==================== design 1
--- src/rtl/player_sprite_ctrl.sv ---
// rtl/player_sprite_ctrl.sv - player sprite horizontal position and per-frame draw launch
// Define PLAYER_WRAP_EN to wrap the sprite at the screen edges instead of clamping.
module player_sprite_ctrl #(
  parameter int RES_H  = 640,
  parameter int SPR_Y  = 440,
  parameter int SPR_W  = 32,
  parameter int STEP   = 2,
  parameter int X_INIT = 304
) (
  input  logic       clk,
  input  logic       rst_n,
  input  logic       btn_left,
  input  logic       btn_right,
  input  logic       freeze,
  input  logic       frame_start,
  input  logic [9:0] pixel_x,
  input  logic [9:0] pixel_y,
  output logic [9:0] spr_x,
  output logic       start
);

  localparam logic [10:0] LIM    = 11'(RES_H - SPR_W);
  localparam logic [10:0] STEP_W = 11'(STEP);
  localparam logic [9:0]  SPR_YW = 10'(SPR_Y);
  localparam logic [9:0]  X_RST  = 10'(X_INIT);

`ifdef PLAYER_WRAP_EN
  localparam logic [9:0] LEFT_EDGE_X  = 10'(LIM);
  localparam logic [9:0] RIGHT_EDGE_X = 10'd0;
`else
  localparam logic [9:0] LEFT_EDGE_X  = 10'd0;
  localparam logic [9:0] RIGHT_EDGE_X = 10'(LIM);
`endif

  typedef enum logic [1:0] {
    ST_IDLE,
    ST_MOVE,
    ST_ARMED,
    ST_FIRE
  } state_e;

  state_e      state_q, state_d;
  logic        bl_meta_q, bl_s_q;
  logic        br_meta_q, br_s_q;
  logic [9:0]  spr_x_q, spr_x_d;
  logic        start_q;
  logic [10:0] x_ext;
  logic [10:0] x_sum;
  logic        line_match;

  // Two-flop synchronizers for the raw push buttons.
  always_ff @(posedge clk or negedge rst_n) begin
    if (!rst_n) begin
      bl_meta_q <= 1'b0;
      bl_s_q    <= 1'b0;
      br_meta_q <= 1'b0;
      br_s_q    <= 1'b0;
    end else begin
      bl_meta_q <= btn_left;
      bl_s_q    <= bl_meta_q;
      br_meta_q <= btn_right;
      br_s_q    <= br_meta_q;
    end
  end

  assign line_match = (pixel_y == SPR_YW) && (pixel_x == 10'd0);

  always_comb begin
    state_d = state_q;
    case (state_q)
      ST_IDLE:  if (frame_start) state_d = ST_MOVE;
      ST_MOVE:  state_d = ST_ARMED;
      ST_ARMED: begin
        if (frame_start) begin
          state_d = ST_MOVE;
        end else if (line_match) begin
          state_d = ST_FIRE;
        end
      end
      ST_FIRE:  state_d = ST_IDLE;
      default:  state_d = ST_IDLE;
    endcase
  end

  // 11-bit arithmetic keeps spr_x + STEP from wrapping before the limit test.
  always_comb begin
    x_ext   = {1'b0, spr_x_q};
    x_sum   = x_ext + STEP_W;
    spr_x_d = spr_x_q;
    if ((state_q == ST_MOVE) && !freeze && (bl_s_q != br_s_q)) begin
      if (bl_s_q) begin
        if (x_ext < STEP_W) begin
          spr_x_d = LEFT_EDGE_X;
        end else begin
          spr_x_d = 10'(x_ext - STEP_W);
        end
      end else begin
        if (x_sum > LIM) begin
          spr_x_d = RIGHT_EDGE_X;
        end else begin
          spr_x_d = 10'(x_sum);
        end
      end
    end
  end

  always_ff @(posedge clk or negedge rst_n) begin
    if (!rst_n) begin
      state_q <= ST_IDLE;
      spr_x_q <= X_RST;
      start_q <= 1'b0;
    end else begin
      state_q <= state_d;
      spr_x_q <= spr_x_d;
      start_q <= (state_d == ST_FIRE);
    end
  end

  assign spr_x = spr_x_q;
  assign start = start_q;

endmodule
--- config.mk ---
export PLATFORM = sky130hd
export DESIGN_NAME = player_sprite_ctrl
export DESIGN_NICKNAME = d
export VERILOG_FILES = /design/src/rtl/player_sprite_ctrl.sv
export SDC_FILE = /design/constraint.sdc
export NUM_CORES = 1
export LEC_CHECK = 0
export ABC_AREA = 1
export CAP_MARGIN = 0
export CORE_UTILIZATION = 43
export CTS_CLUSTER_SIZE = 16
export DETAILED_ROUTE_END_ITERATION = 10
export GPL_TIMING_DRIVEN = 0
export PLACE_DENSITY = 0.76
export SYNTH_ARGS = -nofsm -noshare
export SYNTH_HDL_FRONTEND = slang
export SYNTH_SLANG_ARGS = --single-unit
--- constraint.sdc ---
create_clock -name clk -period 1.8 [get_ports clk]
set_clock_uncertainty 0.2 [all_clocks]
set_input_delay 0.18 -clock clk [delete_from_list [all_inputs] [get_ports clk]]
set_output_delay 0.18 -clock clk [all_outputs]
set_load 0.005 [all_outputs]
==> design_1/pdn.png <==
The bar under the picture is 20 um long. Pins as bars on the die edge. Tap cells in grey.
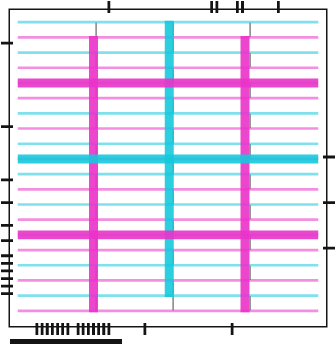
| colour | net |
|---|---|
| cyan | VDD |
| magenta | VSS |
tap cells: 31
met4 straps: 3
met1 rails: 20
met5 straps: 3
Max VDD drop: 0.9715 mV
DIE WIDTH: 56.59 um
die span in y: 56.59 um
Floorplan Core Area: 2781 um^2

==> design_1/cell_classes.png <==
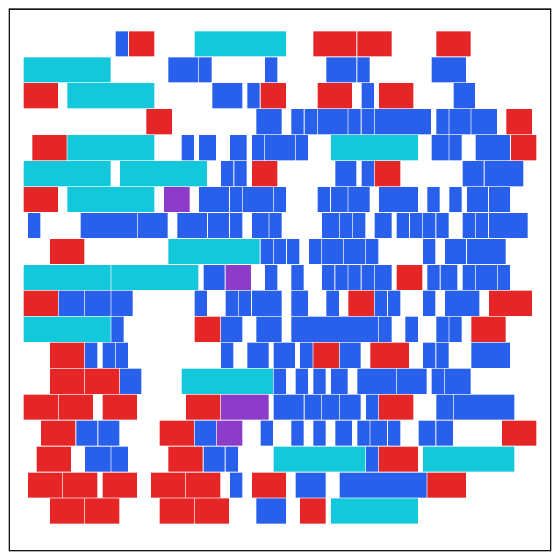
| colour | class | cells | share of their area |
|---|---|---|---|
| purple | clock drivers and dummy loads | 4 | 2.0% |
| cyan | flops | 16 | 22% |
| blue | all other logic | 159 | 50% |
| red | other buffers and delay cells | 50 | 26% |

==> design_1/clock_map.png <==
The bar under the picture is 20 um long.
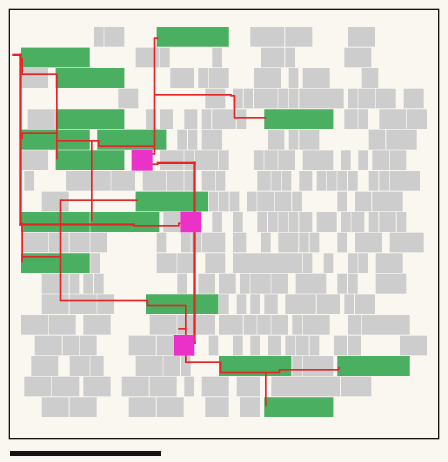
[green] flip-flops | count: 16
[magenta] cells driving clock nets | count: 3
[red] clock wires | length: 251 um
routed clock nets: 4
clock network fraction of total power: 10.0%
reported clock group power: 248 uW
Latency at later pin: 0.30 ns

==> Table 3: Implementation characteristics <==
Summary of implementation characteristics

Parameter                              Value

CTS
  # resized after CTS    9
  Maximum buffer depth of the clock tree    2
  Clock transition time at the flip-flop clock pins of the worst setup and hold paths    0.10 ns
  Clock sink count    16
  CTS tree    yes

Critical path
  Slowest library cell on the worst path    dfrtp_2
  Worst Setup EP    spr_x[6]
  Path depth of the worst reg2reg path    11
  Critical Setup Path Class    flip-flop to flip-flop
  CP peak stage delay    0.47 ns

Timing
  Final setup slack of the worst path    -0.1353 ns
  Finish-stage setup viols    9
  Endpoints failing hold    0

Place
  Port buffer count    35

Pwr
  Share of total power in sequential cells    between 20% and 30%
  Leakage    0.0008600 uW

Logic synthesis
  Primary flip-flop cell chosen by synthesis mapping    dfrtp_1
  Average cell area after synthesis    7.118 um^2
  Number of library cell types mapped by synthesis    31
  Post-synth tally of flip-flops with integrated enable    0

Route
  Number of remaining DRC errors    0
  Via count of the routed design    1361
  Met1 Wirelength    1523 um
  Routed length on met2    1903 um
  Top routing layer in use    met4

Die
  Count of pins on the block boundary    37

Outcome
  Status    finished, violations left
  Failing checks    negative setup slack

GRT
  Maximum number of pins on one net before global-route repair    17
## layout make-up
class                   instances  area, um^2
repair buffers                 45       434.2
well taps                      31       38.79
clock buffers                   4       36.28
flip-flops and latches         16       406.6
inverters                      24       92.59
multi-input cells             135       829.5
fillers                       238       898.4
plain buffers                   5       45.04
## kinds of logic after synthesis
group           count (synthesis)
other cells                     1
buf+inv                        29
compound gates                 21
xor+xnor                        9
flops                          16
simple gates                  102
fa+ha+maj                       2
## state kept, by name (all words and copies together) (netlist names)
name,count
bl_meta_q,1
start,1
spr_x,9
bl_s_q,1
br_meta_q,1
state_q,2
br_s_q,1

==================== design 2
$ cat src/rtl/emu_ctrl_pkg.sv
// rtl/emu_ctrl_pkg.sv - shared types, defaults and saturating add for the emulator run controller
package emu_ctrl_pkg;

  localparam int TIME_W_DEF     = 40;
  localparam int DT_W_DEF       = 24;
  localparam int RST_CYCLES_DEF = 16;

  typedef enum logic [1:0] {
    OP_WAIT_RST = 2'd0,
    OP_SLEEP    = 2'd1,
    OP_GET_TIME = 2'd2,
    OP_RSVD     = 2'd3
  } op_t;

  typedef enum logic [1:0] {
    S_RST_HOLD = 2'd0,
    S_IDLE     = 2'd1,
    S_RUN      = 2'd2,
    S_RESP     = 2'd3
  } state_t;

  // Unsigned a+b clamped to the largest value representable in w bits (w <= 64).
  function automatic logic [63:0] sat_add(input logic [63:0] a, input logic [63:0] b,
                                          input int unsigned w);
    logic [64:0] sum;
    logic [63:0] max_v;
    sum   = {1'b0, a} + {1'b0, b};
    max_v = (w >= 64) ? '1 : ((64'd1 << w) - 64'd1);
    return (sum > {1'b0, max_v}) ? max_v : sum[63:0];
  endfunction

endpackage

$ cat src/rtl/emu_dt_clamp.sv
// rtl/emu_dt_clamp.sv - per-cycle timestep limit: min(dt_req, target - t)
module emu_dt_clamp #(
  parameter int TIME_W = 40,
  parameter int DT_W   = 24
) (
  input  logic [DT_W-1:0]   dt_req,
  input  logic [TIME_W-1:0] t_now,
  input  logic [TIME_W-1:0] t_target,
  output logic [DT_W-1:0]   dt_out
);

  localparam logic [TIME_W-1:0] DT_MAX_T = {{(TIME_W-DT_W){1'b0}}, {DT_W{1'b1}}};

  logic [TIME_W-1:0] remaining;
  logic [DT_W-1:0]   rem_dt;

  // A remaining distance wider than the timestep field is capped at the largest step.
  always_comb begin
    remaining = t_target - t_now;
    rem_dt    = (remaining > DT_MAX_T) ? {DT_W{1'b1}} : remaining[DT_W-1:0];
    dt_out    = (dt_req < rem_dt) ? dt_req : rem_dt;
  end

endmodule

$ cat src/rtl/emu_run_ctrl.sv
// rtl/emu_run_ctrl.sv - emulator time-control responder: reset hold, sleep-until-target, get-time
module emu_run_ctrl
  import emu_ctrl_pkg::*;
#(
  parameter int TIME_W     = TIME_W_DEF,
  parameter int DT_W       = DT_W_DEF,
  parameter int RST_CYCLES = RST_CYCLES_DEF
) (
  input  logic              emu_clk,
  input  logic              emu_rst,
  input  logic              cmd_valid,
  output logic              cmd_ready,
  input  logic [1:0]        cmd_op,
  input  logic [TIME_W-1:0] cmd_arg,
  output logic              rsp_valid,
  input  logic              rsp_ready,
  output logic [TIME_W-1:0] rsp_time,
  input  logic [DT_W-1:0]   dt_req,
  output logic [DT_W-1:0]   dt_grant,
  output logic              model_rst,
  output logic              stall
);

  localparam int CNT_W = (RST_CYCLES > 1) ? $clog2(RST_CYCLES) : 1;

  state_t            state_q, state_d;
  logic [CNT_W-1:0]  cnt_q, cnt_d;
  logic [TIME_W-1:0] t_q, t_d;
  logic [TIME_W-1:0] target_q, target_d;
  logic [TIME_W-1:0] sleep_target;
  logic [DT_W-1:0]   clamp_dt;

  emu_dt_clamp #(.TIME_W(TIME_W), .DT_W(DT_W)) u_clamp (
    .dt_req   (dt_req),
    .t_now    (t_q),
    .t_target (target_q),
    .dt_out   (clamp_dt)
  );

  always_ff @(posedge emu_clk) begin
    if (emu_rst) begin
      state_q  <= S_RST_HOLD;
      cnt_q    <= CNT_W'(RST_CYCLES - 1);
      t_q      <= '0;
      target_q <= '0;
    end else begin
      state_q  <= state_d;
      cnt_q    <= cnt_d;
      t_q      <= t_d;
      target_q <= target_d;
    end
  end

  always_comb begin
    state_d      = state_q;
    cnt_d        = cnt_q;
    t_d          = t_q;
    target_d     = target_q;
    sleep_target = TIME_W'(sat_add(64'(t_q), 64'(cmd_arg), TIME_W));
    case (state_q)
      S_RST_HOLD: begin
        if (cnt_q == '0) state_d = S_IDLE;
        else             cnt_d   = cnt_q - 1'b1;
      end
      S_IDLE: begin
        if (cmd_valid) begin
          if (op_t'(cmd_op) == OP_SLEEP) begin
            target_d = sleep_target;
            // Zero duration or an already saturated clock has nothing to run.
            state_d  = (sleep_target == t_q) ? S_RESP : S_RUN;
          end else begin
            state_d = S_RESP;
          end
        end
      end
      S_RUN: begin
        t_d = t_q + TIME_W'(clamp_dt);
        if (t_d == target_q) state_d = S_RESP;
      end
      S_RESP: begin
        if (rsp_ready) state_d = S_IDLE;
      end
      default: state_d = S_RST_HOLD;
    endcase
  end

  always_comb begin
    cmd_ready = 1'b0;
    rsp_valid = 1'b0;
    rsp_time  = '0;
    dt_grant  = '0;
    model_rst = 1'b0;
    stall     = 1'b1;
    case (state_q)
      S_RST_HOLD: model_rst = 1'b1;
      S_IDLE:     cmd_ready = 1'b1;
      S_RUN: begin
        dt_grant = clamp_dt;
        stall    = (clamp_dt == '0);
      end
      S_RESP: begin
        rsp_valid = 1'b1;
        rsp_time  = t_q;
      end
      default: model_rst = 1'b1;
    endcase
  end

endmodule

$ cat config.mk
export PLATFORM = sky130hd
export DESIGN_NAME = emu_run_ctrl
export DESIGN_NICKNAME = d
export VERILOG_FILES = /design/src/rtl/emu_ctrl_pkg.sv /design/src/rtl/emu_dt_clamp.sv /design/src/rtl/emu_run_ctrl.sv
export SDC_FILE = /design/constraint.sdc
export NUM_CORES = 1
export LEC_CHECK = 0
export ABC_AREA = 1
export CORE_MARGIN = 2
export CORE_UTILIZATION = 50
export CTS_CLUSTER_SIZE = 25
export DETAILED_ROUTE_END_ITERATION = 12
export PLACE_DENSITY = 0.77
export REMOVE_ABC_BUFFERS = 1
export SLEW_MARGIN = 10
export SYNTH_ARGS = -nofsm -noshare
export SYNTH_HDL_FRONTEND = slang
export SYNTH_HIERARCHICAL = 1
export SYNTH_SLANG_ARGS = --single-unit
$ cat constraint.sdc
create_clock -name emu_clk -period 7.8 [get_ports emu_clk]
set_input_delay 2.34 -clock emu_clk [delete_from_list [all_inputs] [get_ports emu_clk]]
set_output_delay 2.34 -clock emu_clk [all_outputs]
set_load 0.02 [all_outputs]
==> design_2/pdn.png <==
The bar under the picture is 50 um long. Pins as bars on the die edge. Tap cells in grey.
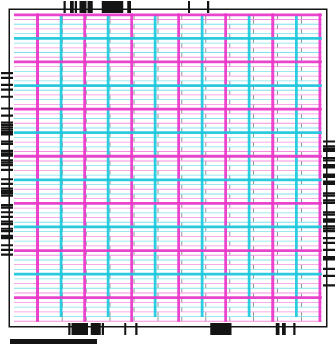
| colour | net |
|---|---|
| cyan | VDD |
| magenta | VSS |
met1 rails: 66
met4 straps: 13
tap cells: 402
signal pins: 138
rows: 65
die span in y: 182.3 um
DIE WIDTH: 182.3 um

critical path, cell delays in order:
cell	delay [ns]
clkdlybuf4s50_1	0.44
ha_1	0.23
a21oi_2	0.14
nor2_1	0.06
a211oi_2	0.16
nor2_1	0.08
or4_4	0.53
a21oi_4	0.17
buf_4	0.14
buf_6	0.20
nand3_1	0.12
nand2_1	0.17
buf_4	0.17
nand2_1	0.06
inv_1	0.08
dlygate4sd2_1	0.33
state kept, by name, indices dropped and copies added (netlist names):
register and cells:
cnt_q 4, state_q 2, t_q 40, target_q 40
==> Table 3: Implementation characteristics <==
Summary of implementation characteristics

Parameter                              Value

Die
  Floorplan Core Area    roughly 31000 um^2

Cells and area
  Total of plain and repair buffers excluding clock buffers    a little over 400

CTS
  Post-CTS Hold Fix Bufs    0
  Clock root buffer master    clkbuf_16

Critical path
  Reg2reg start    target_q[0]
  Critical Setup Path Class    input pin to output pin

Logic synthesis
  Primary flip-flop cell chosen by synthesis mapping    dfxtp_1
  Yosys stat chip area    roughly 16000 um^2
  Synthesized-area fraction occupied by and/or/nand/nor cells    46.83%

Timing
  Fin crit share    99.68%
  Worst-case clock skew    0.01008 ns
  Final setup slack of the worst path    0.02504 ns

Place
  GP Congestion    1.065

GRT
  Initial antenna violation count    0
  Number of global-route vias before repair    19510

Outcome
  Status    complete, no violations

==================== design 3
==> design_3/pdn.png <==
The bar under the picture is 20 um long. Pins as bars on the die edge. Tap cells in grey.
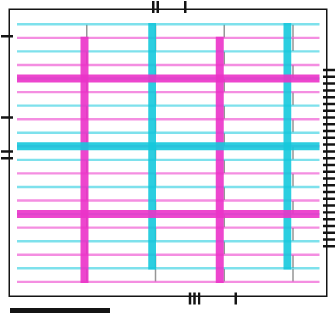
==> design_3/cell_classes.png <==
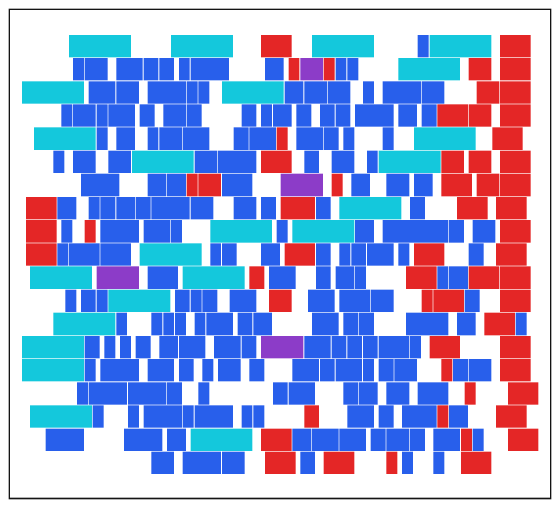
`config.mk`:
```
export PLATFORM = sky130hd
export DESIGN_NAME = lives_display
export DESIGN_NICKNAME = d
export VERILOG_FILES = /design/src/rtl/lives_display.sv
export SDC_FILE = /design/constraint.sdc
export NUM_CORES = 1
export LEC_CHECK = 0
export CAP_MARGIN = 20
export CORE_ASPECT_RATIO = 0.9
export CORE_UTILIZATION = 55
export DETAILED_ROUTE_END_ITERATION = 6
export GPL_TIMING_DRIVEN = 0
export PLACE_DENSITY_LB_ADDON = 0.1
export SETUP_SLACK_MARGIN = 0.05
export SYNTH_ARGS = -nofsm -noshare
export SYNTH_HDL_FRONTEND = slang
export SYNTH_SLANG_ARGS = --single-unit
```
`constraint.sdc`:
```
create_clock -name clk -period 7.25 [get_ports clk]
set_input_delay 1.8125 -clock clk [delete_from_list [all_inputs] [get_ports clk]]
set_output_delay 1.8125 -clock clk [all_outputs]
set_load 0.1 [all_outputs]
```
`src/rtl/lives_display.sv`:
```
// lives_display: draws the remaining-lives icons in the bottom scoreboard band.
// When a life is lost, the lost icons blink for a while before going dark.
//
// Ports
//   clk                   pixel clock
//   rst                   synchronous active-high reset
//   mode[1:0]             game mode; 2 = playing (rendering enabled)
//   lives[2:0]            extra-lives count from game logic
//   xCoord[10:0]          current pixel x
//   yCoord[10:0]          current pixel y
//   rgb[7:0]              registered pixel colour {blue, green, red}
//   is_scoreboard_bottom  registered flag: pixel lies in the band
//
// state | meaning
// ------+---------------------------------------------------------------
// IDLE  | icons reflect lives_q only
// BLINK | icons blink_lo..blink_hi toggle with phase until blink_cnt runs out
module lives_display #(
   parameter int MAX_LIVES    = 6,
   parameter int ICON_X0      = 50,
   parameter int ICON_W       = 40,
   parameter int ICON_GAP     = 10,
   parameter int BAND_TOP     = 460,
   parameter int BAND_BOTTOM  = 480,
   parameter int BLINK_FRAMES = 64,
   parameter int BLINK_HALF   = 8
) (
   input  logic        clk,
   input  logic        rst,
   input  logic [1:0]  mode,
   input  logic [2:0]  lives,
   input  logic [10:0] xCoord,
   input  logic [10:0] yCoord,
   output logic [7:0]  rgb,
   output logic        is_scoreboard_bottom
);

   localparam int PITCH  = ICON_W + ICON_GAP;
   localparam int CNT_W  = (BLINK_FRAMES > 1) ? $clog2(BLINK_FRAMES) : 1;
   localparam int HALF_W = (BLINK_HALF > 1) ? $clog2(BLINK_HALF) : 1;

   typedef enum logic {IDLE, BLINK} state_t;

   state_t              state, state_n;
   logic [2:0]          lives_q, lives_q_n;
   logic [2:0]          blink_lo, blink_lo_n;
   logic [2:0]          blink_hi, blink_hi_n;
   logic [CNT_W-1:0]    blink_cnt, blink_cnt_n;
   logic [HALF_W-1:0]   half_cnt, half_cnt_n;
   logic                phase, phase_n;

   logic                frame_tick;
   logic                playing;
   logic [2:0]          lives_in;
   logic [2:0]          lost_hi;
   logic [7:0]          rgb_n;
   logic                band_n;

   assign frame_tick = (xCoord == 11'd0) && (yCoord == 11'd0);
   assign playing    = (mode == 2'd2);
   assign lives_in   = (lives > 3'(MAX_LIVES)) ? 3'(MAX_LIVES) : lives;
   // Only used on a loss, where lives_q > lives_in >= 0, so no underflow.
   assign lost_hi    = lives_q - 3'd1;

   always_ff @(posedge clk) begin
      if (rst) begin
         state                <= IDLE;
         lives_q              <= '0;
         blink_lo             <= '0;
         blink_hi             <= '0;
         blink_cnt            <= '0;
         half_cnt             <= '0;
         phase                <= 1'b0;
         rgb                  <= 8'h00;
         is_scoreboard_bottom <= 1'b0;
      end else begin
         state                <= state_n;
         lives_q              <= lives_q_n;
         blink_lo             <= blink_lo_n;
         blink_hi             <= blink_hi_n;
         blink_cnt            <= blink_cnt_n;
         half_cnt             <= half_cnt_n;
         phase                <= phase_n;
         rgb                  <= rgb_n;
         is_scoreboard_bottom <= band_n;
      end
   end

   always_comb begin
      state_n     = state;
      lives_q_n   = lives_q;
      blink_lo_n  = blink_lo;
      blink_hi_n  = blink_hi;
      blink_cnt_n = blink_cnt;
      half_cnt_n  = half_cnt;
      phase_n     = phase;

      if (frame_tick) begin
         lives_q_n = lives_in;
         if (!playing) begin
            state_n     = IDLE;
            blink_cnt_n = '0;
            half_cnt_n  = '0;
            phase_n     = 1'b0;
         end else if (lives_in < lives_q) begin
            // New loss, or further loss while blinking: (re)start the blink,
            // widening the blinking range to cover everything lost so far.
            state_n     = BLINK;
            blink_lo_n  = lives_in;
            blink_hi_n  = (state == BLINK && blink_hi > lost_hi) ? blink_hi : lost_hi;
            blink_cnt_n = CNT_W'(BLINK_FRAMES - 1);
            half_cnt_n  = HALF_W'(BLINK_HALF - 1);
            phase_n     = 1'b0;
         end else if (state == BLINK) begin
            if (lives_in > lives_q || blink_cnt == '0) begin
               state_n     = IDLE;
               blink_cnt_n = '0;
               half_cnt_n  = '0;
               phase_n     = 1'b0;
            end else begin
               blink_cnt_n = blink_cnt - 1'b1;
               // half_cnt hits zero every BLINK_HALF frames after entry.
               if (half_cnt == '0) begin
                  phase_n    = ~phase;
                  half_cnt_n = HALF_W'(BLINK_HALF - 1);
               end else begin
                  half_cnt_n = half_cnt - 1'b1;
               end
            end
         end
      end
   end

   always_comb begin
      int  x, y, left;
      logic icon_hit, lit;
      x        = int'(xCoord);
      y        = int'(yCoord);
      icon_hit = 1'b0;
      rgb_n    = 8'h00;
      band_n   = 1'b0;

      for (int k = 0; k < MAX_LIVES; k++) begin
         left = ICON_X0 + k * PITCH;
         lit  = (k < int'(lives_q)) ||
                (state == BLINK && phase &&
                 k >= int'(blink_lo) && k <= int'(blink_hi));
         if (lit && x >= left && x <= left + ICON_W - 1 &&
             y >= BAND_TOP + 5 && y <= BAND_BOTTOM - 5)
            icon_hit = 1'b1;
      end

      if (playing && y >= BAND_TOP && y <= BAND_BOTTOM) begin
         band_n = 1'b1;
         if ((x >= 1 && x <= 9) || (x >= 631 && x <= 639))
            rgb_n = 8'hFF;
         else if (icon_hit)
            rgb_n = 8'h78;
      end
   end

endmodule

```
==> Table 3: Implementation characteristics <==
Summary of implementation characteristics

Parameter                              Value

Timing
  Endpoints failing hold    0

Logic synthesis
  Count of mapped cells out of synthesis    242
  Primary flip-flop cell chosen by synthesis mapping    dfxtp_1
  Asr flop ratio synth    0%
  Portion of netlist area occupied by mux cells    2.212%

CTS
  Clock transition time at the flip-flop clock pins of the worst setup and hold paths    0.08 ns
  # resized after CTS    0
  Clock sink count    23
  Latency at later pin    0.28 ns

Cells and area
  Total of plain and repair buffers excluding clock buffers    around 59
  Register containing the most flip-flops in the final layout    blink_cnt
  Multi-input gate share of total cell area    52.55%
  Fraction of layout cells with a size suffix above 1    8.156%
  Seq area share    19.77%

Route
  Detailed router's first-iteration violation count    131
  Number of remaining DRC errors    0

GRT
  Global Route met3 Usage    between 6 and 7%

Critical path
  Top delay family on crit path    simple AND/OR/NAND/NOR gates
  CP peak stage delay    0.53 ns
  Path depth of the worst reg2reg path    10
  CP startpoint kind    input pin
  Critical Setup Path Class    input pin to flip-flop
  Worst-path maximum fanout    10
  Capturing point of the worst reg2reg path    blink_hi[0]

Outcome
  Status    complete, no violations

Die
  Standard-cell rows    19

Place
  Minimum setup slack after placement    2.665 ns

Pwr
  Share of total power in sequential cells    ~50%
Notes on design_3/pdn.png above:
| colour | net |
|---|---|
| magenta | VSS |
| cyan | VDD |
met5 straps: 3
met1 rails: 20
signal pins: 38
DIE WIDTH: 63.41 um
die span in y: 57.27 um
Max VDD drop: 0.1486 mV
Floorplan Core Area: 3138 um^2

Notes on design_3/cell_classes.png above:
| colour | class | cells | share of their area |
|---|---|---|---|
| red | other buffers and delay cells | 59 | 21% |
| purple | clock drivers and dummy loads | 4 | 2.1% |
| cyan | flops | 23 | 20% |
| blue | all other logic | 196 | 56% |

[power by group through the flow]
stage	Clock [uW]	Sequential (uW)	Combinational, uW
floorplan	0	129	18.8
global placement	0	129	40.4
detailed placement	0	129	41.3
CTS	85.5	126	41.5
global route	89.7	126	46.2
finish	84.0	126	41.7
[through the flow]
| stage | power [uW] | area (um^2) |
|---|---|---|
| after CTS | 253.2 | 2328 |
| after floorplan | 148.0 | 1867 |
| after detailed placement | 170.4 | 2280 |
| final | 252.0 | 2328 |
| after global routing | 262.2 | 2328 |
| after global placement | 169.6 | 2280 |

==================== design 4
==> design_4/pdn.png <==
The bar under the picture is 20 um long. Pins as bars on the die edge. Tap cells in grey.
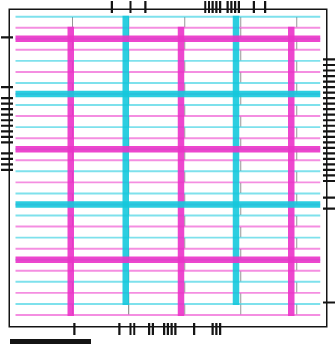
==> design_4/final_clocks.png <==
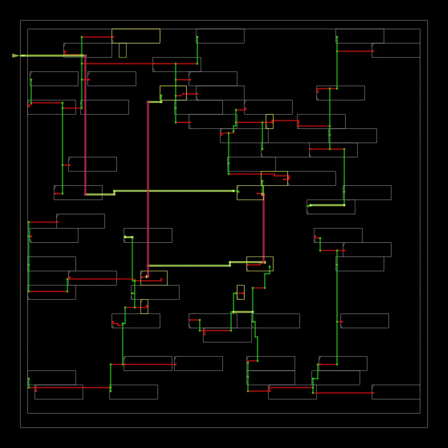
`src/rtl/sys_ctrl_burst.sv`:
```
// System controller: decodes UART command frames, drives the register file and ALU,
// and serialises responses into the TX FIFO with back-pressure.
module sys_ctrl_burst #(
    parameter int unsigned DATA_WIDTH    = 8,
    parameter int unsigned ADDR_WIDTH    = 4,
    parameter int unsigned ALU_OUT_BYTES = 2,
    parameter int unsigned ALU_FUN_WIDTH = 4
) (
    input  logic                                CLK,
    input  logic                                RST,
    input  logic [DATA_WIDTH-1:0]               RX_P_DATA,
    input  logic                                RX_D_VLD,
    input  logic [DATA_WIDTH-1:0]               RdData,
    input  logic                                RdData_Valid,
    output logic                                WrEN,
    output logic                                RdEN,
    output logic [ADDR_WIDTH-1:0]               Address,
    output logic [DATA_WIDTH-1:0]               WrData,
    output logic                                ALU_EN,
    output logic [ALU_FUN_WIDTH-1:0]            ALU_FUN,
    input  logic [DATA_WIDTH*ALU_OUT_BYTES-1:0] ALU_OUT,
    input  logic                                ALU_OUT_VLD,
    output logic                                CLK_EN,
    output logic                                clk_div_en,
    input  logic                                FIFO_FULL,
    output logic [DATA_WIDTH-1:0]               WR_DATA,
    output logic                                WR_INC,
    output logic                                CMD_ERR
);

    localparam int unsigned RES_W = DATA_WIDTH * ALU_OUT_BYTES;
    localparam int unsigned TXC_W = $clog2(ALU_OUT_BYTES + 1);

    localparam logic [DATA_WIDTH-1:0] CMD_WR    = DATA_WIDTH'(8'hAA);
    localparam logic [DATA_WIDTH-1:0] CMD_RD    = DATA_WIDTH'(8'hBB);
    localparam logic [DATA_WIDTH-1:0] CMD_ALU   = DATA_WIDTH'(8'hCC);
    localparam logic [DATA_WIDTH-1:0] CMD_ALU_N = DATA_WIDTH'(8'hDD);
    localparam logic [DATA_WIDTH-1:0] CMD_BURST = DATA_WIDTH'(8'hEE);

    typedef enum logic [3:0] {
        ST_IDLE, ST_WR_ADDR, ST_WR_DATA, ST_RD_ADDR, ST_RD_WAIT,
        ST_OPA, ST_OPB, ST_FUN, ST_ALU_WAIT,
        ST_BR_ADDR, ST_BR_CNT, ST_BR_RD, ST_BR_WAIT, ST_TX
    } state_t;

    state_t                  state_q, state_d;
    logic [ADDR_WIDTH-1:0]   addr_d;
    logic [DATA_WIDTH-1:0]   wdata_d, wr_data_d;
    logic                    wr_en_d, rd_en_d, alu_en_d, clk_en_d, cmd_err_d;
    logic [ALU_FUN_WIDTH-1:0] alu_fun_d;
    logic                    tx_vld, tx_vld_d;
    logic [RES_W-1:0]        tx_buf, tx_buf_d;
    logic [TXC_W-1:0]        tx_left, tx_left_d;
    logic [DATA_WIDTH-1:0]   br_left, br_left_d;
    logic                    tx_push;

    // A push only happens in a cycle where the FIFO reports space, so FULL is honoured live.
    assign tx_push = tx_vld & ~FIFO_FULL;
    assign WR_INC  = tx_push;

    always_ff @(posedge CLK or negedge RST) begin
        if (!RST) begin
            state_q    <= ST_IDLE;
            Address    <= '0;
            WrData     <= '0;
            WrEN       <= 1'b0;
            RdEN       <= 1'b0;
            ALU_EN     <= 1'b0;
            ALU_FUN    <= '0;
            CLK_EN     <= 1'b0;
            clk_div_en <= 1'b0;
            WR_DATA    <= '0;
            CMD_ERR    <= 1'b0;
            tx_vld     <= 1'b0;
            tx_buf     <= '0;
            tx_left    <= '0;
            br_left    <= '0;
        end else begin
            state_q    <= state_d;
            Address    <= addr_d;
            WrData     <= wdata_d;
            WrEN       <= wr_en_d;
            RdEN       <= rd_en_d;
            ALU_EN     <= alu_en_d;
            ALU_FUN    <= alu_fun_d;
            CLK_EN     <= clk_en_d;
            clk_div_en <= 1'b1;
            WR_DATA    <= wr_data_d;
            CMD_ERR    <= cmd_err_d;
            tx_vld     <= tx_vld_d;
            tx_buf     <= tx_buf_d;
            tx_left    <= tx_left_d;
            br_left    <= br_left_d;
        end
    end

    always_comb begin
        state_d   = state_q;
        addr_d    = Address;
        wdata_d   = WrData;
        wr_en_d   = 1'b0;
        rd_en_d   = 1'b0;
        alu_en_d  = 1'b0;
        alu_fun_d = ALU_FUN;
        clk_en_d  = CLK_EN;
        wr_data_d = WR_DATA;
        cmd_err_d = 1'b0;
        tx_vld_d  = tx_vld;
        tx_buf_d  = tx_buf;
        tx_left_d = tx_left;
        br_left_d = br_left;

        unique case (state_q)
            ST_IDLE: begin
                if (RX_D_VLD) begin
                    if (RX_P_DATA == CMD_WR)         state_d = ST_WR_ADDR;
                    else if (RX_P_DATA == CMD_RD)    state_d = ST_RD_ADDR;
                    else if (RX_P_DATA == CMD_ALU)   state_d = ST_OPA;
                    else if (RX_P_DATA == CMD_ALU_N) state_d = ST_FUN;
                    else if (RX_P_DATA == CMD_BURST) state_d = ST_BR_ADDR;
                    else                             cmd_err_d = 1'b1;
                end
            end
            ST_WR_ADDR: begin
                if (RX_D_VLD) begin
                    addr_d  = RX_P_DATA[ADDR_WIDTH-1:0];
                    state_d = ST_WR_DATA;
                end
            end
            ST_WR_DATA: begin
                if (RX_D_VLD) begin
                    wdata_d = RX_P_DATA;
                    wr_en_d = 1'b1;
                    state_d = ST_IDLE;
                end
            end
            ST_RD_ADDR: begin
                if (RX_D_VLD) begin
                    addr_d  = RX_P_DATA[ADDR_WIDTH-1:0];
                    rd_en_d = 1'b1;
                    state_d = ST_RD_WAIT;
                end
            end
            ST_RD_WAIT: begin
                cmd_err_d = RX_D_VLD;
                if (RdData_Valid) begin
                    wr_data_d = RdData;
                    tx_left_d = '0;
                    tx_vld_d  = 1'b1;
                    state_d   = ST_TX;
                end
            end
            // Operands land in the two lowest RF locations where the ALU reads them.
            ST_OPA: begin
                if (RX_D_VLD) begin
                    addr_d  = '0;
                    wdata_d = RX_P_DATA;
                    wr_en_d = 1'b1;
                    state_d = ST_OPB;
                end
            end
            ST_OPB: begin
                if (RX_D_VLD) begin
                    addr_d  = ADDR_WIDTH'(1);
                    wdata_d = RX_P_DATA;
                    wr_en_d = 1'b1;
                    state_d = ST_FUN;
                end
            end
            ST_FUN: begin
                if (RX_D_VLD) begin
                    alu_fun_d = RX_P_DATA[ALU_FUN_WIDTH-1:0];
                    alu_en_d  = 1'b1;
                    clk_en_d  = 1'b1;
                    state_d   = ST_ALU_WAIT;
                end
            end
            ST_ALU_WAIT: begin
                cmd_err_d = RX_D_VLD;
                if (ALU_OUT_VLD) begin
                    wr_data_d = ALU_OUT[DATA_WIDTH-1:0];
                    tx_buf_d  = ALU_OUT >> DATA_WIDTH;
                    tx_left_d = TXC_W'(ALU_OUT_BYTES - 1);
                    tx_vld_d  = 1'b1;
                    clk_en_d  = 1'b0;
                    state_d   = ST_TX;
                end
            end
            ST_BR_ADDR: begin
                if (RX_D_VLD) begin
                    addr_d  = RX_P_DATA[ADDR_WIDTH-1:0];
                    state_d = ST_BR_CNT;
                end
            end
            ST_BR_CNT: begin
                if (RX_D_VLD) begin
                    br_left_d = RX_P_DATA;
                    state_d   = (RX_P_DATA == '0) ? ST_IDLE : ST_BR_RD;
                end
            end
            ST_BR_RD: begin
                cmd_err_d = RX_D_VLD;
                rd_en_d   = 1'b1;
                state_d   = ST_BR_WAIT;
            end
            ST_BR_WAIT: begin
                cmd_err_d = RX_D_VLD;
                if (RdData_Valid) begin
                    wr_data_d = RdData;
                    tx_left_d = '0;
                    tx_vld_d  = 1'b1;
                    br_left_d = br_left - 1'b1;
                    state_d   = ST_TX;
                end
            end
            // Bytes go out LSB first; a burst resumes at the next (wrapping) address.
            ST_TX: begin
                cmd_err_d = RX_D_VLD;
                if (tx_push) begin
                    if (tx_left == '0) begin
                        tx_vld_d = 1'b0;
                        if (br_left != '0) begin
                            addr_d  = Address + 1'b1;
                            state_d = ST_BR_RD;
                        end else begin
                            state_d = ST_IDLE;
                        end
                    end else begin
                        wr_data_d = tx_buf[DATA_WIDTH-1:0];
                        tx_buf_d  = tx_buf >> DATA_WIDTH;
                        tx_left_d = tx_left - 1'b1;
                    end
                end
            end
            default: state_d = ST_IDLE;
        endcase
    end

endmodule

```
`config.mk`:
```
export PLATFORM = sky130hd
export DESIGN_NAME = sys_ctrl_burst
export DESIGN_NICKNAME = d
export VERILOG_FILES = /design/src/rtl/sys_ctrl_burst.sv
export SDC_FILE = /design/constraint.sdc
export NUM_CORES = 1
export LEC_CHECK = 0
export CORE_UTILIZATION = 50
export CTS_CLUSTER_DIAMETER = 40
export DETAILED_ROUTE_END_ITERATION = 7
export GPL_TIMING_DRIVEN = 0
export PLACE_DENSITY = 0.8
export SYNTH_ARGS = -nofsm -noshare
export SYNTH_HDL_FRONTEND = slang
export SYNTH_SLANG_ARGS = --single-unit
```
`constraint.sdc`:
```
create_clock -name CLK -period 3.6 [get_ports CLK]
set_input_delay 0.54 -clock CLK [delete_from_list [all_inputs] [get_ports CLK]]
set_output_delay 0.54 -clock CLK [all_outputs]
set_load 0.05 [all_outputs]
```
==> Table 3: Implementation characteristics <==
Summary of implementation characteristics

Parameter                              Value

GRT
  Total congestion overflow after global routing    0
  GR Util met2    46.55%

Die
  Tapcell count    around 72
  DIE WIDTH    77.80 um

Critical path
  CP startpoint kind    input pin
  Critical Setup Path Class    input pin to flip-flop

Place
  Port buffer count    between 60 and 70

Timing
  Unrepaired setup endpoints after global routing    false
  Endpoints failing hold    0
  Fin crit share    74.34%

Logic synthesis
  Yosys xor share    0%
  Adder share    1.742%
  Average cell area after synthesis    around 9.0 um^2
  Sequential share of the synthesized area    46.17%
  Primary flip-flop cell chosen by synthesis mapping    dfrtp_1
  Most frequent cells after synthesis    nand2_1, dfrtp_1, o21ai_0
  Ys Warns    0

Run
  Number of logged tool warnings    27
  Max-capacitance violation count    0

Cells and area
  Layout multi-input combinational cell count    240
  Fraction of layout cells with a size suffix above 1    between 6 and 7%
  Layout Cells excl Fill    468
  Final design utilization    67.71%

Route
  Met1 Wirelength    3166 um
  Detailed router's first-iteration violation count    211
  Top routing layer in use    met4

Pwr
  Leakage    0.001568 uW
  Power density of the placed cells    914.1 nW/um^2

Outcome
  Status    complete, no violations

CTS
  Clock root buffer master    clkbuf_8
About design_4/pdn.png:
| colour | net |
|---|---|
| cyan | VDD |
| magenta | VSS |
met1 rails: 28
tap cells: 72
signal pins: 69
rows: 27
Max VDD drop: 0.5720 mV
die span in y: 77.80 um

About design_4/final_clocks.png:
worst-case clock skew: 0.009386 ns
clock sink count: 53
Flops: 53
reported clock group power: 323 uW

[power by group]
part | switching, uW | internal (uW)
Sequential | 175 | 854
Combinational | 1310 | 746
Clock | 184 | 139
[sequential cells by signal, summed over array words and instances (netlist names)]
name,cells
WR_DATA,8
WrData,8
br_left,8
tx_buf,8
ALU_FUN,4
Address,4
state_q,4
tx_left,2
ALU_EN,1
CLK_EN,1
CMD_ERR,1
RdEN,1
WrEN,1
clk_div_en,1
tx_vld,1

==================== design 5
==> design_5/cell_classes.png <==
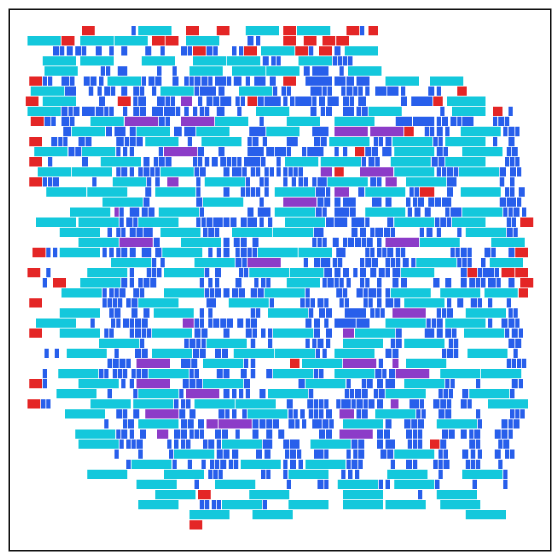
==> design_5/final_clocks.png <==
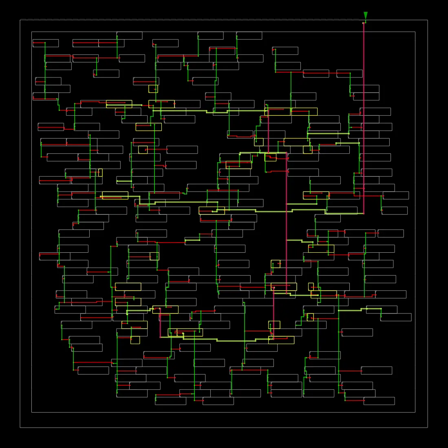
===== src/rtl/fmt_pkg.sv =====
// fmt_pkg: shared constants, FIFO entry type and byte-formatting helper for line_formatter
package fmt_pkg;
   localparam logic [7:0] MARKER     = 8'hFF;
   localparam logic [7:0] MARKER_SUB = 8'hFE;
   localparam int         WORD_W     = 16;

   typedef struct packed {
      logic              is_marker;
      logic [WORD_W-1:0] word;
   } fmt_entry_t;

   function automatic logic [7:0] ent_byte(input fmt_entry_t e, input logic idx);
      logic [7:0] b;
      b = idx ? e.word[7:0] : e.word[15:8];
      return e.is_marker ? MARKER : (b == MARKER ? MARKER_SUB : b);
   endfunction
endpackage


===== src/rtl/fmt_fifo.sv =====
// fmt_fifo: synchronous FIFO exposing the head and the entry behind it for bubble-free reads
module fmt_fifo
   import fmt_pkg::*;
#(
   parameter int DEPTH = 16
) (
   input  logic       i_clk,
   input  logic       i_rst,
   input  logic       i_wr_en,
   input  fmt_entry_t i_wr_data,
   input  logic       i_rd_en,
   output fmt_entry_t o_rd_data,
   output fmt_entry_t o_rd_nx,
   output logic       o_full,
   output logic       o_empty,
   output logic       o_two
);
   localparam int AW = $clog2(DEPTH);

   fmt_entry_t      r_mem [DEPTH];
   logic [AW:0]     r_wptr, r_rptr;
   logic [AW:0]     w_cnt, w_rnx;

   assign w_cnt     = r_wptr - r_rptr;
   assign w_rnx     = r_rptr + 1'b1;
   assign o_full    = w_cnt == (AW+1)'(DEPTH);
   assign o_empty   = w_cnt == '0;
   assign o_two     = w_cnt > (AW+1)'(1);
   assign o_rd_data = r_mem[r_rptr[AW-1:0]];
   assign o_rd_nx   = r_mem[w_rnx[AW-1:0]];

   // pointers: writes into a full FIFO are dropped, reads only happen when non-empty
   always_ff @(posedge i_clk or posedge i_rst) begin
      if (i_rst) begin
         r_wptr <= '0;
         r_rptr <= '0;
      end else begin
         if (i_wr_en && !o_full) r_wptr <= r_wptr + 1'b1;
         if (i_rd_en && !o_empty) r_rptr <= r_rptr + 1'b1;
      end
   end

   // storage array, no reset needed since pointers gate visibility
   always_ff @(posedge i_clk) begin
      if (i_wr_en && !o_full) r_mem[r_wptr[AW-1:0]] <= i_wr_data;
   end
endmodule


===== src/rtl/line_formatter.sv =====
// line_formatter: buffers pixel lines and serialises them into an escaped byte stream with EOL markers
module line_formatter
   import fmt_pkg::*;
#(
   parameter int IN_W       = 16,
   parameter int OUT_BYTES  = 1,
   parameter int FIFO_DEPTH = 16,
   parameter int LEN_W      = 16
) (
   input  logic             rx_clk,
   input  logic             rst,
   input  logic             rx_valid,
   input  logic [IN_W-1:0]  rx_data,
   input  logic             tx_ready,
   output logic             tx_valid,
   output logic [7:0]       tx_data,
   output logic [LEN_W-1:0] line_len,
   output logic             ovf,
   input  logic             ovf_clr
);
   localparam int   PW     = 8*OUT_BYTES;
   localparam logic L_LAST = (OUT_BYTES == 2);

   logic             r_rx_valid_d, r_tx_valid, r_idx, r_ovf;
   logic [7:0]       r_tx_data;
   logic [LEN_W-1:0] r_cnt, r_line_len;
   logic [WORD_W-1:0] w_word;
   fmt_entry_t       w_wr_data, w_head, w_nx;
   logic             w_wr_en, w_full, w_empty, w_two, w_rd_en;
   logic             w_xfer, w_last, w_nx_valid, w_nx_idx;
   logic [7:0]       w_nx_data;

   assign w_word    = WORD_W'(rx_data[IN_W-1 -: PW]) << (WORD_W - PW);
   assign w_wr_en   = rx_valid | r_rx_valid_d;
   assign w_wr_data = rx_valid ? fmt_entry_t'{1'b0, w_word} : fmt_entry_t'{1'b1, '0};

   fmt_fifo #(.DEPTH(FIFO_DEPTH)) u_fifo (
      .i_clk     (rx_clk),
      .i_rst     (rst),
      .i_wr_en   (w_wr_en),
      .i_wr_data (w_wr_data),
      .i_rd_en   (w_rd_en),
      .o_rd_data (w_head),
      .o_rd_nx   (w_nx),
      .o_full    (w_full),
      .o_empty   (w_empty),
      .o_two     (w_two)
   );

   // output register tracks the head byte; on the final byte's transfer it preloads the next entry
   always_comb begin
      w_xfer     = r_tx_valid & tx_ready;
      w_last     = w_head.is_marker | (r_idx == L_LAST);
      w_rd_en    = w_xfer & w_last;
      w_nx_valid = w_xfer ? (!w_last | w_two) : (r_tx_valid | !w_empty);
      w_nx_data  = w_xfer ? (w_last ? (w_two ? ent_byte(w_nx, 1'b0) : r_tx_data)
                                    : ent_byte(w_head, r_idx + 1'b1))
                          : ((r_tx_valid | w_empty) ? r_tx_data : ent_byte(w_head, 1'b0));
      w_nx_idx   = w_xfer ? (w_last ? 1'b0 : r_idx + 1'b1) : r_idx;
   end

   // registered output handshake state
   always_ff @(posedge rx_clk or posedge rst) begin
      if (rst) begin
         r_tx_valid <= 1'b0;
         r_tx_data  <= '0;
         r_idx      <= 1'b0;
      end else begin
         r_tx_valid <= w_nx_valid;
         r_tx_data  <= w_nx_data;
         r_idx      <= w_nx_idx;
      end
   end

   // line tracking: saturating pixel count latched into line_len on the marker edge, sticky overflow
   always_ff @(posedge rx_clk or posedge rst) begin
      if (rst) begin
         r_rx_valid_d <= 1'b0;
         r_cnt        <= '0;
         r_line_len   <= '0;
         r_ovf        <= 1'b0;
      end else begin
         r_rx_valid_d <= rx_valid;
         if (rx_valid) r_cnt <= &r_cnt ? r_cnt : r_cnt + 1'b1;
         else if (r_rx_valid_d) begin
            r_line_len <= r_cnt;
            r_cnt      <= '0;
         end
         r_ovf <= (w_wr_en & w_full) ? 1'b1 : (ovf_clr ? 1'b0 : r_ovf);
      end
   end

   assign tx_valid = r_tx_valid;
   assign tx_data  = r_tx_data;
   assign line_len = r_line_len;
   assign ovf      = r_ovf;
endmodule

===== config.mk =====
export PLATFORM = sky130hd
export DESIGN_NAME = line_formatter
export DESIGN_NICKNAME = d
export VERILOG_FILES = /design/src/rtl/fmt_pkg.sv /design/src/rtl/fmt_fifo.sv /design/src/rtl/line_formatter.sv
export SDC_FILE = /design/constraint.sdc
export NUM_CORES = 1
export LEC_CHECK = 0
export ABC_AREA = 1
export CAP_MARGIN = 20
export CORE_MARGIN = 4
export CORE_UTILIZATION = 55
export CTS_BUF_LIST = sky130_fd_sc_hd__clkbuf_16
export DETAILED_ROUTE_END_ITERATION = 8
export GPL_TIMING_DRIVEN = 1
export PLACE_DENSITY = 0.74
export REMOVE_ABC_BUFFERS = 1
export SYNTH_ARGS = -nofsm -noshare
export SYNTH_HDL_FRONTEND = slang
export SYNTH_SLANG_ARGS = --single-unit

===== constraint.sdc =====
create_clock -name rx_clk -period 7.1 [get_ports rx_clk]
set_input_delay 2.13 -clock rx_clk [delete_from_list [all_inputs] [get_ports rx_clk]]
set_output_delay 2.13 -clock rx_clk [all_outputs]
set_load 0.05 [all_outputs]

==> Table 3: Implementation characteristics <==
Summary of implementation characteristics

Parameter                              Value

CTS
  CTS tree    yes
  H-tree depth    4
  # resized after CTS    0

Timing
  Worst-case clock skew    0.01324 ns
  Fin crit share    66.54%

Pwr
  Leakage    slightly below 0.005 uW
  Comb pwr share    50.9%
  Power density of the placed cells    roughly 460 nW/um^2

Route
  Average wire per standard cell    17.90 um
  Met1 Wirelength    10990 um

Logic synthesis
  Area fraction of the dominant cell type after synthesis    around two fifths
  Asr flop ratio synth    27.27%
  Sequential share of the synthesized area    54.46%
  Adder share    1.393%
  And-or/or-and share of the synthesized area    ~7.7%

Critical path
  Bufs and invs on worst path    2
  Critical path cell sequence    clkdlybuf4s50_1 -> clkinv_1 -> a21oi_1 -> nand2_1 -> nor2_1
  FF-to-FF setup slack    2.49 ns

Cells and area
  Most frequent logic cell in the layout    nand2_1
  # fillers    1577
  Most numerous logic cells after layout    nand2_1, nand3_1, inv_1, edfxtp_1, o21ai_0
  Seq area share    between 40% and 50%

Outcome
  Status    complete, no violations

Die
  Floorplan Core Area    18640 um^2
  DIE WIDTH    ~150 um
Notes on design_5/cell_classes.png above:
| colour | class | cells | share of their area |
|---|---|---|---|
| cyan | flops | 198 | 51% |
| red | other buffers and delay cells | 51 | 4.3% |
| blue | all other logic | 948 | 40% |
| purple | clock drivers and dummy loads | 32 | 5.2% |

Notes on design_5/final_clocks.png above:
number of clock buffer instances in the layout: 19
reported clock group power: 953 uW
Latency at later pin: 0.45 ns

[stage by stage]
stage,power [uW],instances,setup WS [ns],hold slack [ns],instance area (um^2)
2_1_floorplan,3439,1146,1.147,0.4458,10100
3_3_place_gp,4155,1428,1.906,0.4609,10850
3_5_place_dp,4214,1428,1.878,0.4583,10850
4_1_cts,5171,1460,2.330,0.4755,11430
5_1_grt,5569,1463,2.155,0.5059,11460
6_report,5225,1463,2.376,0.4687,11460

==================== design 6
==> design_6/clock_map.png <==
The bar under the picture is 20 um long.
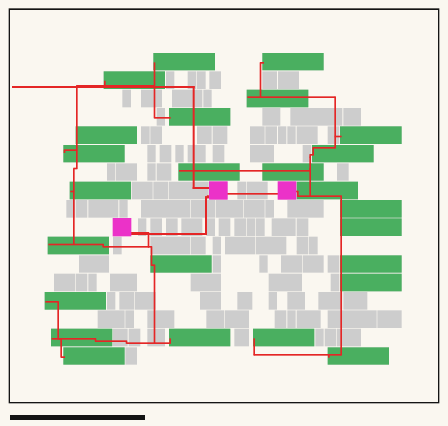
==> design_6/metal_stack.png <==
The bar under the picture is 20 um long. Two of the layers only.
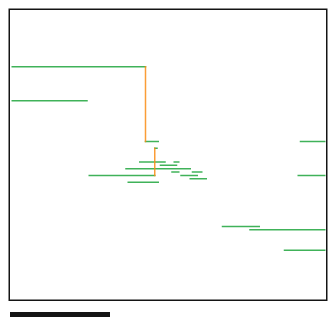
## src/rtl/timer_pkg.sv

```systemverilog
// Shared types and default constants for the pattern-triggered delay timer.
package timer_pkg;

  typedef enum logic [1:0] {
    ST_SEARCH = 2'd0,
    ST_LOAD   = 2'd1,
    ST_COUNT  = 2'd2,
    ST_DONE   = 2'd3
  } state_e;

  localparam int         DEF_PAT_W       = 4;
  localparam logic [3:0] DEF_PATTERN     = 4'b1101;
  localparam int         DEF_DELAY_W     = 4;
  localparam int         DEF_UNIT_CYCLES = 1000;

  // Prescaler width: max(1, ceil(log2(n)))
  function automatic int pre_width(input int n);
    return (n <= 1) ? 1 : $clog2(n);
  endfunction

endpackage

```

## src/rtl/timer_prescaler.sv

```systemverilog
// Unit prescaler: counts UNIT_CYCLES-1 down to 0 while run is high and
// reports tick in the cycle it sits at 0. While idle it preloads the reload
// value so the first running cycle always starts a full unit.
module timer_prescaler
  import timer_pkg::*;
#(
  parameter int UNIT_CYCLES = DEF_UNIT_CYCLES
) (
  input  logic clk,
  input  logic reset_n,
  input  logic run,
  output logic tick
);

  localparam int              PRE_W  = pre_width(UNIT_CYCLES);
  localparam logic [PRE_W-1:0] RELOAD = PRE_W'(UNIT_CYCLES - 1);

  logic [PRE_W-1:0] pre_q, pre_d;

  // Next prescaler value and terminal tick
  always_comb begin
    pre_d = RELOAD;
    tick  = 1'b0;
    if (run) begin
      if (pre_q == '0) tick = 1'b1;
      else             pre_d = pre_q - PRE_W'(1);
    end
  end

  // Prescaler register
  always_ff @(posedge clk or negedge reset_n) begin
    if (!reset_n) pre_q <= '0;
    else          pre_q <= pre_d;
  end

endmodule

```

## src/rtl/param_fancy_timer.sv

```systemverilog
// Pattern-triggered delay timer: hunt for PATTERN in the serial stream,
// load a DELAY_W-bit delay MSB first, count (delay+1) units, then hold done
// until acknowledged. Outputs decode only registered state.
module param_fancy_timer
  import timer_pkg::*;
#(
  parameter int               PAT_W       = DEF_PAT_W,
  parameter logic [PAT_W-1:0] PATTERN     = PAT_W'(DEF_PATTERN),
  parameter int               DELAY_W     = DEF_DELAY_W,
  parameter int               UNIT_CYCLES = DEF_UNIT_CYCLES
) (
  input  logic               clk,
  input  logic               reset_n,
  input  logic               data,
  input  logic               ack,
  input  logic               abort,
  output logic [DELAY_W-1:0] count,
  output logic               counting,
  output logic               done
);

  localparam int              LD_W    = $clog2(DELAY_W + 1);
  localparam logic [LD_W-1:0] LD_LAST = LD_W'(DELAY_W - 1);

  state_e             state_q, state_d;
  logic [PAT_W-1:0]   hist_q, hist_d, hist_shift;
  logic [DELAY_W-1:0] delay_q, delay_d, delay_shift;
  logic [DELAY_W-1:0] count_q, count_d;
  logic [LD_W-1:0]    ld_cnt_q, ld_cnt_d;
  logic               tick;

  timer_prescaler #(.UNIT_CYCLES(UNIT_CYCLES)) u_pre (
    .clk     (clk),
    .reset_n (reset_n),
    .run     (state_q == ST_COUNT),
    .tick    (tick)
  );

  // Next-state and datapath updates for the four-state controller
  always_comb begin
    state_d     = state_q;
    hist_d      = hist_q;
    delay_d     = delay_q;
    count_d     = count_q;
    ld_cnt_d    = ld_cnt_q;
    hist_shift  = {hist_q[PAT_W-2:0], data};
    delay_shift = delay_q << 1;
    delay_shift[0] = data;
    case (state_q)
      ST_SEARCH: begin
        hist_d = hist_shift;
        if (hist_shift == PATTERN) begin
          state_d  = ST_LOAD;
          ld_cnt_d = '0;
          delay_d  = '0;
        end
      end
      ST_LOAD: begin
        delay_d  = delay_shift;
        ld_cnt_d = ld_cnt_q + LD_W'(1);
        if (ld_cnt_q == LD_LAST) begin
          state_d = ST_COUNT;
          count_d = delay_shift;
        end
      end
      ST_COUNT: begin
        // abort wins over a coincident terminal count
        if (abort) begin
          state_d = ST_SEARCH;
          count_d = '0;
          hist_d  = '0;
        end else if (tick) begin
          if (count_q == '0) state_d = ST_DONE;
          else               count_d = count_q - DELAY_W'(1);
        end
      end
      ST_DONE: begin
        if (ack) begin
          state_d = ST_SEARCH;
          hist_d  = '0;
        end
      end
      default: state_d = ST_SEARCH;
    endcase
  end

  // State and datapath registers
  always_ff @(posedge clk or negedge reset_n) begin
    if (!reset_n) begin
      state_q  <= ST_SEARCH;
      hist_q   <= '0;
      delay_q  <= '0;
      count_q  <= '0;
      ld_cnt_q <= '0;
    end else begin
      state_q  <= state_d;
      hist_q   <= hist_d;
      delay_q  <= delay_d;
      count_q  <= count_d;
      ld_cnt_q <= ld_cnt_d;
    end
  end

  assign count    = count_q;
  assign counting = (state_q == ST_COUNT);
  assign done     = (state_q == ST_DONE);

endmodule

```

## config.mk

```make
export PLATFORM = sky130hd
export DESIGN_NAME = param_fancy_timer
export DESIGN_NICKNAME = d
export VERILOG_FILES = /design/src/rtl/timer_pkg.sv /design/src/rtl/timer_prescaler.sv /design/src/rtl/param_fancy_timer.sv
export SDC_FILE = /design/constraint.sdc
export NUM_CORES = 1
export LEC_CHECK = 0
export CAP_MARGIN = 40
export CORE_ASPECT_RATIO = 0.9
export CORE_MARGIN = 5
export CORE_UTILIZATION = 54
export DETAILED_ROUTE_END_ITERATION = 10
export DONT_BUFFER_PORTS = 1
export GPL_TIMING_DRIVEN = 0
export PLACE_DENSITY = 0.69
export SLEW_MARGIN = 10
export SYNTH_ARGS = -nofsm -noshare
export SYNTH_HDL_FRONTEND = slang
export SYNTH_SLANG_ARGS = --single-unit
```

## constraint.sdc

```tcl
create_clock -name clk -period 3.1 [get_ports clk]
set_clock_uncertainty 0.05 [all_clocks]
set_input_delay 0.465 -clock clk [delete_from_list [all_inputs] [get_ports clk]]
set_output_delay 0.465 -clock clk [all_outputs]
set_load 0.02 [all_outputs]
```

==> Table 3: Implementation characteristics <==
Summary of implementation characteristics

Parameter                              Value

Outcome
  Status    complete, no violations

Pwr
  Internal    between 700 and 800 uW
  Switching power total    545.5 uW
  Design Power    1298 uW

Logic synthesis
  Synth area leader    dfrtp_1
  Area fraction of the dominant cell type after synthesis    45.33%

Cells and area
  Flip-flop and latch area    625.6 um^2
  Flops    25
  Seq area share    42.52%
  # fillers    204

Die
  Floorplan Core Area    2446 um^2
  Tapcell count    28

Timing
  Least-Margin Pin Slew    0.5928 ns

Critical path
  Worst Setup SP    count[1]

GRT
  Maximum number of pins on one net before global-route repair    26
Notes on design_6/clock_map.png above:
[magenta] cells driving clock nets | count: 3
[red] clock wires | length: 295 um
[green] flip-flops | count: 25
flops lie: all over the die
clock network fraction of total power: 10.9%
reported clock group power: 142 uW
Latency at later pin: 0.31 ns

Notes on design_6/metal_stack.png above:
| colour | layer | wire length |
|---|---|---|
| green | met3 | 136 um |
| orange | met4 | 20.4 um |
total wire length: 2541 um
average wire per standard cell: 15.31 um
via count of the routed design: 969
overall global routing resource usage: 15.75%

==> power groups by stage <==
| stage | Clock, uW | Combinational, uW | Sequential [uW] |
|---|---|---|---|
| floorplan | 0 | 504 | 520 |
| global route | 168 | 686 | 555 |
| finish | 142 | 616 | 539 |
| detailed placement | 0 | 606 | 544 |
| CTS | 151 | 617 | 538 |
| global placement | 0 | 587 | 539 |

==================== design 7
==> design_7/pdn.png <==
The bar under the picture is 20 um long. Pins as bars on the die edge. Tap cells in grey.
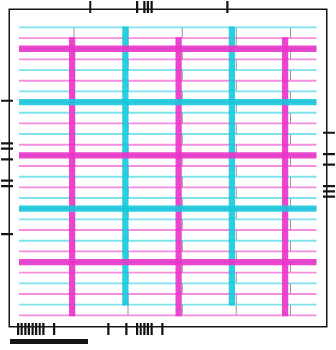
==> design_7/cell_classes.png <==
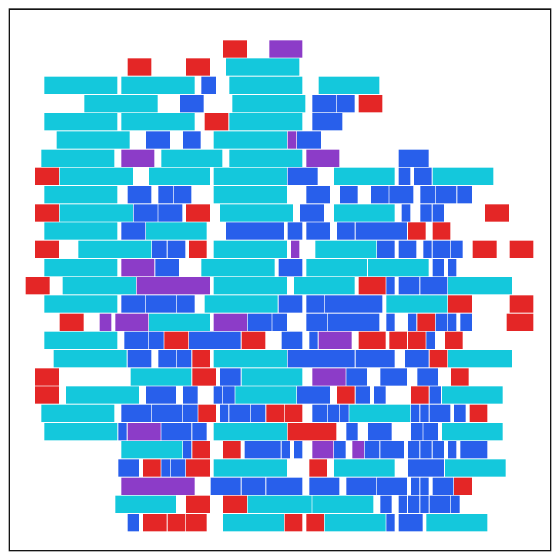
==> design_7/clock_map.png <==
The bar under the picture is 20 um long.
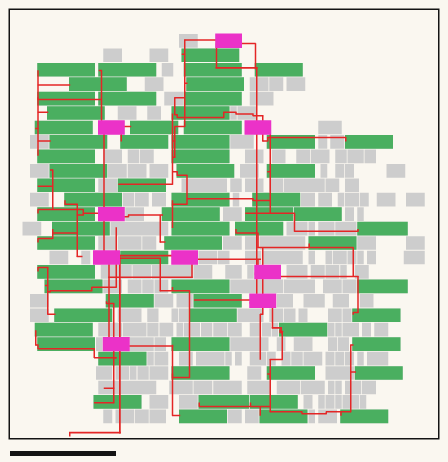
<file path="src/rtl/opll_write_sequencer.sv">
// opll_write_sequencer: buffers host writes and replays them on the OPLL
// CPU bus with YM2413 strobe/wait timing. Macro OPLL_WRSEQ_PAIR_EN: {reg,data} pairs.
module opll_write_sequencer #(
  parameter int DEPTH     = 4,
  parameter int WR_CYCLES = 2,
  parameter int ADDR_WAIT = 12,
  parameter int DATA_WAIT = 84
) (
  input  logic                   clk,
  input  logic                   rst_n,
  input  logic                   i_valid,
  output logic                   o_ready,
  input  logic                   i_a0,
  input  logic [7:0]             i_data,
  input  logic [7:0]             i_reg,
  output logic                   o_CS_n,
  output logic                   o_WR_n,
  output logic                   o_A0,
  output logic [7:0]             o_D,
  output logic                   o_busy,
  output logic [$clog2(DEPTH):0] o_level
);

  localparam int AW   = $clog2(DEPTH);
  localparam int LW   = AW + 1;
  localparam int WMAX = (ADDR_WAIT > DATA_WAIT) ? ADDR_WAIT : DATA_WAIT;
  localparam int CW   = (WMAX < 1) ? 1 : $clog2(WMAX + 1);
  localparam int SW   = $clog2(WR_CYCLES + 1);

`ifdef OPLL_WRSEQ_PAIR_EN
  localparam int EW = 16;
  logic [EW-1:0] w_wdata;
  logic          w_unused;
  assign w_wdata  = {i_reg, i_data};
  assign w_unused = i_a0;
`else
  localparam int EW = 9;
  logic [EW-1:0] w_wdata;
  logic          w_unused;
  assign w_wdata  = {i_a0, i_data};
  assign w_unused = ^i_reg;
`endif

  typedef enum logic [2:0] {
    S_IDLE,
    S_SETUP,
    S_STROBE,
    S_HOLD,
    S_WAIT
  } state_t;

  state_t        r_state;
  logic [EW-1:0] r_mem [DEPTH];
  logic [AW-1:0] r_wr_ptr;
  logic [AW-1:0] r_rd_ptr;
  logic [LW-1:0] r_level;
  logic [SW-1:0] r_scnt;
  logic [CW-1:0] r_wcnt;

  logic          w_push;
  logic          w_pop;
  logic          w_last_half;
  logic          w_more;
  logic [AW-1:0] w_sel_ptr;
  logic [EW-1:0] w_sel;
  logic          w_sel_a0;
  logic [7:0]    w_sel_d;
  logic [CW-1:0] w_wait_n;

  assign o_ready = (r_level != LW'(DEPTH));
  assign w_push  = i_valid && o_ready;
  assign o_level = r_level;
  assign o_busy  = (r_state != S_IDLE) || (r_level != '0);

`ifdef OPLL_WRSEQ_PAIR_EN
  logic r_phase;
  assign w_last_half = r_phase;

  always_ff @(posedge clk or negedge rst_n) begin
    if (!rst_n) begin
      r_phase <= 1'b0;
    end else if (r_state == S_HOLD) begin
      r_phase <= ~r_phase;
    end
  end

  // In HOLD the next SETUP shows the other half of the pair
  assign w_sel_a0 = (r_state == S_HOLD) ? ~r_phase : r_phase;
  assign w_sel_d  = w_sel_a0 ? w_sel[7:0] : w_sel[15:8];
`else
  assign w_last_half = 1'b1;
  assign w_sel_a0    = w_sel[8];
  assign w_sel_d     = w_sel[7:0];
`endif

  assign w_pop     = (r_state == S_HOLD) && w_last_half;
  assign w_more    = w_pop ? (r_level != LW'(1))
                           : (r_level != '0);
  assign w_sel_ptr = w_pop ? r_rd_ptr + AW'(1) : r_rd_ptr;
  assign w_sel     = r_mem[w_sel_ptr];
  assign w_wait_n  = o_A0 ? CW'(DATA_WAIT) : CW'(ADDR_WAIT);

  always_ff @(posedge clk) begin
    if (w_push) begin
      r_mem[r_wr_ptr] <= w_wdata;
    end
  end

  always_ff @(posedge clk or negedge rst_n) begin
    if (!rst_n) begin
      r_wr_ptr <= '0;
      r_rd_ptr <= '0;
      r_level  <= '0;
    end else begin
      if (w_push) begin
        r_wr_ptr <= r_wr_ptr + AW'(1);
      end
      if (w_pop) begin
        r_rd_ptr <= r_rd_ptr + AW'(1);
      end
      if (w_push && !w_pop) begin
        r_level <= r_level + LW'(1);
      end else if (!w_push && w_pop) begin
        r_level <= r_level - LW'(1);
      end
    end
  end

  always_ff @(posedge clk or negedge rst_n) begin
    if (!rst_n) begin
      r_state <= S_IDLE;
      r_scnt  <= '0;
      r_wcnt  <= '0;
      o_CS_n  <= 1'b1;
      o_WR_n  <= 1'b1;
      o_A0    <= 1'b0;
      o_D     <= '0;
    end else begin
      unique case (r_state)
        S_IDLE: begin
          if (w_more) begin
            r_state <= S_SETUP;
            o_CS_n  <= 1'b0;
            o_A0    <= w_sel_a0;
            o_D     <= w_sel_d;
          end
        end
        S_SETUP: begin
          r_state <= S_STROBE;
          o_WR_n  <= 1'b0;
          r_scnt  <= SW'(WR_CYCLES);
        end
        S_STROBE: begin
          if (r_scnt == SW'(1)) begin
            r_state <= S_HOLD;
            o_WR_n  <= 1'b1;
          end else begin
            r_scnt <= r_scnt - SW'(1);
          end
        end
        S_HOLD: begin
          if (w_wait_n != '0) begin
            r_state <= S_WAIT;
            o_CS_n  <= 1'b1;
            r_wcnt  <= w_wait_n;
          end else if (w_more) begin
            r_state <= S_SETUP;
            o_A0    <= w_sel_a0;
            o_D     <= w_sel_d;
          end else begin
            r_state <= S_IDLE;
            o_CS_n  <= 1'b1;
            o_A0    <= 1'b0;
            o_D     <= '0;
          end
        end
        S_WAIT: begin
          if (r_wcnt != CW'(1)) begin
            r_wcnt <= r_wcnt - CW'(1);
          end else if (w_more) begin
            r_state <= S_SETUP;
            o_CS_n  <= 1'b0;
            o_A0    <= w_sel_a0;
            o_D     <= w_sel_d;
          end else begin
            r_state <= S_IDLE;
            o_A0    <= 1'b0;
            o_D     <= '0;
          end
        end
        default: r_state <= S_IDLE;
      endcase
    end
  end

endmodule

</file>
<file path="config.mk">
export PLATFORM = sky130hd
export DESIGN_NAME = opll_write_sequencer
export DESIGN_NICKNAME = d
export VERILOG_FILES = /design/src/rtl/opll_write_sequencer.sv
export SDC_FILE = /design/constraint.sdc
export NUM_CORES = 1
export LEC_CHECK = 0
export CORE_MARGIN = 2
export CORE_UTILIZATION = 50
export DETAILED_ROUTE_END_ITERATION = 12
export GPL_ROUTABILITY_DRIVEN = 0
export HOLD_SLACK_MARGIN = 0.05
export PLACE_DENSITY = 0.88
export SYNTH_ARGS = -nofsm -noshare
export SYNTH_HDL_FRONTEND = slang
export SYNTH_SLANG_ARGS = --single-unit
</file>
<file path="constraint.sdc">
create_clock -name clk -period 1.9 [get_ports clk]
set_input_delay 0.285 -clock clk [delete_from_list [all_inputs] [get_ports clk]]
set_output_delay 0.285 -clock clk [all_outputs]
set_load 0.02 [all_outputs]
</file>
==> Table 3: Implementation characteristics <==
Summary of implementation characteristics

Parameter                              Value

Cells and area
  Area added between synthesis and finish    29.25%
  Clock network area share    5.543%
  Dominant kind of cell by area    sequential cells

Route
  Detailed router's first-iteration violation count    between 80 and 90

Logic synthesis
  Combined area of all synthesized cells    2934 um^2
  Most frequent cells after synthesis    edfxtp_1, dfrtp_1, mux2i_1
  Portion of netlist area occupied by mux cells    6.823%

Critical path
  Critical path cell sequence    inv_2 -> ha_2 -> nand2b_4 -> or4_4 -> buf_6
  Worst Setup EP    o_busy
  Slowest library cell on the worst path    or4_4
  Cell depth of the worst setup path    5

Timing
  Slew HR    74.17%
  Final setup slack of the worst path    -0.03476 ns
  Finish-stage setup viols    1

Outcome
  Failing checks    negative setup slack
  Status    finished, violations left

CTS
  CTS tree    yes

Pwr
  Fraction of power spent switching nets    36.16%
Notes on design_7/pdn.png above:
| colour | net |
|---|---|
| cyan | VDD |
| magenta | VSS |
met5 straps: 5
rows: 27

Notes on design_7/cell_classes.png above:
| colour | class | cells | share of their area |
|---|---|---|---|
| cyan | flops | 66 | 50% |
| red | other buffers and delay cells | 54 | 13% |
| purple | clock drivers and dummy loads | 16 | 5.7% |
| blue | all other logic | 141 | 31% |
final design utilization: 68.04%
total non-filler cell area in the finished layout: 3792 um^2
standard-cell rows: 27
Floorplan Core Area: 5574 um^2
Seq area share: 48.40%

Notes on design_7/clock_map.png above:
[green] flip-flops | count: 66
[magenta] cells driving clock nets | count: 9
[red] clock wires | length: 820 um
routed clock nets: 10
flops lie: all over the die

## worst register-to-register path, delay by kind of cell, from the launching register on
| family | cells | cell delay [ns] |
|---|---|---|
| buffers and inverters | 1 | 0.18 |
| flip-flops | 1 | 0.38 |
| AND-OR/OR-AND | 3 | 0.53 |
| AND/OR/NAND/NOR | 2 | 0.74 |
## layer usage
layer | track usage, % | vias to the layer above | wire length (um) | share of wire (%)
li1 | - | 909 | - | -
met5 | 0 | - | 0 | 0
met2 | 32.33 | 51 | 3099 | 53
met1 | 21.48 | 953 | 2438 | 42
met3 | 2.697 | 6 | 194 | 3.3
met4 | 8.644 | 0 | 77 | 1.3

==================== design 8
<file path="src/rtl/hex_message_scroller.sv">
// hex_message_scroller: scrolls or blinks a glyph message across a row of 7-segment digits
module hex_message_scroller #(
  parameter int NUM_DIGITS = 6,
  parameter int MSG_LEN    = 8,
  parameter int TICK_DIV   = 50000000
) (
  input  logic                         CLOCK_50,
  input  logic                         reset,
  input  logic                         load,
  input  logic [5*MSG_LEN-1:0]         msg_data,
  input  logic [$clog2(MSG_LEN+1)-1:0] msg_len,
  input  logic [1:0]                   mode,
  input  logic [1:0]                   speed,
  output logic [7*NUM_DIGITS-1:0]      hex_out,
  output logic                         wrap,
  output logic                         load_err
);
  localparam int RL = MSG_LEN > NUM_DIGITS ? MSG_LEN : NUM_DIGITS;
  localparam int PW = $clog2(RL);
  localparam int LW = $clog2(RL + 1);
  localparam int MW = $clog2(MSG_LEN + 1);
  localparam int CW = $clog2(TICK_DIV);
  localparam int IW = $clog2(2 * RL) + 1;
  // Segment patterns {g,f,e,d,c,b,a}, active low, indexed by glyph code (code 0 in the low bits)
  localparam logic [32*7-1:0] SEG = {{6{7'h7f}}, 7'h3f, 7'h23, 7'h2f, 7'h41, 7'h0c, 7'h47, 7'h48,
    7'h79, 7'h09, 7'h7f, 7'h0e, 7'h06, 7'h21, 7'h46, 7'h03, 7'h08, 7'h10, 7'h00, 7'h78, 7'h02,
    7'h12, 7'h19, 7'h30, 7'h24, 7'h79, 7'h40};
  logic [CW-1:0]           pre_q, pre_d;
  logic [1:0]              stp_q, stp_d;
  logic [PW-1:0]           pos_q, pos_d, inc, dec;
  logic [LW-1:0]           len_q, len_d, lq, ld;
  logic [5*MSG_LEN-1:0]    msg_q, msg_d;
  logic                    blank_q, blank_d, wrap_q, wrap_d, err_q, err_d;
  logic [7*NUM_DIGITS-1:0] hex_q, hex_d;
  logic                    tick, step, ok, lv;
  logic [IW-1:0]           s;
  logic [4:0]              g;
  // Timebase, step scheduling, load acceptance and ring position update
  always_comb begin
    tick    = pre_q == CW'(TICK_DIV - 1);
    step    = tick && stp_q == speed;
    ok      = msg_len != '0 && msg_len <= MW'(MSG_LEN);
    lv      = load && ok;
    pre_d   = lv || tick ? '0 : pre_q + 1'b1;
    stp_d   = lv || step ? '0 : tick ? stp_q + 1'b1 : stp_q;
    lq      = len_q > LW'(NUM_DIGITS) ? len_q : LW'(NUM_DIGITS);
    inc     = pos_q == PW'(lq - 1'b1) ? '0 : pos_q + 1'b1;
    dec     = pos_q == '0 ? PW'(lq - 1'b1) : pos_q - 1'b1;
    pos_d   = lv ? '0 : !step ? pos_q : mode == 2'b01 ? inc : mode == 2'b10 ? dec : pos_q;
    blank_d = lv || mode != 2'b11 ? 1'b0 : step ? ~blank_q : blank_q;
    wrap_d  = !lv && step && (mode[0] ^ mode[1]) && pos_d == '0;
    err_d   = load && !ok;
    msg_d   = lv ? msg_data : msg_q;
    len_d   = lv ? LW'(msg_len) : len_q;
    ld      = len_d > LW'(NUM_DIGITS) ? len_d : LW'(NUM_DIGITS);
  end
  // Next display image from the next ring state, so hex_out lands with the state change
  always_comb begin
    hex_d = '1;
    s     = '0;
    g     = '0;
    for (int i = 0; i < NUM_DIGITS; i++) begin
      s = IW'(pos_d) + IW'(NUM_DIGITS - 1 - i);
      s = s >= IW'(ld) ? s - IW'(ld) : s;
      g = 5'h10;
      for (int k = 0; k < MSG_LEN; k++) g = IW'(k) == s && LW'(k) < len_d ? msg_d[5*k +: 5] : g;
      hex_d[7*i +: 7] = blank_d ? 7'h7f : SEG[7*g +: 7];
    end
  end
  // State registers; reset restores a blank default message of display width
  always_ff @(posedge CLOCK_50) begin
    if (reset) begin
      pre_q   <= '0;
      stp_q   <= '0;
      pos_q   <= '0;
      len_q   <= LW'(NUM_DIGITS);
      msg_q   <= {MSG_LEN{5'h10}};
      blank_q <= 1'b0;
      wrap_q  <= 1'b0;
      err_q   <= 1'b0;
      hex_q   <= '1;
    end else begin
      pre_q   <= pre_d;
      stp_q   <= stp_d;
      pos_q   <= pos_d;
      len_q   <= len_d;
      msg_q   <= msg_d;
      blank_q <= blank_d;
      wrap_q  <= wrap_d;
      err_q   <= err_d;
      hex_q   <= hex_d;
    end
  end
  assign hex_out  = hex_q;
  assign wrap     = wrap_q;
  assign load_err = err_q;
endmodule

</file>
<file path="config.mk">
export PLATFORM = sky130hd
export DESIGN_NAME = hex_message_scroller
export DESIGN_NICKNAME = d
export VERILOG_FILES = /design/src/rtl/hex_message_scroller.sv
export SDC_FILE = /design/constraint.sdc
export NUM_CORES = 1
export LEC_CHECK = 0
export CAP_MARGIN = 15
export CORE_MARGIN = 3
export CORE_UTILIZATION = 45
export DETAILED_ROUTE_END_ITERATION = 8
export PLACE_DENSITY = 0.73
export SLEW_MARGIN = 10
export SYNTH_ARGS = -nofsm -noshare
export SYNTH_HDL_FRONTEND = slang
export SYNTH_SLANG_ARGS = --single-unit
export TNS_END_PERCENT = 5
</file>
<file path="constraint.sdc">
create_clock -name CLOCK_50 -period 15.6 [get_ports CLOCK_50]
set_input_delay 3.9 -clock CLOCK_50 [delete_from_list [all_inputs] [get_ports CLOCK_50]]
set_output_delay 3.9 -clock CLOCK_50 [all_outputs]
set_load 0.01 [all_outputs]
</file>
==> design_8/pdn.png <==
The bar under the picture is 50 um long. Pins as bars on the die edge. Tap cells in grey.
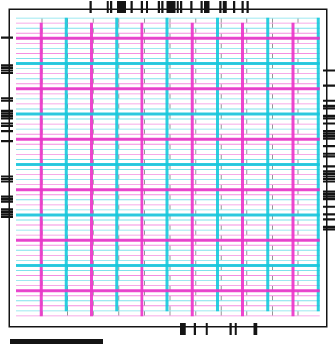
| colour | net |
|---|---|
| magenta | VSS |
| cyan | VDD |
signal pins: 95
rows: 59
tap cells: 335
met4 straps: 12
met5 straps: 11

==> design_8/cell_classes.png <==
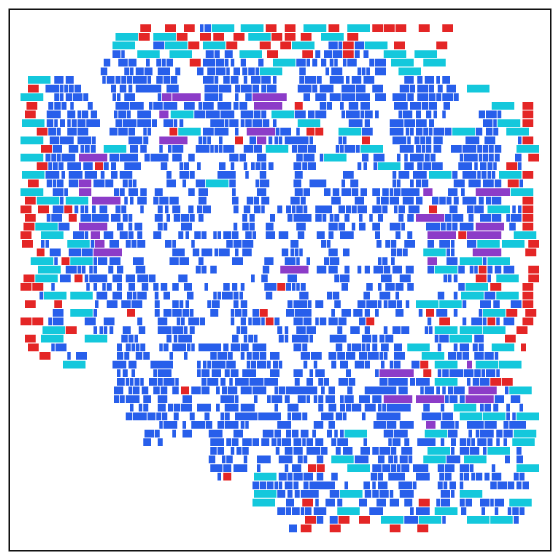
| colour | class | cells | share of their area |
|---|---|---|---|
| purple | clock drivers and dummy loads | 32 | 4.7% |
| red | other buffers and delay cells | 123 | 8.5% |
| blue | all other logic | 1388 | 69% |
| cyan | flops | 120 | 18% |
total non-filler cell area in the finished layout: 14030 um^2
Floorplan Core Area: 26280 um^2
standard-cell rows: 59
final design utilization: 53.39%
Seq area share: 17.12%

==> design_8/clock_map.png <==
The bar under the picture is 50 um long.
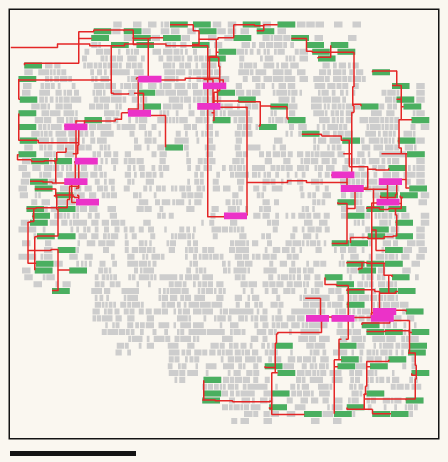
[green] flip-flops | count: 120
[magenta] cells driving clock nets | count: 17
[red] clock wires | length: 2000 um
routed clock nets: 18
flops lie: all over the die

worst paths after layout:
kind                            slack, ns  depth (start not counted)      start     endpoint
worst max-delay path                 4.51                         26    mode[0]  hex_out[17]
worst min-delay path                 0.49                          2  pre_q[16]    pre_q[16]
worst max register to register       7.59                         27   len_q[1]  hex_out[17]
worst min register to register       0.49                          2  pre_q[16]    pre_q[16]
==> Table 3: Implementation characteristics <==
Summary of implementation characteristics

Parameter                              Value

Outcome
  Status    complete, no violations

Logic synthesis
  Primary flip-flop cell chosen by synthesis mapping    dfxtp_1

GRT
  GR Util met2    between 40 and 50%
  Global routing met1 resource utilization    36.99%

Pwr
  Reported clock group power    437 uW
  Max VDD drop    0.06825 mV

Cells and area
  Fraction of layout cells with a size suffix above 1    8.900%
  Flops    120

Route
  Routed length on met2    about 19000 um

Critical path
  Critical Setup Path Class    input pin to flip-flop
  CP startpoint kind    input pin
  Bufs and invs on worst path    5

Timing
  Time the worst path needs with I/O delays and setup    11.09 ns
  Least-Margin Pin Slew    1.113 ns
  Fmax    about 0.090 GHz

CTS
  Clock buffer count from CTS    17
  H-tree depth    4
  Latency at later pin    0.43 ns

Place
  Port buffer count    94

==================== design 9
==> design_9/pdn.png <==
The bar under the picture is 20 um long. Pins as bars on the die edge. Tap cells in grey.
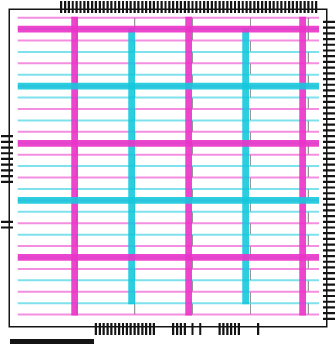
==> design_9/cell_classes.png <==
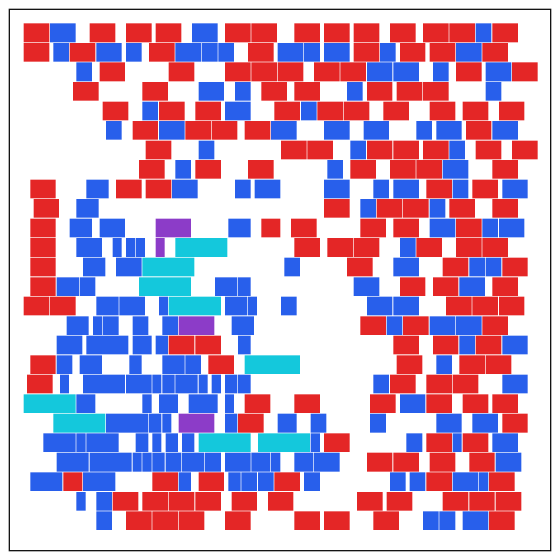
<file path="src/rtl/xif_coproc_arbiter.sv">
// rtl/xif_coproc_arbiter.sv - shares one CORE-V-XIF issue/commit/result channel between NUM_COPROC coprocessors
module xif_coproc_arbiter #(
  parameter int NUM_COPROC = 2,
  parameter int ID_WIDTH   = 4,
  parameter int DATA_WIDTH = 32
) (
  input  logic                             clk_i,
  input  logic                             rst_i,
  // CPU issue side
  input  logic                             cpu_issue_valid_i,
  input  logic [ID_WIDTH-1:0]              cpu_issue_id_i,
  output logic                             cpu_issue_ready_o,
  output logic                             cpu_issue_accept_o,
  output logic                             cpu_issue_writeback_o,
  // coprocessor issue side
  output logic [NUM_COPROC-1:0]            cp_issue_valid_o,
  input  logic [NUM_COPROC-1:0]            cp_issue_ready_i,
  input  logic [NUM_COPROC-1:0]            cp_issue_accept_i,
  input  logic [NUM_COPROC-1:0]            cp_issue_writeback_i,
  // commit
  input  logic                             cpu_commit_valid_i,
  input  logic [ID_WIDTH-1:0]              cpu_commit_id_i,
  input  logic                             cpu_commit_kill_i,
  output logic [NUM_COPROC-1:0]            cp_commit_valid_o,
  // coprocessor result side
  input  logic [NUM_COPROC-1:0]            cp_result_valid_i,
  output logic [NUM_COPROC-1:0]            cp_result_ready_o,
  input  logic [NUM_COPROC*ID_WIDTH-1:0]   cp_result_id_i,
  input  logic [NUM_COPROC*DATA_WIDTH-1:0] cp_result_data_i,
  input  logic [NUM_COPROC*5-1:0]          cp_result_rd_i,
  input  logic [NUM_COPROC-1:0]            cp_result_we_i,
  // CPU result side
  output logic                             cpu_result_valid_o,
  input  logic                             cpu_result_ready_i,
  output logic [ID_WIDTH-1:0]              cpu_result_id_o,
  output logic [DATA_WIDTH-1:0]            cpu_result_data_o,
  output logic [4:0]                       cpu_result_rd_o,
  output logic                             cpu_result_we_o,
  // status
  output logic                             busy_o,
  output logic                             err_o
);

  localparam int IDXW = (NUM_COPROC > 1) ? $clog2(NUM_COPROC) : 1;
  localparam logic [IDXW-1:0]       LAST_IDX = IDXW'(NUM_COPROC - 1);
  localparam logic [NUM_COPROC-1:0] ONE      = NUM_COPROC'(1);

  typedef enum logic [1:0] {
    IDLE        = 2'd0,
    OFFER       = 2'd1,
    COMMIT_WAIT = 2'd2,
    RESULT_WAIT = 2'd3
  } state_e;

  state_e                state_q, state_d;
  logic [IDXW-1:0]       idx_q, idx_d;
  logic [IDXW-1:0]       owner_q, owner_d;
  logic [ID_WIDTH-1:0]   id_q, id_d;
  logic                  err_q, err_d;

  logic [NUM_COPROC-1:0] offer_oh;
  logic [NUM_COPROC-1:0] owner_oh;
  logic                  sel_ready;
  logic                  sel_accept;
  logic                  sel_wb;
  logic                  own_res_valid;
  logic                  stray_res;
  logic [ID_WIDTH-1:0]   own_res_id;

  assign offer_oh      = ONE << idx_q;
  assign owner_oh      = ONE << owner_q;
  assign sel_ready     = cp_issue_ready_i[idx_q];
  assign sel_accept    = cp_issue_accept_i[idx_q];
  assign sel_wb        = cp_issue_writeback_i[idx_q];
  assign own_res_valid = cp_result_valid_i[owner_q];
  // A result from anyone but the owner is never expected while an instruction is in flight
  assign stray_res     = |(cp_result_valid_i & ~owner_oh);
  assign own_res_id    = cp_result_id_i[int'(owner_q)*ID_WIDTH +: ID_WIDTH];

  assign busy_o = (state_q != IDLE);
  assign err_o  = err_q;

  // Next-state and handshake/routing outputs, combinational from state plus same-cycle inputs
  always_comb begin
    state_d               = state_q;
    idx_d                 = idx_q;
    owner_d               = owner_q;
    id_d                  = id_q;
    err_d                 = err_q;
    cpu_issue_ready_o     = 1'b0;
    cpu_issue_accept_o    = 1'b0;
    cpu_issue_writeback_o = 1'b0;
    cp_issue_valid_o      = '0;
    cp_commit_valid_o     = '0;
    cp_result_ready_o     = '0;
    cpu_result_valid_o    = 1'b0;
    cpu_result_id_o       = '0;
    cpu_result_data_o     = '0;
    cpu_result_rd_o       = '0;
    cpu_result_we_o       = 1'b0;

    unique case (state_q)
      IDLE: begin
        if (cpu_issue_valid_i) begin
          state_d = OFFER;
          idx_d   = '0;
        end
      end

      OFFER: begin
        cp_issue_valid_o = offer_oh;
        if (!cpu_issue_valid_i) begin
          // CPU withdrew an issue before the handshake completed
          err_d   = 1'b1;
          state_d = IDLE;
        end else if (sel_ready) begin
          if (sel_accept) begin
            cpu_issue_ready_o     = 1'b1;
            cpu_issue_accept_o    = 1'b1;
            cpu_issue_writeback_o = sel_wb;
            owner_d               = idx_q;
            id_d                  = cpu_issue_id_i;
            if (cpu_commit_valid_i && (cpu_commit_id_i == cpu_issue_id_i)) begin
              // Commit arriving with the accept skips COMMIT_WAIT entirely
              cp_commit_valid_o = offer_oh;
              state_d           = cpu_commit_kill_i ? IDLE : RESULT_WAIT;
            end else begin
              state_d = COMMIT_WAIT;
            end
          end else if (idx_q == LAST_IDX) begin
            // Every coprocessor declined: complete the handshake as not accepted
            cpu_issue_ready_o = 1'b1;
            state_d           = IDLE;
          end else begin
            idx_d = idx_q + IDXW'(1);
          end
        end
      end

      COMMIT_WAIT: begin
        if (cpu_commit_valid_i) begin
          if (cpu_commit_id_i == id_q) begin
            cp_commit_valid_o = owner_oh;
            state_d           = cpu_commit_kill_i ? IDLE : RESULT_WAIT;
          end else begin
            err_d = 1'b1;
          end
        end
        if (stray_res) begin
          err_d = 1'b1;
        end
      end

      RESULT_WAIT: begin
        cpu_result_valid_o = own_res_valid;
        cp_result_ready_o  = owner_oh & {NUM_COPROC{cpu_result_ready_i}};
        cpu_result_id_o    = own_res_id;
        cpu_result_data_o  = cp_result_data_i[int'(owner_q)*DATA_WIDTH +: DATA_WIDTH];
        cpu_result_rd_o    = cp_result_rd_i[int'(owner_q)*5 +: 5];
        cpu_result_we_o    = cp_result_we_i[owner_q];
        if (own_res_valid && cpu_result_ready_i) begin
          state_d = IDLE;
          // Mismatched id is still delivered, but flagged
          if (own_res_id != id_q) begin
            err_d = 1'b1;
          end
        end
        if (stray_res) begin
          err_d = 1'b1;
        end
      end

      default: begin
        state_d = IDLE;
      end
    endcase
  end

  // State registers with synchronous active-high reset
  always_ff @(posedge clk_i) begin
    if (rst_i) begin
      state_q <= IDLE;
      idx_q   <= '0;
      owner_q <= '0;
      id_q    <= '0;
      err_q   <= 1'b0;
    end else begin
      state_q <= state_d;
      idx_q   <= idx_d;
      owner_q <= owner_d;
      id_q    <= id_d;
      err_q   <= err_d;
    end
  end

endmodule

</file>
<file path="config.mk">
export PLATFORM = sky130hd
export DESIGN_NAME = xif_coproc_arbiter
export DESIGN_NICKNAME = d
export VERILOG_FILES = /design/src/rtl/xif_coproc_arbiter.sv
export SDC_FILE = /design/constraint.sdc
export NUM_CORES = 1
export LEC_CHECK = 0
export ABC_AREA = 0
export CAP_MARGIN = 10
export CORE_MARGIN = 1.5
export CORE_UTILIZATION = 30
export DETAILED_ROUTE_END_ITERATION = 8
export MAX_ROUTING_LAYER = met4
export PLACE_DENSITY = 0.81
export SLEW_MARGIN = 10
export SYNTH_ARGS = -nofsm -noshare
export SYNTH_HDL_FRONTEND = slang
export SYNTH_SLANG_ARGS = --single-unit
export TNS_END_PERCENT = 50
</file>
<file path="constraint.sdc">
create_clock -name clk_i -period 4.9 [get_ports clk_i]
set_clock_uncertainty 0.05 [all_clocks]
set_input_delay 0.735 -clock clk_i [delete_from_list [all_inputs] [get_ports clk_i]]
set_output_delay 0.735 -clock clk_i [all_outputs]
set_load 0.02 [all_outputs]
</file>
==> Table 3: Implementation characteristics <==
Summary of implementation characteristics

Parameter                              Value

Outcome
  Status    complete, no violations

Route
  Pre-Repair DR Iteration Count    4
  Wire length on met3    around 540 um

Timing
  Worst Hold Margin    between 0.4 and 0.5 ns
  Fmax    0.2690 GHz

Critical path
  Path depth of the worst reg2reg path    6
  Worst-path maximum fanout    4
  Critical Setup Path Class    input pin to output pin

CTS
  Clock transition time at the flip-flop clock pins of the worst setup and hold paths    0.05 ns
  Post-CTS Hold Fix Bufs    0

Die
  Floorplan Core Area    5075 um^2

GRT
  Initial antenna violation count    0
  Overall global routing resource usage    19.70%

Logic synthesis
  Sequential share of the synthesized area    a little under an eighth
  Most instantiated library cell after synthesis    mux2i_1
  Ys Warns    0
  Combinational family with the most area after synthesis    multiplexers

Cells and area
  Layout Cells excl Fill    418
  Layout Nets    around 460

Run
  Number of logged tool warnings    30

Pwr
  Design Power    about 410 uW
Notes on design_9/pdn.png above:
| colour | net |
|---|---|
| magenta | VSS |
| cyan | VDD |
met4 straps: 5
rows: 26
met5 straps: 5
Max VDD drop: 0.1985 mV
DIE WIDTH: 75.26 um

Notes on design_9/cell_classes.png above:
| colour | class | cells | share of their area |
|---|---|---|---|
| cyan | flops | 9 | 5.7% |
| purple | clock drivers and dummy loads | 4 | 1.4% |
| blue | all other logic | 174 | 42% |
| red | other buffers and delay cells | 161 | 51% |

-- critical path, cell delays in order --
cell             delay (ns)
clkdlybuf4s50_1        0.44
xor2_1                 0.18
nor4_1                 0.60
nand3_1                0.14
a21boi_1               0.21
clkdlybuf4s50_1        0.63
-- final cells by class --
class	count	area share [%]
Timing Repair Buffer	161	49.52
Multi-Input combinational cell	167	39.99
Sequential cell	9	5.592
Tap cell	70	2.700
Clock buffer	4	1.388
Inverter	7	0.8099
-- flip-flops by register name (all words and copies together) (netlist names) --
| signal | cells |
|---|---|
| owner_q | 1 |
| id_q | 4 |
| err_o | 1 |
| idx_q | 1 |
| state_q | 2 |

==================== design 10
**config.mk**
```make
export PLATFORM = sky130hd
export DESIGN_NAME = alu_share_sched_flat
export DESIGN_NICKNAME = d
export VERILOG_FILES = /design/src/rtl/alu_share_sched_pkg.sv /design/src/rtl/alu_share_sched_if.sv /design/src/rtl/alu_share_sched_rr_arb2.sv /design/src/rtl/alu_share_sched.sv /design/src/flat_wrapper.sv
export SDC_FILE = /design/constraint.sdc
export NUM_CORES = 1
export LEC_CHECK = 0
export ABC_AREA = 1
export CAP_MARGIN = 20
export CORE_AREA = 2 2 211 213
export CTS_CLUSTER_DIAMETER = 50
export DETAILED_ROUTE_END_ITERATION = 6
export DIE_AREA = 0 0 213 215
export PLACE_DENSITY = 0.58
export SLEW_MARGIN = 20
export SYNTH_ARGS = -nofsm -noshare
export SYNTH_HDL_FRONTEND = slang
export SYNTH_HIERARCHICAL = 1
export SYNTH_SLANG_ARGS = --single-unit
```
**constraint.sdc**
```tcl
create_clock -name clk -period 4 [get_ports clk]
set_input_delay 0.8 -clock clk [delete_from_list [all_inputs] [get_ports clk]]
set_output_delay 0.8 -clock clk [all_outputs]
set_load 0.02 [all_outputs]
```
**src/rtl/alu_share_sched_pkg.sv**
```systemverilog
// Shared definitions for the ALU time-share scheduler: operation codes,
// legality check and FSM state encoding.
package alu_pkg;

    localparam logic [3:0] ALU_AND   = 4'b0000;
    localparam logic [3:0] ALU_OR    = 4'b0001;
    localparam logic [3:0] ALU_ADD   = 4'b0010;
    localparam logic [3:0] ALU_SUB   = 4'b0110;
    localparam logic [3:0] ALU_PASSB = 4'b0111;

    typedef enum logic [1:0] {
        IDLE,
        EXEC,
        RESP
    } sched_state_t;

    function automatic logic is_legal_op(input logic [3:0] op);
        case (op)
            ALU_AND, ALU_OR, ALU_ADD, ALU_SUB, ALU_PASSB: return 1'b1;
            default:                                      return 1'b0;
        endcase
    endfunction

endpackage

```
**src/rtl/alu_share_sched_if.sv**
```systemverilog
// Bundle of the two request channels, the ALU connection and the response
// channel. The scheduler takes the slave view; requesters/ALU/consumer take master.
interface alu_share_sched_if #(
    parameter int unsigned DATA_W = 64
);
    logic              req0_valid;
    logic              req0_ready;
    logic [3:0]        req0_op;
    logic [DATA_W-1:0] req0_a;
    logic [DATA_W-1:0] req0_b;

    logic              req1_valid;
    logic              req1_ready;
    logic [3:0]        req1_op;
    logic [DATA_W-1:0] req1_a;
    logic [DATA_W-1:0] req1_b;

    logic [3:0]        alu_op;
    logic [DATA_W-1:0] alu_a;
    logic [DATA_W-1:0] alu_b;
    logic [DATA_W-1:0] alu_result;
    logic              alu_zero;

    logic              rsp_valid;
    logic              rsp_ready;
    logic              rsp_id;
    logic [DATA_W-1:0] rsp_result;
    logic              rsp_zero;
    logic              rsp_err;
    logic              busy;

    modport slave (
        input  req0_valid, req0_op, req0_a, req0_b,
        output req0_ready,
        input  req1_valid, req1_op, req1_a, req1_b,
        output req1_ready,
        output alu_op, alu_a, alu_b,
        input  alu_result, alu_zero,
        output rsp_valid, rsp_id, rsp_result, rsp_zero, rsp_err,
        input  rsp_ready,
        output busy
    );

    modport master (
        output req0_valid, req0_op, req0_a, req0_b,
        input  req0_ready,
        output req1_valid, req1_op, req1_a, req1_b,
        input  req1_ready,
        input  alu_op, alu_a, alu_b,
        output alu_result, alu_zero,
        input  rsp_valid, rsp_id, rsp_result, rsp_zero, rsp_err,
        output rsp_ready,
        input  busy
    );

endinterface

```
**src/rtl/alu_share_sched_rr_arb2.sv**
```systemverilog
// Combinational two-way round-robin arbiter: a lone requester always wins,
// on contention the port that did not win last time is chosen.
module rr_arb2 (
    input  logic [1:0] i_valid,
    input  logic       i_last_grant,
    output logic       o_gnt_valid,
    output logic       o_gnt_idx
);

    always_comb begin
        o_gnt_valid = |i_valid;
        o_gnt_idx   = 1'b0;
        case (i_valid)
            2'b01:   o_gnt_idx = 1'b0;
            2'b10:   o_gnt_idx = 1'b1;
            2'b11:   o_gnt_idx = ~i_last_grant;
            default: o_gnt_idx = 1'b0;
        endcase
    end

endmodule

```
**src/rtl/alu_share_sched.sv**
```systemverilog
// Time-shares one ALU between the fetch/branch port (0) and the execute port (1),
// waiting ALU_LAT cycles per legal operation and returning a tagged response.
module alu_share_sched
    import alu_pkg::*;
#(
    parameter int unsigned DATA_W  = 64,
    parameter int unsigned ALU_LAT = 1
) (
    input  logic             clk,
    input  logic             rst_n,
    alu_share_sched_if.slave bus
);

    localparam logic [2:0] CNT_INIT = 3'(ALU_LAT - 1);

    sched_state_t      r_state;
    sched_state_t      w_state_nxt;

    logic [1:0]        w_req_valid;
    logic              w_gnt_valid;
    logic              w_gnt_idx;
    logic              w_xfer;
    logic              w_op_legal;
    logic [3:0]        w_op;
    logic [DATA_W-1:0] w_a;
    logic [DATA_W-1:0] w_b;

    logic [3:0]        r_alu_op;
    logic [DATA_W-1:0] r_alu_a;
    logic [DATA_W-1:0] r_alu_b;
    logic [2:0]        r_count;
    logic              r_last_grant;
    logic              r_rsp_id;
    logic [DATA_W-1:0] r_rsp_result;
    logic              r_rsp_zero;
    logic              r_rsp_err;

    assign w_req_valid = {bus.req1_valid, bus.req0_valid};

    rr_arb2 u_arb (
        .i_valid      (w_req_valid),
        .i_last_grant (r_last_grant),
        .o_gnt_valid  (w_gnt_valid),
        .o_gnt_idx    (w_gnt_idx)
    );

    assign w_op       = w_gnt_idx ? bus.req1_op : bus.req0_op;
    assign w_a        = w_gnt_idx ? bus.req1_a  : bus.req0_a;
    assign w_b        = w_gnt_idx ? bus.req1_b  : bus.req0_b;
    assign w_xfer     = (r_state == IDLE) && w_gnt_valid;
    assign w_op_legal = is_legal_op(w_op);

    always_ff @(posedge clk or negedge rst_n) begin
        if (!rst_n) begin
            r_state <= IDLE;
        end else begin
            r_state <= w_state_nxt;
        end
    end

    always_comb begin
        w_state_nxt = r_state;
        case (r_state)
            IDLE: begin
                if (w_xfer) begin
                    w_state_nxt = w_op_legal ? EXEC : RESP;
                end
            end
            EXEC: begin
                if (r_count == 3'd0) begin
                    w_state_nxt = RESP;
                end
            end
            RESP: begin
                // No grant in the handshake cycle; arbitration resumes from IDLE.
                if (bus.rsp_ready) begin
                    w_state_nxt = IDLE;
                end
            end
            default: w_state_nxt = IDLE;
        endcase
    end

    always_ff @(posedge clk or negedge rst_n) begin
        if (!rst_n) begin
            r_alu_op     <= '0;
            r_alu_a      <= '0;
            r_alu_b      <= '0;
            r_count      <= '0;
            r_last_grant <= 1'b1;
            r_rsp_id     <= 1'b0;
            r_rsp_result <= '0;
            r_rsp_zero   <= 1'b0;
            r_rsp_err    <= 1'b0;
        end else begin
            case (r_state)
                IDLE: begin
                    if (w_xfer) begin
                        r_alu_op     <= w_op;
                        r_alu_a      <= w_a;
                        r_alu_b      <= w_b;
                        r_rsp_id     <= w_gnt_idx;
                        r_last_grant <= w_gnt_idx;
                        if (w_op_legal) begin
                            r_count <= CNT_INIT;
                        end else begin
                            r_rsp_result <= '0;
                            r_rsp_zero   <= 1'b0;
                            r_rsp_err    <= 1'b1;
                        end
                    end
                end
                EXEC: begin
                    if (r_count == 3'd0) begin
                        r_rsp_result <= bus.alu_result;
                        r_rsp_zero   <= bus.alu_zero;
                        r_rsp_err    <= 1'b0;
                    end else begin
                        r_count <= r_count - 3'd1;
                    end
                end
                default: ;
            endcase
        end
    end

    assign bus.req0_ready = w_xfer && !w_gnt_idx;
    assign bus.req1_ready = w_xfer &&  w_gnt_idx;

    assign bus.alu_op     = r_alu_op;
    assign bus.alu_a      = r_alu_a;
    assign bus.alu_b      = r_alu_b;

    assign bus.rsp_valid  = (r_state == RESP);
    assign bus.rsp_id     = r_rsp_id;
    assign bus.rsp_result = r_rsp_result;
    assign bus.rsp_zero   = r_rsp_zero;
    assign bus.rsp_err    = r_rsp_err;
    assign bus.busy       = (r_state != IDLE);

endmodule

```
**src/flat_wrapper.sv**
```systemverilog
// flat-port wrapper written by rule: the top's interface ports become plain ports
module alu_share_sched_flat import alu_pkg::*;
#(
    parameter int unsigned DATA_W  = 64,
    parameter int unsigned ALU_LAT = 1
)
  (clk, rst_n, bus_req0_valid, bus_req0_op, bus_req0_a, bus_req0_b, bus_req0_ready, bus_req1_valid, bus_req1_op, bus_req1_a, bus_req1_b, bus_req1_ready, bus_alu_op, bus_alu_a, bus_alu_b, bus_alu_result, bus_alu_zero, bus_rsp_valid, bus_rsp_id, bus_rsp_result, bus_rsp_zero, bus_rsp_err, bus_rsp_ready, bus_busy);
  alu_share_sched_if #(.DATA_W(DATA_W)) bus_i ();
  input  logic clk;
  input  logic rst_n;
  input wire logic [$bits(bus_i.req0_valid)-1:0] bus_req0_valid;
  input wire logic [$bits(bus_i.req0_op)-1:0] bus_req0_op;
  input wire logic [$bits(bus_i.req0_a)-1:0] bus_req0_a;
  input wire logic [$bits(bus_i.req0_b)-1:0] bus_req0_b;
  output wire logic [$bits(bus_i.req0_ready)-1:0] bus_req0_ready;
  input wire logic [$bits(bus_i.req1_valid)-1:0] bus_req1_valid;
  input wire logic [$bits(bus_i.req1_op)-1:0] bus_req1_op;
  input wire logic [$bits(bus_i.req1_a)-1:0] bus_req1_a;
  input wire logic [$bits(bus_i.req1_b)-1:0] bus_req1_b;
  output wire logic [$bits(bus_i.req1_ready)-1:0] bus_req1_ready;
  output wire logic [$bits(bus_i.alu_op)-1:0] bus_alu_op;
  output wire logic [$bits(bus_i.alu_a)-1:0] bus_alu_a;
  output wire logic [$bits(bus_i.alu_b)-1:0] bus_alu_b;
  input wire logic [$bits(bus_i.alu_result)-1:0] bus_alu_result;
  input wire logic [$bits(bus_i.alu_zero)-1:0] bus_alu_zero;
  output wire logic [$bits(bus_i.rsp_valid)-1:0] bus_rsp_valid;
  output wire logic [$bits(bus_i.rsp_id)-1:0] bus_rsp_id;
  output wire logic [$bits(bus_i.rsp_result)-1:0] bus_rsp_result;
  output wire logic [$bits(bus_i.rsp_zero)-1:0] bus_rsp_zero;
  output wire logic [$bits(bus_i.rsp_err)-1:0] bus_rsp_err;
  input wire logic [$bits(bus_i.rsp_ready)-1:0] bus_rsp_ready;
  output wire logic [$bits(bus_i.busy)-1:0] bus_busy;
  assign bus_i.req0_valid = bus_req0_valid;
  assign bus_i.req0_op = bus_req0_op;
  assign bus_i.req0_a = bus_req0_a;
  assign bus_i.req0_b = bus_req0_b;
  assign bus_req0_ready = bus_i.req0_ready;
  assign bus_i.req1_valid = bus_req1_valid;
  assign bus_i.req1_op = bus_req1_op;
  assign bus_i.req1_a = bus_req1_a;
  assign bus_i.req1_b = bus_req1_b;
  assign bus_req1_ready = bus_i.req1_ready;
  assign bus_alu_op = bus_i.alu_op;
  assign bus_alu_a = bus_i.alu_a;
  assign bus_alu_b = bus_i.alu_b;
  assign bus_i.alu_result = bus_alu_result;
  assign bus_i.alu_zero = bus_alu_zero;
  assign bus_rsp_valid = bus_i.rsp_valid;
  assign bus_rsp_id = bus_i.rsp_id;
  assign bus_rsp_result = bus_i.rsp_result;
  assign bus_rsp_zero = bus_i.rsp_zero;
  assign bus_rsp_err = bus_i.rsp_err;
  assign bus_i.rsp_ready = bus_rsp_ready;
  assign bus_busy = bus_i.busy;
  alu_share_sched #(.DATA_W(DATA_W), .ALU_LAT(ALU_LAT)) u_core (.clk(clk), .rst_n(rst_n), .bus(bus_i));
endmodule
```
==> design_10/pdn.png <==
The bar under the picture is 50 um long. Pins as bars on the die edge. Tap cells in grey.
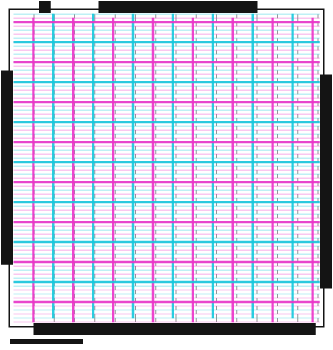
| colour | net |
|---|---|
| cyan | VDD |
| magenta | VSS |
met4 straps: 15
tap cells: 592
met1 rails: 78

==> Table 3: Implementation characteristics <==
Summary of implementation characteristics

Parameter                              Value

Cells and area
  Most numerous logic cells after layout    nand2_1, clkdlybuf4s50_1, dfrtp_1, nand3_1, nand3b_1
  Layout Cells excl Fill    2265

Timing
  Endpoints failing hold    0

Logic synthesis
  Most frequent cells after synthesis    nand2_1, dfrtp_1, nand3_1
  Count of mapped cells out of synthesis    about 1100
  Combined area of all synthesized cells    slightly above 9000 um^2
  Area fraction of the dominant cell type after synthesis    between 50% and 60%
  Most instantiated library cell after synthesis    nand2_1

Die
  Chip area    45800 um^2
  Standard-cell rows    77
  Floorplan Core Area    43640 um^2

Pwr
  Internal    roughly 7600 uW
  Max VDD drop    0.3874 mV
  Fraction of power spent switching nets    39.30%
  Design Power    around 13000 uW
  Switching power total    4954 uW
  Share of total power in sequential cells    27.9%
  Leakage    0.007327 uW

GRT
  Number of global-route vias before repair    slightly below 10000

Hold path
  Min-Delay Path Class    input pin to async pin

Place
  Port buffer count    536
  Total cell area at the placement stage    15140 um^2

Critical path
  Critical Setup Path Class    input pin to output pin
  CP startpoint kind    input pin
  Reg2reg start    u_core/r_last_grant
  Top delay family on crit path    buffers and inverters

Outcome
  Status    complete, no violations
-- cell type report --
type	count	area (um^2)
flip-flops and latches	205	5131
well taps	592	740.7
multi-input cells	840	3651
clock inverters	20	292.8
fillers	4468	27280
repair buffers	549	5542
diodes	1	2.502
clock buffers	39	920.9
inverters	19	78.83
-- power groups by stage --
stage | Sequential (uW) | Combinational (uW) | Clock [uW]
final | 3510 | 5930 | 3160
after global routing | 3630 | 6380 | 3360
after CTS | 3520 | 6020 | 3270
after detailed placement | 3530 | 6000 | 0
after global placement | 3500 | 5960 | 0
after floorplan | 4570 | 1990 | 0

==================== design 11
File: src/rtl/hex_avalon_slave_pkg.sv
// ============================================================================
// Module  : hex_avalon_slave_pkg
// Purpose : Shared register map, segment codes and conversion FSM states for
//           the six-digit seven-segment Avalon slave.
// Revision: 1.0
// ============================================================================
`default_nettype none

package hex_avalon_slave_pkg;

    localparam logic [1:0] ADDR_DATA   = 2'd0;
    localparam logic [1:0] ADDR_CTRL   = 2'd1;
    localparam logic [1:0] ADDR_DIV    = 2'd2;
    localparam logic [1:0] ADDR_STATUS = 2'd3;

    localparam int CTRL_DEC   = 0;
    localparam int CTRL_LZB   = 1;
    localparam int CTRL_BLINK = 2;

    localparam logic [6:0]  SEG_BLANK = 7'h7F;
    localparam logic [6:0]  SEG_DASH  = 7'h3F;
    localparam logic [19:0] DEC_MAX   = 20'd999999;

    typedef enum logic [1:0] {
        ST_IDLE   = 2'd0,
        ST_LOAD   = 2'd1,
        ST_SHIFT  = 2'd2,
        ST_COMMIT = 2'd3
    } conv_state_t;

    // Active-low segments, bit 0 = a ... bit 6 = g.
    function automatic logic [6:0] nib2seg(input logic [3:0] nib);
        logic [6:0] seg;
        case (nib)
            4'h0:    seg = 7'h40;
            4'h1:    seg = 7'h79;
            4'h2:    seg = 7'h24;
            4'h3:    seg = 7'h30;
            4'h4:    seg = 7'h19;
            4'h5:    seg = 7'h12;
            4'h6:    seg = 7'h02;
            4'h7:    seg = 7'h78;
            4'h8:    seg = 7'h00;
            4'h9:    seg = 7'h10;
            4'hA:    seg = 7'h08;
            4'hB:    seg = 7'h03;
            4'hC:    seg = 7'h46;
            4'hD:    seg = 7'h21;
            4'hE:    seg = 7'h06;
            default: seg = 7'h0E;
        endcase
        return seg;
    endfunction

endpackage

`default_nettype wire

File: src/rtl/hex_avalon_slave_bin2bcd.sv
// ============================================================================
// Module  : bin2bcd_seq
// Purpose : Sequential shift-add-3 binary-to-BCD converter, one bit per cycle,
//           restartable at any time by start and cancellable by abort.
// Revision: 1.0
// ============================================================================
`default_nettype none

module bin2bcd_seq
    import hex_avalon_slave_pkg::*;
#(
    parameter int BIN_W = 20,
    parameter int BCD_W = 24
) (
    input  logic             clk,
    input  logic             rst_n,
    input  logic             start,
    input  logic             abort,
    input  logic [BIN_W-1:0] bin,
    output logic             busy,
    output logic             done,
    output logic [BCD_W-1:0] bcd
);

    localparam int             CNT_W = $clog2(BIN_W);
    localparam logic [CNT_W-1:0] LAST_BIT = CNT_W'(BIN_W - 1);

    conv_state_t      state_q, state_d;
    logic [BIN_W-1:0] bin_q;
    logic [BIN_W-1:0] sh_q;
    logic [BCD_W-1:0] bcd_q;
    logic [BCD_W-1:0] adj;
    logic [CNT_W-1:0] cnt_q;

    always_comb begin
        adj = bcd_q;
        for (int i = 0; i < BCD_W / 4; i++) begin
            if (bcd_q[4*i +: 4] >= 4'd5) begin
                adj[4*i +: 4] = bcd_q[4*i +: 4] + 4'd3;
            end
        end
    end

    // A new start wins over everything so a rewrite always restarts cleanly.
    always_comb begin
        state_d = state_q;
        case (state_q)
            ST_IDLE:   if (start) state_d = ST_LOAD;
            ST_LOAD:   state_d = ST_SHIFT;
            ST_SHIFT:  if (cnt_q == LAST_BIT) state_d = ST_COMMIT;
            ST_COMMIT: state_d = ST_IDLE;
            default:   state_d = ST_IDLE;
        endcase
        if (abort) state_d = ST_IDLE;
        if (start) state_d = ST_LOAD;
    end

    always_ff @(posedge clk or negedge rst_n) begin
        if (!rst_n) begin
            state_q <= ST_IDLE;
        end else begin
            state_q <= state_d;
        end
    end

    always_ff @(posedge clk or negedge rst_n) begin
        if (!rst_n) begin
            bin_q <= '0;
            sh_q  <= '0;
            bcd_q <= '0;
            cnt_q <= '0;
        end else begin
            if (start) bin_q <= bin;
            case (state_q)
                ST_LOAD: begin
                    sh_q  <= bin_q;
                    bcd_q <= '0;
                    cnt_q <= '0;
                end
                ST_SHIFT: begin
                    {bcd_q, sh_q} <= {adj[BCD_W-2:0], sh_q, 1'b0};
                    cnt_q         <= cnt_q + CNT_W'(1);
                end
                default: ;
            endcase
        end
    end

    assign busy = (state_q != ST_IDLE);
    assign done = (state_q == ST_COMMIT);
    assign bcd  = bcd_q;

endmodule

`default_nettype wire

File: src/rtl/hex_avalon_slave.sv
// ============================================================================
// Module  : hex_avalon_slave
// Purpose : Avalon-MM slave driving six seven-segment digits in hex or
//           decimal form, with leading-zero blanking and blinking.
// Revision: 1.0
// ============================================================================
`default_nettype none

module hex_avalon_slave
    import hex_avalon_slave_pkg::*;
#(
    parameter int unsigned CLK_HZ = 50_000_000
) (
    input  logic        clk_clk,
    input  logic        reset_reset_n,
    input  logic [1:0]  avs_address,
    input  logic        avs_write,
    input  logic [31:0] avs_writedata,
    input  logic        avs_read,
    output logic [31:0] avs_readdata,
    output logic [6:0]  to_hex_0_readdata,
    output logic [6:0]  to_hex_1_readdata,
    output logic [6:0]  to_hex_2_readdata,
    output logic [6:0]  to_hex_3_readdata,
    output logic [6:0]  to_hex_4_readdata,
    output logic [6:0]  to_hex_5_readdata
);

    localparam logic [31:0] DIV_RST = 32'(CLK_HZ / 2);

    logic [23:0] data_q;
    logic [2:0]  ctrl_q;
    logic [31:0] div_q;
    logic [23:0] shown_q;
    logic        dash_q;
    logic [31:0] cnt_q;
    logic        phase_q;

    logic        wr_data, wr_ctrl, wr_div;
    logic [23:0] new_data;
    logic [2:0]  new_ctrl;
    logic        conv_start, conv_abort, hex_load, commit;
    logic        busy, done;
    logic [23:0] bcd;

    assign wr_data  = avs_write && (avs_address == ADDR_DATA);
    assign wr_ctrl  = avs_write && (avs_address == ADDR_CTRL);
    assign wr_div   = avs_write && (avs_address == ADDR_DIV);
    assign new_data = wr_data ? avs_writedata[23:0] : data_q;
    assign new_ctrl = wr_ctrl ? avs_writedata[2:0]  : ctrl_q;

    assign conv_start = (wr_data || wr_ctrl) &&  new_ctrl[CTRL_DEC];
    assign conv_abort = wr_ctrl && !new_ctrl[CTRL_DEC];
    assign hex_load   = (wr_data || wr_ctrl) && !new_ctrl[CTRL_DEC];
    // A result finishing on the same edge as a rewrite is stale; drop it.
    assign commit     = done && !conv_start && !conv_abort;

    bin2bcd_seq #(
        .BIN_W (20),
        .BCD_W (24)
    ) u_bin2bcd (
        .clk   (clk_clk),
        .rst_n (reset_reset_n),
        .start (conv_start),
        .abort (conv_abort),
        .bin   (new_data[19:0]),
        .busy  (busy),
        .done  (done),
        .bcd   (bcd)
    );

    always_ff @(posedge clk_clk or negedge reset_reset_n) begin
        if (!reset_reset_n) begin
            data_q  <= '0;
            ctrl_q  <= '0;
            div_q   <= DIV_RST;
            shown_q <= '0;
            dash_q  <= 1'b0;
        end else begin
            if (wr_data) data_q <= avs_writedata[23:0];
            if (wr_ctrl) ctrl_q <= avs_writedata[2:0];
            if (wr_div)  div_q  <= avs_writedata;
            if (hex_load) begin
                shown_q <= new_data;
                dash_q  <= 1'b0;
            end else if (commit) begin
                shown_q <= bcd;
                dash_q  <= (data_q[19:0] > DEC_MAX);
            end
        end
    end

    always_ff @(posedge clk_clk or negedge reset_reset_n) begin
        if (!reset_reset_n) begin
            cnt_q   <= '0;
            phase_q <= 1'b0;
        end else if (wr_div || (div_q == 32'd0)) begin
            cnt_q   <= '0;
            phase_q <= 1'b0;
        end else if (cnt_q == div_q - 32'd1) begin
            cnt_q   <= '0;
            phase_q <= ~phase_q;
        end else begin
            cnt_q   <= cnt_q + 32'd1;
        end
    end

    always_ff @(posedge clk_clk or negedge reset_reset_n) begin
        if (!reset_reset_n) begin
            avs_readdata <= '0;
        end else if (avs_read) begin
            case (avs_address)
                ADDR_DATA:   avs_readdata <= {8'd0, data_q};
                ADDR_CTRL:   avs_readdata <= {29'd0, ctrl_q};
                ADDR_DIV:    avs_readdata <= div_q;
                default:     avs_readdata <= {31'd0, busy};
            endcase
        end
    end

    logic [41:0] seg_vec;
    logic [3:0]  digit;
    logic [6:0]  seg;
    logic        lead;

    // Walk from the top digit down; lead stays set while every digit so far is 0.
    always_comb begin
        seg_vec = '0;
        digit   = '0;
        seg     = SEG_BLANK;
        lead    = ctrl_q[CTRL_LZB] && !dash_q;
        for (int k = 5; k >= 0; k--) begin
            digit = shown_q[4*k +: 4];
            if (dash_q) begin
                seg = SEG_DASH;
            end else if (lead && (digit == 4'd0) && (k != 0)) begin
                seg = SEG_BLANK;
            end else begin
                seg = nib2seg(digit);
            end
            if (digit != 4'd0) lead = 1'b0;
            if (ctrl_q[CTRL_BLINK] && phase_q) seg = SEG_BLANK;
            seg_vec[7*k +: 7] = seg;
        end
    end

    assign to_hex_0_readdata = seg_vec[6:0];
    assign to_hex_1_readdata = seg_vec[13:7];
    assign to_hex_2_readdata = seg_vec[20:14];
    assign to_hex_3_readdata = seg_vec[27:21];
    assign to_hex_4_readdata = seg_vec[34:28];
    assign to_hex_5_readdata = seg_vec[41:35];

endmodule

`default_nettype wire

File: config.mk
export PLATFORM = sky130hd
export DESIGN_NAME = hex_avalon_slave
export DESIGN_NICKNAME = d
export VERILOG_FILES = /design/src/rtl/hex_avalon_slave_pkg.sv /design/src/rtl/hex_avalon_slave_bin2bcd.sv /design/src/rtl/hex_avalon_slave.sv
export SDC_FILE = /design/constraint.sdc
export NUM_CORES = 1
export LEC_CHECK = 0
export CAP_MARGIN = 0
export CORE_MARGIN = 1.5
export CORE_UTILIZATION = 30
export CTS_CLUSTER_DIAMETER = 120
export DETAILED_ROUTE_END_ITERATION = 8
export MAX_ROUTING_LAYER = met4
export PLACE_DENSITY = 0.52
export SLEW_MARGIN = 20
export SYNTH_ARGS = -nofsm -noshare
export SYNTH_HDL_FRONTEND = slang
export SYNTH_SLANG_ARGS = --single-unit
File: constraint.sdc
create_clock -name clk_clk -period 10.9 [get_ports clk_clk]
set_input_delay 2.18 -clock clk_clk [delete_from_list [all_inputs] [get_ports clk_clk]]
set_output_delay 2.18 -clock clk_clk [all_outputs]
set_load 0.1 [all_outputs]
==> design_11/pdn.png <==
The bar under the picture is 50 um long. Pins as bars on the die edge. Tap cells in grey.
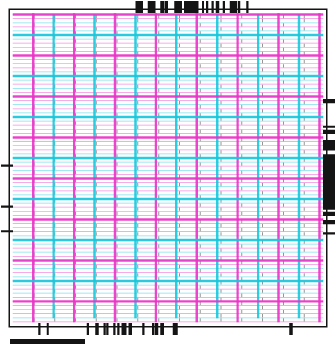
| colour | net |
|---|---|
| magenta | VSS |
| cyan | VDD |
signal pins: 112
met5 straps: 15

==> design_11/cell_classes.png <==
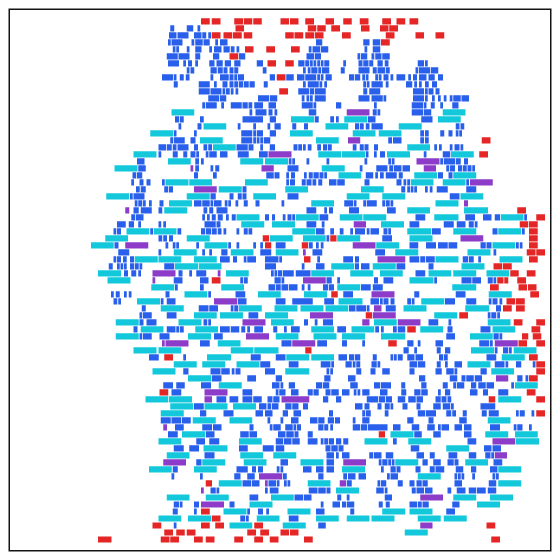
| colour | class | cells | share of their area |
|---|---|---|---|
| purple | clock drivers and dummy loads | 50 | 6.2% |
| red | other buffers and delay cells | 124 | 8.3% |
| blue | all other logic | 1036 | 48% |
| cyan | flops | 220 | 38% |
Seq area share: 36.04%
standard-cell rows: 75

==> Table 3: Implementation characteristics <==
Summary of implementation characteristics

Parameter                              Value

Route
  Top routing layer in use    met4
  Wire length on met3    1185 um

Timing
  Final setup slack of the worst path    4.566 ns
  Finish-stage setup viols    0

Pwr
  Leakage    0.006398 uW
  Design Power    4853 uW
  Max VDD drop    0.3124 mV

Cells and area
  Flops    between 200 and 250
  Biggest registers after layout    avs_readdata: 32 flops, cnt_q: 32 flops, div_q: 32 flops
  Non-clock buffering overhead in the final layout    7.891%
  Multi-input gate share of total cell area    43.46%

Critical path
  Capturing point of the worst reg2reg path    cnt_q[19]
  Critical path cell sequence    inv_1 -> ha_1 -> and4b_1 -> nand4_1 -> nand4b_1 -> nor3_1 -> a41oi_1 -> o311ai_0 -> clkdlybuf4s50_1
  Worst Setup EP    to_hex_1_readdata[5]
  Required @ worst endpoint    8.72 ns

GRT
  Highest-utilization routing layer at the global route stage    met2
  Initial antenna violation count    2

Logic synthesis
  Average cell area after synthesis    9.591 um^2
  Synthesized Nets    between 1000 and 1500
  Most instantiated library cell after synthesis    dfrtp_1

Die
  Chip area    44000 um^2
  Die span in y    209.8 um
  Count of pins on the block boundary    112

Place
  Placed insts    1919
  GP Congestion    a little under 0.9

Outcome
  Status    complete, no violations

Hold path
  Startpoint of the most critical hold path    u_bin2bcd.bin_q[15]
==> design_11/clock_map.png <==
The bar under the picture is 50 um long.
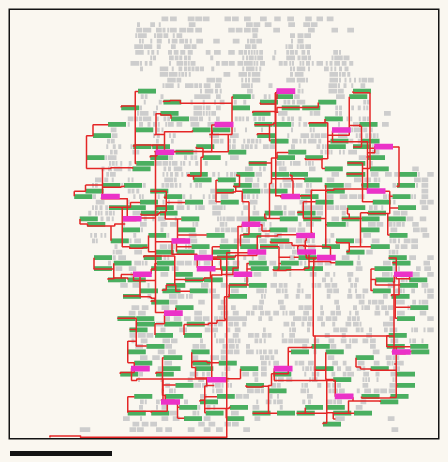
[green] flip-flops | count: 220
[magenta] cells driving clock nets | count: 27
[red] clock wires | length: 3220 um
routed clock nets: 28

[stage by stage]
step	hold slack, ns	area, um^2
2_1_floorplan	0.4736	12820
3_3_place_gp	0.4858	14410
3_5_place_dp	0.4951	14410
4_1_cts	0.5079	15310
5_1_grt	0.5269	15320
6_report	0.5035	15320
[power by group]
part           internal [uW]  switching, uW  leakage [uW]
Clock                    552            356      0.000445
Sequential              1020            255       0.00276
Combinational            731           1940       0.00320
Total                   2310           2550       0.00640

==================== design 12
==> design_12/clock_map.png <==
The bar under the picture is 20 um long.
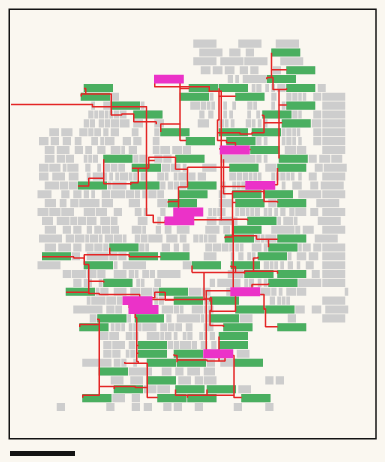
## src/rtl/uart_mem_pkg.sv

```systemverilog
// Shared constants and state encoding for the UART-to-RAM image loader.
package uart_mem_pkg;

  localparam int unsigned RAM_DEPTH      = 5320;
  localparam int unsigned RAM_AW         = 13;
  localparam int unsigned RAM_DW         = 32;
  localparam int unsigned BYTES_PER_WORD = 4;
  localparam int unsigned MAX_LOAD_BYTES = RAM_DEPTH * BYTES_PER_WORD;

  typedef enum logic [1:0] {
    IDLE,
    FILL,
    WRITE,
    DONE
  } state_e;

endpackage

```

## src/rtl/uart_byte_packer.sv

```systemverilog
// Little-endian byte-to-word packer: lane buffer, written-lane mask and lane index.
module uart_byte_packer
  import uart_mem_pkg::*;
(
  input  logic              clk,
  input  logic              reset_n,
  input  logic              clear_i,
  input  logic              accept_i,
  input  logic [7:0]        byte_i,
  output logic [RAM_DW-1:0] word_o,
  output logic [3:0]        mask_o,
  output logic              word_full_o
);

  logic [RAM_DW-1:0] buf_q, buf_d;
  logic [3:0]        mask_q, mask_d;
  logic [1:0]        idx_q, idx_d;

  always_comb begin
    buf_d  = buf_q;
    mask_d = mask_q;
    idx_d  = idx_q;
    if (clear_i) begin
      buf_d  = '0;
      mask_d = '0;
      idx_d  = '0;
    end else if (accept_i) begin
      for (int unsigned i = 0; i < BYTES_PER_WORD; i++) begin
        if (idx_q == i[1:0]) begin
          buf_d[8*i +: 8] = byte_i;
          mask_d[i]       = 1'b1;
        end
      end
      idx_d = idx_q + 2'd1;
    end
  end

  always_ff @(posedge clk or negedge reset_n) begin
    if (!reset_n) begin
      buf_q  <= '0;
      mask_q <= '0;
      idx_q  <= '0;
    end else begin
      buf_q  <= buf_d;
      mask_q <= mask_d;
      idx_q  <= idx_d;
    end
  end

  assign word_o      = buf_q;
  assign mask_o      = mask_q;
  assign word_full_o = accept_i && (idx_q == 2'd3);

endmodule

```

## src/rtl/uart_mem_loader.sv

```systemverilog
// Loads a UART byte stream into on-chip RAM as little-endian 32-bit words from word 0.
module uart_mem_loader
  import uart_mem_pkg::*;
#(
  parameter int unsigned DATA_WIDTH = RAM_DW,
  parameter int unsigned ADDR_WIDTH = RAM_AW,
  parameter int unsigned DEPTH      = RAM_DEPTH,
  parameter int unsigned LEN_WIDTH  = 15
) (
  input  logic                  clk,
  input  logic                  reset_n,
  input  logic                  start,
  input  logic [LEN_WIDTH-1:0]  length,
  input  logic [7:0]            in_data,
  input  logic                  in_valid,
  output logic                  in_ready,
  output logic [ADDR_WIDTH-1:0] mem_address,
  output logic [DATA_WIDTH-1:0] mem_writedata,
  output logic [3:0]            mem_byteenable,
  output logic                  mem_chipselect,
  output logic                  mem_write,
  output logic                  mem_clken,
  output logic                  busy,
  output logic                  done,
  output logic                  len_error
);

  localparam logic [LEN_WIDTH-1:0] MAX_LEN = LEN_WIDTH'(DEPTH * BYTES_PER_WORD);

  state_e                state_q, state_d;
  logic [LEN_WIDTH-1:0]  remaining_q, remaining_d;
  logic [ADDR_WIDTH-1:0] word_addr_q, word_addr_d;
  logic [ADDR_WIDTH-1:0] addr_out_q, addr_out_d;
  logic                  len_err_q, len_err_d;

  logic                  pk_clear;
  logic                  accept;
  logic                  word_full;
  logic [RAM_DW-1:0]     pk_word;
  logic [3:0]            pk_mask;

  assign accept = in_valid && (state_q == FILL);

  uart_byte_packer u_packer (
    .clk         (clk),
    .reset_n     (reset_n),
    .clear_i     (pk_clear),
    .accept_i    (accept),
    .byte_i      (in_data),
    .word_o      (pk_word),
    .mask_o      (pk_mask),
    .word_full_o (word_full)
  );

  always_comb begin
    state_d     = state_q;
    remaining_d = remaining_q;
    word_addr_d = word_addr_q;
    addr_out_d  = addr_out_q;
    len_err_d   = len_err_q;
    pk_clear    = 1'b0;
    unique case (state_q)
      IDLE: begin
        if (start) begin
          if (length == '0) begin
            state_d = DONE;
          end else if (length > MAX_LEN) begin
            len_err_d = 1'b1;
          end else begin
            len_err_d   = 1'b0;
            remaining_d = length;
            word_addr_d = '0;
            pk_clear    = 1'b1;
            state_d     = FILL;
          end
        end
      end
      FILL: begin
        if (accept) begin
          remaining_d = remaining_q - 1'b1;
          if (word_full || (remaining_q == LEN_WIDTH'(1))) begin
            // Latch the target address on entry so mem_address holds it after the write.
            addr_out_d = word_addr_q;
            state_d    = WRITE;
          end
        end
      end
      WRITE: begin
        pk_clear    = 1'b1;
        word_addr_d = word_addr_q + 1'b1;
        state_d     = (remaining_q == '0) ? DONE : FILL;
      end
      DONE: begin
        state_d = IDLE;
      end
      default: begin
        state_d = IDLE;
      end
    endcase
  end

  always_ff @(posedge clk or negedge reset_n) begin
    if (!reset_n) begin
      state_q     <= IDLE;
      remaining_q <= '0;
      word_addr_q <= '0;
      addr_out_q  <= '0;
      len_err_q   <= 1'b0;
    end else begin
      state_q     <= state_d;
      remaining_q <= remaining_d;
      word_addr_q <= word_addr_d;
      addr_out_q  <= addr_out_d;
      len_err_q   <= len_err_d;
    end
  end

  assign in_ready       = (state_q == FILL);
  assign busy           = (state_q == FILL) || (state_q == WRITE);
  assign done           = (state_q == DONE);
  assign len_error      = len_err_q;
  assign mem_chipselect = (state_q == WRITE);
  assign mem_write      = (state_q == WRITE);
  assign mem_clken      = 1'b1;
  assign mem_address    = addr_out_q;
  assign mem_writedata  = (state_q == WRITE) ? DATA_WIDTH'(pk_word) : '0;
  assign mem_byteenable = (state_q == WRITE) ? pk_mask : '0;

endmodule

```

## config.mk

```make
export PLATFORM = sky130hd
export DESIGN_NAME = uart_mem_loader
export DESIGN_NICKNAME = d
export VERILOG_FILES = /design/src/rtl/uart_mem_pkg.sv /design/src/rtl/uart_byte_packer.sv /design/src/rtl/uart_mem_loader.sv
export SDC_FILE = /design/constraint.sdc
export NUM_CORES = 1
export LEC_CHECK = 0
export ABC_CLOCK_PERIOD_IN_PS = 2500
export CAP_MARGIN = 20
export CORE_ASPECT_RATIO = 1.2
export CORE_MARGIN = 8
export CORE_UTILIZATION = 40
export CTS_CLUSTER_DIAMETER = 150
export CTS_CLUSTER_SIZE = 40
export DETAILED_ROUTE_END_ITERATION = 8
export PLACE_DENSITY = 0.76
export SLEW_MARGIN = 40
export SYNTH_ARGS = -nofsm -noshare
export SYNTH_HDL_FRONTEND = slang
export SYNTH_SLANG_ARGS = --single-unit
```

## constraint.sdc

```tcl
create_clock -name clk -period 2.5 [get_ports clk]
set_input_delay 0.5 -clock clk [delete_from_list [all_inputs] [get_ports clk]]
set_output_delay 0.5 -clock clk [all_outputs]
set_load 0.1 [all_outputs]
```

==> Table 3: Implementation characteristics <==
Summary of implementation characteristics

Parameter                              Value

Critical path
  Worst Setup SP    length[1]
  Reg2reg start    remaining_q[10]
  Worst Setup EP    word_addr_q[11]
  Capturing point of the worst reg2reg path    state_q[0]

Cells and area
  Dominant kind of cell by area    logic gates
  Number of logic inverters in the finished layout    10
  Flops    between 80 and 90

Timing
  Worst-case clock skew    0.007661 ns
  Fmax    just over 0.4 GHz
  Setup total negative slack    0 ns

Route
  Wire length on met3    around 700 um

Logic synthesis
  Post-synth tally of flip-flops with integrated enable    0
  Asr flop ratio synth    100.0%
  Yosys xor share    0.1975%
  Average cell area after synthesis    8.961 um^2
  Top area cells in the synthesized netlist    dfrtp_1, nand2_1, a21oi_1
  Count of mapped cells out of synthesis    between 400 and 500

Place
  Port buffer count    81
  Placed insts    718
  Half-perimeter wire length of the detailed placement result    9079 um

Pwr
  Comb pwr    roughly 3700 uW
  Reported clock group power    1340 uW
  Clock network fraction of total power    18.7%

GRT
  First-pass GRT wire length    19950 um
  GR Util met2    27.52%

Outcome
  Status    complete, no violations

CTS
  Clock transition time at the flip-flop clock pins of the worst setup and hold paths    about 0.060 ns
Notes on design_12/clock_map.png above:
[red] clock wires | length: 978 um
[green] flip-flops | count: 82
[magenta] cells driving clock nets | count: 9
routed clock nets: 10

==> critical path: stages <==
cell and delay, ns:
dlygate4sd2_1 0.24, or4_4 0.54, o41a_1 0.45, o21ai_2 0.11, a21boi_4 0.09, buf_4 0.15, or4_4 0.51, a21oi_2 0.13
==> through the flow <==
step,hold slack [ns],util [%]
6_report,0.1353,58.83
2_1_floorplan,0.2044,-
3_5_place_dp,0.5047,55.36
5_1_grt,0.1775,58.83
4_1_cts,0.1560,58.48
3_3_place_gp,0.4827,55.36

==================== design 13
==> design_13/pdn.png <==
The bar under the picture is 50 um long. Pins as bars on the die edge. Tap cells in grey.
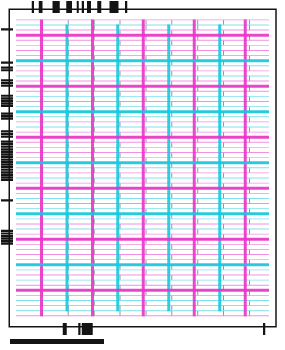
==> design_13/cell_classes.png <==
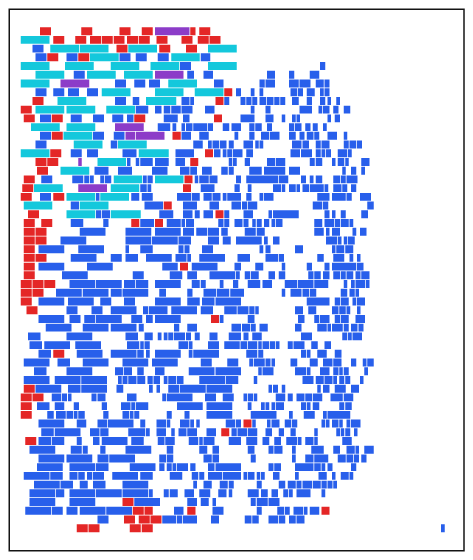
==> design_13/clock_map.png <==
The bar under the picture is 50 um long.
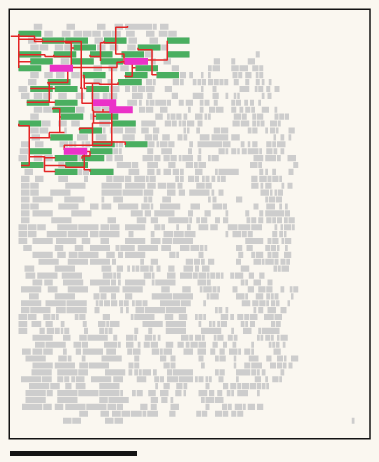
[config.mk]
export PLATFORM = sky130hd
export DESIGN_NAME = bus_grant_sched
export DESIGN_NICKNAME = d
export VERILOG_FILES = /design/src/rtl/bus_grant_sched.sv
export SDC_FILE = /design/constraint.sdc
export NUM_CORES = 1
export LEC_CHECK = 0
export CORE_ASPECT_RATIO = 1.2
export CORE_MARGIN = 3
export CORE_UTILIZATION = 40
export CTS_BUF_LIST = sky130_fd_sc_hd__clkbuf_16
export DETAILED_ROUTE_END_ITERATION = 8
export PLACE_DENSITY = 0.63
export REMOVE_ABC_BUFFERS = 1
export SLEW_MARGIN = 20
export SYNTH_ARGS = -nofsm -noshare
export SYNTH_HDL_FRONTEND = slang
export SYNTH_SLANG_ARGS = --single-unit
[constraint.sdc]
create_clock -name clk -period 18.8 [get_ports clk]
set_input_delay 2.82 -clock clk [delete_from_list [all_inputs] [get_ports clk]]
set_output_delay 2.82 -clock clk [all_outputs]
set_load 0.02 [all_outputs]
[src/rtl/bus_grant_sched.sv]
// bus_grant_sched -- round-robin bus arbiter with registered one-hot grant.
//
// Sources request the bus through req[31:0]. From IDLE, the first requester
// at or above the rotating pointer wins. The pointer search wraps from 31
// to 0. The winner is granted one cycle later and keeps the bus until it
// drops its request. Every grant is followed by one RELEASE cycle for bus
// turnaround, and then the arbiter returns to IDLE before it re-arbitrates.
//
// Optional feature: define BUS_SCHED_TIMEOUT_EN to force-release an owner
// after MAX_HOLD granted cycles. A forced release pulses tmo for one cycle.
// In the default build (macro undefined) there is no hold counter and tmo
// is tied low.
//
// Ports:
//   clk  in   1  rising-edge clock
//   clr  in   1  asynchronous active-low reset
//   req  in  32  per-source request, bit i = source i
//   gnt  out 32  registered one-hot grant
//   sel  out  5  registered binary index of current/last owner (mux select)
//   busy out  1  high in GRANT or RELEASE
//   tmo  out  1  one-cycle pulse on timeout release
module bus_grant_sched #(
  parameter int unsigned MAX_HOLD = 16
) (
  input  logic        clk,
  input  logic        clr,
  input  logic [31:0] req,
  output logic [31:0] gnt,
  output logic [4:0]  sel,
  output logic        busy,
  output logic        tmo
);

  typedef enum logic [1:0] {
    IDLE    = 2'd0,
    GRANT   = 2'd1,
    RELEASE = 2'd2
  } state_t;

  if (MAX_HOLD < 2 || MAX_HOLD > 255) begin : g_bad_max_hold
    $error("bus_grant_sched: MAX_HOLD must be in 2..255");
  end

  state_t      state, state_next;
  logic [31:0] gnt_next;
  logic [4:0]  sel_next;
  logic [4:0]  ptr, ptr_next;
  logic [4:0]  winner;
  logic [4:0]  idx;
  logic        found;
  logic        timeout;

  // The priority search starts at ptr and walks upward. The 5-bit index
  // wraps from 31 back to 0 on its own, so no modulo logic is needed.
  always_comb begin
    found  = 1'b0;
    winner = ptr;
    idx    = ptr;
    for (int i = 0; i < 32; i++) begin
      idx = ptr + 5'(i);
      if (!found && req[idx]) begin
        found  = 1'b1;
        winner = idx;
      end
    end
  end

`ifdef BUS_SCHED_TIMEOUT_EN
  localparam logic [7:0] HOLD_LAST = 8'(MAX_HOLD - 1);

  logic [7:0] hold;

  assign timeout = (hold == HOLD_LAST);

  // hold counts the cycles spent in GRANT. It is 0 on the first granted
  // cycle, so the owner holds the bus for exactly MAX_HOLD cycles.
  always_ff @(posedge clk or negedge clr) begin
    if (!clr) begin
      hold <= '0;
    end else if (state == GRANT && state_next == GRANT) begin
      hold <= hold + 8'd1;
    end else begin
      hold <= '0;
    end
  end

  // The pulse is raised only when the owner is still requesting. If the
  // request drops in the timeout cycle, that is an ordinary release.
  always_ff @(posedge clk or negedge clr) begin
    if (!clr) begin
      tmo <= 1'b0;
    end else begin
      tmo <= (state == GRANT) && req[sel] && timeout;
    end
  end
`else
  assign timeout = 1'b0;
  assign tmo     = 1'b0;
`endif

  // NOTE: every output of this block gets a default first, so no path
  // leaves a signal unassigned and no latch is inferred.
  always_comb begin
    state_next = state;
    gnt_next   = gnt;
    sel_next   = sel;
    ptr_next   = ptr;
    case (state)
      IDLE: begin
        gnt_next = '0;
        if (found) begin
          state_next = GRANT;
          gnt_next   = 32'd1 << winner;
          sel_next   = winner;
          ptr_next   = winner + 5'd1;
        end
      end
      GRANT: begin
        // Only the owner's request line matters here. Other sources wait
        // for the next IDLE arbitration.
        if (!req[sel] || timeout) begin
          state_next = RELEASE;
          gnt_next   = '0;
        end
      end
      RELEASE: begin
        state_next = IDLE;
        gnt_next   = '0;
      end
      default: begin
        state_next = IDLE;
        gnt_next   = '0;
      end
    endcase
  end

  // NOTE: state registers use non-blocking assignments. All flops then
  // update together from values sampled before the edge.
  always_ff @(posedge clk or negedge clr) begin
    if (!clr) begin
      state <= IDLE;
      gnt   <= '0;
      sel   <= '0;
      ptr   <= '0;
    end else begin
      state <= state_next;
      gnt   <= gnt_next;
      sel   <= sel_next;
      ptr   <= ptr_next;
    end
  end

  assign busy = (state != IDLE);

endmodule

==> Table 3: Implementation characteristics <==
Summary of implementation characteristics

Parameter                              Value

Die
  Standard-cell rows    58

Critical path
  Reg2reg start    ptr[3]
  Capturing point of the worst reg2reg path    ptr[2]
  CP peak stage delay    approximately 1 ns

Place
  GP Congestion    1.115

Cells and area
  Most numerous logic cells after layout    mux4_2, nand2_1, clkdlybuf4s50_1, nor2_1, mux2_2
  Area added between synthesis and finish    11.37%
  Total of plain and repair buffers excluding clock buffers    90
  Flops    44

Route
  Wire length on met3    3700 um
  Via count of the routed design    9271

Outcome
  Status    complete, no violations

Logic synthesis
  Asr flop ratio synth    100.0%
  Top area cells in the synthesized netlist    mux4_2, dfrtp_1, mux2_2
  Ys Warns    0

Timing
  Worst Hold Margin    0.4416 ns
About design_13/pdn.png:
| colour | net |
|---|---|
| magenta | VSS |
| cyan | VDD |
met1 rails: 59
rows: 58
met5 straps: 11
tap cells: 270
DIE WIDTH: 141.4 um
Floorplan Core Area: 21260 um^2

About design_13/cell_classes.png:
| colour | class | cells | share of their area |
|---|---|---|---|
| blue | all other logic | 841 | 78% |
| red | other buffers and delay cells | 90 | 9.0% |
| purple | clock drivers and dummy loads | 8 | 1.8% |
| cyan | flops | 44 | 12% |

About design_13/clock_map.png:
[green] flip-flops | count: 44
[magenta] cells driving clock nets | count: 5
[red] clock wires | length: 540 um
routed clock nets: 6
worst-case clock skew: 0.003240 ns
Latency at later pin: 0.28 ns

-- flip-flops by register name, indices dropped and copies added, names as in the netlist --
register	flops
state	2
sel	5
ptr	5
gnt	32
-- worst min path at each step --
stage	cells past startpoint	to	from	slack [ns]
2_1_floorplan	1	state[1]	state[1]	0.41
3_3_place_gp	1	state[1]	state[1]	0.43
3_5_place_dp	1	state[1]	state[1]	0.43
4_1_cts	1	state[1]	state[1]	0.44
5_1_grt	1	state[1]	state[1]	0.49
6_report	1	state[1]	state[1]	0.44

==================== design 14
==> design_14/pdn.png <==
The bar under the picture is 20 um long. Pins as bars on the die edge. Tap cells in grey.
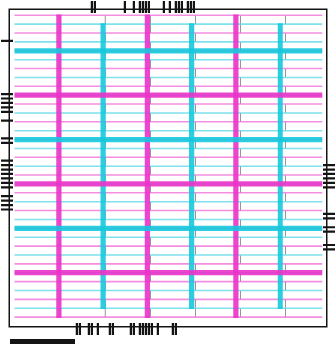
File: config.mk
export PLATFORM = sky130hd
export DESIGN_NAME = cactus_collide
export DESIGN_NICKNAME = d
export VERILOG_FILES = /design/src/rtl/cactus_pkg.sv /design/src/rtl/box_overlap.sv /design/src/rtl/cactus_collide.sv
export SDC_FILE = /design/constraint.sdc
export NUM_CORES = 1
export LEC_CHECK = 0
export CORE_UTILIZATION = 40
export CTS_CLUSTER_SIZE = 8
export DETAILED_ROUTE_END_ITERATION = 16
export PLACE_DENSITY = 0.68
export SKIP_LAST_GASP = 1
export SLEW_MARGIN = 20
export SYNTH_ARGS = -nofsm -noshare
export SYNTH_HDL_FRONTEND = slang
export SYNTH_HIERARCHICAL = 1
export SYNTH_SLANG_ARGS = --single-unit
export TNS_END_PERCENT = 30
File: constraint.sdc
create_clock -name clk -period 4.5 [get_ports clk]
set_clock_uncertainty 0.2 [all_clocks]
set_input_delay 0.9 -clock clk [delete_from_list [all_inputs] [get_ports clk]]
set_output_delay 0.9 -clock clk [all_outputs]
set_load 0.05 [all_outputs]
File: src/rtl/cactus_pkg.sv
`default_nettype none
// ============================================================================
// Module   : cactus_pkg
// Purpose  : Shared definitions for the cactus game blocks: collision-check
//            FSM state encoding, screen width and default sprite widths. The
//            cactus mover and the renderer use the same constants.
// Ports    : none (package)
// Revision : 1.0 - initial release
// ============================================================================
package cactus_pkg;

  // First x coordinate that is off the right edge of the screen.
  localparam int SCREEN_W = 320;
  // Default sprite widths in pixels.
  localparam int CACTUS_W = 10;
  localparam int DINO_W   = 20;

  typedef enum logic [2:0] {
    ST_IDLE   = 3'd0,
    ST_SAMPLE = 3'd1,
    ST_CHK1   = 3'd2,
    ST_CHK2   = 3'd3,
    ST_REPORT = 3'd4
  } state_t;

endpackage : cactus_pkg
`default_nettype wire

File: src/rtl/box_overlap.sv
`default_nettype none
// ============================================================================
// Module   : box_overlap
// Purpose  : Combinational test of one cactus against the dino: on-screen,
//            horizontal overlap and vertical overlap.
// Ports    : i_cx        cactus left x (9 bit)
//            i_height    cactus height above ground (9 bit)
//            i_dino_x    dino left x (9 bit)
//            i_dino_alt  dino feet altitude above ground (9 bit)
//            o_on_screen cactus left edge is left of SCREEN_W
//            o_h_overlap horizontal spans intersect
//            o_v_overlap dino feet are below the cactus top
// Revision : 1.0 - initial release
// ============================================================================
module box_overlap
  import cactus_pkg::*;
#(
  parameter int CACTUS_W = cactus_pkg::CACTUS_W,
  parameter int DINO_W   = cactus_pkg::DINO_W,
  parameter int SCREEN_W = cactus_pkg::SCREEN_W
) (
  input  logic [8:0] i_cx,
  input  logic [8:0] i_height,
  input  logic [8:0] i_dino_x,
  input  logic [8:0] i_dino_alt,
  output logic       o_on_screen,
  output logic       o_h_overlap,
  output logic       o_v_overlap
);

  // Right edges are formed at 10 bits so a sprite near x=511 cannot wrap
  // back to a small value and fake an overlap.
  logic [9:0] w_cx_ext;
  logic [9:0] w_dino_ext;
  logic [9:0] w_cactus_right;
  logic [9:0] w_dino_right;

  assign w_cx_ext       = {1'b0, i_cx};
  assign w_dino_ext     = {1'b0, i_dino_x};
  assign w_cactus_right = w_cx_ext + 10'(CACTUS_W);
  assign w_dino_right   = w_dino_ext + 10'(DINO_W);

  assign o_on_screen = (w_cx_ext < 10'(SCREEN_W));
  assign o_h_overlap = (w_cx_ext < w_dino_right) && (w_dino_ext < w_cactus_right);
  assign o_v_overlap = (i_dino_alt < i_height);

endmodule : box_overlap
`default_nettype wire

File: src/rtl/cactus_collide.sv
`default_nettype none
// ============================================================================
// Module   : cactus_collide
// Purpose  : Per-frame collision check of the dino against two cacti, with a
//            life counter and sticky game-over flag. Cactus2 sits at
//            (pixel + x_dist) mod 512. One shared box_overlap is time-shared
//            between the two cacti (CHK1, CHK2).
// Config   : `define CACTUS_COLLIDE_GRACE_EN adds a post-hit immunity counter
//            of GRACE_FRAMES completed frames.
// Ports    : clk, rst (sync, active-high)
//            enable, frame_tick, clear                 control inputs
//            pixel, x_dist, height1, height2,
//            dino_x, dino_alt                          9-bit geometry inputs
//            busy, done, hit                           status / pulses
//            lives_left[1:0], game_over                game state
// Timing   : tick accepted in cycle N -> busy N+1..N+4, done and hit in N+4,
//            lives_left / game_over already reflect the hit in N+4.
// Revision : 1.0 - initial release
// ============================================================================
module cactus_collide
  import cactus_pkg::*;
#(
  parameter int CACTUS_W     = cactus_pkg::CACTUS_W,
  parameter int DINO_W       = cactus_pkg::DINO_W,
  parameter int SCREEN_W     = cactus_pkg::SCREEN_W,
  parameter int LIVES        = 3,
  parameter int GRACE_FRAMES = 30
) (
  input  logic       clk,
  input  logic       rst,
  input  logic       enable,
  input  logic       frame_tick,
  input  logic       clear,
  input  logic [8:0] pixel,
  input  logic [8:0] x_dist,
  input  logic [8:0] height1,
  input  logic [8:0] height2,
  input  logic [8:0] dino_x,
  input  logic [8:0] dino_alt,
  output logic       busy,
  output logic       done,
  output logic       hit,
  output logic [1:0] lives_left,
  output logic       game_over
);

  state_t     r_state;
  state_t     w_state_next;

  // Snapshot of the frame's geometry, taken in SAMPLE.
  logic [8:0] r_cx1;
  logic [8:0] r_cx2;
  logic [8:0] r_h1;
  logic [8:0] r_h2;
  logic [8:0] r_dino_x;
  logic [8:0] r_dino_alt;

  logic       r_c1_coll;    // cactus1 result from CHK1
  logic       r_count;      // frame collision that will be counted in REPORT
  logic [1:0] r_lives;
  logic       r_game_over;

  logic [8:0] w_cx;
  logic [8:0] w_height;
  logic       w_on_screen;
  logic       w_h_overlap;
  logic       w_v_overlap;
  logic       w_cactus_coll;
  logic       w_grace_ok;
  logic       w_done;
  logic       w_hit;
  logic [1:0] w_lives;
  logic       w_game_over;

  // --------------------------------------------------------------------------
  // FSM: state register and next-state logic
  // --------------------------------------------------------------------------
  always_ff @(posedge clk) begin
    if (rst) begin
      r_state <= ST_IDLE;
    end else if (clear) begin
      r_state <= ST_IDLE;
    end else begin
      r_state <= w_state_next;
    end
  end

  always_comb begin
    w_state_next = r_state;
    case (r_state)
      ST_IDLE: begin
        if (frame_tick && enable && !r_game_over) begin
          w_state_next = ST_SAMPLE;
        end
      end
      ST_SAMPLE: w_state_next = ST_CHK1;
      ST_CHK1:   w_state_next = ST_CHK2;
      ST_CHK2:   w_state_next = ST_REPORT;
      ST_REPORT: w_state_next = ST_IDLE;
      default:   w_state_next = ST_IDLE;
    endcase
  end

  // --------------------------------------------------------------------------
  // Shared overlap test, muxed between the two cacti
  // --------------------------------------------------------------------------
  assign w_cx     = (r_state == ST_CHK2) ? r_cx2 : r_cx1;
  assign w_height = (r_state == ST_CHK2) ? r_h2  : r_h1;

  box_overlap #(
    .CACTUS_W (CACTUS_W),
    .DINO_W   (DINO_W),
    .SCREEN_W (SCREEN_W)
  ) u_box_overlap (
    .i_cx        (w_cx),
    .i_height    (w_height),
    .i_dino_x    (r_dino_x),
    .i_dino_alt  (r_dino_alt),
    .o_on_screen (w_on_screen),
    .o_h_overlap (w_h_overlap),
    .o_v_overlap (w_v_overlap)
  );

  assign w_cactus_coll = w_on_screen && w_h_overlap && w_v_overlap;

  // --------------------------------------------------------------------------
  // Optional post-hit immunity
  // --------------------------------------------------------------------------
`ifdef CACTUS_COLLIDE_GRACE_EN
  localparam int GW = (GRACE_FRAMES < 2) ? 1 : $clog2(GRACE_FRAMES + 1);

  logic [GW-1:0] r_grace;

  assign w_grace_ok = (r_grace == '0);

  always_ff @(posedge clk) begin
    if (rst) begin
      r_grace <= '0;
    end else if (!clear && (r_state == ST_REPORT)) begin
      if (w_hit) begin
        r_grace <= GW'(GRACE_FRAMES);
      end else if (r_grace != '0) begin
        r_grace <= r_grace - GW'(1);
      end
    end
  end
`else
  logic w_unused_grace;
  assign w_unused_grace = (GRACE_FRAMES != 0);
  assign w_grace_ok     = 1'b1;
`endif

  // --------------------------------------------------------------------------
  // Outputs. The REPORT cycle shows the post-hit lives / game_over values
  // combinationally; they are committed to the registers at the end of REPORT.
  // --------------------------------------------------------------------------
  assign w_done      = (r_state == ST_REPORT);
  assign w_hit       = w_done && r_count;
  assign w_lives     = r_lives - {1'b0, w_hit};
  assign w_game_over = r_game_over || (w_hit && (r_lives == 2'd1));

  assign busy       = (r_state != ST_IDLE);
  assign done       = w_done;
  assign hit        = w_hit;
  assign lives_left = w_lives;
  assign game_over  = w_game_over;

  // --------------------------------------------------------------------------
  // Datapath registers
  // --------------------------------------------------------------------------
  always_ff @(posedge clk) begin
    if (rst) begin
      r_cx1       <= '0;
      r_cx2       <= '0;
      r_h1        <= '0;
      r_h2        <= '0;
      r_dino_x    <= '0;
      r_dino_alt  <= '0;
      r_c1_coll   <= 1'b0;
      r_count     <= 1'b0;
      r_lives     <= 2'(LIVES);
      r_game_over <= 1'b0;
    end else if (clear) begin
      r_c1_coll   <= 1'b0;
      r_count     <= 1'b0;
      r_lives     <= 2'(LIVES);
      r_game_over <= 1'b0;
    end else begin
      if (r_state == ST_SAMPLE) begin
        r_cx1      <= pixel;
        r_cx2      <= pixel + x_dist;   // 9-bit wrap is intended
        r_h1       <= height1;
        r_h2       <= height2;
        r_dino_x   <= dino_x;
        r_dino_alt <= dino_alt;
      end
      if (r_state == ST_CHK1) begin
        r_c1_coll <= w_cactus_coll;
      end
      if (r_state == ST_CHK2) begin
        // Either cactus colliding counts as a single hit for the frame.
        r_count <= (r_c1_coll || w_cactus_coll) && w_grace_ok && (r_lives != 2'd0);
      end
      if (r_state == ST_REPORT) begin
        r_lives     <= w_lives;
        r_game_over <= w_game_over;
        r_count     <= 1'b0;
      end
    end
  end

endmodule : cactus_collide
`default_nettype wire

==> Table 3: Implementation characteristics <==
Summary of implementation characteristics

Parameter                              Value

Cells and area
  Layout multi-input combinational cell count    336
  Number of clock buffer instances in the layout    12
  Final design utilization    a little over 50%
  Number of logic inverters in the finished layout    17

Logic synthesis
  Area fraction of the dominant cell type after synthesis    34.52%
  Number of library cell types mapped by synthesis    48
  Ys Warns    6
  Asr flop ratio synth    0%

Route
  Wire length on met3    301 um
  Routed length on met2    roughly 4200 um
  Average wire per standard cell    13.82 um
  Total wire length    8386 um
  Remaining antenna violation count after routing    0

Critical path
  Path depth of the worst reg2reg path    14
  Bufs and invs on worst path    0
  Worst Setup SP    r_state[1]
  Reg2reg start    r_state[1]
  CP startpoint kind    flip-flop

Pwr
  Switching power total    roughly 280 uW

CTS
  Post-CTS Hold Fix Bufs    0
  H-tree depth    3
  Clock transition time at the flip-flop clock pins of the worst setup and hold paths    0.07 ns

Outcome
  Status    complete, no violations

Timing
  Endpoints failing hold    0
  Final setup slack of the worst path    0.7343 ns
  Fin crit share    83.68%
  Worst Hold Margin    0.2529 ns

Hold path
  Worst-case hold path end point    r_h1[4]

Die
  Standard-cell rows    34
Notes on design_14/pdn.png above:
| colour | net |
|---|---|
| magenta | VSS |
| cyan | VDD |
met5 straps: 6
rows: 34
met4 straps: 6
Max VDD drop: 0.1468 mV
Floorplan Core Area: 8721 um^2
DIE WIDTH: 96.82 um
die span in y: 96.82 um

## power by group through the flow
stage,clock network (uW),logic (uW),registers (uW)
floorplan,0,80.7,572
finish,489,153,562
global placement,0,150,574
detailed placement,0,152,574
global route,522,170,562
CTS,499,154,562
## cells by family after synthesis
group	Yosys count	synth area share [%]
compound gates	114	19.35
xor+xnor	16	3.897
fa+ha+maj	36	12.73
buf+inv	39	4.558
flops	62	34.52
mux	19	5.915
simple gates	151	19.03

==================== design 15
==> design_15/cell_classes.png <==
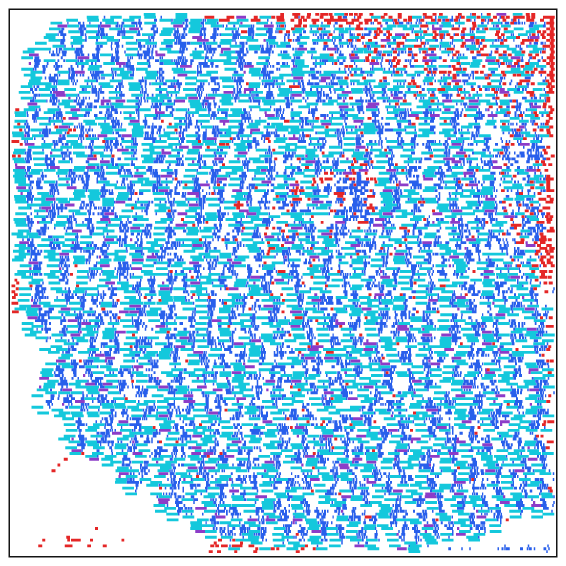
## src/rtl/leve2_pkg.sv

```systemverilog
// leve2_pkg: opcode constants, immediate-format enum and opcode-to-format helper
package leve2_pkg;

    localparam logic [6:0] LUI       = 7'b0110111;
    localparam logic [6:0] AUIPC     = 7'b0010111;
    localparam logic [6:0] JAL       = 7'b1101111;
    localparam logic [6:0] JALR      = 7'b1100111;
    localparam logic [6:0] BRANCH    = 7'b1100011;
    localparam logic [6:0] LOAD      = 7'b0000011;
    localparam logic [6:0] STORE     = 7'b0100011;
    localparam logic [6:0] OP_IMM    = 7'b0010011;
    localparam logic [6:0] OP        = 7'b0110011;
    localparam logic [6:0] OP_IMM_32 = 7'b0011011;
    localparam logic [6:0] OP_32     = 7'b0111011;
    localparam logic [6:0] AMO       = 7'b0101111;
    localparam logic [6:0] SYSTEM    = 7'b1110011;

    localparam logic [31:0] NOP_INSTR = 32'h0000_0013;

    typedef enum logic [2:0] {IMM_NONE, IMM_I, IMM_S, IMM_B, IMM_U, IMM_J} imm_sel_e;

    function automatic imm_sel_e imm_sel(input logic [6:0] op);
        return (op == JALR || op == LOAD || op == OP_IMM || op == OP_IMM_32 || op == SYSTEM) ? IMM_I :
               (op == STORE)                                                                 ? IMM_S :
               (op == BRANCH)                                                                ? IMM_B :
               (op == LUI || op == AUIPC)                                                    ? IMM_U :
               (op == JAL)                                                                   ? IMM_J : IMM_NONE;
    endfunction

endpackage

```

## src/rtl/leve2_decode_stage_regfile.sv

```systemverilog
// leve2_regfile: integer register file, 2 async reads, 1 write, write-through, x0 hardwired
// Ports: clk_i; we_i/waddr_i/wdata_i write port; raddr1_i/raddr2_i -> rdata1_o/rdata2_o
module leve2_regfile #(
    parameter int XLEN    = 64,
    parameter int NUM_REG = 32
) (
    input  logic                       clk_i,
    input  logic                       we_i,
    input  logic [$clog2(NUM_REG)-1:0] waddr_i,
    input  logic [XLEN-1:0]            wdata_i,
    input  logic [$clog2(NUM_REG)-1:0] raddr1_i,
    input  logic [$clog2(NUM_REG)-1:0] raddr2_i,
    output logic [XLEN-1:0]            rdata1_o,
    output logic [XLEN-1:0]            rdata2_o
);

    logic [XLEN-1:0] mem_q [NUM_REG];

    always_ff @(posedge clk_i) begin
        if (we_i && waddr_i != '0) mem_q[waddr_i] <= wdata_i;
    end

    // Same-cycle write is visible to readers so WB needs no separate bypass path
    assign rdata1_o = (raddr1_i == '0) ? '0 : (we_i && raddr1_i == waddr_i) ? wdata_i : mem_q[raddr1_i];
    assign rdata2_o = (raddr2_i == '0) ? '0 : (we_i && raddr2_i == waddr_i) ? wdata_i : mem_q[raddr2_i];

endmodule

```

## src/rtl/leve2_decode_stage.sv

```systemverilog
// leve2_decode_stage: decode/operand-read stage with EX/WB forwarding and load-use stall
// Ports: clk_i, rst_i (async, high); fetch side ivalid_i/iready_o/ipc_i/iinstr_i/iflush_i;
//        execute side ovalid_o/oready_i/opc_o/oinstr_o/rs1_o/rs2_o/oimm_o;
//        forwarding ex_*_i, write-back wb_*_i; stall_cnt_o.
// Optional feature: define LEVE2_ID_PERF_CNT_EN to build the load-use stall counter.
module leve2_decode_stage
    import leve2_pkg::*;
#(
    parameter int XLEN    = 64,
    parameter int NUM_REG = 32,
    parameter int REG_AW  = $clog2(NUM_REG)
) (
    input  logic              clk_i,
    input  logic              rst_i,
    input  logic              ivalid_i,
    output logic              iready_o,
    input  logic [XLEN-1:0]   ipc_i,
    input  logic [31:0]       iinstr_i,
    input  logic              iflush_i,
    output logic              ovalid_o,
    input  logic              oready_i,
    output logic [XLEN-1:0]   opc_o,
    output logic [31:0]       oinstr_o,
    output logic [XLEN-1:0]   rs1_o,
    output logic [XLEN-1:0]   rs2_o,
    output logic [XLEN-1:0]   oimm_o,
    input  logic              ex_valid_i,
    input  logic              ex_is_load_i,
    input  logic [REG_AW-1:0] ex_rd_idx_i,
    input  logic [XLEN-1:0]   ex_rd_i,
    input  logic              wb_we_i,
    input  logic [REG_AW-1:0] wb_rd_idx_i,
    input  logic [XLEN-1:0]   wb_rd_i,
    output logic [31:0]       stall_cnt_o
);

    logic [6:0]        opcode;
    logic [REG_AW-1:0] rs1_idx, rs2_idx;
    logic [XLEN-1:0]   rf_rs1, rf_rs2, rs1_d, rs2_d, imm_d;
    logic [31:0]       imm32;
    imm_sel_e          sel;
    logic              uses_rs1, uses_rs2, load_use, hold, load_en, ovalid_d;
    logic              ovalid_q;
    logic [XLEN-1:0]   opc_q, rs1_q, rs2_q, imm_q;
    logic [31:0]       instr_q;

    assign opcode  = iinstr_i[6:0];
    assign rs1_idx = iinstr_i[15 +: REG_AW];
    assign rs2_idx = iinstr_i[20 +: REG_AW];

    leve2_regfile #(.XLEN(XLEN), .NUM_REG(NUM_REG)) u_rf (
        .clk_i    (clk_i),
        .we_i     (wb_we_i),
        .waddr_i  (wb_rd_idx_i),
        .wdata_i  (wb_rd_i),
        .raddr1_i (rs1_idx),
        .raddr2_i (rs2_idx),
        .rdata1_o (rf_rs1),
        .rdata2_o (rf_rs2)
    );

    always_comb begin
        sel      = imm_sel(opcode);
        imm32    = (sel == IMM_I) ? {{20{iinstr_i[31]}}, iinstr_i[31:20]} :
                   (sel == IMM_S) ? {{20{iinstr_i[31]}}, iinstr_i[31:25], iinstr_i[11:7]} :
                   (sel == IMM_B) ? {{19{iinstr_i[31]}}, iinstr_i[31], iinstr_i[7], iinstr_i[30:25], iinstr_i[11:8], 1'b0} :
                   (sel == IMM_U) ? {iinstr_i[31:12], 12'b0} :
                   (sel == IMM_J) ? {{11{iinstr_i[31]}}, iinstr_i[31], iinstr_i[19:12], iinstr_i[20], iinstr_i[30:21], 1'b0} :
                                    32'b0;
        // All formats fit in 32 bits; widen with sign extension to XLEN
        imm_d    = XLEN'($signed(imm32));
        uses_rs1 = !(opcode == LUI || opcode == AUIPC || opcode == JAL);
        uses_rs2 = opcode == STORE || opcode == BRANCH || opcode == OP || opcode == OP_32 || opcode == AMO;
        load_use = ivalid_i && ex_valid_i && ex_is_load_i && ex_rd_idx_i != '0 &&
                   ((uses_rs1 && rs1_idx == ex_rd_idx_i) || (uses_rs2 && rs2_idx == ex_rd_idx_i));
        hold     = ovalid_q && !oready_i;
        // EX beats WB: the EX result is younger than the one being written back
        rs1_d    = (rs1_idx == '0) ? '0 :
                   (ex_valid_i && !ex_is_load_i && rs1_idx == ex_rd_idx_i) ? ex_rd_i : rf_rs1;
        rs2_d    = (rs2_idx == '0) ? '0 :
                   (ex_valid_i && !ex_is_load_i && rs2_idx == ex_rd_idx_i) ? ex_rd_i : rf_rs2;
        load_en  = !iflush_i && !hold && !load_use;
        ovalid_d = iflush_i ? 1'b0 : hold ? ovalid_q : load_use ? 1'b0 : ivalid_i;
    end

    // A flush always "accepts" so fetch can drop the redirected slot immediately
    assign iready_o = iflush_i || (!hold && !load_use);

    always_ff @(posedge clk_i or posedge rst_i) begin
        if (rst_i) begin
            ovalid_q <= 1'b0;
            opc_q    <= '0;
            instr_q  <= NOP_INSTR;
            rs1_q    <= '0;
            rs2_q    <= '0;
            imm_q    <= '0;
        end else begin
            ovalid_q <= ovalid_d;
            if (load_en) begin
                opc_q   <= ipc_i;
                instr_q <= iinstr_i;
                rs1_q   <= rs1_d;
                rs2_q   <= rs2_d;
                imm_q   <= imm_d;
            end
        end
    end

    assign ovalid_o = ovalid_q;
    assign opc_o    = opc_q;
    assign oinstr_o = instr_q;
    assign rs1_o    = rs1_q;
    assign rs2_o    = rs2_q;
    assign oimm_o   = imm_q;

`ifdef LEVE2_ID_PERF_CNT_EN
    logic [31:0] stall_cnt_q;
    always_ff @(posedge clk_i or posedge rst_i) begin
        if (rst_i) stall_cnt_q <= '0;
        else if (load_use && !iflush_i && !hold && stall_cnt_q != '1) stall_cnt_q <= stall_cnt_q + 32'd1;
    end
    assign stall_cnt_o = stall_cnt_q;
`else
    assign stall_cnt_o = '0;
`endif

endmodule
```

## config.mk

```make
export PLATFORM = sky130hd
export DESIGN_NAME = leve2_decode_stage
export DESIGN_NICKNAME = d
export VERILOG_FILES = /design/src/rtl/leve2_pkg.sv /design/src/rtl/leve2_decode_stage_regfile.sv /design/src/rtl/leve2_decode_stage.sv
export SDC_FILE = /design/constraint.sdc
export NUM_CORES = 2
export LEC_CHECK = 0
export ABC_AREA = 1
export CAP_MARGIN = 20
export CORE_UTILIZATION = 45
export DETAILED_ROUTE_END_ITERATION = 8
export HOLD_SLACK_MARGIN = 0.08
export PLACE_DENSITY_LB_ADDON = 0.08
export SKIP_CTS_REPAIR_TIMING = 1
export SYNTH_ARGS = -nofsm -noshare
export SYNTH_HDL_FRONTEND = slang
export SYNTH_SLANG_ARGS = --single-unit
```

## constraint.sdc

```tcl
create_clock -name clk_i -period 13.2 [get_ports clk_i]
set_clock_uncertainty 0.05 [all_clocks]
set_input_delay 3.3 -clock clk_i [delete_from_list [all_inputs] [get_ports clk_i]]
set_output_delay 3.3 -clock clk_i [all_outputs]
set_load 0.01 [all_outputs]
```

==> Table 3: Implementation characteristics <==
Summary of implementation characteristics

Parameter                              Value

Outcome
  Status    complete, no violations

Route
  Number of remaining DRC errors    0
  Top routing layer in use    met5
  Via density    6.009

Logic synthesis
  Top area cells in the synthesized netlist    edfxtp_1, nand2_1, nand3_1
  Most frequent cells after synthesis    nand2_1, edfxtp_1, nand3_1

Critical path
  Reg2reg start    ovalid_o
  CP peak stage delay    between 0.4 and 0.5 ns
  Required @ worst endpoint    9.85 ns
  Capturing point of the worst reg2reg path    rs1_o[6]
  Worst Setup SP    iinstr_i[1]
  Critical Setup Path Class    input pin to output pin

Cells and area
  Ant diodes    27
  Number of flip-flops under the largest register name    about 2000
  Flops    approximately 2300

Place
  Port buffer count    around 530

Die
  Die span in y    514.2 um

Pwr
  Comb pwr share    between 10 and 15%
  Share of total power in sequential cells    45.5%
  Fraction of power spent switching nets    26.72%

Timing
  Setup total negative slack    0 ns
Notes on design_15/cell_classes.png above:
| colour | class | cells | share of their area |
|---|---|---|---|
| blue | all other logic | 10427 | 35% |
| cyan | flops | 2305 | 52% |
| purple | clock drivers and dummy loads | 475 | 6.7% |
| red | other buffers and delay cells | 831 | 6.0% |

[worst max-delay path by stage]
stage / to / slack (ns) / cells past startpoint
detailed placement: iready_o / 4.27 / 10
CTS: iready_o / 4.26 / 10
global route: iready_o / 4.12 / 10
floorplan: oimm_o[0] / 2.78 / 1
finish: iready_o / 4.26 / 10
global placement: iready_o / 4.20 / 10
[per-stage QoR]
stage	hold slack, ns	std cells	instance area (um^2)
finish	0.4193	17560	135100
global route	0.4286	17550	135000
CTS	0.4212	17530	134800
detailed placement	0.4106	17050	126100
global placement	0.4066	17050	126000
floorplan	0.4228	13760	118400

==================== design 16
==> design_16/pdn.png <==
The bar under the picture is 50 um long. Pins as bars on the die edge. Tap cells in grey.
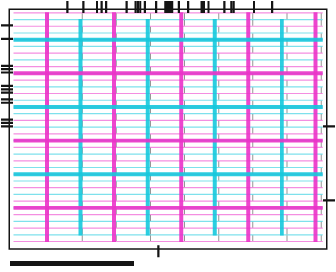
==> src/rtl/vga_pkg.sv <==
// Shared VGA definitions: pixel type, pattern encodings and colour-bar table.
package vga_pkg;

    typedef logic [2:0][3:0] pixel_t;

    typedef enum logic [1:0] {
        PAT_BARS    = 2'd0,
        PAT_CHECKER = 2'd1,
        PAT_RAMP    = 2'd2,
        PAT_SOLID   = 2'd3
    } pattern_e;

    localparam pixel_t BAR_TABLE [8] = '{
        12'hFFF, 12'hFF0, 12'h0FF, 12'h0F0,
        12'hF0F, 12'hF00, 12'h00F, 12'h000
    };

endpackage

==> src/rtl/vga_pattern_lut.sv <==
// Combinational colour mapping from pixel coordinates and pattern select.
module vga_pattern_lut
    import vga_pkg::*;
#(
    parameter int H_ACTIVE = 640,
    parameter int XW       = 10,
    parameter int YW       = 9
) (
    input  logic [XW-1:0] x,
    input  logic [YW-1:0] y,
    input  pattern_e      pattern,
    input  pixel_t        solid_rgb,
    output pixel_t        pixel
);

    localparam int BAR_W  = H_ACTIVE / 8;
    localparam int BAND_W = H_ACTIVE / 16;

    logic [2:0] bar;
    logic [3:0] band;
    logic       chk;

    assign bar  = 3'(32'(x) / BAR_W);
    assign band = 4'(32'(x) / BAND_W);
    // 16x16 squares: parity of bit 4 of each coordinate
    assign chk  = 1'((32'(x) >> 4) ^ (32'(y) >> 4));

    always_comb begin
        pixel = '0;
        unique case (pattern)
            PAT_BARS:    pixel = BAR_TABLE[bar];
            PAT_CHECKER: pixel = chk ? 12'h000 : 12'hFFF;
            PAT_RAMP:    pixel = {3{band}};
            PAT_SOLID:   pixel = solid_rgb;
            default:     pixel = '0;
        endcase
    end

endmodule

==> src/rtl/vga_pattern_gen.sv <==
// Test-pattern frame source with AXI-Stream output, frame-aligned start/stop.
module vga_pattern_gen
    import vga_pkg::*;
#(
    parameter int H_ACTIVE = 640,
    parameter int V_ACTIVE = 480
) (
    input  logic       aclk,
    input  logic       areset,
    input  logic       enable,
    input  logic [1:0] pattern,
    input  pixel_t     solid_rgb,
    output logic       pix_tvalid,
    input  logic       pix_tready,
    output pixel_t     pix_tdata,
    output logic       pix_tlast,
    output logic       pix_tuser,
    output logic [7:0] frame_cnt
);

    localparam int XW = (H_ACTIVE > 1) ? $clog2(H_ACTIVE) : 1;
    localparam int YW = (V_ACTIVE > 1) ? $clog2(V_ACTIVE) : 1;

    typedef enum logic {IDLE, RUN} state_e;

    state_e    state_q, state_d;
    logic [XW-1:0] x_q, nx;
    logic [YW-1:0] y_q, ny;
    pattern_e  pat_q, pat_sel;
    pixel_t    solid_q, solid_sel, lut_pix;
    logic      load, start, frame_done;
    logic      xfer, last_x, last_y;

    assign xfer   = pix_tvalid & pix_tready;
    assign last_x = (x_q == XW'(H_ACTIVE - 1));
    assign last_y = (y_q == YW'(V_ACTIVE - 1));

    always_comb begin
        state_d    = state_q;
        load       = 1'b0;
        start      = 1'b0;
        frame_done = 1'b0;
        nx         = x_q;
        ny         = y_q;
        unique case (state_q)
            IDLE: begin
                if (enable) begin
                    state_d = RUN;
                    load    = 1'b1;
                    start   = 1'b1;
                    nx      = '0;
                    ny      = '0;
                end
            end
            RUN: begin
                if (xfer) begin
                    if (last_x && last_y) begin
                        frame_done = 1'b1;
                        nx         = '0;
                        ny         = '0;
                        if (enable) begin
                            load  = 1'b1;
                            start = 1'b1;
                        end else begin
                            state_d = IDLE;
                        end
                    end else begin
                        load = 1'b1;
                        nx   = last_x ? '0 : x_q + 1'b1;
                        ny   = last_x ? y_q + 1'b1 : y_q;
                    end
                end
            end
            default: state_d = IDLE;
        endcase
    end

    // Pattern inputs only matter when a frame's first pixel is loaded
    assign pat_sel   = start ? pattern_e'(pattern) : pat_q;
    assign solid_sel = start ? solid_rgb : solid_q;

    vga_pattern_lut #(
        .H_ACTIVE (H_ACTIVE),
        .XW       (XW),
        .YW       (YW)
    ) u_lut (
        .x         (nx),
        .y         (ny),
        .pattern   (pat_sel),
        .solid_rgb (solid_sel),
        .pixel     (lut_pix)
    );

    always_ff @(posedge aclk) begin
        if (areset) begin
            state_q    <= IDLE;
            x_q        <= '0;
            y_q        <= '0;
            pat_q      <= PAT_BARS;
            solid_q    <= '0;
            pix_tvalid <= 1'b0;
            pix_tdata  <= '0;
            pix_tlast  <= 1'b0;
            pix_tuser  <= 1'b0;
            frame_cnt  <= '0;
        end else begin
            state_q    <= state_d;
            x_q        <= nx;
            y_q        <= ny;
            pix_tvalid <= (state_d == RUN);
            if (start) begin
                pat_q   <= pat_sel;
                solid_q <= solid_sel;
            end
            if (load) begin
                pix_tdata <= lut_pix;
                pix_tlast <= (nx == XW'(H_ACTIVE - 1));
                pix_tuser <= start;
            end else if (state_d == IDLE) begin
                pix_tdata <= '0;
                pix_tlast <= 1'b0;
                pix_tuser <= 1'b0;
            end
            if (frame_done) begin
                frame_cnt <= frame_cnt + 8'd1;
            end
        end
    end

endmodule
==> config.mk <==
export PLATFORM = sky130hd
export DESIGN_NAME = vga_pattern_gen
export DESIGN_NICKNAME = d
export VERILOG_FILES = /design/src/rtl/vga_pkg.sv /design/src/rtl/vga_pattern_lut.sv /design/src/rtl/vga_pattern_gen.sv
export SDC_FILE = /design/constraint.sdc
export NUM_CORES = 1
export LEC_CHECK = 0
export CELL_PAD_IN_SITES_DETAIL_PLACEMENT = 1
export CELL_PAD_IN_SITES_GLOBAL_PLACEMENT = 2
export CORE_ASPECT_RATIO = 0.75
export CORE_UTILIZATION = 30
export DETAILED_ROUTE_END_ITERATION = 10
export PLACE_DENSITY_LB_ADDON = 0.1
export SYNTH_ARGS = -nofsm -noshare
export SYNTH_HDL_FRONTEND = slang
export SYNTH_SLANG_ARGS = --single-unit
==> constraint.sdc <==
create_clock -name aclk -period 4.1 [get_ports aclk]
set_input_delay 0.41 -clock aclk [delete_from_list [all_inputs] [get_ports aclk]]
set_output_delay 0.41 -clock aclk [all_outputs]
set_load 0.005 [all_outputs]
==> Table 3: Implementation characteristics <==
Summary of implementation characteristics

Parameter                              Value

Outcome
  Status    complete, no violations

Critical path
  Slowest library cell on the worst path    clkdlybuf4s50_1
  Bufs and invs on worst path    2
  CP startpoint kind    input pin

Cells and area
  Most numerous logic cells after layout    buf_4, nor2_1, dfxtp_1, clkdlybuf4s50_1, nand2_1
  Biggest registers after layout    pix_tdata: 12 flops, solid_q: 12 flops, x_q: 10 flops
  # fillers    ~1400

Pwr
  Clock network fraction of total power    37.6%
  Fraction of power spent switching nets    26.41%

Logic synthesis
  Most frequent cells after synthesis    dfxtp_1, nor2_1, a21oi_1, nand2_1, o21ai_0
  Asr flop ratio synth    0%

Die
  Initial Utilization    30.76%
  Floorplan Core Area    11570 um^2
  DIE WIDTH    roughly 130 um

GRT
  Initial antenna violation count    0
## Picture notes: design_16/pdn.png
| colour | net |
|---|---|
| magenta | VSS |
| cyan | VDD |
rows: 34
signal pins: 41
tap cells: 162
met4 straps: 9
met5 straps: 6

[tightest hold or removal path: cells and delay by family]
kind / cells / cell delay [ns]
buffers and inverters: 1 / 0.12
AND/OR/NAND/NOR: 2 / 0.15
[area by class of cell]
cell class | instances | area (um^2) | area share, %
well taps | 162 | 202.7 | 4.370
clock inverters | 2 | 16.27 | 0.3507
repair buffers | 97 | 823.3 | 17.75
inverters | 6 | 28.78 | 0.6204
flip-flops and latches | 56 | 1125 | 24.25
clock buffers | 6 | 128.9 | 2.779
multi-input cells | 345 | 2313 | 49.88

==================== design 17
File: config.mk
export PLATFORM = sky130hd
export DESIGN_NAME = ttm_regbank
export DESIGN_NICKNAME = d
export VERILOG_FILES = /design/src/rtl/ttm_pkg.sv /design/src/rtl/ttm_ret_stack.sv /design/src/rtl/ttm_regbank.sv
export SDC_FILE = /design/constraint.sdc
export NUM_CORES = 1
export LEC_CHECK = 0
export CAP_MARGIN = 20
export CORE_UTILIZATION = 33
export DETAILED_ROUTE_END_ITERATION = 10
export PLACE_DENSITY = 0.61
export SLEW_MARGIN = 25
export SYNTH_ARGS = -nofsm -noshare
export SYNTH_HDL_FRONTEND = slang
export SYNTH_SLANG_ARGS = --single-unit
File: constraint.sdc
create_clock -name CLK -period 2.75 [get_ports CLK]
set_input_delay 0.4125 -clock CLK [delete_from_list [all_inputs] [get_ports CLK]]
set_output_delay 0.4125 -clock CLK [all_outputs]
set_load 0.02 [all_outputs]
File: src/rtl/ttm_pkg.sv
// Shared defaults, LOADBUS source codes and a nibble-extract helper for the TTM4 register bank.
package ttm_pkg;

  localparam int DW_DEF = 4;
  localparam int AW_DEF = 8;

  typedef enum logic [1:0] {
    LD_NONE = 2'd0,
    LD_JR   = 2'd1,
    LD_IR   = 2'd2,
    LD_OR   = 2'd3
  } ld_sel_e;

  // Words up to 256 bits; result is the dw-bit nibble idx, zero-extended to 32 bits.
  function automatic logic [31:0] nib_get(input logic [255:0] word, input int unsigned idx,
                                          input int unsigned dw);
    logic [255:0] sh;
    sh = word >> (idx * dw);
    return sh[31:0] & ((32'd1 << dw) - 32'd1);
  endfunction

endpackage

File: src/rtl/ttm_ret_stack.sv
// Hardware return stack: LIFO of AW-bit addresses with occupancy, full and empty flags.
module ttm_ret_stack #(
  parameter int AW        = 8,
  parameter int STK_DEPTH = 4,
  parameter int LW        = $clog2(STK_DEPTH + 1)
) (
  input  logic          clk_sys,
  input  logic          rst_n,
  input  logic          i_push,
  input  logic          i_pop,
  input  logic [AW-1:0] i_data,
  output logic [AW-1:0] o_top,
  output logic [LW-1:0] o_level,
  output logic          o_full,
  output logic          o_empty
);

  localparam int IW = (STK_DEPTH > 1) ? $clog2(STK_DEPTH) : 1;

  logic [AW-1:0] r_mem [STK_DEPTH];
  logic [LW-1:0] r_lvl;
  logic [LW-1:0] w_lvl_m1;

  assign w_lvl_m1 = r_lvl - LW'(1);
  assign o_top    = r_mem[w_lvl_m1[IW-1:0]];
  assign o_level  = r_lvl;
  assign o_full   = (r_lvl == LW'(STK_DEPTH));
  assign o_empty  = (r_lvl == '0);

  // Callers gate push with full and pop with empty; push wins if both ever arrive.
  always_ff @(posedge clk_sys or negedge rst_n) begin
    if (!rst_n) begin
      r_lvl <= '0;
      for (int i = 0; i < STK_DEPTH; i++) r_mem[i] <= '0;
    end else if (i_push) begin
      r_mem[r_lvl[IW-1:0]] <= i_data;
      r_lvl                <= r_lvl + LW'(1);
    end else if (i_pop) begin
      r_lvl <= w_lvl_m1;
    end
  end

endmodule

File: src/rtl/ttm_regbank.sv
// TTM4 register bank: PC with call/return stack, nibble-written JR and output registers,
// synchronised input ports and a registered LOADBUS mux.
module ttm_regbank
  import ttm_pkg::*;
#(
  parameter int DW        = DW_DEF,
  parameter int AW        = AW_DEF,
  parameter int N_OUT     = 2,
  parameter int N_IN      = 2,
  parameter int STK_DEPTH = 4,
  parameter int NIB       = AW / DW,
  parameter int NW        = (NIB > 1) ? $clog2(NIB) : 1,
  parameter int OSW       = (N_OUT > 1) ? $clog2(N_OUT) : 1,
  parameter int ISW       = (N_IN > 1) ? $clog2(N_IN) : 1,
  parameter int SLW       = $clog2(STK_DEPTH + 1)
) (
  input  logic                CLK,
  input  logic                RST,
  input  logic                PC_INC,
  input  logic                PC_nLD,
  input  logic                nCALL,
  input  logic                nRET,
  input  logic                nPC_OPEN,
  input  logic [NIB-1:0]      nJR_ST,
  input  logic [NIB-1:0]      nOR_ST,
  input  logic [OSW-1:0]      OR_SEL,
  input  logic [1:0]          LD_SEL,
  input  logic [NW-1:0]       LD_NIB,
  input  logic [ISW-1:0]      IR_SEL,
  input  logic [DW-1:0]       STOREBUS,
  input  logic [N_IN*AW-1:0]  IR,
  output logic [AW-1:0]       PA,
  output logic [DW-1:0]       LOADBUS,
  output logic [N_OUT*AW-1:0] OR,
  output logic [SLW-1:0]      STK_LVL,
  output logic                STK_ERR
);

  logic [AW-1:0]       r_pc;
  logic [AW-1:0]       r_jr;
  logic [N_OUT*AW-1:0] r_or;
  logic [N_IN*AW-1:0]  r_ir_s1;
  logic [N_IN*AW-1:0]  r_ir_s2;
  logic [DW-1:0]       r_load;
  logic                r_ncall_d;
  logic                r_nret_d;
  logic                r_stk_err;

  logic                w_call_edge;
  logic                w_ret_edge;
  logic [AW-1:0]       w_pc_inc;
  logic                w_push;
  logic                w_pop;
  logic [AW-1:0]       w_top;
  logic                w_full;
  logic                w_empty;
  logic [SLW-1:0]      w_lvl;
  logic [AW-1:0]       w_or_word;
  logic [AW-1:0]       w_ir_word;
  logic [DW-1:0]       w_load_nxt;

  assign w_call_edge = r_ncall_d & ~nCALL;
  assign w_ret_edge  = r_nret_d & ~nRET;
  assign w_pc_inc    = r_pc + AW'(1);
  assign w_push      = w_call_edge & ~w_full;
  assign w_pop       = ~w_call_edge & w_ret_edge & ~w_empty;

  ttm_ret_stack #(.AW(AW), .STK_DEPTH(STK_DEPTH), .LW(SLW)) u_stack (
    .clk_sys (CLK),
    .rst_n   (RST),
    .i_push  (w_push),
    .i_pop   (w_pop),
    .i_data  (w_pc_inc),
    .o_top   (w_top),
    .o_level (w_lvl),
    .o_full  (w_full),
    .o_empty (w_empty)
  );

  // A CALL edge swallows a simultaneous RET edge; the jump still happens on overflow.
  always_ff @(posedge CLK or negedge RST) begin
    if (!RST) begin
      r_pc      <= '0;
      r_ncall_d <= 1'b1;
      r_nret_d  <= 1'b1;
      r_stk_err <= 1'b0;
    end else begin
      r_ncall_d <= nCALL;
      r_nret_d  <= nRET;
      if (w_call_edge) begin
        r_pc <= r_jr;
        if (w_full) r_stk_err <= 1'b1;
      end else if (w_ret_edge) begin
        if (w_empty) r_stk_err <= 1'b1;
        else         r_pc      <= w_top;
      end else if (!PC_nLD) begin
        r_pc <= r_jr;
      end else if (PC_INC) begin
        r_pc <= w_pc_inc;
      end
    end
  end

  always_ff @(posedge CLK or negedge RST) begin
    if (!RST) begin
      r_jr <= '0;
      r_or <= '0;
    end else begin
      for (int n = 0; n < NIB; n++) begin
        if (!nJR_ST[n]) r_jr[n*DW +: DW] <= STOREBUS;
      end
      for (int k = 0; k < N_OUT; k++) begin
        for (int n = 0; n < NIB; n++) begin
          if (int'(OR_SEL) == k && !nOR_ST[n]) r_or[k*AW + n*DW +: DW] <= STOREBUS;
        end
      end
    end
  end

  always_ff @(posedge CLK or negedge RST) begin
    if (!RST) begin
      r_ir_s1 <= '0;
      r_ir_s2 <= '0;
      r_load  <= '0;
    end else begin
      r_ir_s1 <= IR;
      r_ir_s2 <= r_ir_s1;
      r_load  <= w_load_nxt;
    end
  end

  // Out-of-range selects leave the word at zero, so the loaded nibble is zero too.
  always_comb begin
    w_or_word  = '0;
    w_ir_word  = '0;
    w_load_nxt = '0;
    for (int k = 0; k < N_OUT; k++) begin
      if (int'(OR_SEL) == k) w_or_word = r_or[k*AW +: AW];
    end
    for (int k = 0; k < N_IN; k++) begin
      if (int'(IR_SEL) == k) w_ir_word = r_ir_s2[k*AW +: AW];
    end
    if (int'(LD_NIB) < NIB) begin
      case (LD_SEL)
        LD_JR:   w_load_nxt = DW'(nib_get(256'(r_jr), 32'(LD_NIB), DW));
        LD_IR:   w_load_nxt = DW'(nib_get(256'(w_ir_word), 32'(LD_NIB), DW));
        LD_OR:   w_load_nxt = DW'(nib_get(256'(w_or_word), 32'(LD_NIB), DW));
        default: w_load_nxt = '0;
      endcase
    end
  end

  assign PA      = nPC_OPEN ? '1 : r_pc;
  assign LOADBUS = r_load;
  assign OR      = r_or;
  assign STK_LVL = w_lvl;
  assign STK_ERR = r_stk_err;

endmodule
==> Table 3: Implementation characteristics <==
Summary of implementation characteristics

Parameter                              Value

Logic synthesis
  Synth area leader    dfrtp_1
  Synthesized Nets    just under 400
  Top area cells in the synthesized netlist    dfrtp_1, mux2_2, mux4_2
  Combinational family with the most area after synthesis    multiplexers

Run
  Number of logged tool warnings    30

Outcome
  Status    complete, no violations

Critical path
  Data arrival, critical path    ~1.8 ns
  Critical Setup Path Class    input pin to output pin
  Bufs and invs on worst path    2

GRT
  Overall global routing resource usage    between 10 and 15%

CTS
  Number of buffers inserted by post-CTS setup repair    0

Cells and area
  Layout Cells excl Fill    602
  Most frequent logic cell in the layout    dfrtp_1
  Multi-input gate share of total cell area    between 30 and 40%

Pwr
  Power density of the placed cells    903.5 nW/um^2
  Comb pwr    approximately 1600 uW

Timing
  Slew HR    55.40%
  Fmax    0.4613 GHz
  Endpoints failing hold    0

Route
  Pre-Repair DR Iteration Count    5
  Via density    between 4 and 5
==> routing by layer <==
metal  up-vias  global-route usage [%]
li1       1401                       -
met1      1484                   19.63
met2        67                   22.94
met3        14                   1.882
met4         0                   7.358
met5         -                       0
==> per-stage QoR <==
step / util (%) / setup WS [ns]
final: 42.38 / 0.5824
after CTS: 42.38 / 0.5554
after detailed placement: 40.14 / 0.5596
after floorplan: - / 0.4275
after global routing: 42.38 / 0.5054
after global placement: 40.14 / 0.6001
==> design_17/pdn.png <==
The bar under the picture is 20 um long. Pins as bars on the die edge. Tap cells in grey.
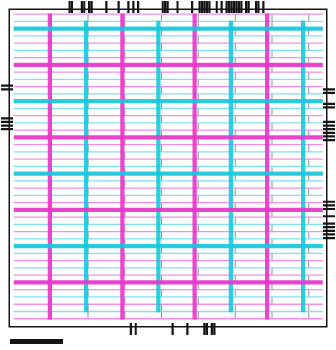
| colour | net |
|---|---|
| magenta | VSS |
| cyan | VDD |
signal pins: 68
tap cells: 176
met4 straps: 8
rows: 42

==> design_17/cell_classes.png <==
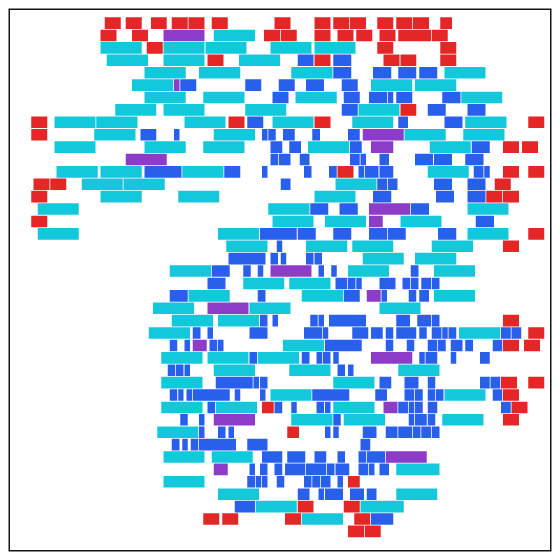
| colour | class | cells | share of their area |
|---|---|---|---|
| blue | all other logic | 232 | 32% |
| purple | clock drivers and dummy loads | 16 | 5.3% |
| red | other buffers and delay cells | 72 | 13% |
| cyan | flops | 106 | 49% |


==================== design 18
==> design_18/metal_stack.png <==
The bar under the picture is 50 um long. Two of the layers only.
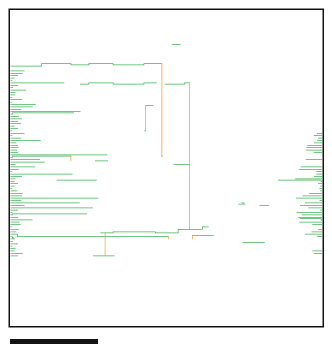
## src/rtl/fingerprint_tx_scheduler_if.sv

```systemverilog
// FIFO write-side port between the fingerprint scheduler and the SPI FIFO.
// Carries the write strobe and data plus the FIFO's write-domain fill level and full flag.
interface fingerprint_tx_scheduler_if #(
  parameter int unsigned FREQ_W     = 9,
  parameter int unsigned FIFO_ASIZE = 6
);
  logic                  wr_en;
  logic [FREQ_W-1:0]     wr_data;
  logic [FIFO_ASIZE:0]   fifo_wcount;
  logic                  fifo_wfull;

  modport master (
    output wr_en,
    output wr_data,
    input  fifo_wcount,
    input  fifo_wfull
  );

  modport slave (
    input  wr_en,
    input  wr_data,
    output fifo_wcount,
    output fifo_wfull
  );
endinterface

```

## src/rtl/fingerprint_tx_scheduler.sv

```systemverilog
// Admits whole frames of spectral maxima into the SPI FIFO when they fit and streams their frequencies.
// Optional frame marker word: define FRAME_HEADER_EN.
module fingerprint_tx_scheduler #(
  parameter int unsigned NUM_BINS   = 16,
  parameter int unsigned BIN_W      = 25,
  parameter int unsigned FREQ_W     = 9,
  parameter int unsigned FIFO_ASIZE = 6
`ifdef FRAME_HEADER_EN
  ,
  parameter logic [FREQ_W-1:0] HEADER_WORD = 9'h1FF
`endif
) (
  input  logic                      clk,
  input  logic                      reset,
  input  logic                      frame_valid_i,
  input  logic [NUM_BINS*BIN_W-1:0] frame_data_i,
  fingerprint_tx_scheduler_if.master fifo,
  output logic                      busy_o,
  output logic [15:0]               frame_count_o,
  output logic [15:0]               drop_count_o
);

`ifdef FRAME_HEADER_EN
  localparam int unsigned FrameLen = NUM_BINS + 1;
`else
  localparam int unsigned FrameLen = NUM_BINS;
`endif
  localparam int unsigned IdxW = (NUM_BINS > 1) ? $clog2(NUM_BINS) : 1;
  localparam logic [IdxW-1:0] LastIdx = IdxW'(NUM_BINS - 1);
  localparam logic [FIFO_ASIZE:0] FifoDepth = (FIFO_ASIZE + 1)'(2 ** FIFO_ASIZE);
  localparam logic [FIFO_ASIZE:0] FrameLenW = (FIFO_ASIZE + 1)'(FrameLen);

  typedef enum logic [1:0] {
    StIdle   = 2'd0,
    StCheck  = 2'd1,
`ifdef FRAME_HEADER_EN
    StHeader = 2'd2,
`endif
    StSend   = 2'd3
  } state_e;

  state_e state_q, state_d;

  logic [FREQ_W-1:0] shadow_q [NUM_BINS];
  logic [FREQ_W-1:0] shadow_d [NUM_BINS];
  logic [IdxW-1:0]   idx_q, idx_d;
  logic [15:0]       frame_count_q, frame_count_d;
  logic [15:0]       drop_count_q, drop_count_d;

  logic                wr_en;
  logic [FREQ_W-1:0]   wr_data;
  logic [FIFO_ASIZE:0] space;
  logic                fits;
  logic                last_write;
  logic                drop_event;

  // Only the frequency field of each bin is forwarded; magnitudes are discarded.
  logic unused_frame_bits;
  assign unused_frame_bits = ^frame_data_i;

  assign space      = FifoDepth - fifo.fifo_wcount;
  assign fits       = (space >= FrameLenW);
  assign last_write = (state_q == StSend) && wr_en && (idx_q == LastIdx);
  // A CHECK failure and an overrun in the same cycle share a single increment.
  assign drop_event = (frame_valid_i && (state_q != StIdle)) ||
                      ((state_q == StCheck) && !fits);

  always_ff @(posedge clk) begin
    if (reset) begin
      state_q <= StIdle;
    end else begin
      state_q <= state_d;
    end
  end

  always_comb begin
    state_d = state_q;
    unique case (state_q)
      StIdle: begin
        if (frame_valid_i) state_d = StCheck;
      end
      StCheck: begin
`ifdef FRAME_HEADER_EN
        state_d = fits ? StHeader : StIdle;
`else
        state_d = fits ? StSend : StIdle;
`endif
      end
`ifdef FRAME_HEADER_EN
      StHeader: begin
        if (wr_en) state_d = StSend;
      end
`endif
      StSend: begin
        if (last_write) state_d = StIdle;
      end
      default: state_d = StIdle;
    endcase
  end

  always_comb begin
    wr_en   = 1'b0;
    wr_data = '0;
    unique case (state_q)
`ifdef FRAME_HEADER_EN
      StHeader: begin
        wr_en   = !fifo.fifo_wfull;
        wr_data = HEADER_WORD;
      end
`endif
      StSend: begin
        wr_en   = !fifo.fifo_wfull;
        wr_data = shadow_q[idx_q];
      end
      default: begin
        wr_en   = 1'b0;
        wr_data = '0;
      end
    endcase
  end

  assign fifo.wr_en    = wr_en;
  assign fifo.wr_data  = wr_data;
  assign busy_o        = (state_q != StIdle);
  assign frame_count_o = frame_count_q;
  assign drop_count_o  = drop_count_q;

  always_comb begin
    shadow_d      = shadow_q;
    idx_d         = idx_q;
    frame_count_d = frame_count_q;
    drop_count_d  = drop_count_q;
    if ((state_q == StIdle) && frame_valid_i) begin
      for (int i = 0; i < NUM_BINS; i++) begin
        shadow_d[i] = frame_data_i[i*BIN_W +: FREQ_W];
      end
      idx_d = '0;
    end
    if ((state_q == StSend) && wr_en) begin
      idx_d = idx_q + 1'b1;
    end
    if (last_write) begin
      frame_count_d = frame_count_q + 16'd1;
    end
    if (drop_event && (drop_count_q != 16'hFFFF)) begin
      drop_count_d = drop_count_q + 16'd1;
    end
  end

  always_ff @(posedge clk) begin
    if (reset) begin
      idx_q         <= '0;
      frame_count_q <= '0;
      drop_count_q  <= '0;
    end else begin
      idx_q         <= idx_d;
      frame_count_q <= frame_count_d;
      drop_count_q  <= drop_count_d;
    end
  end

  // Payload storage needs no reset: it is always loaded before it is read.
  always_ff @(posedge clk) begin
    shadow_q <= shadow_d;
  end

endmodule
```

## src/flat_wrapper.sv

```systemverilog
// flat-port wrapper written by rule: the top's interface ports become plain ports
module fingerprint_tx_scheduler_flat 
#(
  parameter int unsigned NUM_BINS   = 16,
  parameter int unsigned BIN_W      = 25,
  parameter int unsigned FREQ_W     = 9,
  parameter int unsigned FIFO_ASIZE = 6

)
  (clk, reset, frame_valid_i, frame_data_i, busy_o, frame_count_o, drop_count_o, fifo_wr_en, fifo_wr_data, fifo_fifo_wcount, fifo_fifo_wfull);
  fingerprint_tx_scheduler_if #(.FREQ_W(FREQ_W), .FIFO_ASIZE(FIFO_ASIZE)) fifo_i ();
  input  logic clk;
  input  logic reset;
  input  logic frame_valid_i;
  input  logic [NUM_BINS*BIN_W-1:0] frame_data_i;
  output logic busy_o;
  output logic [15:0] frame_count_o;
  output logic [15:0] drop_count_o;
  output wire logic [$bits(fifo_i.wr_en)-1:0] fifo_wr_en;
  output wire logic [$bits(fifo_i.wr_data)-1:0] fifo_wr_data;
  input wire logic [$bits(fifo_i.fifo_wcount)-1:0] fifo_fifo_wcount;
  input wire logic [$bits(fifo_i.fifo_wfull)-1:0] fifo_fifo_wfull;
  assign fifo_wr_en = fifo_i.wr_en;
  assign fifo_wr_data = fifo_i.wr_data;
  assign fifo_i.fifo_wcount = fifo_fifo_wcount;
  assign fifo_i.fifo_wfull = fifo_fifo_wfull;
  fingerprint_tx_scheduler #(.NUM_BINS(NUM_BINS), .BIN_W(BIN_W), .FREQ_W(FREQ_W), .FIFO_ASIZE(FIFO_ASIZE)) u_core (.clk(clk), .reset(reset), .frame_valid_i(frame_valid_i), .frame_data_i(frame_data_i), .fifo(fifo_i), .busy_o(busy_o), .frame_count_o(frame_count_o), .drop_count_o(drop_count_o));
endmodule
```

## config.mk

```make
export PLATFORM = sky130hd
export DESIGN_NAME = fingerprint_tx_scheduler_flat
export DESIGN_NICKNAME = d
export VERILOG_FILES = /design/src/rtl/fingerprint_tx_scheduler_if.sv /design/src/rtl/fingerprint_tx_scheduler.sv /design/src/flat_wrapper.sv
export SDC_FILE = /design/constraint.sdc
export NUM_CORES = 1
export LEC_CHECK = 0
export CAP_MARGIN = 20
export CORE_AREA = 2 2 175 177
export DETAILED_ROUTE_END_ITERATION = 7
export DIE_AREA = 0 0 177 179
export GPL_TIMING_DRIVEN = 0
export PLACE_DENSITY = 0.6
export RECOVER_POWER = 25
export SETUP_SLACK_MARGIN = 0.02
export SKIP_LAST_GASP = 1
export SYNTH_ARGS = -nofsm -noshare
export SYNTH_HDL_FRONTEND = slang
export SYNTH_SLANG_ARGS = --single-unit
```

## constraint.sdc

```tcl
create_clock -name clk -period 7.89 [get_ports clk]
set_input_delay 2.367 -clock clk [delete_from_list [all_inputs] [get_ports clk]]
set_output_delay 2.367 -clock clk [all_outputs]
set_load 0.03 [all_outputs]
```

==> Table 3: Implementation characteristics <==
Summary of implementation characteristics

Parameter                              Value

Logic synthesis
  Ys Warns    0
  Sequential share of the synthesized area    69.02%
  Average cell area after synthesis    16.97 um^2
  Synth area leader    edfxtp_1
  Adder share    0.5095%
  Most instantiated library cell after synthesis    edfxtp_1

CTS
  Latency at later pin    0.43 ns

Place
  Placed insts    1029

Timing
  Least-Margin Pin Slew    between 0.9 and 1 ns
  Fin crit share    80.10%

Critical path
  Crit-path most repeated cell    clkdlybuf4s50_1
  Crit path capture type    output pin
  Data arrival, critical path    3.95 ns

Die
  Count of pins on the block boundary    around 450

Run
  Number of logged tool warnings    around 280

Cells and area
  Layout Cells excl Fill    1067
  Flip-flop and latch area    5085 um^2
  Most numerous logic cells after layout    edfxtp_1, clkdlybuf4s50_1, dlygate4sd3_1, mux4_2, dfxtp_1
  Most frequent logic cell in the layout    edfxtp_1

GRT
  GR Util met2    19.94%
  Global routing met1 resource utilization    15.97%

Route
  Detailed router's first-iteration violation count    188

Outcome
  Status    complete, no violations
Notes on design_18/metal_stack.png above:
| colour | layer | wire length |
|---|---|---|
| green | met3 | 1430 um |
| orange | met4 | 169 um |

-- area by class of cell --
type,instances,area share (%)
plain buffers,18,0.9181
multi-input cells,227,20.58
flip-flops and latches,182,48.46
repair buffers,200,19.34
diodes,5,0.1192
clock inverters,15,1.514
clock buffers,17,4.054
well taps,396,4.722
inverters,7,0.2981
-- power breakdown --
group          total [uW]  internal, uW  switching, uW
clock network         851           426            425
logic                 159          91.5           67.7
registers            1120          1100           14.6
total                2130          1620            508
-- registers in the layout, summed over array words and instances (netlist names) --
name and cells:
u_core.shadow_q 144, u_core.drop_count_o 16, u_core.frame_count_o 16, u_core.idx_q 4
u_core.state_q 2

==================== design 19
==> design_19/pdn.png <==
The bar under the picture is 100 um long. Pins as bars on the die edge. Tap cells in grey.
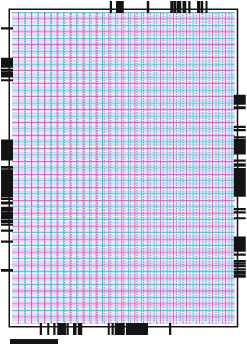
==> design_19/cell_classes.png <==
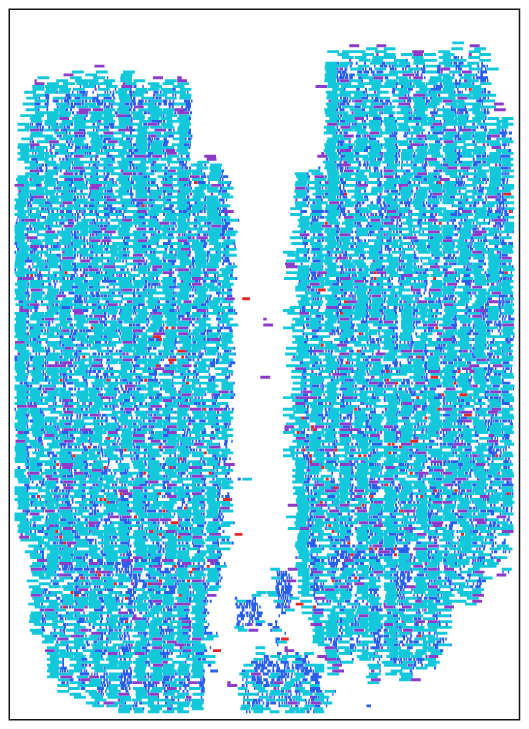
==> design_19/clock_map.png <==
The bar under the picture is 100 um long.
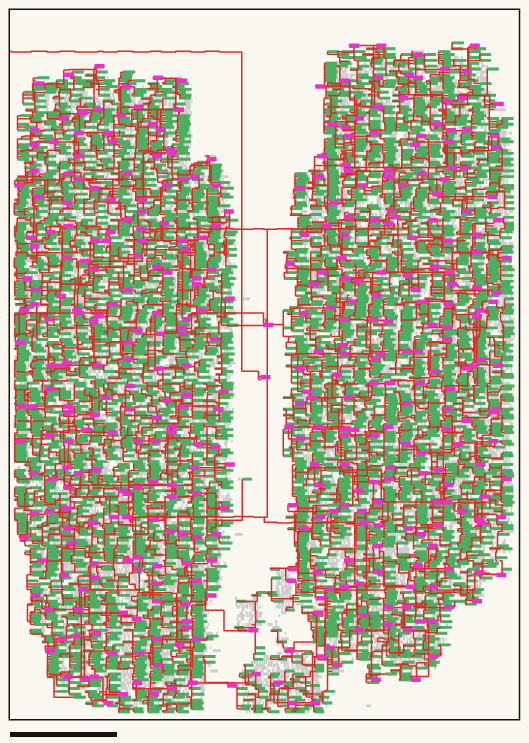
`src/rtl/spmv_operand_join_pkg.sv`:
```
`default_nettype none
// ============================================================================
// Module   : spmv_operand_join_pkg
// Brief    : Shared widths and a log2 helper for the SpMV operand join block.
// Revision : 1.0
// ============================================================================
package spmv_operand_join_pkg;

    localparam int DATA_WIDTH = 64;
    localparam int COL_WIDTH  = 32;
    localparam int ROW_WIDTH  = 32;

    // Ceiling log2 for elaboration-time sizing of pointers and counters.
    function automatic int clog2(input int value);
        int r;
        int v;
        r = 0;
        v = value - 1;
        while (v > 0) begin
            r = r + 1;
            v = v >> 1;
        end
        return r;
    endfunction

endpackage
`default_nettype wire

```
`src/rtl/spmv_operand_join_fifo.sv`:
```
`default_nettype none
// ============================================================================
// Module   : spmv_show_ahead_fifo
// Brief    : Power-of-two show-ahead FIFO with registered occupancy count.
// Revision : 1.0
// ============================================================================
module spmv_show_ahead_fifo #(
    parameter int WIDTH = 64,
    parameter int DEPTH = 32
) (
    input  logic                                          clk,
    input  logic                                          rst,
    input  logic                                          push,
    input  logic [WIDTH-1:0]                              din,
    input  logic                                          pop,
    output logic [WIDTH-1:0]                              q,
    output logic                                          empty,
    output logic                                          full,
    output logic [spmv_operand_join_pkg::clog2(DEPTH):0]  count
);
    import spmv_operand_join_pkg::*;

    localparam int            AW      = clog2(DEPTH);
    localparam logic [AW:0]   c_DEPTH = (AW+1)'(DEPTH);

    logic [WIDTH-1:0] r_mem [DEPTH];
    logic [AW-1:0]    r_wr_ptr;
    logic [AW-1:0]    r_rd_ptr;
    logic [AW:0]      r_count;
    logic             w_pop;
    logic             w_push;

    // A pop on a full FIFO frees the slot the same-cycle push lands in.
    assign w_pop  = pop && (r_count != '0);
    assign w_push = push && ((r_count != c_DEPTH) || w_pop);

    always_ff @(posedge clk) begin
        if (w_push) begin
            r_mem[r_wr_ptr] <= din;
        end
    end

    always_ff @(posedge clk or posedge rst) begin
        if (rst) begin
            r_wr_ptr <= '0;
            r_rd_ptr <= '0;
            r_count  <= '0;
        end else begin
            if (w_push) r_wr_ptr <= r_wr_ptr + 1'b1;
            if (w_pop)  r_rd_ptr <= r_rd_ptr + 1'b1;
            case ({w_push, w_pop})
                2'b10:   r_count <= r_count + 1'b1;
                2'b01:   r_count <= r_count - 1'b1;
                default: r_count <= r_count;
            endcase
        end
    end

    assign q     = r_mem[r_rd_ptr];
    assign empty = (r_count == '0);
    assign full  = (r_count == c_DEPTH);
    assign count = r_count;

endmodule
`default_nettype wire

```
`src/rtl/spmv_operand_join.sv`:
```
`default_nettype none
// ============================================================================
// Module   : spmv_operand_join
// Brief    : Joins x-vector and matrix-value streams into multiplier operands.
// Revision : 1.0
// ============================================================================
module spmv_operand_join #(
    parameter int DATA_WIDTH     = spmv_operand_join_pkg::DATA_WIDTH,
    parameter int X_FIFO_DEPTH   = 32,
    parameter int VAL_FIFO_DEPTH = 32,
    parameter int STALL_SLACK    = 5,
    parameter int VAL_AF_SLACK   = 4,
    parameter int ROW_WIDTH      = spmv_operand_join_pkg::ROW_WIDTH
) (
    input  logic                  clk,
    input  logic                  rst,
    input  logic                  push_x,
    input  logic [DATA_WIDTH-1:0] x_val,
    output logic                  stall,
    input  logic                  push_val,
    input  logic [DATA_WIDTH-1:0] val,
    input  logic                  val_last,
    output logic                  val_almost_full,
    output logic                  out_valid,
    input  logic                  out_ready,
    output logic [DATA_WIDTH-1:0] out_a,
    output logic [DATA_WIDTH-1:0] out_b,
    output logic                  out_last,
    output logic [ROW_WIDTH-1:0]  out_row,
    output logic                  overflow_err
);
    import spmv_operand_join_pkg::*;

    localparam int               XCW          = clog2(X_FIFO_DEPTH) + 1;
    localparam int               VCW          = clog2(VAL_FIFO_DEPTH) + 1;
    localparam logic [XCW-1:0]   c_X_STALL_TH = XCW'(X_FIFO_DEPTH - STALL_SLACK);
    localparam logic [VCW-1:0]   c_V_AF_TH    = VCW'(VAL_FIFO_DEPTH - VAL_AF_SLACK);

    logic [DATA_WIDTH-1:0] w_x_q;
    logic                  w_x_empty;
    logic                  w_x_full;
    logic [XCW-1:0]        w_x_count;
    logic [DATA_WIDTH:0]   w_v_q;
    logic                  w_v_empty;
    logic                  w_v_full;
    logic [VCW-1:0]        w_v_count;
    logic                  w_load;
    logic                  w_row_adv;
    logic [ROW_WIDTH-1:0]  w_row_next;

    logic                  r_out_valid;
    logic [DATA_WIDTH-1:0] r_out_a;
    logic [DATA_WIDTH-1:0] r_out_b;
    logic                  r_out_last;
    logic [ROW_WIDTH-1:0]  r_out_row;
    logic [ROW_WIDTH-1:0]  r_row_cnt;
    logic                  r_stall;
    logic                  r_val_af;
    logic                  r_overflow;

    spmv_show_ahead_fifo #(
        .WIDTH (DATA_WIDTH),
        .DEPTH (X_FIFO_DEPTH)
    ) u_x_fifo (
        .clk   (clk),
        .rst   (rst),
        .push  (push_x),
        .din   (x_val),
        .pop   (w_load),
        .q     (w_x_q),
        .empty (w_x_empty),
        .full  (w_x_full),
        .count (w_x_count)
    );

    spmv_show_ahead_fifo #(
        .WIDTH (DATA_WIDTH + 1),
        .DEPTH (VAL_FIFO_DEPTH)
    ) u_val_fifo (
        .clk   (clk),
        .rst   (rst),
        .push  (push_val),
        .din   ({val_last, val}),
        .pop   (w_load),
        .q     (w_v_q),
        .empty (w_v_empty),
        .full  (w_v_full),
        .count (w_v_count)
    );

    assign w_load     = !w_x_empty && !w_v_empty && (!r_out_valid || out_ready);
    assign w_row_adv  = r_out_valid && out_ready && r_out_last;
    // A pair loaded in the cycle a row closes already belongs to the next row.
    assign w_row_next = r_row_cnt + {{(ROW_WIDTH-1){1'b0}}, w_row_adv};

    always_ff @(posedge clk or posedge rst) begin
        if (rst) begin
            r_out_valid <= 1'b0;
            r_out_a     <= '0;
            r_out_b     <= '0;
            r_out_last  <= 1'b0;
            r_out_row   <= '0;
            r_row_cnt   <= '0;
            r_stall     <= 1'b0;
            r_val_af    <= 1'b0;
            r_overflow  <= 1'b0;
        end else begin
            r_row_cnt <= w_row_next;
            if (w_load) begin
                r_out_valid <= 1'b1;
                r_out_a     <= w_v_q[DATA_WIDTH-1:0];
                r_out_last  <= w_v_q[DATA_WIDTH];
                r_out_b     <= w_x_q;
                r_out_row   <= w_row_next;
            end else if (out_ready) begin
                r_out_valid <= 1'b0;
            end
            r_stall  <= (w_x_count >= c_X_STALL_TH);
            r_val_af <= (w_v_count >= c_V_AF_TH);
            if ((push_x && w_x_full && !w_load) || (push_val && w_v_full && !w_load)) begin
                r_overflow <= 1'b1;
            end
        end
    end

    assign stall           = r_stall;
    assign val_almost_full = r_val_af;
    assign out_valid       = r_out_valid;
    assign out_a           = r_out_a;
    assign out_b           = r_out_b;
    assign out_last        = r_out_last;
    assign out_row         = r_out_row;
    assign overflow_err    = r_overflow;

endmodule
`default_nettype wire

```
`config.mk`:
```
export PLATFORM = sky130hd
export DESIGN_NAME = spmv_operand_join
export DESIGN_NICKNAME = d
export VERILOG_FILES = /design/src/rtl/spmv_operand_join_pkg.sv /design/src/rtl/spmv_operand_join_fifo.sv /design/src/rtl/spmv_operand_join.sv
export SDC_FILE = /design/constraint.sdc
export NUM_CORES = 2
export LEC_CHECK = 0
export ABC_AREA = 1
export CORE_ASPECT_RATIO = 1.4
export CORE_MARGIN = 4
export CORE_UTILIZATION = 55
export DETAILED_ROUTE_END_ITERATION = 7
export DONT_BUFFER_PORTS = 1
export PLACE_DENSITY = 0.77
export SYNTH_ARGS = -nofsm -noshare
export SYNTH_HDL_FRONTEND = slang
export SYNTH_MEMORY_MAX_BITS = 65536
export SYNTH_SLANG_ARGS = --single-unit
```
`constraint.sdc`:
```
create_clock -name clk -period 10.4 [get_ports clk]
set_input_delay 2.08 -clock clk [delete_from_list [all_inputs] [get_ports clk]]
set_output_delay 2.08 -clock clk [all_outputs]
set_load 0.02 [all_outputs]
```
==> Table 3: Implementation characteristics <==
Summary of implementation characteristics

Parameter                              Value

Outcome
  Status    finished, violations left
  Failing checks    design-rule violations, max-slew violations

Critical path
  Path depth of the worst reg2reg path    8
  Worst Setup EP    u_val_fifo.r_mem[29][1]

Logic synthesis
  Asr flop ratio synth    5.256%
  Total of flip-flops plus latches after synthesis    4357
  Most frequent cells after synthesis    edfxtp_1, nor2_1, o21ai_0

Route
  Number of remaining DRC errors    2

Hold path
  Min-Delay Path Class    flip-flop to flip-flop

GRT
  First-pass GRT wire length    681700 um
  Initial antenna violation count    13

CTS
  Clock transition time at the flip-flop clock pins of the worst setup and hold paths    0.06 ns
  Clock buffer count from CTS    397
  Clock root buffer master    clkbuf_16

Pwr
  Max VDD drop    0.2778 mV

Timing
  Final Max-Slew Violation Tally    48

Cells and area
  # fillers    21460

Die
  Floorplan Core Area    between 300000 and 400000 um^2
Notes on design_19/pdn.png above:
| colour | net |
|---|---|
| cyan | VDD |
| magenta | VSS |
signal pins: 299
met4 straps: 34
met5 straps: 48

Notes on design_19/cell_classes.png above:
| colour | class | cells | share of their area |
|---|---|---|---|
| blue | all other logic | 7132 | 20% |
| cyan | flops | 4357 | 72% |
| red | other buffers and delay cells | 147 | 0.72% |
| purple | clock drivers and dummy loads | 726 | 7.4% |

Notes on design_19/clock_map.png above:
[green] flip-flops | count: 4357
[magenta] cells driving clock nets | count: 397
[red] clock wires | length: 43.4 mm
routed clock nets: 398
clock network fraction of total power: 28.3%
Latency at later pin: 0.91 ns
reported clock group power: 14900 uW

-- cell families after synthesis --
logic type | count (synthesis) | synth area share (%)
flip-flops | 4357 | 76.91
XOR/XNOR | 50 | 0.2686
adder cells (fa/ha/maj) | 14 | 0.1039
AND-OR/OR-AND | 3356 | 11.50
AND/OR/NAND/NOR | 3632 | 8.746
buffers and inverters | 974 | 2.476
-- worst max-delay path: stages --
cell and delay (ns):
inv_1 0.03, nand2_1 0.20, nand3_4 0.65, nand2_1 0.34, nand2_1 0.18, inv_1 0.22
nand2_1 0.58, nor2_4 0.87, buf_4 0.75

==================== design 20
==> design_20/final_clocks.png <==
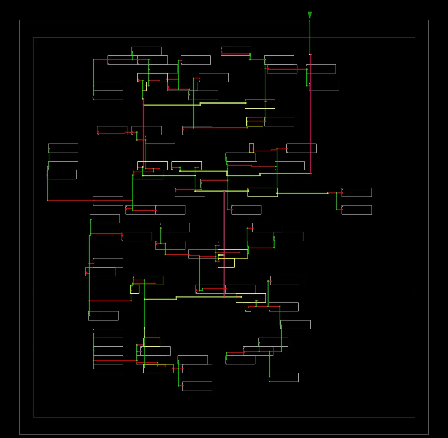
==> design_20/pdn.png <==
The bar under the picture is 50 um long. Pins as bars on the die edge. Tap cells in grey.
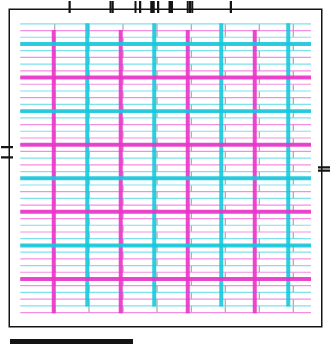
### config.mk
export PLATFORM = sky130hd
export DESIGN_NAME = score_stream_sorter
export DESIGN_NICKNAME = d
export VERILOG_FILES = /design/src/rtl/score_stream_sorter.sv
export SDC_FILE = /design/constraint.sdc
export NUM_CORES = 1
export LEC_CHECK = 0
export CORE_AREA = 4 4 122 124
export CTS_CLUSTER_DIAMETER = 80
export DETAILED_ROUTE_END_ITERATION = 6
export DIE_AREA = 0 0 126 128
export GPL_ROUTABILITY_DRIVEN = 0
export SLEW_MARGIN = 40
export SYNTH_ARGS = -nofsm -noshare
export SYNTH_HDL_FRONTEND = slang
export SYNTH_SLANG_ARGS = --single-unit
### constraint.sdc
create_clock -name clk -period 4.8 [get_ports clk]
set_input_delay 0.72 -clock clk [delete_from_list [all_inputs] [get_ports clk]]
set_output_delay 0.72 -clock clk [all_outputs]
set_load 0.1 [all_outputs]
### src/rtl/score_stream_sorter.sv
// Collects a 7-score frame, sorts (score, id) pairs with an odd-even transposition
// network (one pass per cycle), then streams the ranked pairs out one per cycle.
module score_stream_sorter (
  input  logic       clk,
  input  logic       rst,
  input  logic       in_valid,
  input  logic [3:0] in_score,
  input  logic [1:0] opt,
  output logic       out_valid,
  output logic [2:0] out_id,
  output logic [3:0] out_score,
  output logic       busy
);

  localparam logic [1:0] S_IDLE = 2'd0;
  localparam logic [1:0] S_LOAD = 2'd1;
  localparam logic [1:0] S_SORT = 2'd2;
  localparam logic [1:0] S_OUT  = 2'd3;

  logic [1:0] state_q, state_d;
  logic [2:0] cnt_q, cnt_d;
  logic [1:0] opt_q, opt_d;
  logic [3:0] score_q [7];
  logic [3:0] score_d [7];
  logic [2:0] id_q    [7];
  logic [2:0] id_d    [7];
  logic       out_valid_q, out_valid_d;
  logic [2:0] out_id_q, out_id_d;
  logic [3:0] out_score_q, out_score_d;

  logic [3:0] score_sw [7];
  logic [2:0] id_sw    [7];

  // opt bit0 selects signed keys, bit1 selects descending order; ties never swap.
  function automatic logic out_of_order(input logic [3:0] a, input logic [3:0] b,
                                        input logic [1:0] o);
    logic signed [4:0] ka;
    logic signed [4:0] kb;
    ka = o[0] ? {a[3], a} : {1'b0, a};
    kb = o[0] ? {b[3], b} : {1'b0, b};
    return o[1] ? (ka < kb) : (ka > kb);
  endfunction

  // One transposition pass; even passes start at pair (0,1), odd at (1,2).
  always_comb begin
    score_sw = score_q;
    id_sw    = id_q;
    for (int i = 0; i < 6; i++) begin
      if ((i[0] == cnt_q[0]) && out_of_order(score_q[i], score_q[i+1], opt_q)) begin
        score_sw[i]   = score_q[i+1];
        score_sw[i+1] = score_q[i];
        id_sw[i]      = id_q[i+1];
        id_sw[i+1]    = id_q[i];
      end
    end
  end

  always_comb begin
    state_d     = state_q;
    cnt_d       = cnt_q;
    opt_d       = opt_q;
    score_d     = score_q;
    id_d        = id_q;
    out_valid_d = 1'b0;
    out_id_d    = 3'd0;
    out_score_d = 4'd0;
    case (state_q)
      S_IDLE: begin
        if (in_valid) begin
          score_d[0] = in_score;
          id_d[0]    = 3'd0;
          opt_d      = opt;
          cnt_d      = 3'd1;
          state_d    = S_LOAD;
        end
      end
      S_LOAD: begin
        if (!in_valid) begin
          state_d = S_IDLE;
          cnt_d   = 3'd0;
        end else begin
          score_d[cnt_q] = in_score;
          id_d[cnt_q]    = cnt_q;
          if (cnt_q == 3'd6) begin
            state_d = S_SORT;
            cnt_d   = 3'd0;
          end else begin
            cnt_d = cnt_q + 3'd1;
          end
        end
      end
      S_SORT: begin
        score_d = score_sw;
        id_d    = id_sw;
        // The final pass result feeds rank 0 directly so output starts without a bubble.
        if (cnt_q == 3'd6) begin
          state_d     = S_OUT;
          cnt_d       = 3'd0;
          out_valid_d = 1'b1;
          out_id_d    = id_sw[0];
          out_score_d = score_sw[0];
        end else begin
          cnt_d = cnt_q + 3'd1;
        end
      end
      default: begin
        if (cnt_q == 3'd6) begin
          state_d = S_IDLE;
          cnt_d   = 3'd0;
        end else begin
          cnt_d       = cnt_q + 3'd1;
          out_valid_d = 1'b1;
          out_id_d    = id_q[cnt_q + 3'd1];
          out_score_d = score_q[cnt_q + 3'd1];
        end
      end
    endcase
  end

  always_ff @(posedge clk or posedge rst) begin
    if (rst) begin
      state_q     <= S_IDLE;
      cnt_q       <= 3'd0;
      opt_q       <= 2'd0;
      out_valid_q <= 1'b0;
      out_id_q    <= 3'd0;
      out_score_q <= 4'd0;
      for (int i = 0; i < 7; i++) begin
        score_q[i] <= 4'd0;
        id_q[i]    <= 3'd0;
      end
    end else begin
      state_q     <= state_d;
      cnt_q       <= cnt_d;
      opt_q       <= opt_d;
      out_valid_q <= out_valid_d;
      out_id_q    <= out_id_d;
      out_score_q <= out_score_d;
      score_q     <= score_d;
      id_q        <= id_d;
    end
  end

  assign out_valid = out_valid_q;
  assign out_id    = out_id_q;
  assign out_score = out_score_q;
  assign busy      = (state_q != S_IDLE);

endmodule

==> Table 3: Implementation characteristics <==
Summary of implementation characteristics

Parameter                              Value

Critical path
  Worst Setup SP    state_q[0]
  Data arrival, critical path    3.38 ns
  Cell depth of the worst setup path    10
  Worst Setup EP    id_q[8]
  Critical Setup Path Class    flip-flop to flip-flop
  Required @ worst endpoint    5.02 ns

Cells and area
  Non-clock buffering overhead in the final layout    under 10%
  Clock network area share    5.376%
  Ant diodes    0

CTS
  Clock transition time at the flip-flop clock pins of the worst setup and hold paths    0.05 ns
  Post-CTS Hold Fix Bufs    0
  # resized after CTS    0
  Clock sink count    64

Logic synthesis
  Most instantiated library cell after synthesis    dfrtp_1
  Asr flop ratio synth    100.0%
  Most frequent cells after synthesis    dfrtp_1, nor2_1, inv_1
  Sequential share of the synthesized area    around a third
  Synth area leader    dfrtp_1
  Post-synth tally of flip-flops with integrated enable    0

Place
  Minimum setup slack after placement    1.711 ns
  Total cell area at the placement stage    5040 um^2

Timing
  Finish-stage setup viols    0
  Final Max-Slew Violation Tally    0

Run
  Max-capacitance violation count    0

Hold path
  Startpoint of the most critical hold path    id_q[0]

Outcome
  Status    complete, no violations
## Picture notes: design_20/final_clocks.png
Flops: 64
number of clock buffer instances in the layout: 14
Latency at later pin: 0.33 ns
worst-case clock skew: 0.008145 ns
clock buffer count from CTS: 9

## Picture notes: design_20/pdn.png
| colour | net |
|---|---|
| magenta | VSS |
| cyan | VDD |
rows: 43
signal pins: 18
met5 straps: 8
DIE WIDTH: 126 um
Floorplan Core Area: 13770 um^2
die span in y: 128 um

[cell families after synthesis]
logic type / synth area share [%]
adders and majority gates: 8.208
muxes: 11.17
xor gates and xnor gates: 1.668
buffers and inverters: 5.692
AOI/OAI and AO/OA: 25.79
and+or+nand+nor: 13.58
DFF: 33.89
[registers in the layout (all words and copies together) (netlist names)]
register and count:
cnt_q 3, id_q 21, opt_q 2, out_id 3, out_score 4, out_valid 1
score_q 28, state_q 2

==================== design 21
==> design_21/final_clocks.png <==
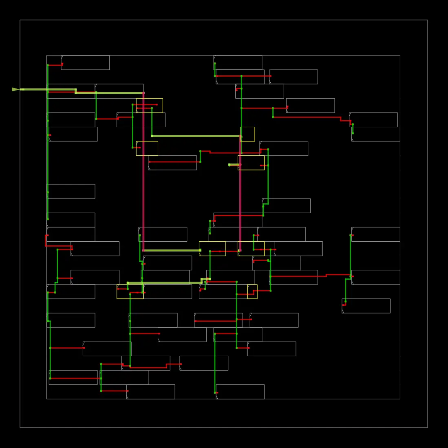
==> design_21/pdn.png <==
The bar under the picture is 20 um long. Pins as bars on the die edge. Tap cells in grey.
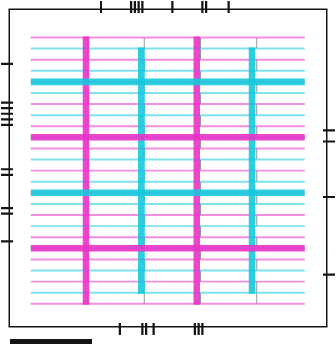
<file path="src/rtl/uart_cmd_decoder_pkg.sv">
// Shared constants and types for the UART command decoder.
package uart_cmd_decoder_pkg;
   localparam logic [7:0] ASCII_CR  = 8'h0d;
   localparam logic [7:0] ASCII_0   = 8'h30;
   localparam logic [7:0] CMD_TIME  = 8'h6c;   // 'l'
   localparam logic [7:0] CMD_ALARM = 8'h4c;   // 'L'
   localparam logic [3:0] MAX_TENS  = 4'd5;
   localparam logic [3:0] MAX_ONES  = 4'd9;

   typedef enum logic [1:0] {ST_IDLE, ST_DIG, ST_WCR} state_t;
   typedef enum logic {K_TIME, K_ALARM} kind_t;
endpackage

</file>
<file path="src/rtl/uart_cmd_decoder_ascii_bcd_check.sv">
// ASCII digit to BCD converter with an upper-bound check ('0'..max).
module ascii_bcd_check
   import uart_cmd_decoder_pkg::*;
(
   input  logic [7:0] i_byte,
   input  logic [3:0] i_max,
   output logic [3:0] o_bcd,
   output logic       o_ok
);
   logic [7:0] w_diff;

   assign w_diff = i_byte - ASCII_0;
   assign o_bcd  = w_diff[3:0];
   assign o_ok   = (i_byte >= ASCII_0) && (w_diff <= {4'h0, i_max});
endmodule

</file>
<file path="src/rtl/uart_cmd_decoder.sv">
// Parses 'l'/'L' + MMSS + CR frames from the UART byte stream into
// registered time/alarm load pulses; malformed or stalled frames pulse cmd_err.
module uart_cmd_decoder
   import uart_cmd_decoder_pkg::*;
#(
   parameter int TIMEOUT_CYC = 1200,
   parameter int TMO_W       = 11
) (
   input  logic        clk12m,
   input  logic        rst_n,
   input  logic [7:0]  rx_data,
   input  logic        rx_data_rdy,
   output logic        ld_time,
   output logic        ld_alarm,
   output logic [15:0] ld_digits,
   output logic        cmd_err,
   output logic        busy
);
   localparam logic [TMO_W-1:0] TMO_LAST = TMO_W'((TIMEOUT_CYC > 0) ? TIMEOUT_CYC - 1 : 0);
   localparam logic [TMO_W-1:0] TMO_MAX  = TMO_W'(TIMEOUT_CYC);

   state_t           r_state, w_state_nxt;
   kind_t            r_kind, w_kind_nxt;
   logic [1:0]       r_idx, w_idx_nxt;
   logic [3:0][3:0]  r_sh;
   logic [TMO_W-1:0] r_tmo, w_tmo_nxt;
   logic [15:0]      r_digits;
   logic             r_ld_time, r_ld_alarm, r_err;
   logic             w_ld_time, w_ld_alarm, w_err, w_load, w_sh_we;
   logic             w_is_cmd, w_dig_ok;
   kind_t            w_cmd_kind;
   logic [3:0]       w_bcd, w_max;
   logic [1:0]       w_nib;

   assign w_max      = r_idx[0] ? MAX_ONES : MAX_TENS;
   assign w_is_cmd   = (rx_data == CMD_TIME) || (rx_data == CMD_ALARM);
   assign w_cmd_kind = (rx_data == CMD_ALARM) ? K_ALARM : K_TIME;
   // Shadow is packed MSB-first so it maps straight onto ld_digits.
   assign w_nib      = 2'd3 - r_idx;

   ascii_bcd_check u_chk (
      .i_byte (rx_data),
      .i_max  (w_max),
      .o_bcd  (w_bcd),
      .o_ok   (w_dig_ok)
   );

   always_comb begin
      w_state_nxt = r_state;
      w_kind_nxt  = r_kind;
      w_idx_nxt   = r_idx;
      w_ld_time   = 1'b0;
      w_ld_alarm  = 1'b0;
      w_err       = 1'b0;
      w_load      = 1'b0;
      w_sh_we     = 1'b0;
      if (rx_data_rdy) begin
         if (w_is_cmd) begin
            w_state_nxt = ST_DIG;
            w_kind_nxt  = w_cmd_kind;
            w_idx_nxt   = 2'd0;
         end else begin
            case (r_state)
               ST_DIG: begin
                  if (w_dig_ok) begin
                     w_sh_we     = 1'b1;
                     w_idx_nxt   = r_idx + 2'd1;
                     if (r_idx == 2'd3) w_state_nxt = ST_WCR;
                  end else begin
                     w_err       = 1'b1;
                     w_state_nxt = ST_IDLE;
                  end
               end
               ST_WCR: begin
                  w_state_nxt = ST_IDLE;
                  if (rx_data == ASCII_CR) begin
                     w_load     = 1'b1;
                     w_ld_time  = (r_kind == K_TIME);
                     w_ld_alarm = (r_kind == K_ALARM);
                  end else begin
                     w_err = 1'b1;
                  end
               end
               default: ;
            endcase
         end
      end else if ((TIMEOUT_CYC > 0) && (r_state != ST_IDLE) && (r_tmo == TMO_LAST)) begin
         w_err       = 1'b1;
         w_state_nxt = ST_IDLE;
      end
   end

   always_comb begin
      w_tmo_nxt = r_tmo;
      if (rx_data_rdy || (r_state == ST_IDLE)) w_tmo_nxt = '0;
      else if (r_tmo != TMO_MAX)               w_tmo_nxt = r_tmo + 1'b1;
   end

   always_ff @(posedge clk12m or negedge rst_n) begin
      if (!rst_n) begin
         r_state    <= ST_IDLE;
         r_kind     <= K_TIME;
         r_idx      <= 2'd0;
         r_sh       <= '0;
         r_tmo      <= '0;
         r_digits   <= 16'h0000;
         r_ld_time  <= 1'b0;
         r_ld_alarm <= 1'b0;
         r_err      <= 1'b0;
      end else begin
         r_state    <= w_state_nxt;
         r_kind     <= w_kind_nxt;
         r_idx      <= w_idx_nxt;
         r_tmo      <= w_tmo_nxt;
         r_ld_time  <= w_ld_time;
         r_ld_alarm <= w_ld_alarm;
         r_err      <= w_err;
         if (w_sh_we) r_sh[w_nib] <= w_bcd;
         if (w_load)  r_digits    <= r_sh;
      end
   end

   assign ld_time   = r_ld_time;
   assign ld_alarm  = r_ld_alarm;
   assign cmd_err   = r_err;
   assign ld_digits = r_digits;
   assign busy      = (r_state != ST_IDLE);
endmodule

</file>
<file path="config.mk">
export PLATFORM = sky130hd
export DESIGN_NAME = uart_cmd_decoder
export DESIGN_NICKNAME = d
export VERILOG_FILES = /design/src/rtl/uart_cmd_decoder_pkg.sv /design/src/rtl/uart_cmd_decoder_ascii_bcd_check.sv /design/src/rtl/uart_cmd_decoder.sv
export SDC_FILE = /design/constraint.sdc
export NUM_CORES = 1
export LEC_CHECK = 0
export ABC_CLOCK_PERIOD_IN_PS = 2600
export CAP_MARGIN = 20
export CORE_MARGIN = 5
export CORE_UTILIZATION = 52
export DETAILED_ROUTE_END_ITERATION = 16
export PLACE_DENSITY = 0.77
export SKIP_LAST_GASP = 1
export SYNTH_ARGS = -nofsm -noshare
export SYNTH_HDL_FRONTEND = slang
export SYNTH_SLANG_ARGS = --single-unit
export TNS_END_PERCENT = 1
</file>
<file path="constraint.sdc">
create_clock -name clk12m -period 2.6 [get_ports clk12m]
set_input_delay 0.39 -clock clk12m [delete_from_list [all_inputs] [get_ports clk12m]]
set_output_delay 0.39 -clock clk12m [all_outputs]
set_load 0.005 [all_outputs]
</file>
==> Table 3: Implementation characteristics <==
Summary of implementation characteristics

Parameter                              Value

Timing
  Fmax    0.4620 GHz
  Least-Margin Pin Slew    0.6243 ns

Logic synthesis
  Yosys cell count    189
  Area fraction of the dominant cell type after synthesis    53.94%
  Primary flip-flop cell chosen by synthesis mapping    dfrtp_1

CTS
  Post-CTS Hold Fix Bufs    0

Hold path
  Min-Delay Path Class    input pin to async pin

Place
  Port buffer count    30
  Total cell area at the placement stage    2758 um^2

Critical path
  Critical path cell sequence    inv_1 -> ha_1 -> and3_2 -> o2111a_1 -> nand2_1 -> mux2_2
  CP startpoint kind    flip-flop
  Capturing point of the worst reg2reg path    r_sh[7]
  Bufs and invs on worst path    1

Cells and area
  Ant diodes    0
  Layout Cells excl Fill    282
  Number of logic inverters in the finished layout    11

Pwr
  Max VDD drop    0.3600 mV

Outcome
  Status    complete, no violations
About design_21/final_clocks.png:
clock sink count: 51
Flops: 51
number of clock buffer instances in the layout: 5
Latency at later pin: 0.30 ns
reported clock group power: 460 uW

About design_21/pdn.png:
| colour | net |
|---|---|
| cyan | VDD |
| magenta | VSS |
rows: 24
signal pins: 31
met5 straps: 4
Floorplan Core Area: 4384 um^2
die span in y: 77.46 um

power breakdown:
part / leakage [uW] / internal (uW) / total [uW] / switching [uW]
clock: 0.0000461 / 194 / 460 / 265
combinational: 0.000578 / 78.1 / 167 / 88.5
sequential: 0.000711 / 813 / 830 / 17.0
cell families after synthesis:
group / count (synthesis) / share of synthesized area, %
simple gates: 56 / 13.96
mux: 35 / 16.71
buf+inv: 14 / 2.327
fa+ha+maj: 11 / 5.817
xor+xnor: 8 / 2.962
flops: 51 / 53.94
compound gates: 14 / 4.284

==================== design 22
==> design_22/pdn.png <==
The bar under the picture is 20 um long. Pins as bars on the die edge. Tap cells in grey.
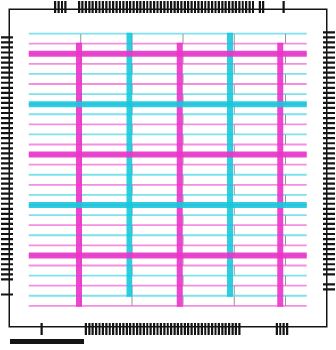
==> design_22/cell_classes.png <==
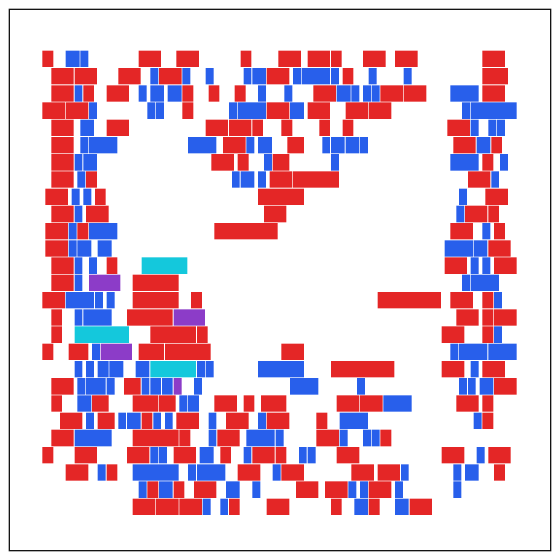
==> design_22/clock_map.png <==
The bar under the picture is 20 um long.
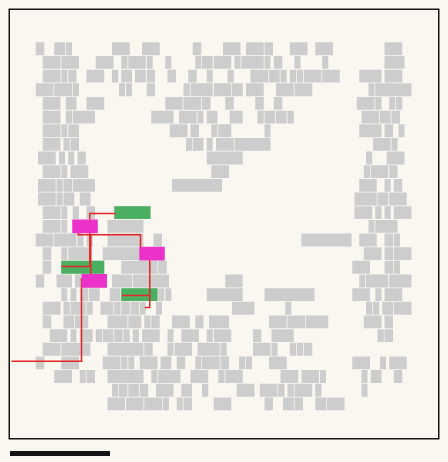
**src/rtl/sp_ram_arbiter.sv**
```systemverilog
// Round-robin arbiter sharing one single-port RAM among NUM_MASTERS req/gnt/rvalid masters.
// Tracks the owner of the outstanding response and routes rvalid back to it only.
module sp_ram_arbiter #(
    parameter int NUM_MASTERS = 2,
    parameter int ADDR_WIDTH  = 8,
    parameter int DATA_WIDTH  = 32
) (
    input  logic                                 clk,
    input  logic                                 rst_n,
    input  logic [NUM_MASTERS-1:0]               m_req_i,
    input  logic [NUM_MASTERS*ADDR_WIDTH-1:0]    m_addr_i,
    input  logic [NUM_MASTERS-1:0]               m_we_i,
    input  logic [NUM_MASTERS*DATA_WIDTH-1:0]    m_wdata_i,
    input  logic [NUM_MASTERS*DATA_WIDTH/8-1:0]  m_be_i,
    output logic [NUM_MASTERS-1:0]               m_gnt_o,
    output logic [NUM_MASTERS-1:0]               m_rvalid_o,
    output logic [DATA_WIDTH-1:0]                m_rdata_o,
    output logic                                 mem_req_o,
    output logic                                 mem_en_o,
    output logic [ADDR_WIDTH-1:0]                mem_addr_o,
    output logic                                 mem_we_o,
    output logic [DATA_WIDTH-1:0]                mem_wdata_o,
    output logic [DATA_WIDTH/8-1:0]              mem_be_o,
    input  logic                                 mem_gnt_i,
    input  logic                                 mem_rvalid_i,
    input  logic [DATA_WIDTH-1:0]                mem_rdata_i
);

    localparam int          BE_WIDTH  = DATA_WIDTH / 8;
    localparam int          PTR_WIDTH = (NUM_MASTERS > 1) ? $clog2(NUM_MASTERS) : 1;
    localparam int unsigned N         = NUM_MASTERS;

    logic [PTR_WIDTH-1:0] rr_ptr;
    logic [PTR_WIDTH-1:0] rsp_owner;
    logic                 rsp_vld;
    logic [PTR_WIDTH-1:0] winner;
    logic [PTR_WIDTH-1:0] sel;
    logic [PTR_WIDTH-1:0] next_ptr;
    logic                 found;
    logic                 active;
    logic                 grant;
    int unsigned          idx;

    // Scan from rr_ptr upward, wrapping modulo N; the first requester wins.
    always_comb begin
        winner = rr_ptr;
        found  = 1'b0;
        idx    = 0;
        sel    = '0;
        for (int unsigned i = 0; i < N; i++) begin
            idx = 32'(rr_ptr) + i;
            if (idx >= N) idx = idx - N;
            sel = PTR_WIDTH'(idx);
            if (!found && m_req_i[sel]) begin
                winner = sel;
                found  = 1'b1;
            end
        end
    end

    assign active    = rst_n & (|m_req_i);
    assign grant     = active & mem_gnt_i;
    assign mem_req_o = active;
    assign mem_en_o  = active;
    assign m_rdata_o = mem_rdata_i;
    assign next_ptr  = (winner == PTR_WIDTH'(N - 1)) ? '0 : winner + 1'b1;

    always_comb begin
        mem_addr_o  = '0;
        mem_we_o    = 1'b0;
        mem_wdata_o = '0;
        mem_be_o    = '0;
        if (active) begin
            mem_addr_o  = m_addr_i[int'(winner)*ADDR_WIDTH +: ADDR_WIDTH];
            mem_we_o    = m_we_i[winner];
            mem_wdata_o = m_wdata_i[int'(winner)*DATA_WIDTH +: DATA_WIDTH];
            mem_be_o    = m_be_i[int'(winner)*BE_WIDTH +: BE_WIDTH];
        end
    end

    always_comb begin
        m_gnt_o = '0;
        if (grant) m_gnt_o[winner] = 1'b1;
    end

    // rst_n gating drops a response issued the cycle before reset asserted.
    always_comb begin
        m_rvalid_o = '0;
        for (int unsigned k = 0; k < N; k++) begin
            m_rvalid_o[k] = rst_n & rsp_vld & mem_rvalid_i & (rsp_owner == PTR_WIDTH'(k));
        end
    end

    always_ff @(posedge clk) begin
        if (!rst_n) begin
            rr_ptr    <= '0;
            rsp_vld   <= 1'b0;
            rsp_owner <= '0;
        end else if (grant) begin
            rr_ptr    <= next_ptr;
            rsp_vld   <= 1'b1;
            rsp_owner <= winner;
        end else begin
            rsp_vld   <= 1'b0;
        end
    end

endmodule

```
**config.mk**
```make
export PLATFORM = sky130hd
export DESIGN_NAME = sp_ram_arbiter
export DESIGN_NICKNAME = d
export VERILOG_FILES = /design/src/rtl/sp_ram_arbiter.sv
export SDC_FILE = /design/constraint.sdc
export NUM_CORES = 1
export LEC_CHECK = 0
export CAP_MARGIN = 20
export CORE_MARGIN = 5
export CORE_UTILIZATION = 20
export CTS_CLUSTER_SIZE = 20
export DETAILED_ROUTE_END_ITERATION = 6
export PLACE_DENSITY = 0.81
export SLEW_MARGIN = 20
export SYNTH_ARGS = -nofsm -noshare
export SYNTH_HDL_FRONTEND = slang
export SYNTH_SLANG_ARGS = --single-unit
export TNS_END_PERCENT = 5
```
**constraint.sdc**
```tcl
create_clock -name clk -period 1.1 [get_ports clk]
set_input_delay 0.165 -clock clk [delete_from_list [all_inputs] [get_ports clk]]
set_output_delay 0.165 -clock clk [all_outputs]
set_load 0.01 [all_outputs]
```
==> Table 3: Implementation characteristics <==
Summary of implementation characteristics

Parameter                              Value

Timing
  Final setup slack of the worst path    -0.4116 ns
  Finish-stage setup viols    50
  Worst-case clock skew    0.0002988 ns
  Fmax    0.6615 GHz

Logic synthesis
  And-or/or-and share of the synthesized area    27.29%
  Yosys xor share    0%

Pwr
  Reported clock group power    about 330 uW
  Comb pwr    1070 uW

Outcome
  Failing checks    negative setup slack
  Status    finished, violations left

Critical path
  Crit-path most repeated cell    buf_12
  Data arrival, critical path    1.35 ns
  Worst Setup EP    mem_wdata_o[22]

Route
  Via count of the routed design    1846
  Average wire per standard cell    about 15 um

GRT
  Overall global routing resource usage    ~15%

Cells and area
  Ant diodes    0
About design_22/pdn.png:
| colour | net |
|---|---|
| magenta | VSS |
| cyan | VDD |
tap cells: 72
met5 straps: 5
Floorplan Core Area: 5507 um^2
DIE WIDTH: 85.25 um
Max VDD drop: 0.5691 mV
die span in y: 85.25 um

About design_22/cell_classes.png:
| colour | class | cells | share of their area |
|---|---|---|---|
| cyan | flops | 3 | 2.6% |
| purple | clock drivers and dummy loads | 4 | 1.8% |
| blue | all other logic | 155 | 35% |
| red | other buffers and delay cells | 163 | 61% |
standard-cell rows: 27
Seq area share: 2.464%
total non-filler cell area in the finished layout: 2590 um^2
final design utilization: 47.03%

About design_22/clock_map.png:
[magenta] cells driving clock nets | count: 3
[green] flip-flops | count: 3
[red] clock wires | length: 105 um
routed clock nets: 4

==> registers in the layout (all words and copies together) (netlist names) <==
signal	cells
rsp_owner	1
rsp_vld	1
rr_ptr	1
==> cell type report <==
cell class	instances	area [um^2]
flip-flops and latches	3	63.81
fillers	552	2917
repair buffers	163	1513
inverters	3	11.26
clock buffers	4	45.04
multi-input cells	152	867.1
well taps	72	90.09
==> layer usage <==
metal,track usage [%],vias up
met2,29.38,98
met5,0,-
met4,5.612,0
li1,-,906
met3,4.951,26
met1,14.01,816

==================== design 23
==> design_23/pdn.png <==
The bar under the picture is 20 um long. Pins as bars on the die edge. Tap cells in grey.
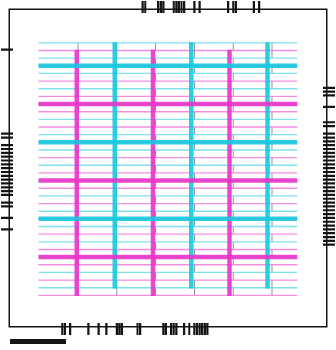
`src/rtl/pipe_hazard_ctrl_pkg.sv`:
```
// Shared types and constants for the pipeline hazard controller.
//   state_e             : controller FSM states (RUN/WAIT/ERROR = 0/1/2)
//   REG_ADDR_W, reg_addr_t, REG_ZERO : register address width, type and x0
//   MEM_TIMEOUT_DEFAULT : default watchdog limit in consecutive wait cycles
package pipe_hazard_ctrl_pkg;

  localparam int unsigned REG_ADDR_W = 5;
  typedef logic [REG_ADDR_W-1:0] reg_addr_t;
  localparam reg_addr_t REG_ZERO = '0;

  localparam int unsigned MEM_TIMEOUT_DEFAULT = 64;

  typedef enum logic [1:0] {
    StRun   = 2'd0,
    StWait  = 2'd1,
    StError = 2'd2
  } state_e;

endpackage

```
`src/rtl/pipe_hazard_ctrl_if.sv`:
```
// Bundle between the pipeline datapath and the hazard controller.
//   master : pipeline side, drives stage status, receives hold/bubble commands
//   slave  : controller side
// Status : id_valid, id_rs1/2, id_uses_rs1/2, exe_valid, exe_rd, exe_is_load,
//          exe_branch_taken, mem_req, mem_ready
// Command: pc_stall, ifid_stall, idexe_stall, exemem_stall, ifid_flush, idexe_flush
interface pipe_hazard_ctrl_if;
  import pipe_hazard_ctrl_pkg::*;

  logic      id_valid;
  reg_addr_t id_rs1;
  reg_addr_t id_rs2;
  logic      id_uses_rs1;
  logic      id_uses_rs2;
  logic      exe_valid;
  reg_addr_t exe_rd;
  logic      exe_is_load;
  logic      exe_branch_taken;
  logic      mem_req;
  logic      mem_ready;

  logic      pc_stall;
  logic      ifid_stall;
  logic      idexe_stall;
  logic      exemem_stall;
  logic      ifid_flush;
  logic      idexe_flush;

  modport master (
    output id_valid, id_rs1, id_rs2, id_uses_rs1, id_uses_rs2,
    output exe_valid, exe_rd, exe_is_load, exe_branch_taken, mem_req, mem_ready,
    input  pc_stall, ifid_stall, idexe_stall, exemem_stall, ifid_flush, idexe_flush
  );

  modport slave (
    input  id_valid, id_rs1, id_rs2, id_uses_rs1, id_uses_rs2,
    input  exe_valid, exe_rd, exe_is_load, exe_branch_taken, mem_req, mem_ready,
    output pc_stall, ifid_stall, idexe_stall, exemem_stall, ifid_flush, idexe_flush
  );

endinterface

```
`src/rtl/pipe_hazard_ctrl_perf_counter.sv`:
```
// Saturating event counter: counts cycles with i_inc high, sticks at all-ones.
//   i_clk   : clock
//   i_clr   : synchronous clear (highest priority)
//   i_inc   : count this cycle
//   o_count : current count
module pipe_hazard_ctrl_perf_counter #(
  parameter int unsigned CNT_W = 32
) (
  input  logic             i_clk,
  input  logic             i_clr,
  input  logic             i_inc,
  output logic [CNT_W-1:0] o_count
);

  logic [CNT_W-1:0] r_count;

  always_ff @(posedge i_clk) begin
    if (i_clr) begin
      r_count <= '0;
    end else if (i_inc && (r_count != '1)) begin
      r_count <= r_count + CNT_W'(1);
    end
  end

  assign o_count = r_count;

endmodule

```
`src/rtl/pipe_hazard_ctrl.sv`:
```
// Pipeline hazard and sequencing controller for the 5-stage core.
// Produces same-cycle hold/bubble commands for PC, IF/ID, ID/EXE and EXE/MEM,
// watches data-memory wait time, and counts stall/flush cycles.
//   i_clk, i_rst    : clock, synchronous active-high reset
//   bus (slave)     : stage status in, stall/flush commands out
//   o_state         : FSM state (0 RUN, 1 WAIT, 2 ERROR)
//   o_mem_timeout   : sticky watchdog error flag
//   o_stall_cnt     : saturating count of pc_stall cycles
//   o_flush_cnt     : saturating count of cycles with any flush
module pipe_hazard_ctrl
  import pipe_hazard_ctrl_pkg::*;
#(
  parameter int unsigned MEM_TIMEOUT = MEM_TIMEOUT_DEFAULT,
  parameter int unsigned CNT_W       = 32
) (
  input  logic               i_clk,
  input  logic               i_rst,
  pipe_hazard_ctrl_if.slave  bus,
  output logic [1:0]         o_state,
  output logic               o_mem_timeout,
  output logic [CNT_W-1:0]   o_stall_cnt,
  output logic [CNT_W-1:0]   o_flush_cnt
);

  localparam int unsigned WaitW = $clog2(MEM_TIMEOUT + 1);

  state_e           r_state, w_state_d;
  logic [WaitW-1:0] r_wait_cnt, w_wait_d, w_wait_inc;
  logic             r_mem_timeout, w_timeout_d;

  logic w_mem_stuck, w_frz, w_rs1_hit, w_rs2_hit, w_lu;
  logic w_pc_stall, w_ifid_stall, w_idexe_stall, w_exemem_stall;
  logic w_ifid_flush, w_idexe_flush;

  // Hazard detection; x0 is hardwired so it never carries a dependency.
  assign w_rs1_hit = bus.id_uses_rs1 & (bus.id_rs1 == bus.exe_rd);
  assign w_rs2_hit = bus.id_uses_rs2 & (bus.id_rs2 == bus.exe_rd);
  assign w_lu      = bus.id_valid & bus.exe_valid & bus.exe_is_load &
                     (bus.exe_rd != REG_ZERO) & (w_rs1_hit | w_rs2_hit);

  assign w_mem_stuck = bus.mem_req & ~bus.mem_ready;
  assign w_frz       = w_mem_stuck | (r_state == StError);

  assign w_wait_inc = r_wait_cnt + WaitW'(1);

  // Watchdog FSM next state.
  always_comb begin
    w_state_d   = r_state;
    w_wait_d    = r_wait_cnt;
    w_timeout_d = r_mem_timeout;
    unique case (r_state)
      StRun: begin
        if (w_mem_stuck) begin
          w_wait_d = WaitW'(1);
          if (MEM_TIMEOUT <= 1) begin
            w_state_d   = StError;
            w_timeout_d = 1'b1;
          end else begin
            w_state_d = StWait;
          end
        end
      end
      StWait: begin
        if (!w_mem_stuck) begin
          w_state_d = StRun;
          w_wait_d  = '0;
        end else begin
          // This cycle is wait number r_wait_cnt+1; trip on reaching the limit.
          w_wait_d = w_wait_inc;
          if (w_wait_inc == WaitW'(MEM_TIMEOUT)) begin
            w_state_d   = StError;
            w_timeout_d = 1'b1;
          end
        end
      end
      StError: begin
      end
      default: begin
        w_state_d = StRun;
        w_wait_d  = '0;
      end
    endcase
  end

  always_ff @(posedge i_clk) begin
    if (i_rst) begin
      r_state       <= StRun;
      r_wait_cnt    <= '0;
      r_mem_timeout <= 1'b0;
    end else begin
      r_state       <= w_state_d;
      r_wait_cnt    <= w_wait_d;
      r_mem_timeout <= w_timeout_d;
    end
  end

  // Command generation. Reset bubbles everything; a freeze outranks a taken
  // branch so the branch is flushed on the first unfrozen cycle.
  always_comb begin
    w_pc_stall     = 1'b0;
    w_ifid_stall   = 1'b0;
    w_idexe_stall  = 1'b0;
    w_exemem_stall = 1'b0;
    w_ifid_flush   = 1'b0;
    w_idexe_flush  = 1'b0;
    if (i_rst) begin
      w_ifid_flush  = 1'b1;
      w_idexe_flush = 1'b1;
    end else if (w_frz) begin
      w_pc_stall     = 1'b1;
      w_ifid_stall   = 1'b1;
      w_idexe_stall  = 1'b1;
      w_exemem_stall = 1'b1;
    end else if (bus.exe_branch_taken) begin
      w_ifid_flush  = 1'b1;
      w_idexe_flush = 1'b1;
    end else if (w_lu) begin
      w_pc_stall    = 1'b1;
      w_ifid_stall  = 1'b1;
      w_idexe_flush = 1'b1;
    end
  end

  assign bus.pc_stall     = w_pc_stall;
  assign bus.ifid_stall   = w_ifid_stall;
  assign bus.idexe_stall  = w_idexe_stall;
  assign bus.exemem_stall = w_exemem_stall;
  assign bus.ifid_flush   = w_ifid_flush;
  assign bus.idexe_flush  = w_idexe_flush;

  pipe_hazard_ctrl_perf_counter #(
    .CNT_W (CNT_W)
  ) u_stall_cnt (
    .i_clk   (i_clk),
    .i_clr   (i_rst),
    .i_inc   (w_pc_stall),
    .o_count (o_stall_cnt)
  );

  pipe_hazard_ctrl_perf_counter #(
    .CNT_W (CNT_W)
  ) u_flush_cnt (
    .i_clk   (i_clk),
    .i_clr   (i_rst),
    .i_inc   (w_ifid_flush | w_idexe_flush),
    .o_count (o_flush_cnt)
  );

  assign o_state       = r_state;
  assign o_mem_timeout = r_mem_timeout;

endmodule

```
`src/flat_wrapper.sv`:
```
// flat-port wrapper written by rule: the top's interface ports become plain ports
module pipe_hazard_ctrl_flat import pipe_hazard_ctrl_pkg::*;
#(
  parameter int unsigned MEM_TIMEOUT = MEM_TIMEOUT_DEFAULT,
  parameter int unsigned CNT_W       = 32
)
  (i_clk, i_rst, o_state, o_mem_timeout, o_stall_cnt, o_flush_cnt, bus_id_valid, bus_id_rs1, bus_id_rs2, bus_id_uses_rs1, bus_id_uses_rs2, bus_exe_valid, bus_exe_rd, bus_exe_is_load, bus_exe_branch_taken, bus_mem_req, bus_mem_ready, bus_pc_stall, bus_ifid_stall, bus_idexe_stall, bus_exemem_stall, bus_ifid_flush, bus_idexe_flush);
  pipe_hazard_ctrl_if bus_i ();
  input  logic i_clk;
  input  logic i_rst;
  output logic [1:0] o_state;
  output logic o_mem_timeout;
  output logic [CNT_W-1:0] o_stall_cnt;
  output logic [CNT_W-1:0] o_flush_cnt;
  input wire logic [$bits(bus_i.id_valid)-1:0] bus_id_valid;
  input wire logic [$bits(bus_i.id_rs1)-1:0] bus_id_rs1;
  input wire logic [$bits(bus_i.id_rs2)-1:0] bus_id_rs2;
  input wire logic [$bits(bus_i.id_uses_rs1)-1:0] bus_id_uses_rs1;
  input wire logic [$bits(bus_i.id_uses_rs2)-1:0] bus_id_uses_rs2;
  input wire logic [$bits(bus_i.exe_valid)-1:0] bus_exe_valid;
  input wire logic [$bits(bus_i.exe_rd)-1:0] bus_exe_rd;
  input wire logic [$bits(bus_i.exe_is_load)-1:0] bus_exe_is_load;
  input wire logic [$bits(bus_i.exe_branch_taken)-1:0] bus_exe_branch_taken;
  input wire logic [$bits(bus_i.mem_req)-1:0] bus_mem_req;
  input wire logic [$bits(bus_i.mem_ready)-1:0] bus_mem_ready;
  output wire logic [$bits(bus_i.pc_stall)-1:0] bus_pc_stall;
  output wire logic [$bits(bus_i.ifid_stall)-1:0] bus_ifid_stall;
  output wire logic [$bits(bus_i.idexe_stall)-1:0] bus_idexe_stall;
  output wire logic [$bits(bus_i.exemem_stall)-1:0] bus_exemem_stall;
  output wire logic [$bits(bus_i.ifid_flush)-1:0] bus_ifid_flush;
  output wire logic [$bits(bus_i.idexe_flush)-1:0] bus_idexe_flush;
  assign bus_i.id_valid = bus_id_valid;
  assign bus_i.id_rs1 = bus_id_rs1;
  assign bus_i.id_rs2 = bus_id_rs2;
  assign bus_i.id_uses_rs1 = bus_id_uses_rs1;
  assign bus_i.id_uses_rs2 = bus_id_uses_rs2;
  assign bus_i.exe_valid = bus_exe_valid;
  assign bus_i.exe_rd = bus_exe_rd;
  assign bus_i.exe_is_load = bus_exe_is_load;
  assign bus_i.exe_branch_taken = bus_exe_branch_taken;
  assign bus_i.mem_req = bus_mem_req;
  assign bus_i.mem_ready = bus_mem_ready;
  assign bus_pc_stall = bus_i.pc_stall;
  assign bus_ifid_stall = bus_i.ifid_stall;
  assign bus_idexe_stall = bus_i.idexe_stall;
  assign bus_exemem_stall = bus_i.exemem_stall;
  assign bus_ifid_flush = bus_i.ifid_flush;
  assign bus_idexe_flush = bus_i.idexe_flush;
  pipe_hazard_ctrl #(.MEM_TIMEOUT(MEM_TIMEOUT), .CNT_W(CNT_W)) u_core (.i_clk(i_clk), .i_rst(i_rst), .bus(bus_i), .o_state(o_state), .o_mem_timeout(o_mem_timeout), .o_stall_cnt(o_stall_cnt), .o_flush_cnt(o_flush_cnt));
endmodule
```
`config.mk`:
```
export PLATFORM = sky130hd
export DESIGN_NAME = pipe_hazard_ctrl_flat
export DESIGN_NICKNAME = d
export VERILOG_FILES = /design/src/rtl/pipe_hazard_ctrl_pkg.sv /design/src/rtl/pipe_hazard_ctrl_if.sv /design/src/rtl/pipe_hazard_ctrl_perf_counter.sv /design/src/rtl/pipe_hazard_ctrl.sv /design/src/flat_wrapper.sv
export SDC_FILE = /design/constraint.sdc
export NUM_CORES = 1
export LEC_CHECK = 0
export ABC_AREA = 1
export ABC_CLOCK_PERIOD_IN_PS = 8400
export CAP_MARGIN = 10
export CORE_MARGIN = 10
export CORE_UTILIZATION = 58
export CTS_BUF_LIST = sky130_fd_sc_hd__clkbuf_8
export DETAILED_ROUTE_END_ITERATION = 8
export PLACE_DENSITY = 0.91
export SYNTH_ARGS = -nofsm -noshare
export SYNTH_HDL_FRONTEND = slang
export SYNTH_SLANG_ARGS = --single-unit
```
`constraint.sdc`:
```
create_clock -name i_clk -period 8.4 [get_ports i_clk]
set_clock_uncertainty 0.2 [all_clocks]
set_input_delay 2.52 -clock i_clk [delete_from_list [all_inputs] [get_ports i_clk]]
set_output_delay 2.52 -clock i_clk [all_outputs]
set_load 0.005 [all_outputs]
```
==> Table 3: Implementation characteristics <==
Summary of implementation characteristics

Parameter                              Value

Timing
  Worst Hold Margin    0.2600 ns
  Unrepaired setup endpoints after global routing    false

GRT
  Global Route met3 Usage    approximately 5.8%
  First-pass GRT wire length    26230 um

Die
  Initial Utilization    around three fifths
  Standard-cell rows    33
  Chip area    approximately 13000 um^2

Critical path
  Critical path cell sequence    clkdlybuf4s50_1 -> inv_1 -> nor2_1 -> inv_1 -> nand2_1 -> inv_2 -> a21oi_2 -> buf_4 -> nand2_1 -> clkdlybuf4s50_1
  FF-to-FF setup slack    4.95 ns
  Reg2reg start    u_core.u_flush_cnt.o_count[0]
  Slowest library cell on the worst path    clkdlybuf4s50_1
  Bufs and invs on worst path    6

Place
  Minimum setup slack after placement    1.254 ns
  Port buffer count    97

Route
  Routed length on met2    7126 um
  Via density    5.697

Hold path
  Min-Delay Path Class    flip-flop to flip-flop

Outcome
  Status    complete, no violations

Pwr
  Design Power    approximately 700 uW
  Power density of the placed cells    115.6 nW/um^2

Logic synthesis
  Synth area leader    dfxtp_1
  Asr flop ratio synth    0%
  Sequential share of the synthesized area    29.97%
Notes on design_23/pdn.png above:
| colour | net |
|---|---|
| magenta | VSS |
| cyan | VDD |
signal pins: 98
tap cells: 105
met5 straps: 6
met4 straps: 6
rows: 33

-- kinds of logic after synthesis --
| family | share of synthesized area (%) |
|---|---|
| buffers and inverters | 8.000 |
| and+or+nand+nor | 47.11 |
| adders and majority gates | 0.7596 |
| DFF | 29.97 |
| xor gates and xnor gates | 6.380 |
| AOI/OAI and AO/OA | 7.772 |
-- layout make-up --
class | instances | area (um^2)
Sequential cell | 74 | 1481
Fill cell | 710 | 2150
Multi-Input combinational cell | 654 | 3065
Tap cell | 105 | 131.4
Inverter | 62 | 232.7
Timing Repair Buffer | 101 | 996.0
Clock buffer | 10 | 137.6
Clock inverter | 6 | 63.81

==================== design 24
==> design_24/cell_classes.png <==
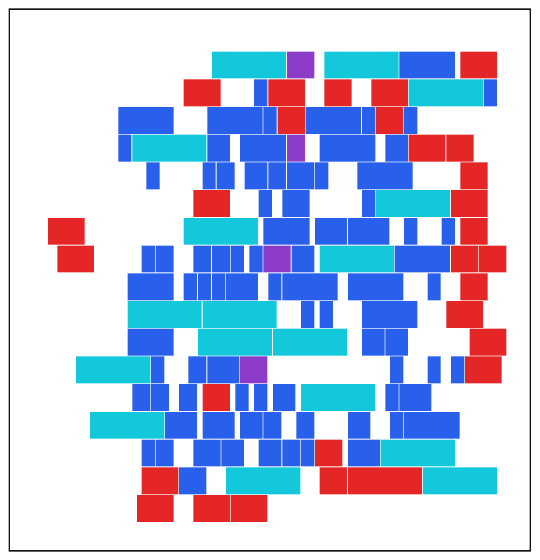
==> design_24/pdn.png <==
The bar under the picture is 20 um long. Pins as bars on the die edge. Tap cells in grey.
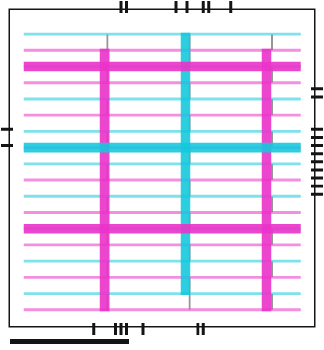
<file path="src/rtl/shift_pkg.sv">
// Shared constants for the iterative shifter: mode and direction encodings
// plus the controller state type.
package shift_pkg;

    localparam logic [1:0] MODE_LOG = 2'b00;
    localparam logic [1:0] MODE_ARI = 2'b01;
    localparam logic [1:0] MODE_ROT = 2'b10;

    localparam logic DIR_R = 1'b0;
    localparam logic DIR_L = 1'b1;

    typedef enum logic [1:0] {
        IDLE  = 2'b00,
        SHIFT = 2'b01,
        DONE  = 2'b10
    } state_t;

endpackage

</file>
<file path="src/rtl/shift_step.sv">
// Single-position shifter stage: moves value one bit left or right and
// reports the bit that falls off the end. Mode 2'b11 behaves as logical.
module shift_step
    import shift_pkg::*;
#(
    parameter int WIDTH = 8
) (
    input  logic [WIDTH-1:0] value,
    input  logic             dir,
    input  logic [1:0]       mode,
    output logic [WIDTH-1:0] shifted,
    output logic             out_bit
);

    // One-bit move; the fill bit depends on direction and mode.
    always_comb begin
        shifted = value;
        out_bit = 1'b0;
        case (dir)
            DIR_R: begin
                out_bit = value[0];
                case (mode)
                    MODE_ARI: shifted = {value[WIDTH-1], value[WIDTH-1:1]};
                    MODE_ROT: shifted = {value[0], value[WIDTH-1:1]};
                    MODE_LOG: shifted = {1'b0, value[WIDTH-1:1]};
                    default:  shifted = {1'b0, value[WIDTH-1:1]};
                endcase
            end
            DIR_L: begin
                out_bit = value[WIDTH-1];
                if (mode == MODE_ROT) begin
                    shifted = {value[WIDTH-2:0], value[WIDTH-1]};
                end else begin
                    shifted = {value[WIDTH-2:0], 1'b0};
                end
            end
            default: begin
                shifted = value;
                out_bit = 1'b0;
            end
        endcase
    end

endmodule

</file>
<file path="src/rtl/shift_unit_seq.sv">
// Iterative WIDTH-bit shifter: one position per clock, logical/arithmetic/
// rotate, start/busy/done handshake.
// Optional build macro SHIFT_CARRY_EN adds carry_out (last bit shifted out).
//
// state | meaning
// IDLE  | waiting for start
// SHIFT | applying one step per edge, count holds steps remaining
// DONE  | one-cycle done pulse; start here reloads back-to-back
module shift_unit_seq
    import shift_pkg::*;
#(
    parameter  int WIDTH   = 8,
    localparam int SHAMT_W = $clog2(WIDTH)
) (
    input  logic               clk,
    input  logic               rst,
    input  logic               start,
    input  logic [WIDTH-1:0]   din,
    input  logic [SHAMT_W-1:0] amt,
    input  logic               dir,
    input  logic [1:0]         mode,
    output logic               busy,
    output logic               done,
    output logic [WIDTH-1:0]   result
`ifdef SHIFT_CARRY_EN
    ,
    output logic               carry_out
`endif
);

    localparam logic [SHAMT_W-1:0] CNT_ONE = SHAMT_W'(1);

    state_t             state;
    logic [SHAMT_W-1:0] count;
    logic               dir_q;
    logic [1:0]         mode_q;
    logic [WIDTH-1:0]   step_val;
`ifdef SHIFT_CARRY_EN
    logic               step_bit;
`else
    logic               unused_step_bit;
`endif

    shift_step #(
        .WIDTH (WIDTH)
    ) u_step (
        .value   (result),
        .dir     (dir_q),
        .mode    (mode_q),
        .shifted (step_val),
`ifdef SHIFT_CARRY_EN
        .out_bit (step_bit)
`else
        .out_bit (unused_step_bit)
`endif
    );

    // Controller: accepts work in IDLE/DONE, walks the shift count down in SHIFT.
    always_ff @(posedge clk) begin
        if (rst) begin
            state     <= IDLE;
            busy      <= 1'b0;
            done      <= 1'b0;
            result    <= '0;
            count     <= '0;
            dir_q     <= DIR_R;
            mode_q    <= MODE_LOG;
`ifdef SHIFT_CARRY_EN
            carry_out <= 1'b0;
`endif
        end else begin
            case (state)
                IDLE, DONE: begin
                    if (start) begin
                        result    <= din;
                        count     <= amt;
                        dir_q     <= dir;
                        mode_q    <= mode;
`ifdef SHIFT_CARRY_EN
                        carry_out <= 1'b0;
`endif
                        if (amt != '0) begin
                            state <= SHIFT;
                            busy  <= 1'b1;
                            done  <= 1'b0;
                        end else begin
                            state <= DONE;
                            busy  <= 1'b0;
                            done  <= 1'b1;
                        end
                    end else begin
                        state <= IDLE;
                        busy  <= 1'b0;
                        done  <= 1'b0;
                    end
                end
                SHIFT: begin
                    result    <= step_val;
                    count     <= count - CNT_ONE;
`ifdef SHIFT_CARRY_EN
                    carry_out <= step_bit;
`endif
                    if (count == CNT_ONE) begin
                        state <= DONE;
                        busy  <= 1'b0;
                        done  <= 1'b1;
                    end
                end
                default: begin
                    state <= IDLE;
                    busy  <= 1'b0;
                    done  <= 1'b0;
                end
            endcase
        end
    end

endmodule

</file>
<file path="config.mk">
export PLATFORM = sky130hd
export DESIGN_NAME = shift_unit_seq
export DESIGN_NICKNAME = d
export VERILOG_FILES = /design/src/rtl/shift_pkg.sv /design/src/rtl/shift_step.sv /design/src/rtl/shift_unit_seq.sv
export SDC_FILE = /design/constraint.sdc
export NUM_CORES = 1
export LEC_CHECK = 0
export CAP_MARGIN = 10
export CORE_AREA = 2 2 49 51
export CTS_CLUSTER_SIZE = 14
export DETAILED_ROUTE_END_ITERATION = 10
export DIE_AREA = 0 0 51 53
export PLACE_DENSITY = 0.8
export SYNTH_ARGS = -nofsm -noshare
export SYNTH_HDL_FRONTEND = slang
export SYNTH_HIERARCHICAL = 1
export SYNTH_SLANG_ARGS = --single-unit
export TNS_END_PERCENT = 100
</file>
<file path="constraint.sdc">
create_clock -name clk -period 1.7 [get_ports clk]
set_input_delay 0.255 -clock clk [delete_from_list [all_inputs] [get_ports clk]]
set_output_delay 0.255 -clock clk [all_outputs]
set_load 0.05 [all_outputs]
</file>
==> Table 3: Implementation characteristics <==
Summary of implementation characteristics

Parameter                              Value

Outcome
  Status    complete, no violations

Pwr
  Comb pwr share    about a third
  Clock network fraction of total power    21.0%
  Share of total power in sequential cells    45.3%
  Power consumed by sequential cells    476 uW

Hold path
  Cell count of the worst hold path    2
  Startpoint of the most critical hold path    count[1]

Die
  Tapcell count    28
  Die span in y    53 um

Timing
  Slew HR    67.61%
  Worst-case clock skew    0.006173 ns
  Finish-stage setup viols    0

Cells and area
  Non-clock buffering overhead in the final layout    21.64%
  Register containing the most flip-flops in the final layout    result
  Number of logic inverters in the finished layout    6

Run
  Max-capacitance violation count    0

CTS
  H-tree depth    1
  Number of buffers inserted by post-CTS setup repair    0

Critical path
  Required @ worst endpoint    1.92 ns
  CP peak stage delay    0.38 ns
  CP startpoint kind    flip-flop
  Capturing point of the worst reg2reg path    result[7]
  Worst-path maximum fanout    3

Place
  Port buffer count    26

Route
  Top routing layer in use    met4
  Average wire per standard cell    13.91 um
  Detailed router's first-iteration violation count    25

Logic synthesis
  Average cell area after synthesis    8.931 um^2
About design_24/cell_classes.png:
| colour | class | cells | share of their area |
|---|---|---|---|
| blue | all other logic | 84 | 47% |
| purple | clock drivers and dummy loads | 4 | 2.3% |
| red | other buffers and delay cells | 29 | 22% |
| cyan | flops | 17 | 28% |
total non-filler cell area in the finished layout: 1249 um^2
final design utilization: 58.12%
standard-cell rows: 17
Floorplan Core Area: 2148 um^2

About design_24/pdn.png:
| colour | net |
|---|---|
| cyan | VDD |
| magenta | VSS |
met5 straps: 3
met4 straps: 3
tap cells: 28
signal pins: 27

==> metrics by stage <==
step | utilization, % | std cells | area (um^2) | worst slack [ns] | power [uW]
after floorplan | - | 109 | 973.4 | 0.2529 | 728.9
after global placement | 56.84 | 158 | 1221 | 0.2524 | 825.5
after detailed placement | 56.84 | 158 | 1221 | 0.2066 | 838.1
after CTS | 58.12 | 162 | 1249 | 0.2782 | 1061
after global routing | 58.12 | 162 | 1249 | 0.1820 | 1114
final | 58.12 | 162 | 1249 | 0.2750 | 1051


## Gallery

Floorplan with the power grid.
panel A
The bar under the picture is 20 um long. Pins as bars on the die edge. Tap cells in grey.
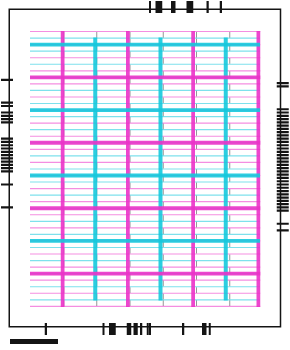
panel B
The bar under the picture is 20 um long. Pins as bars on the die edge. Tap cells in grey.
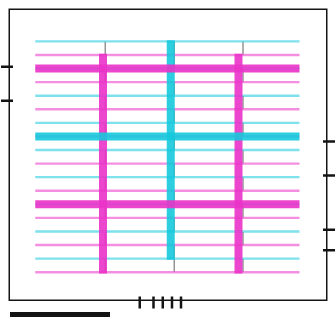
panel C
The bar under the picture is 50 um long. Pins as bars on the die edge. Tap cells in grey.
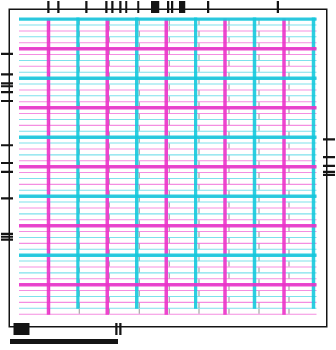
panel D
The bar under the picture is 200 um long. Pins as bars on the die edge. Tap cells in grey.
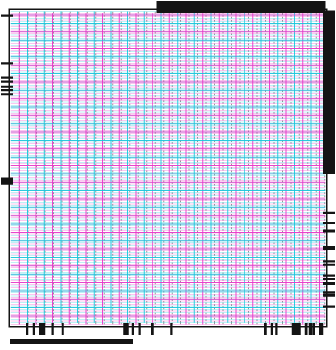
panel E
The bar under the picture is 50 um long. Pins as bars on the die edge. Tap cells in grey.
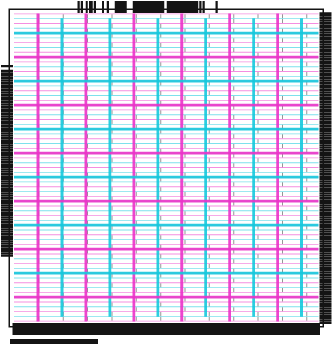
Of these, most pins: panel D
Of these, smallest die: panel B
- panel A = design 12
- panel D = design 15
- panel B = design 6
- panel E = design 18
- panel C = design 5


==> notes/layouts.md <==
Pictures saved along the way, in no particular order.

Clock distribution.
image #1
The bar under the picture is 50 um long.
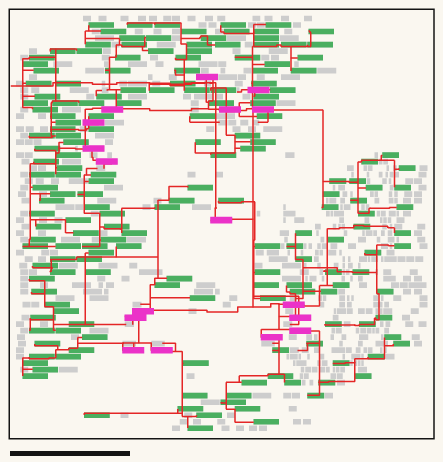
image #2
The bar under the picture is 20 um long.
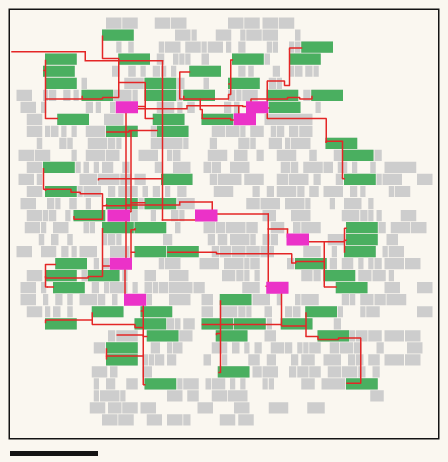
image #3
The bar under the picture is 20 um long.
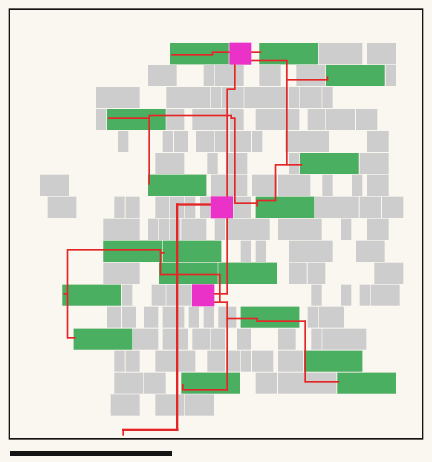
image #4
The bar under the picture is 50 um long.
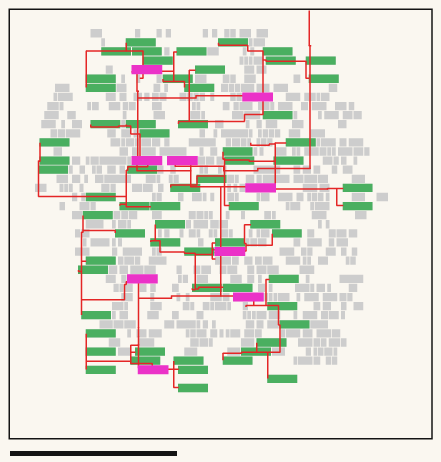
image #5
The bar under the picture is 20 um long.
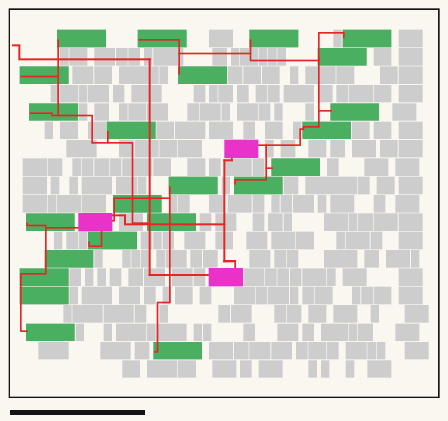
image #6
The bar under the picture is 50 um long.
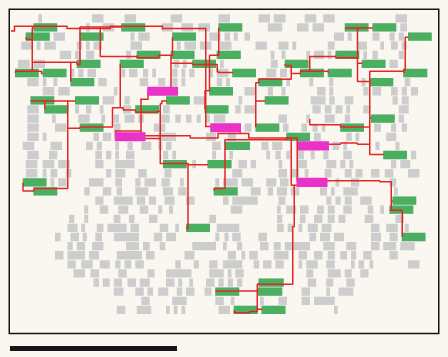
| picture | from |
|---|---|
| image #3 | design 24 |
| image #2 | design 14 |
| image #5 | design 3 |
| image #6 | design 16 |
| image #4 | design 20 |
| image #1 | design 18 |
Of these, most sequential cells: image #1
Of these, largest die: image #1

Key to image #3:
[green] flip-flops | count: 17
[red] clock wires | length: 236 um
[magenta] cells driving clock nets | count: 3
routed clock nets: 4

Power figures rest on the tool's default switching activity, not on a simulated workload.
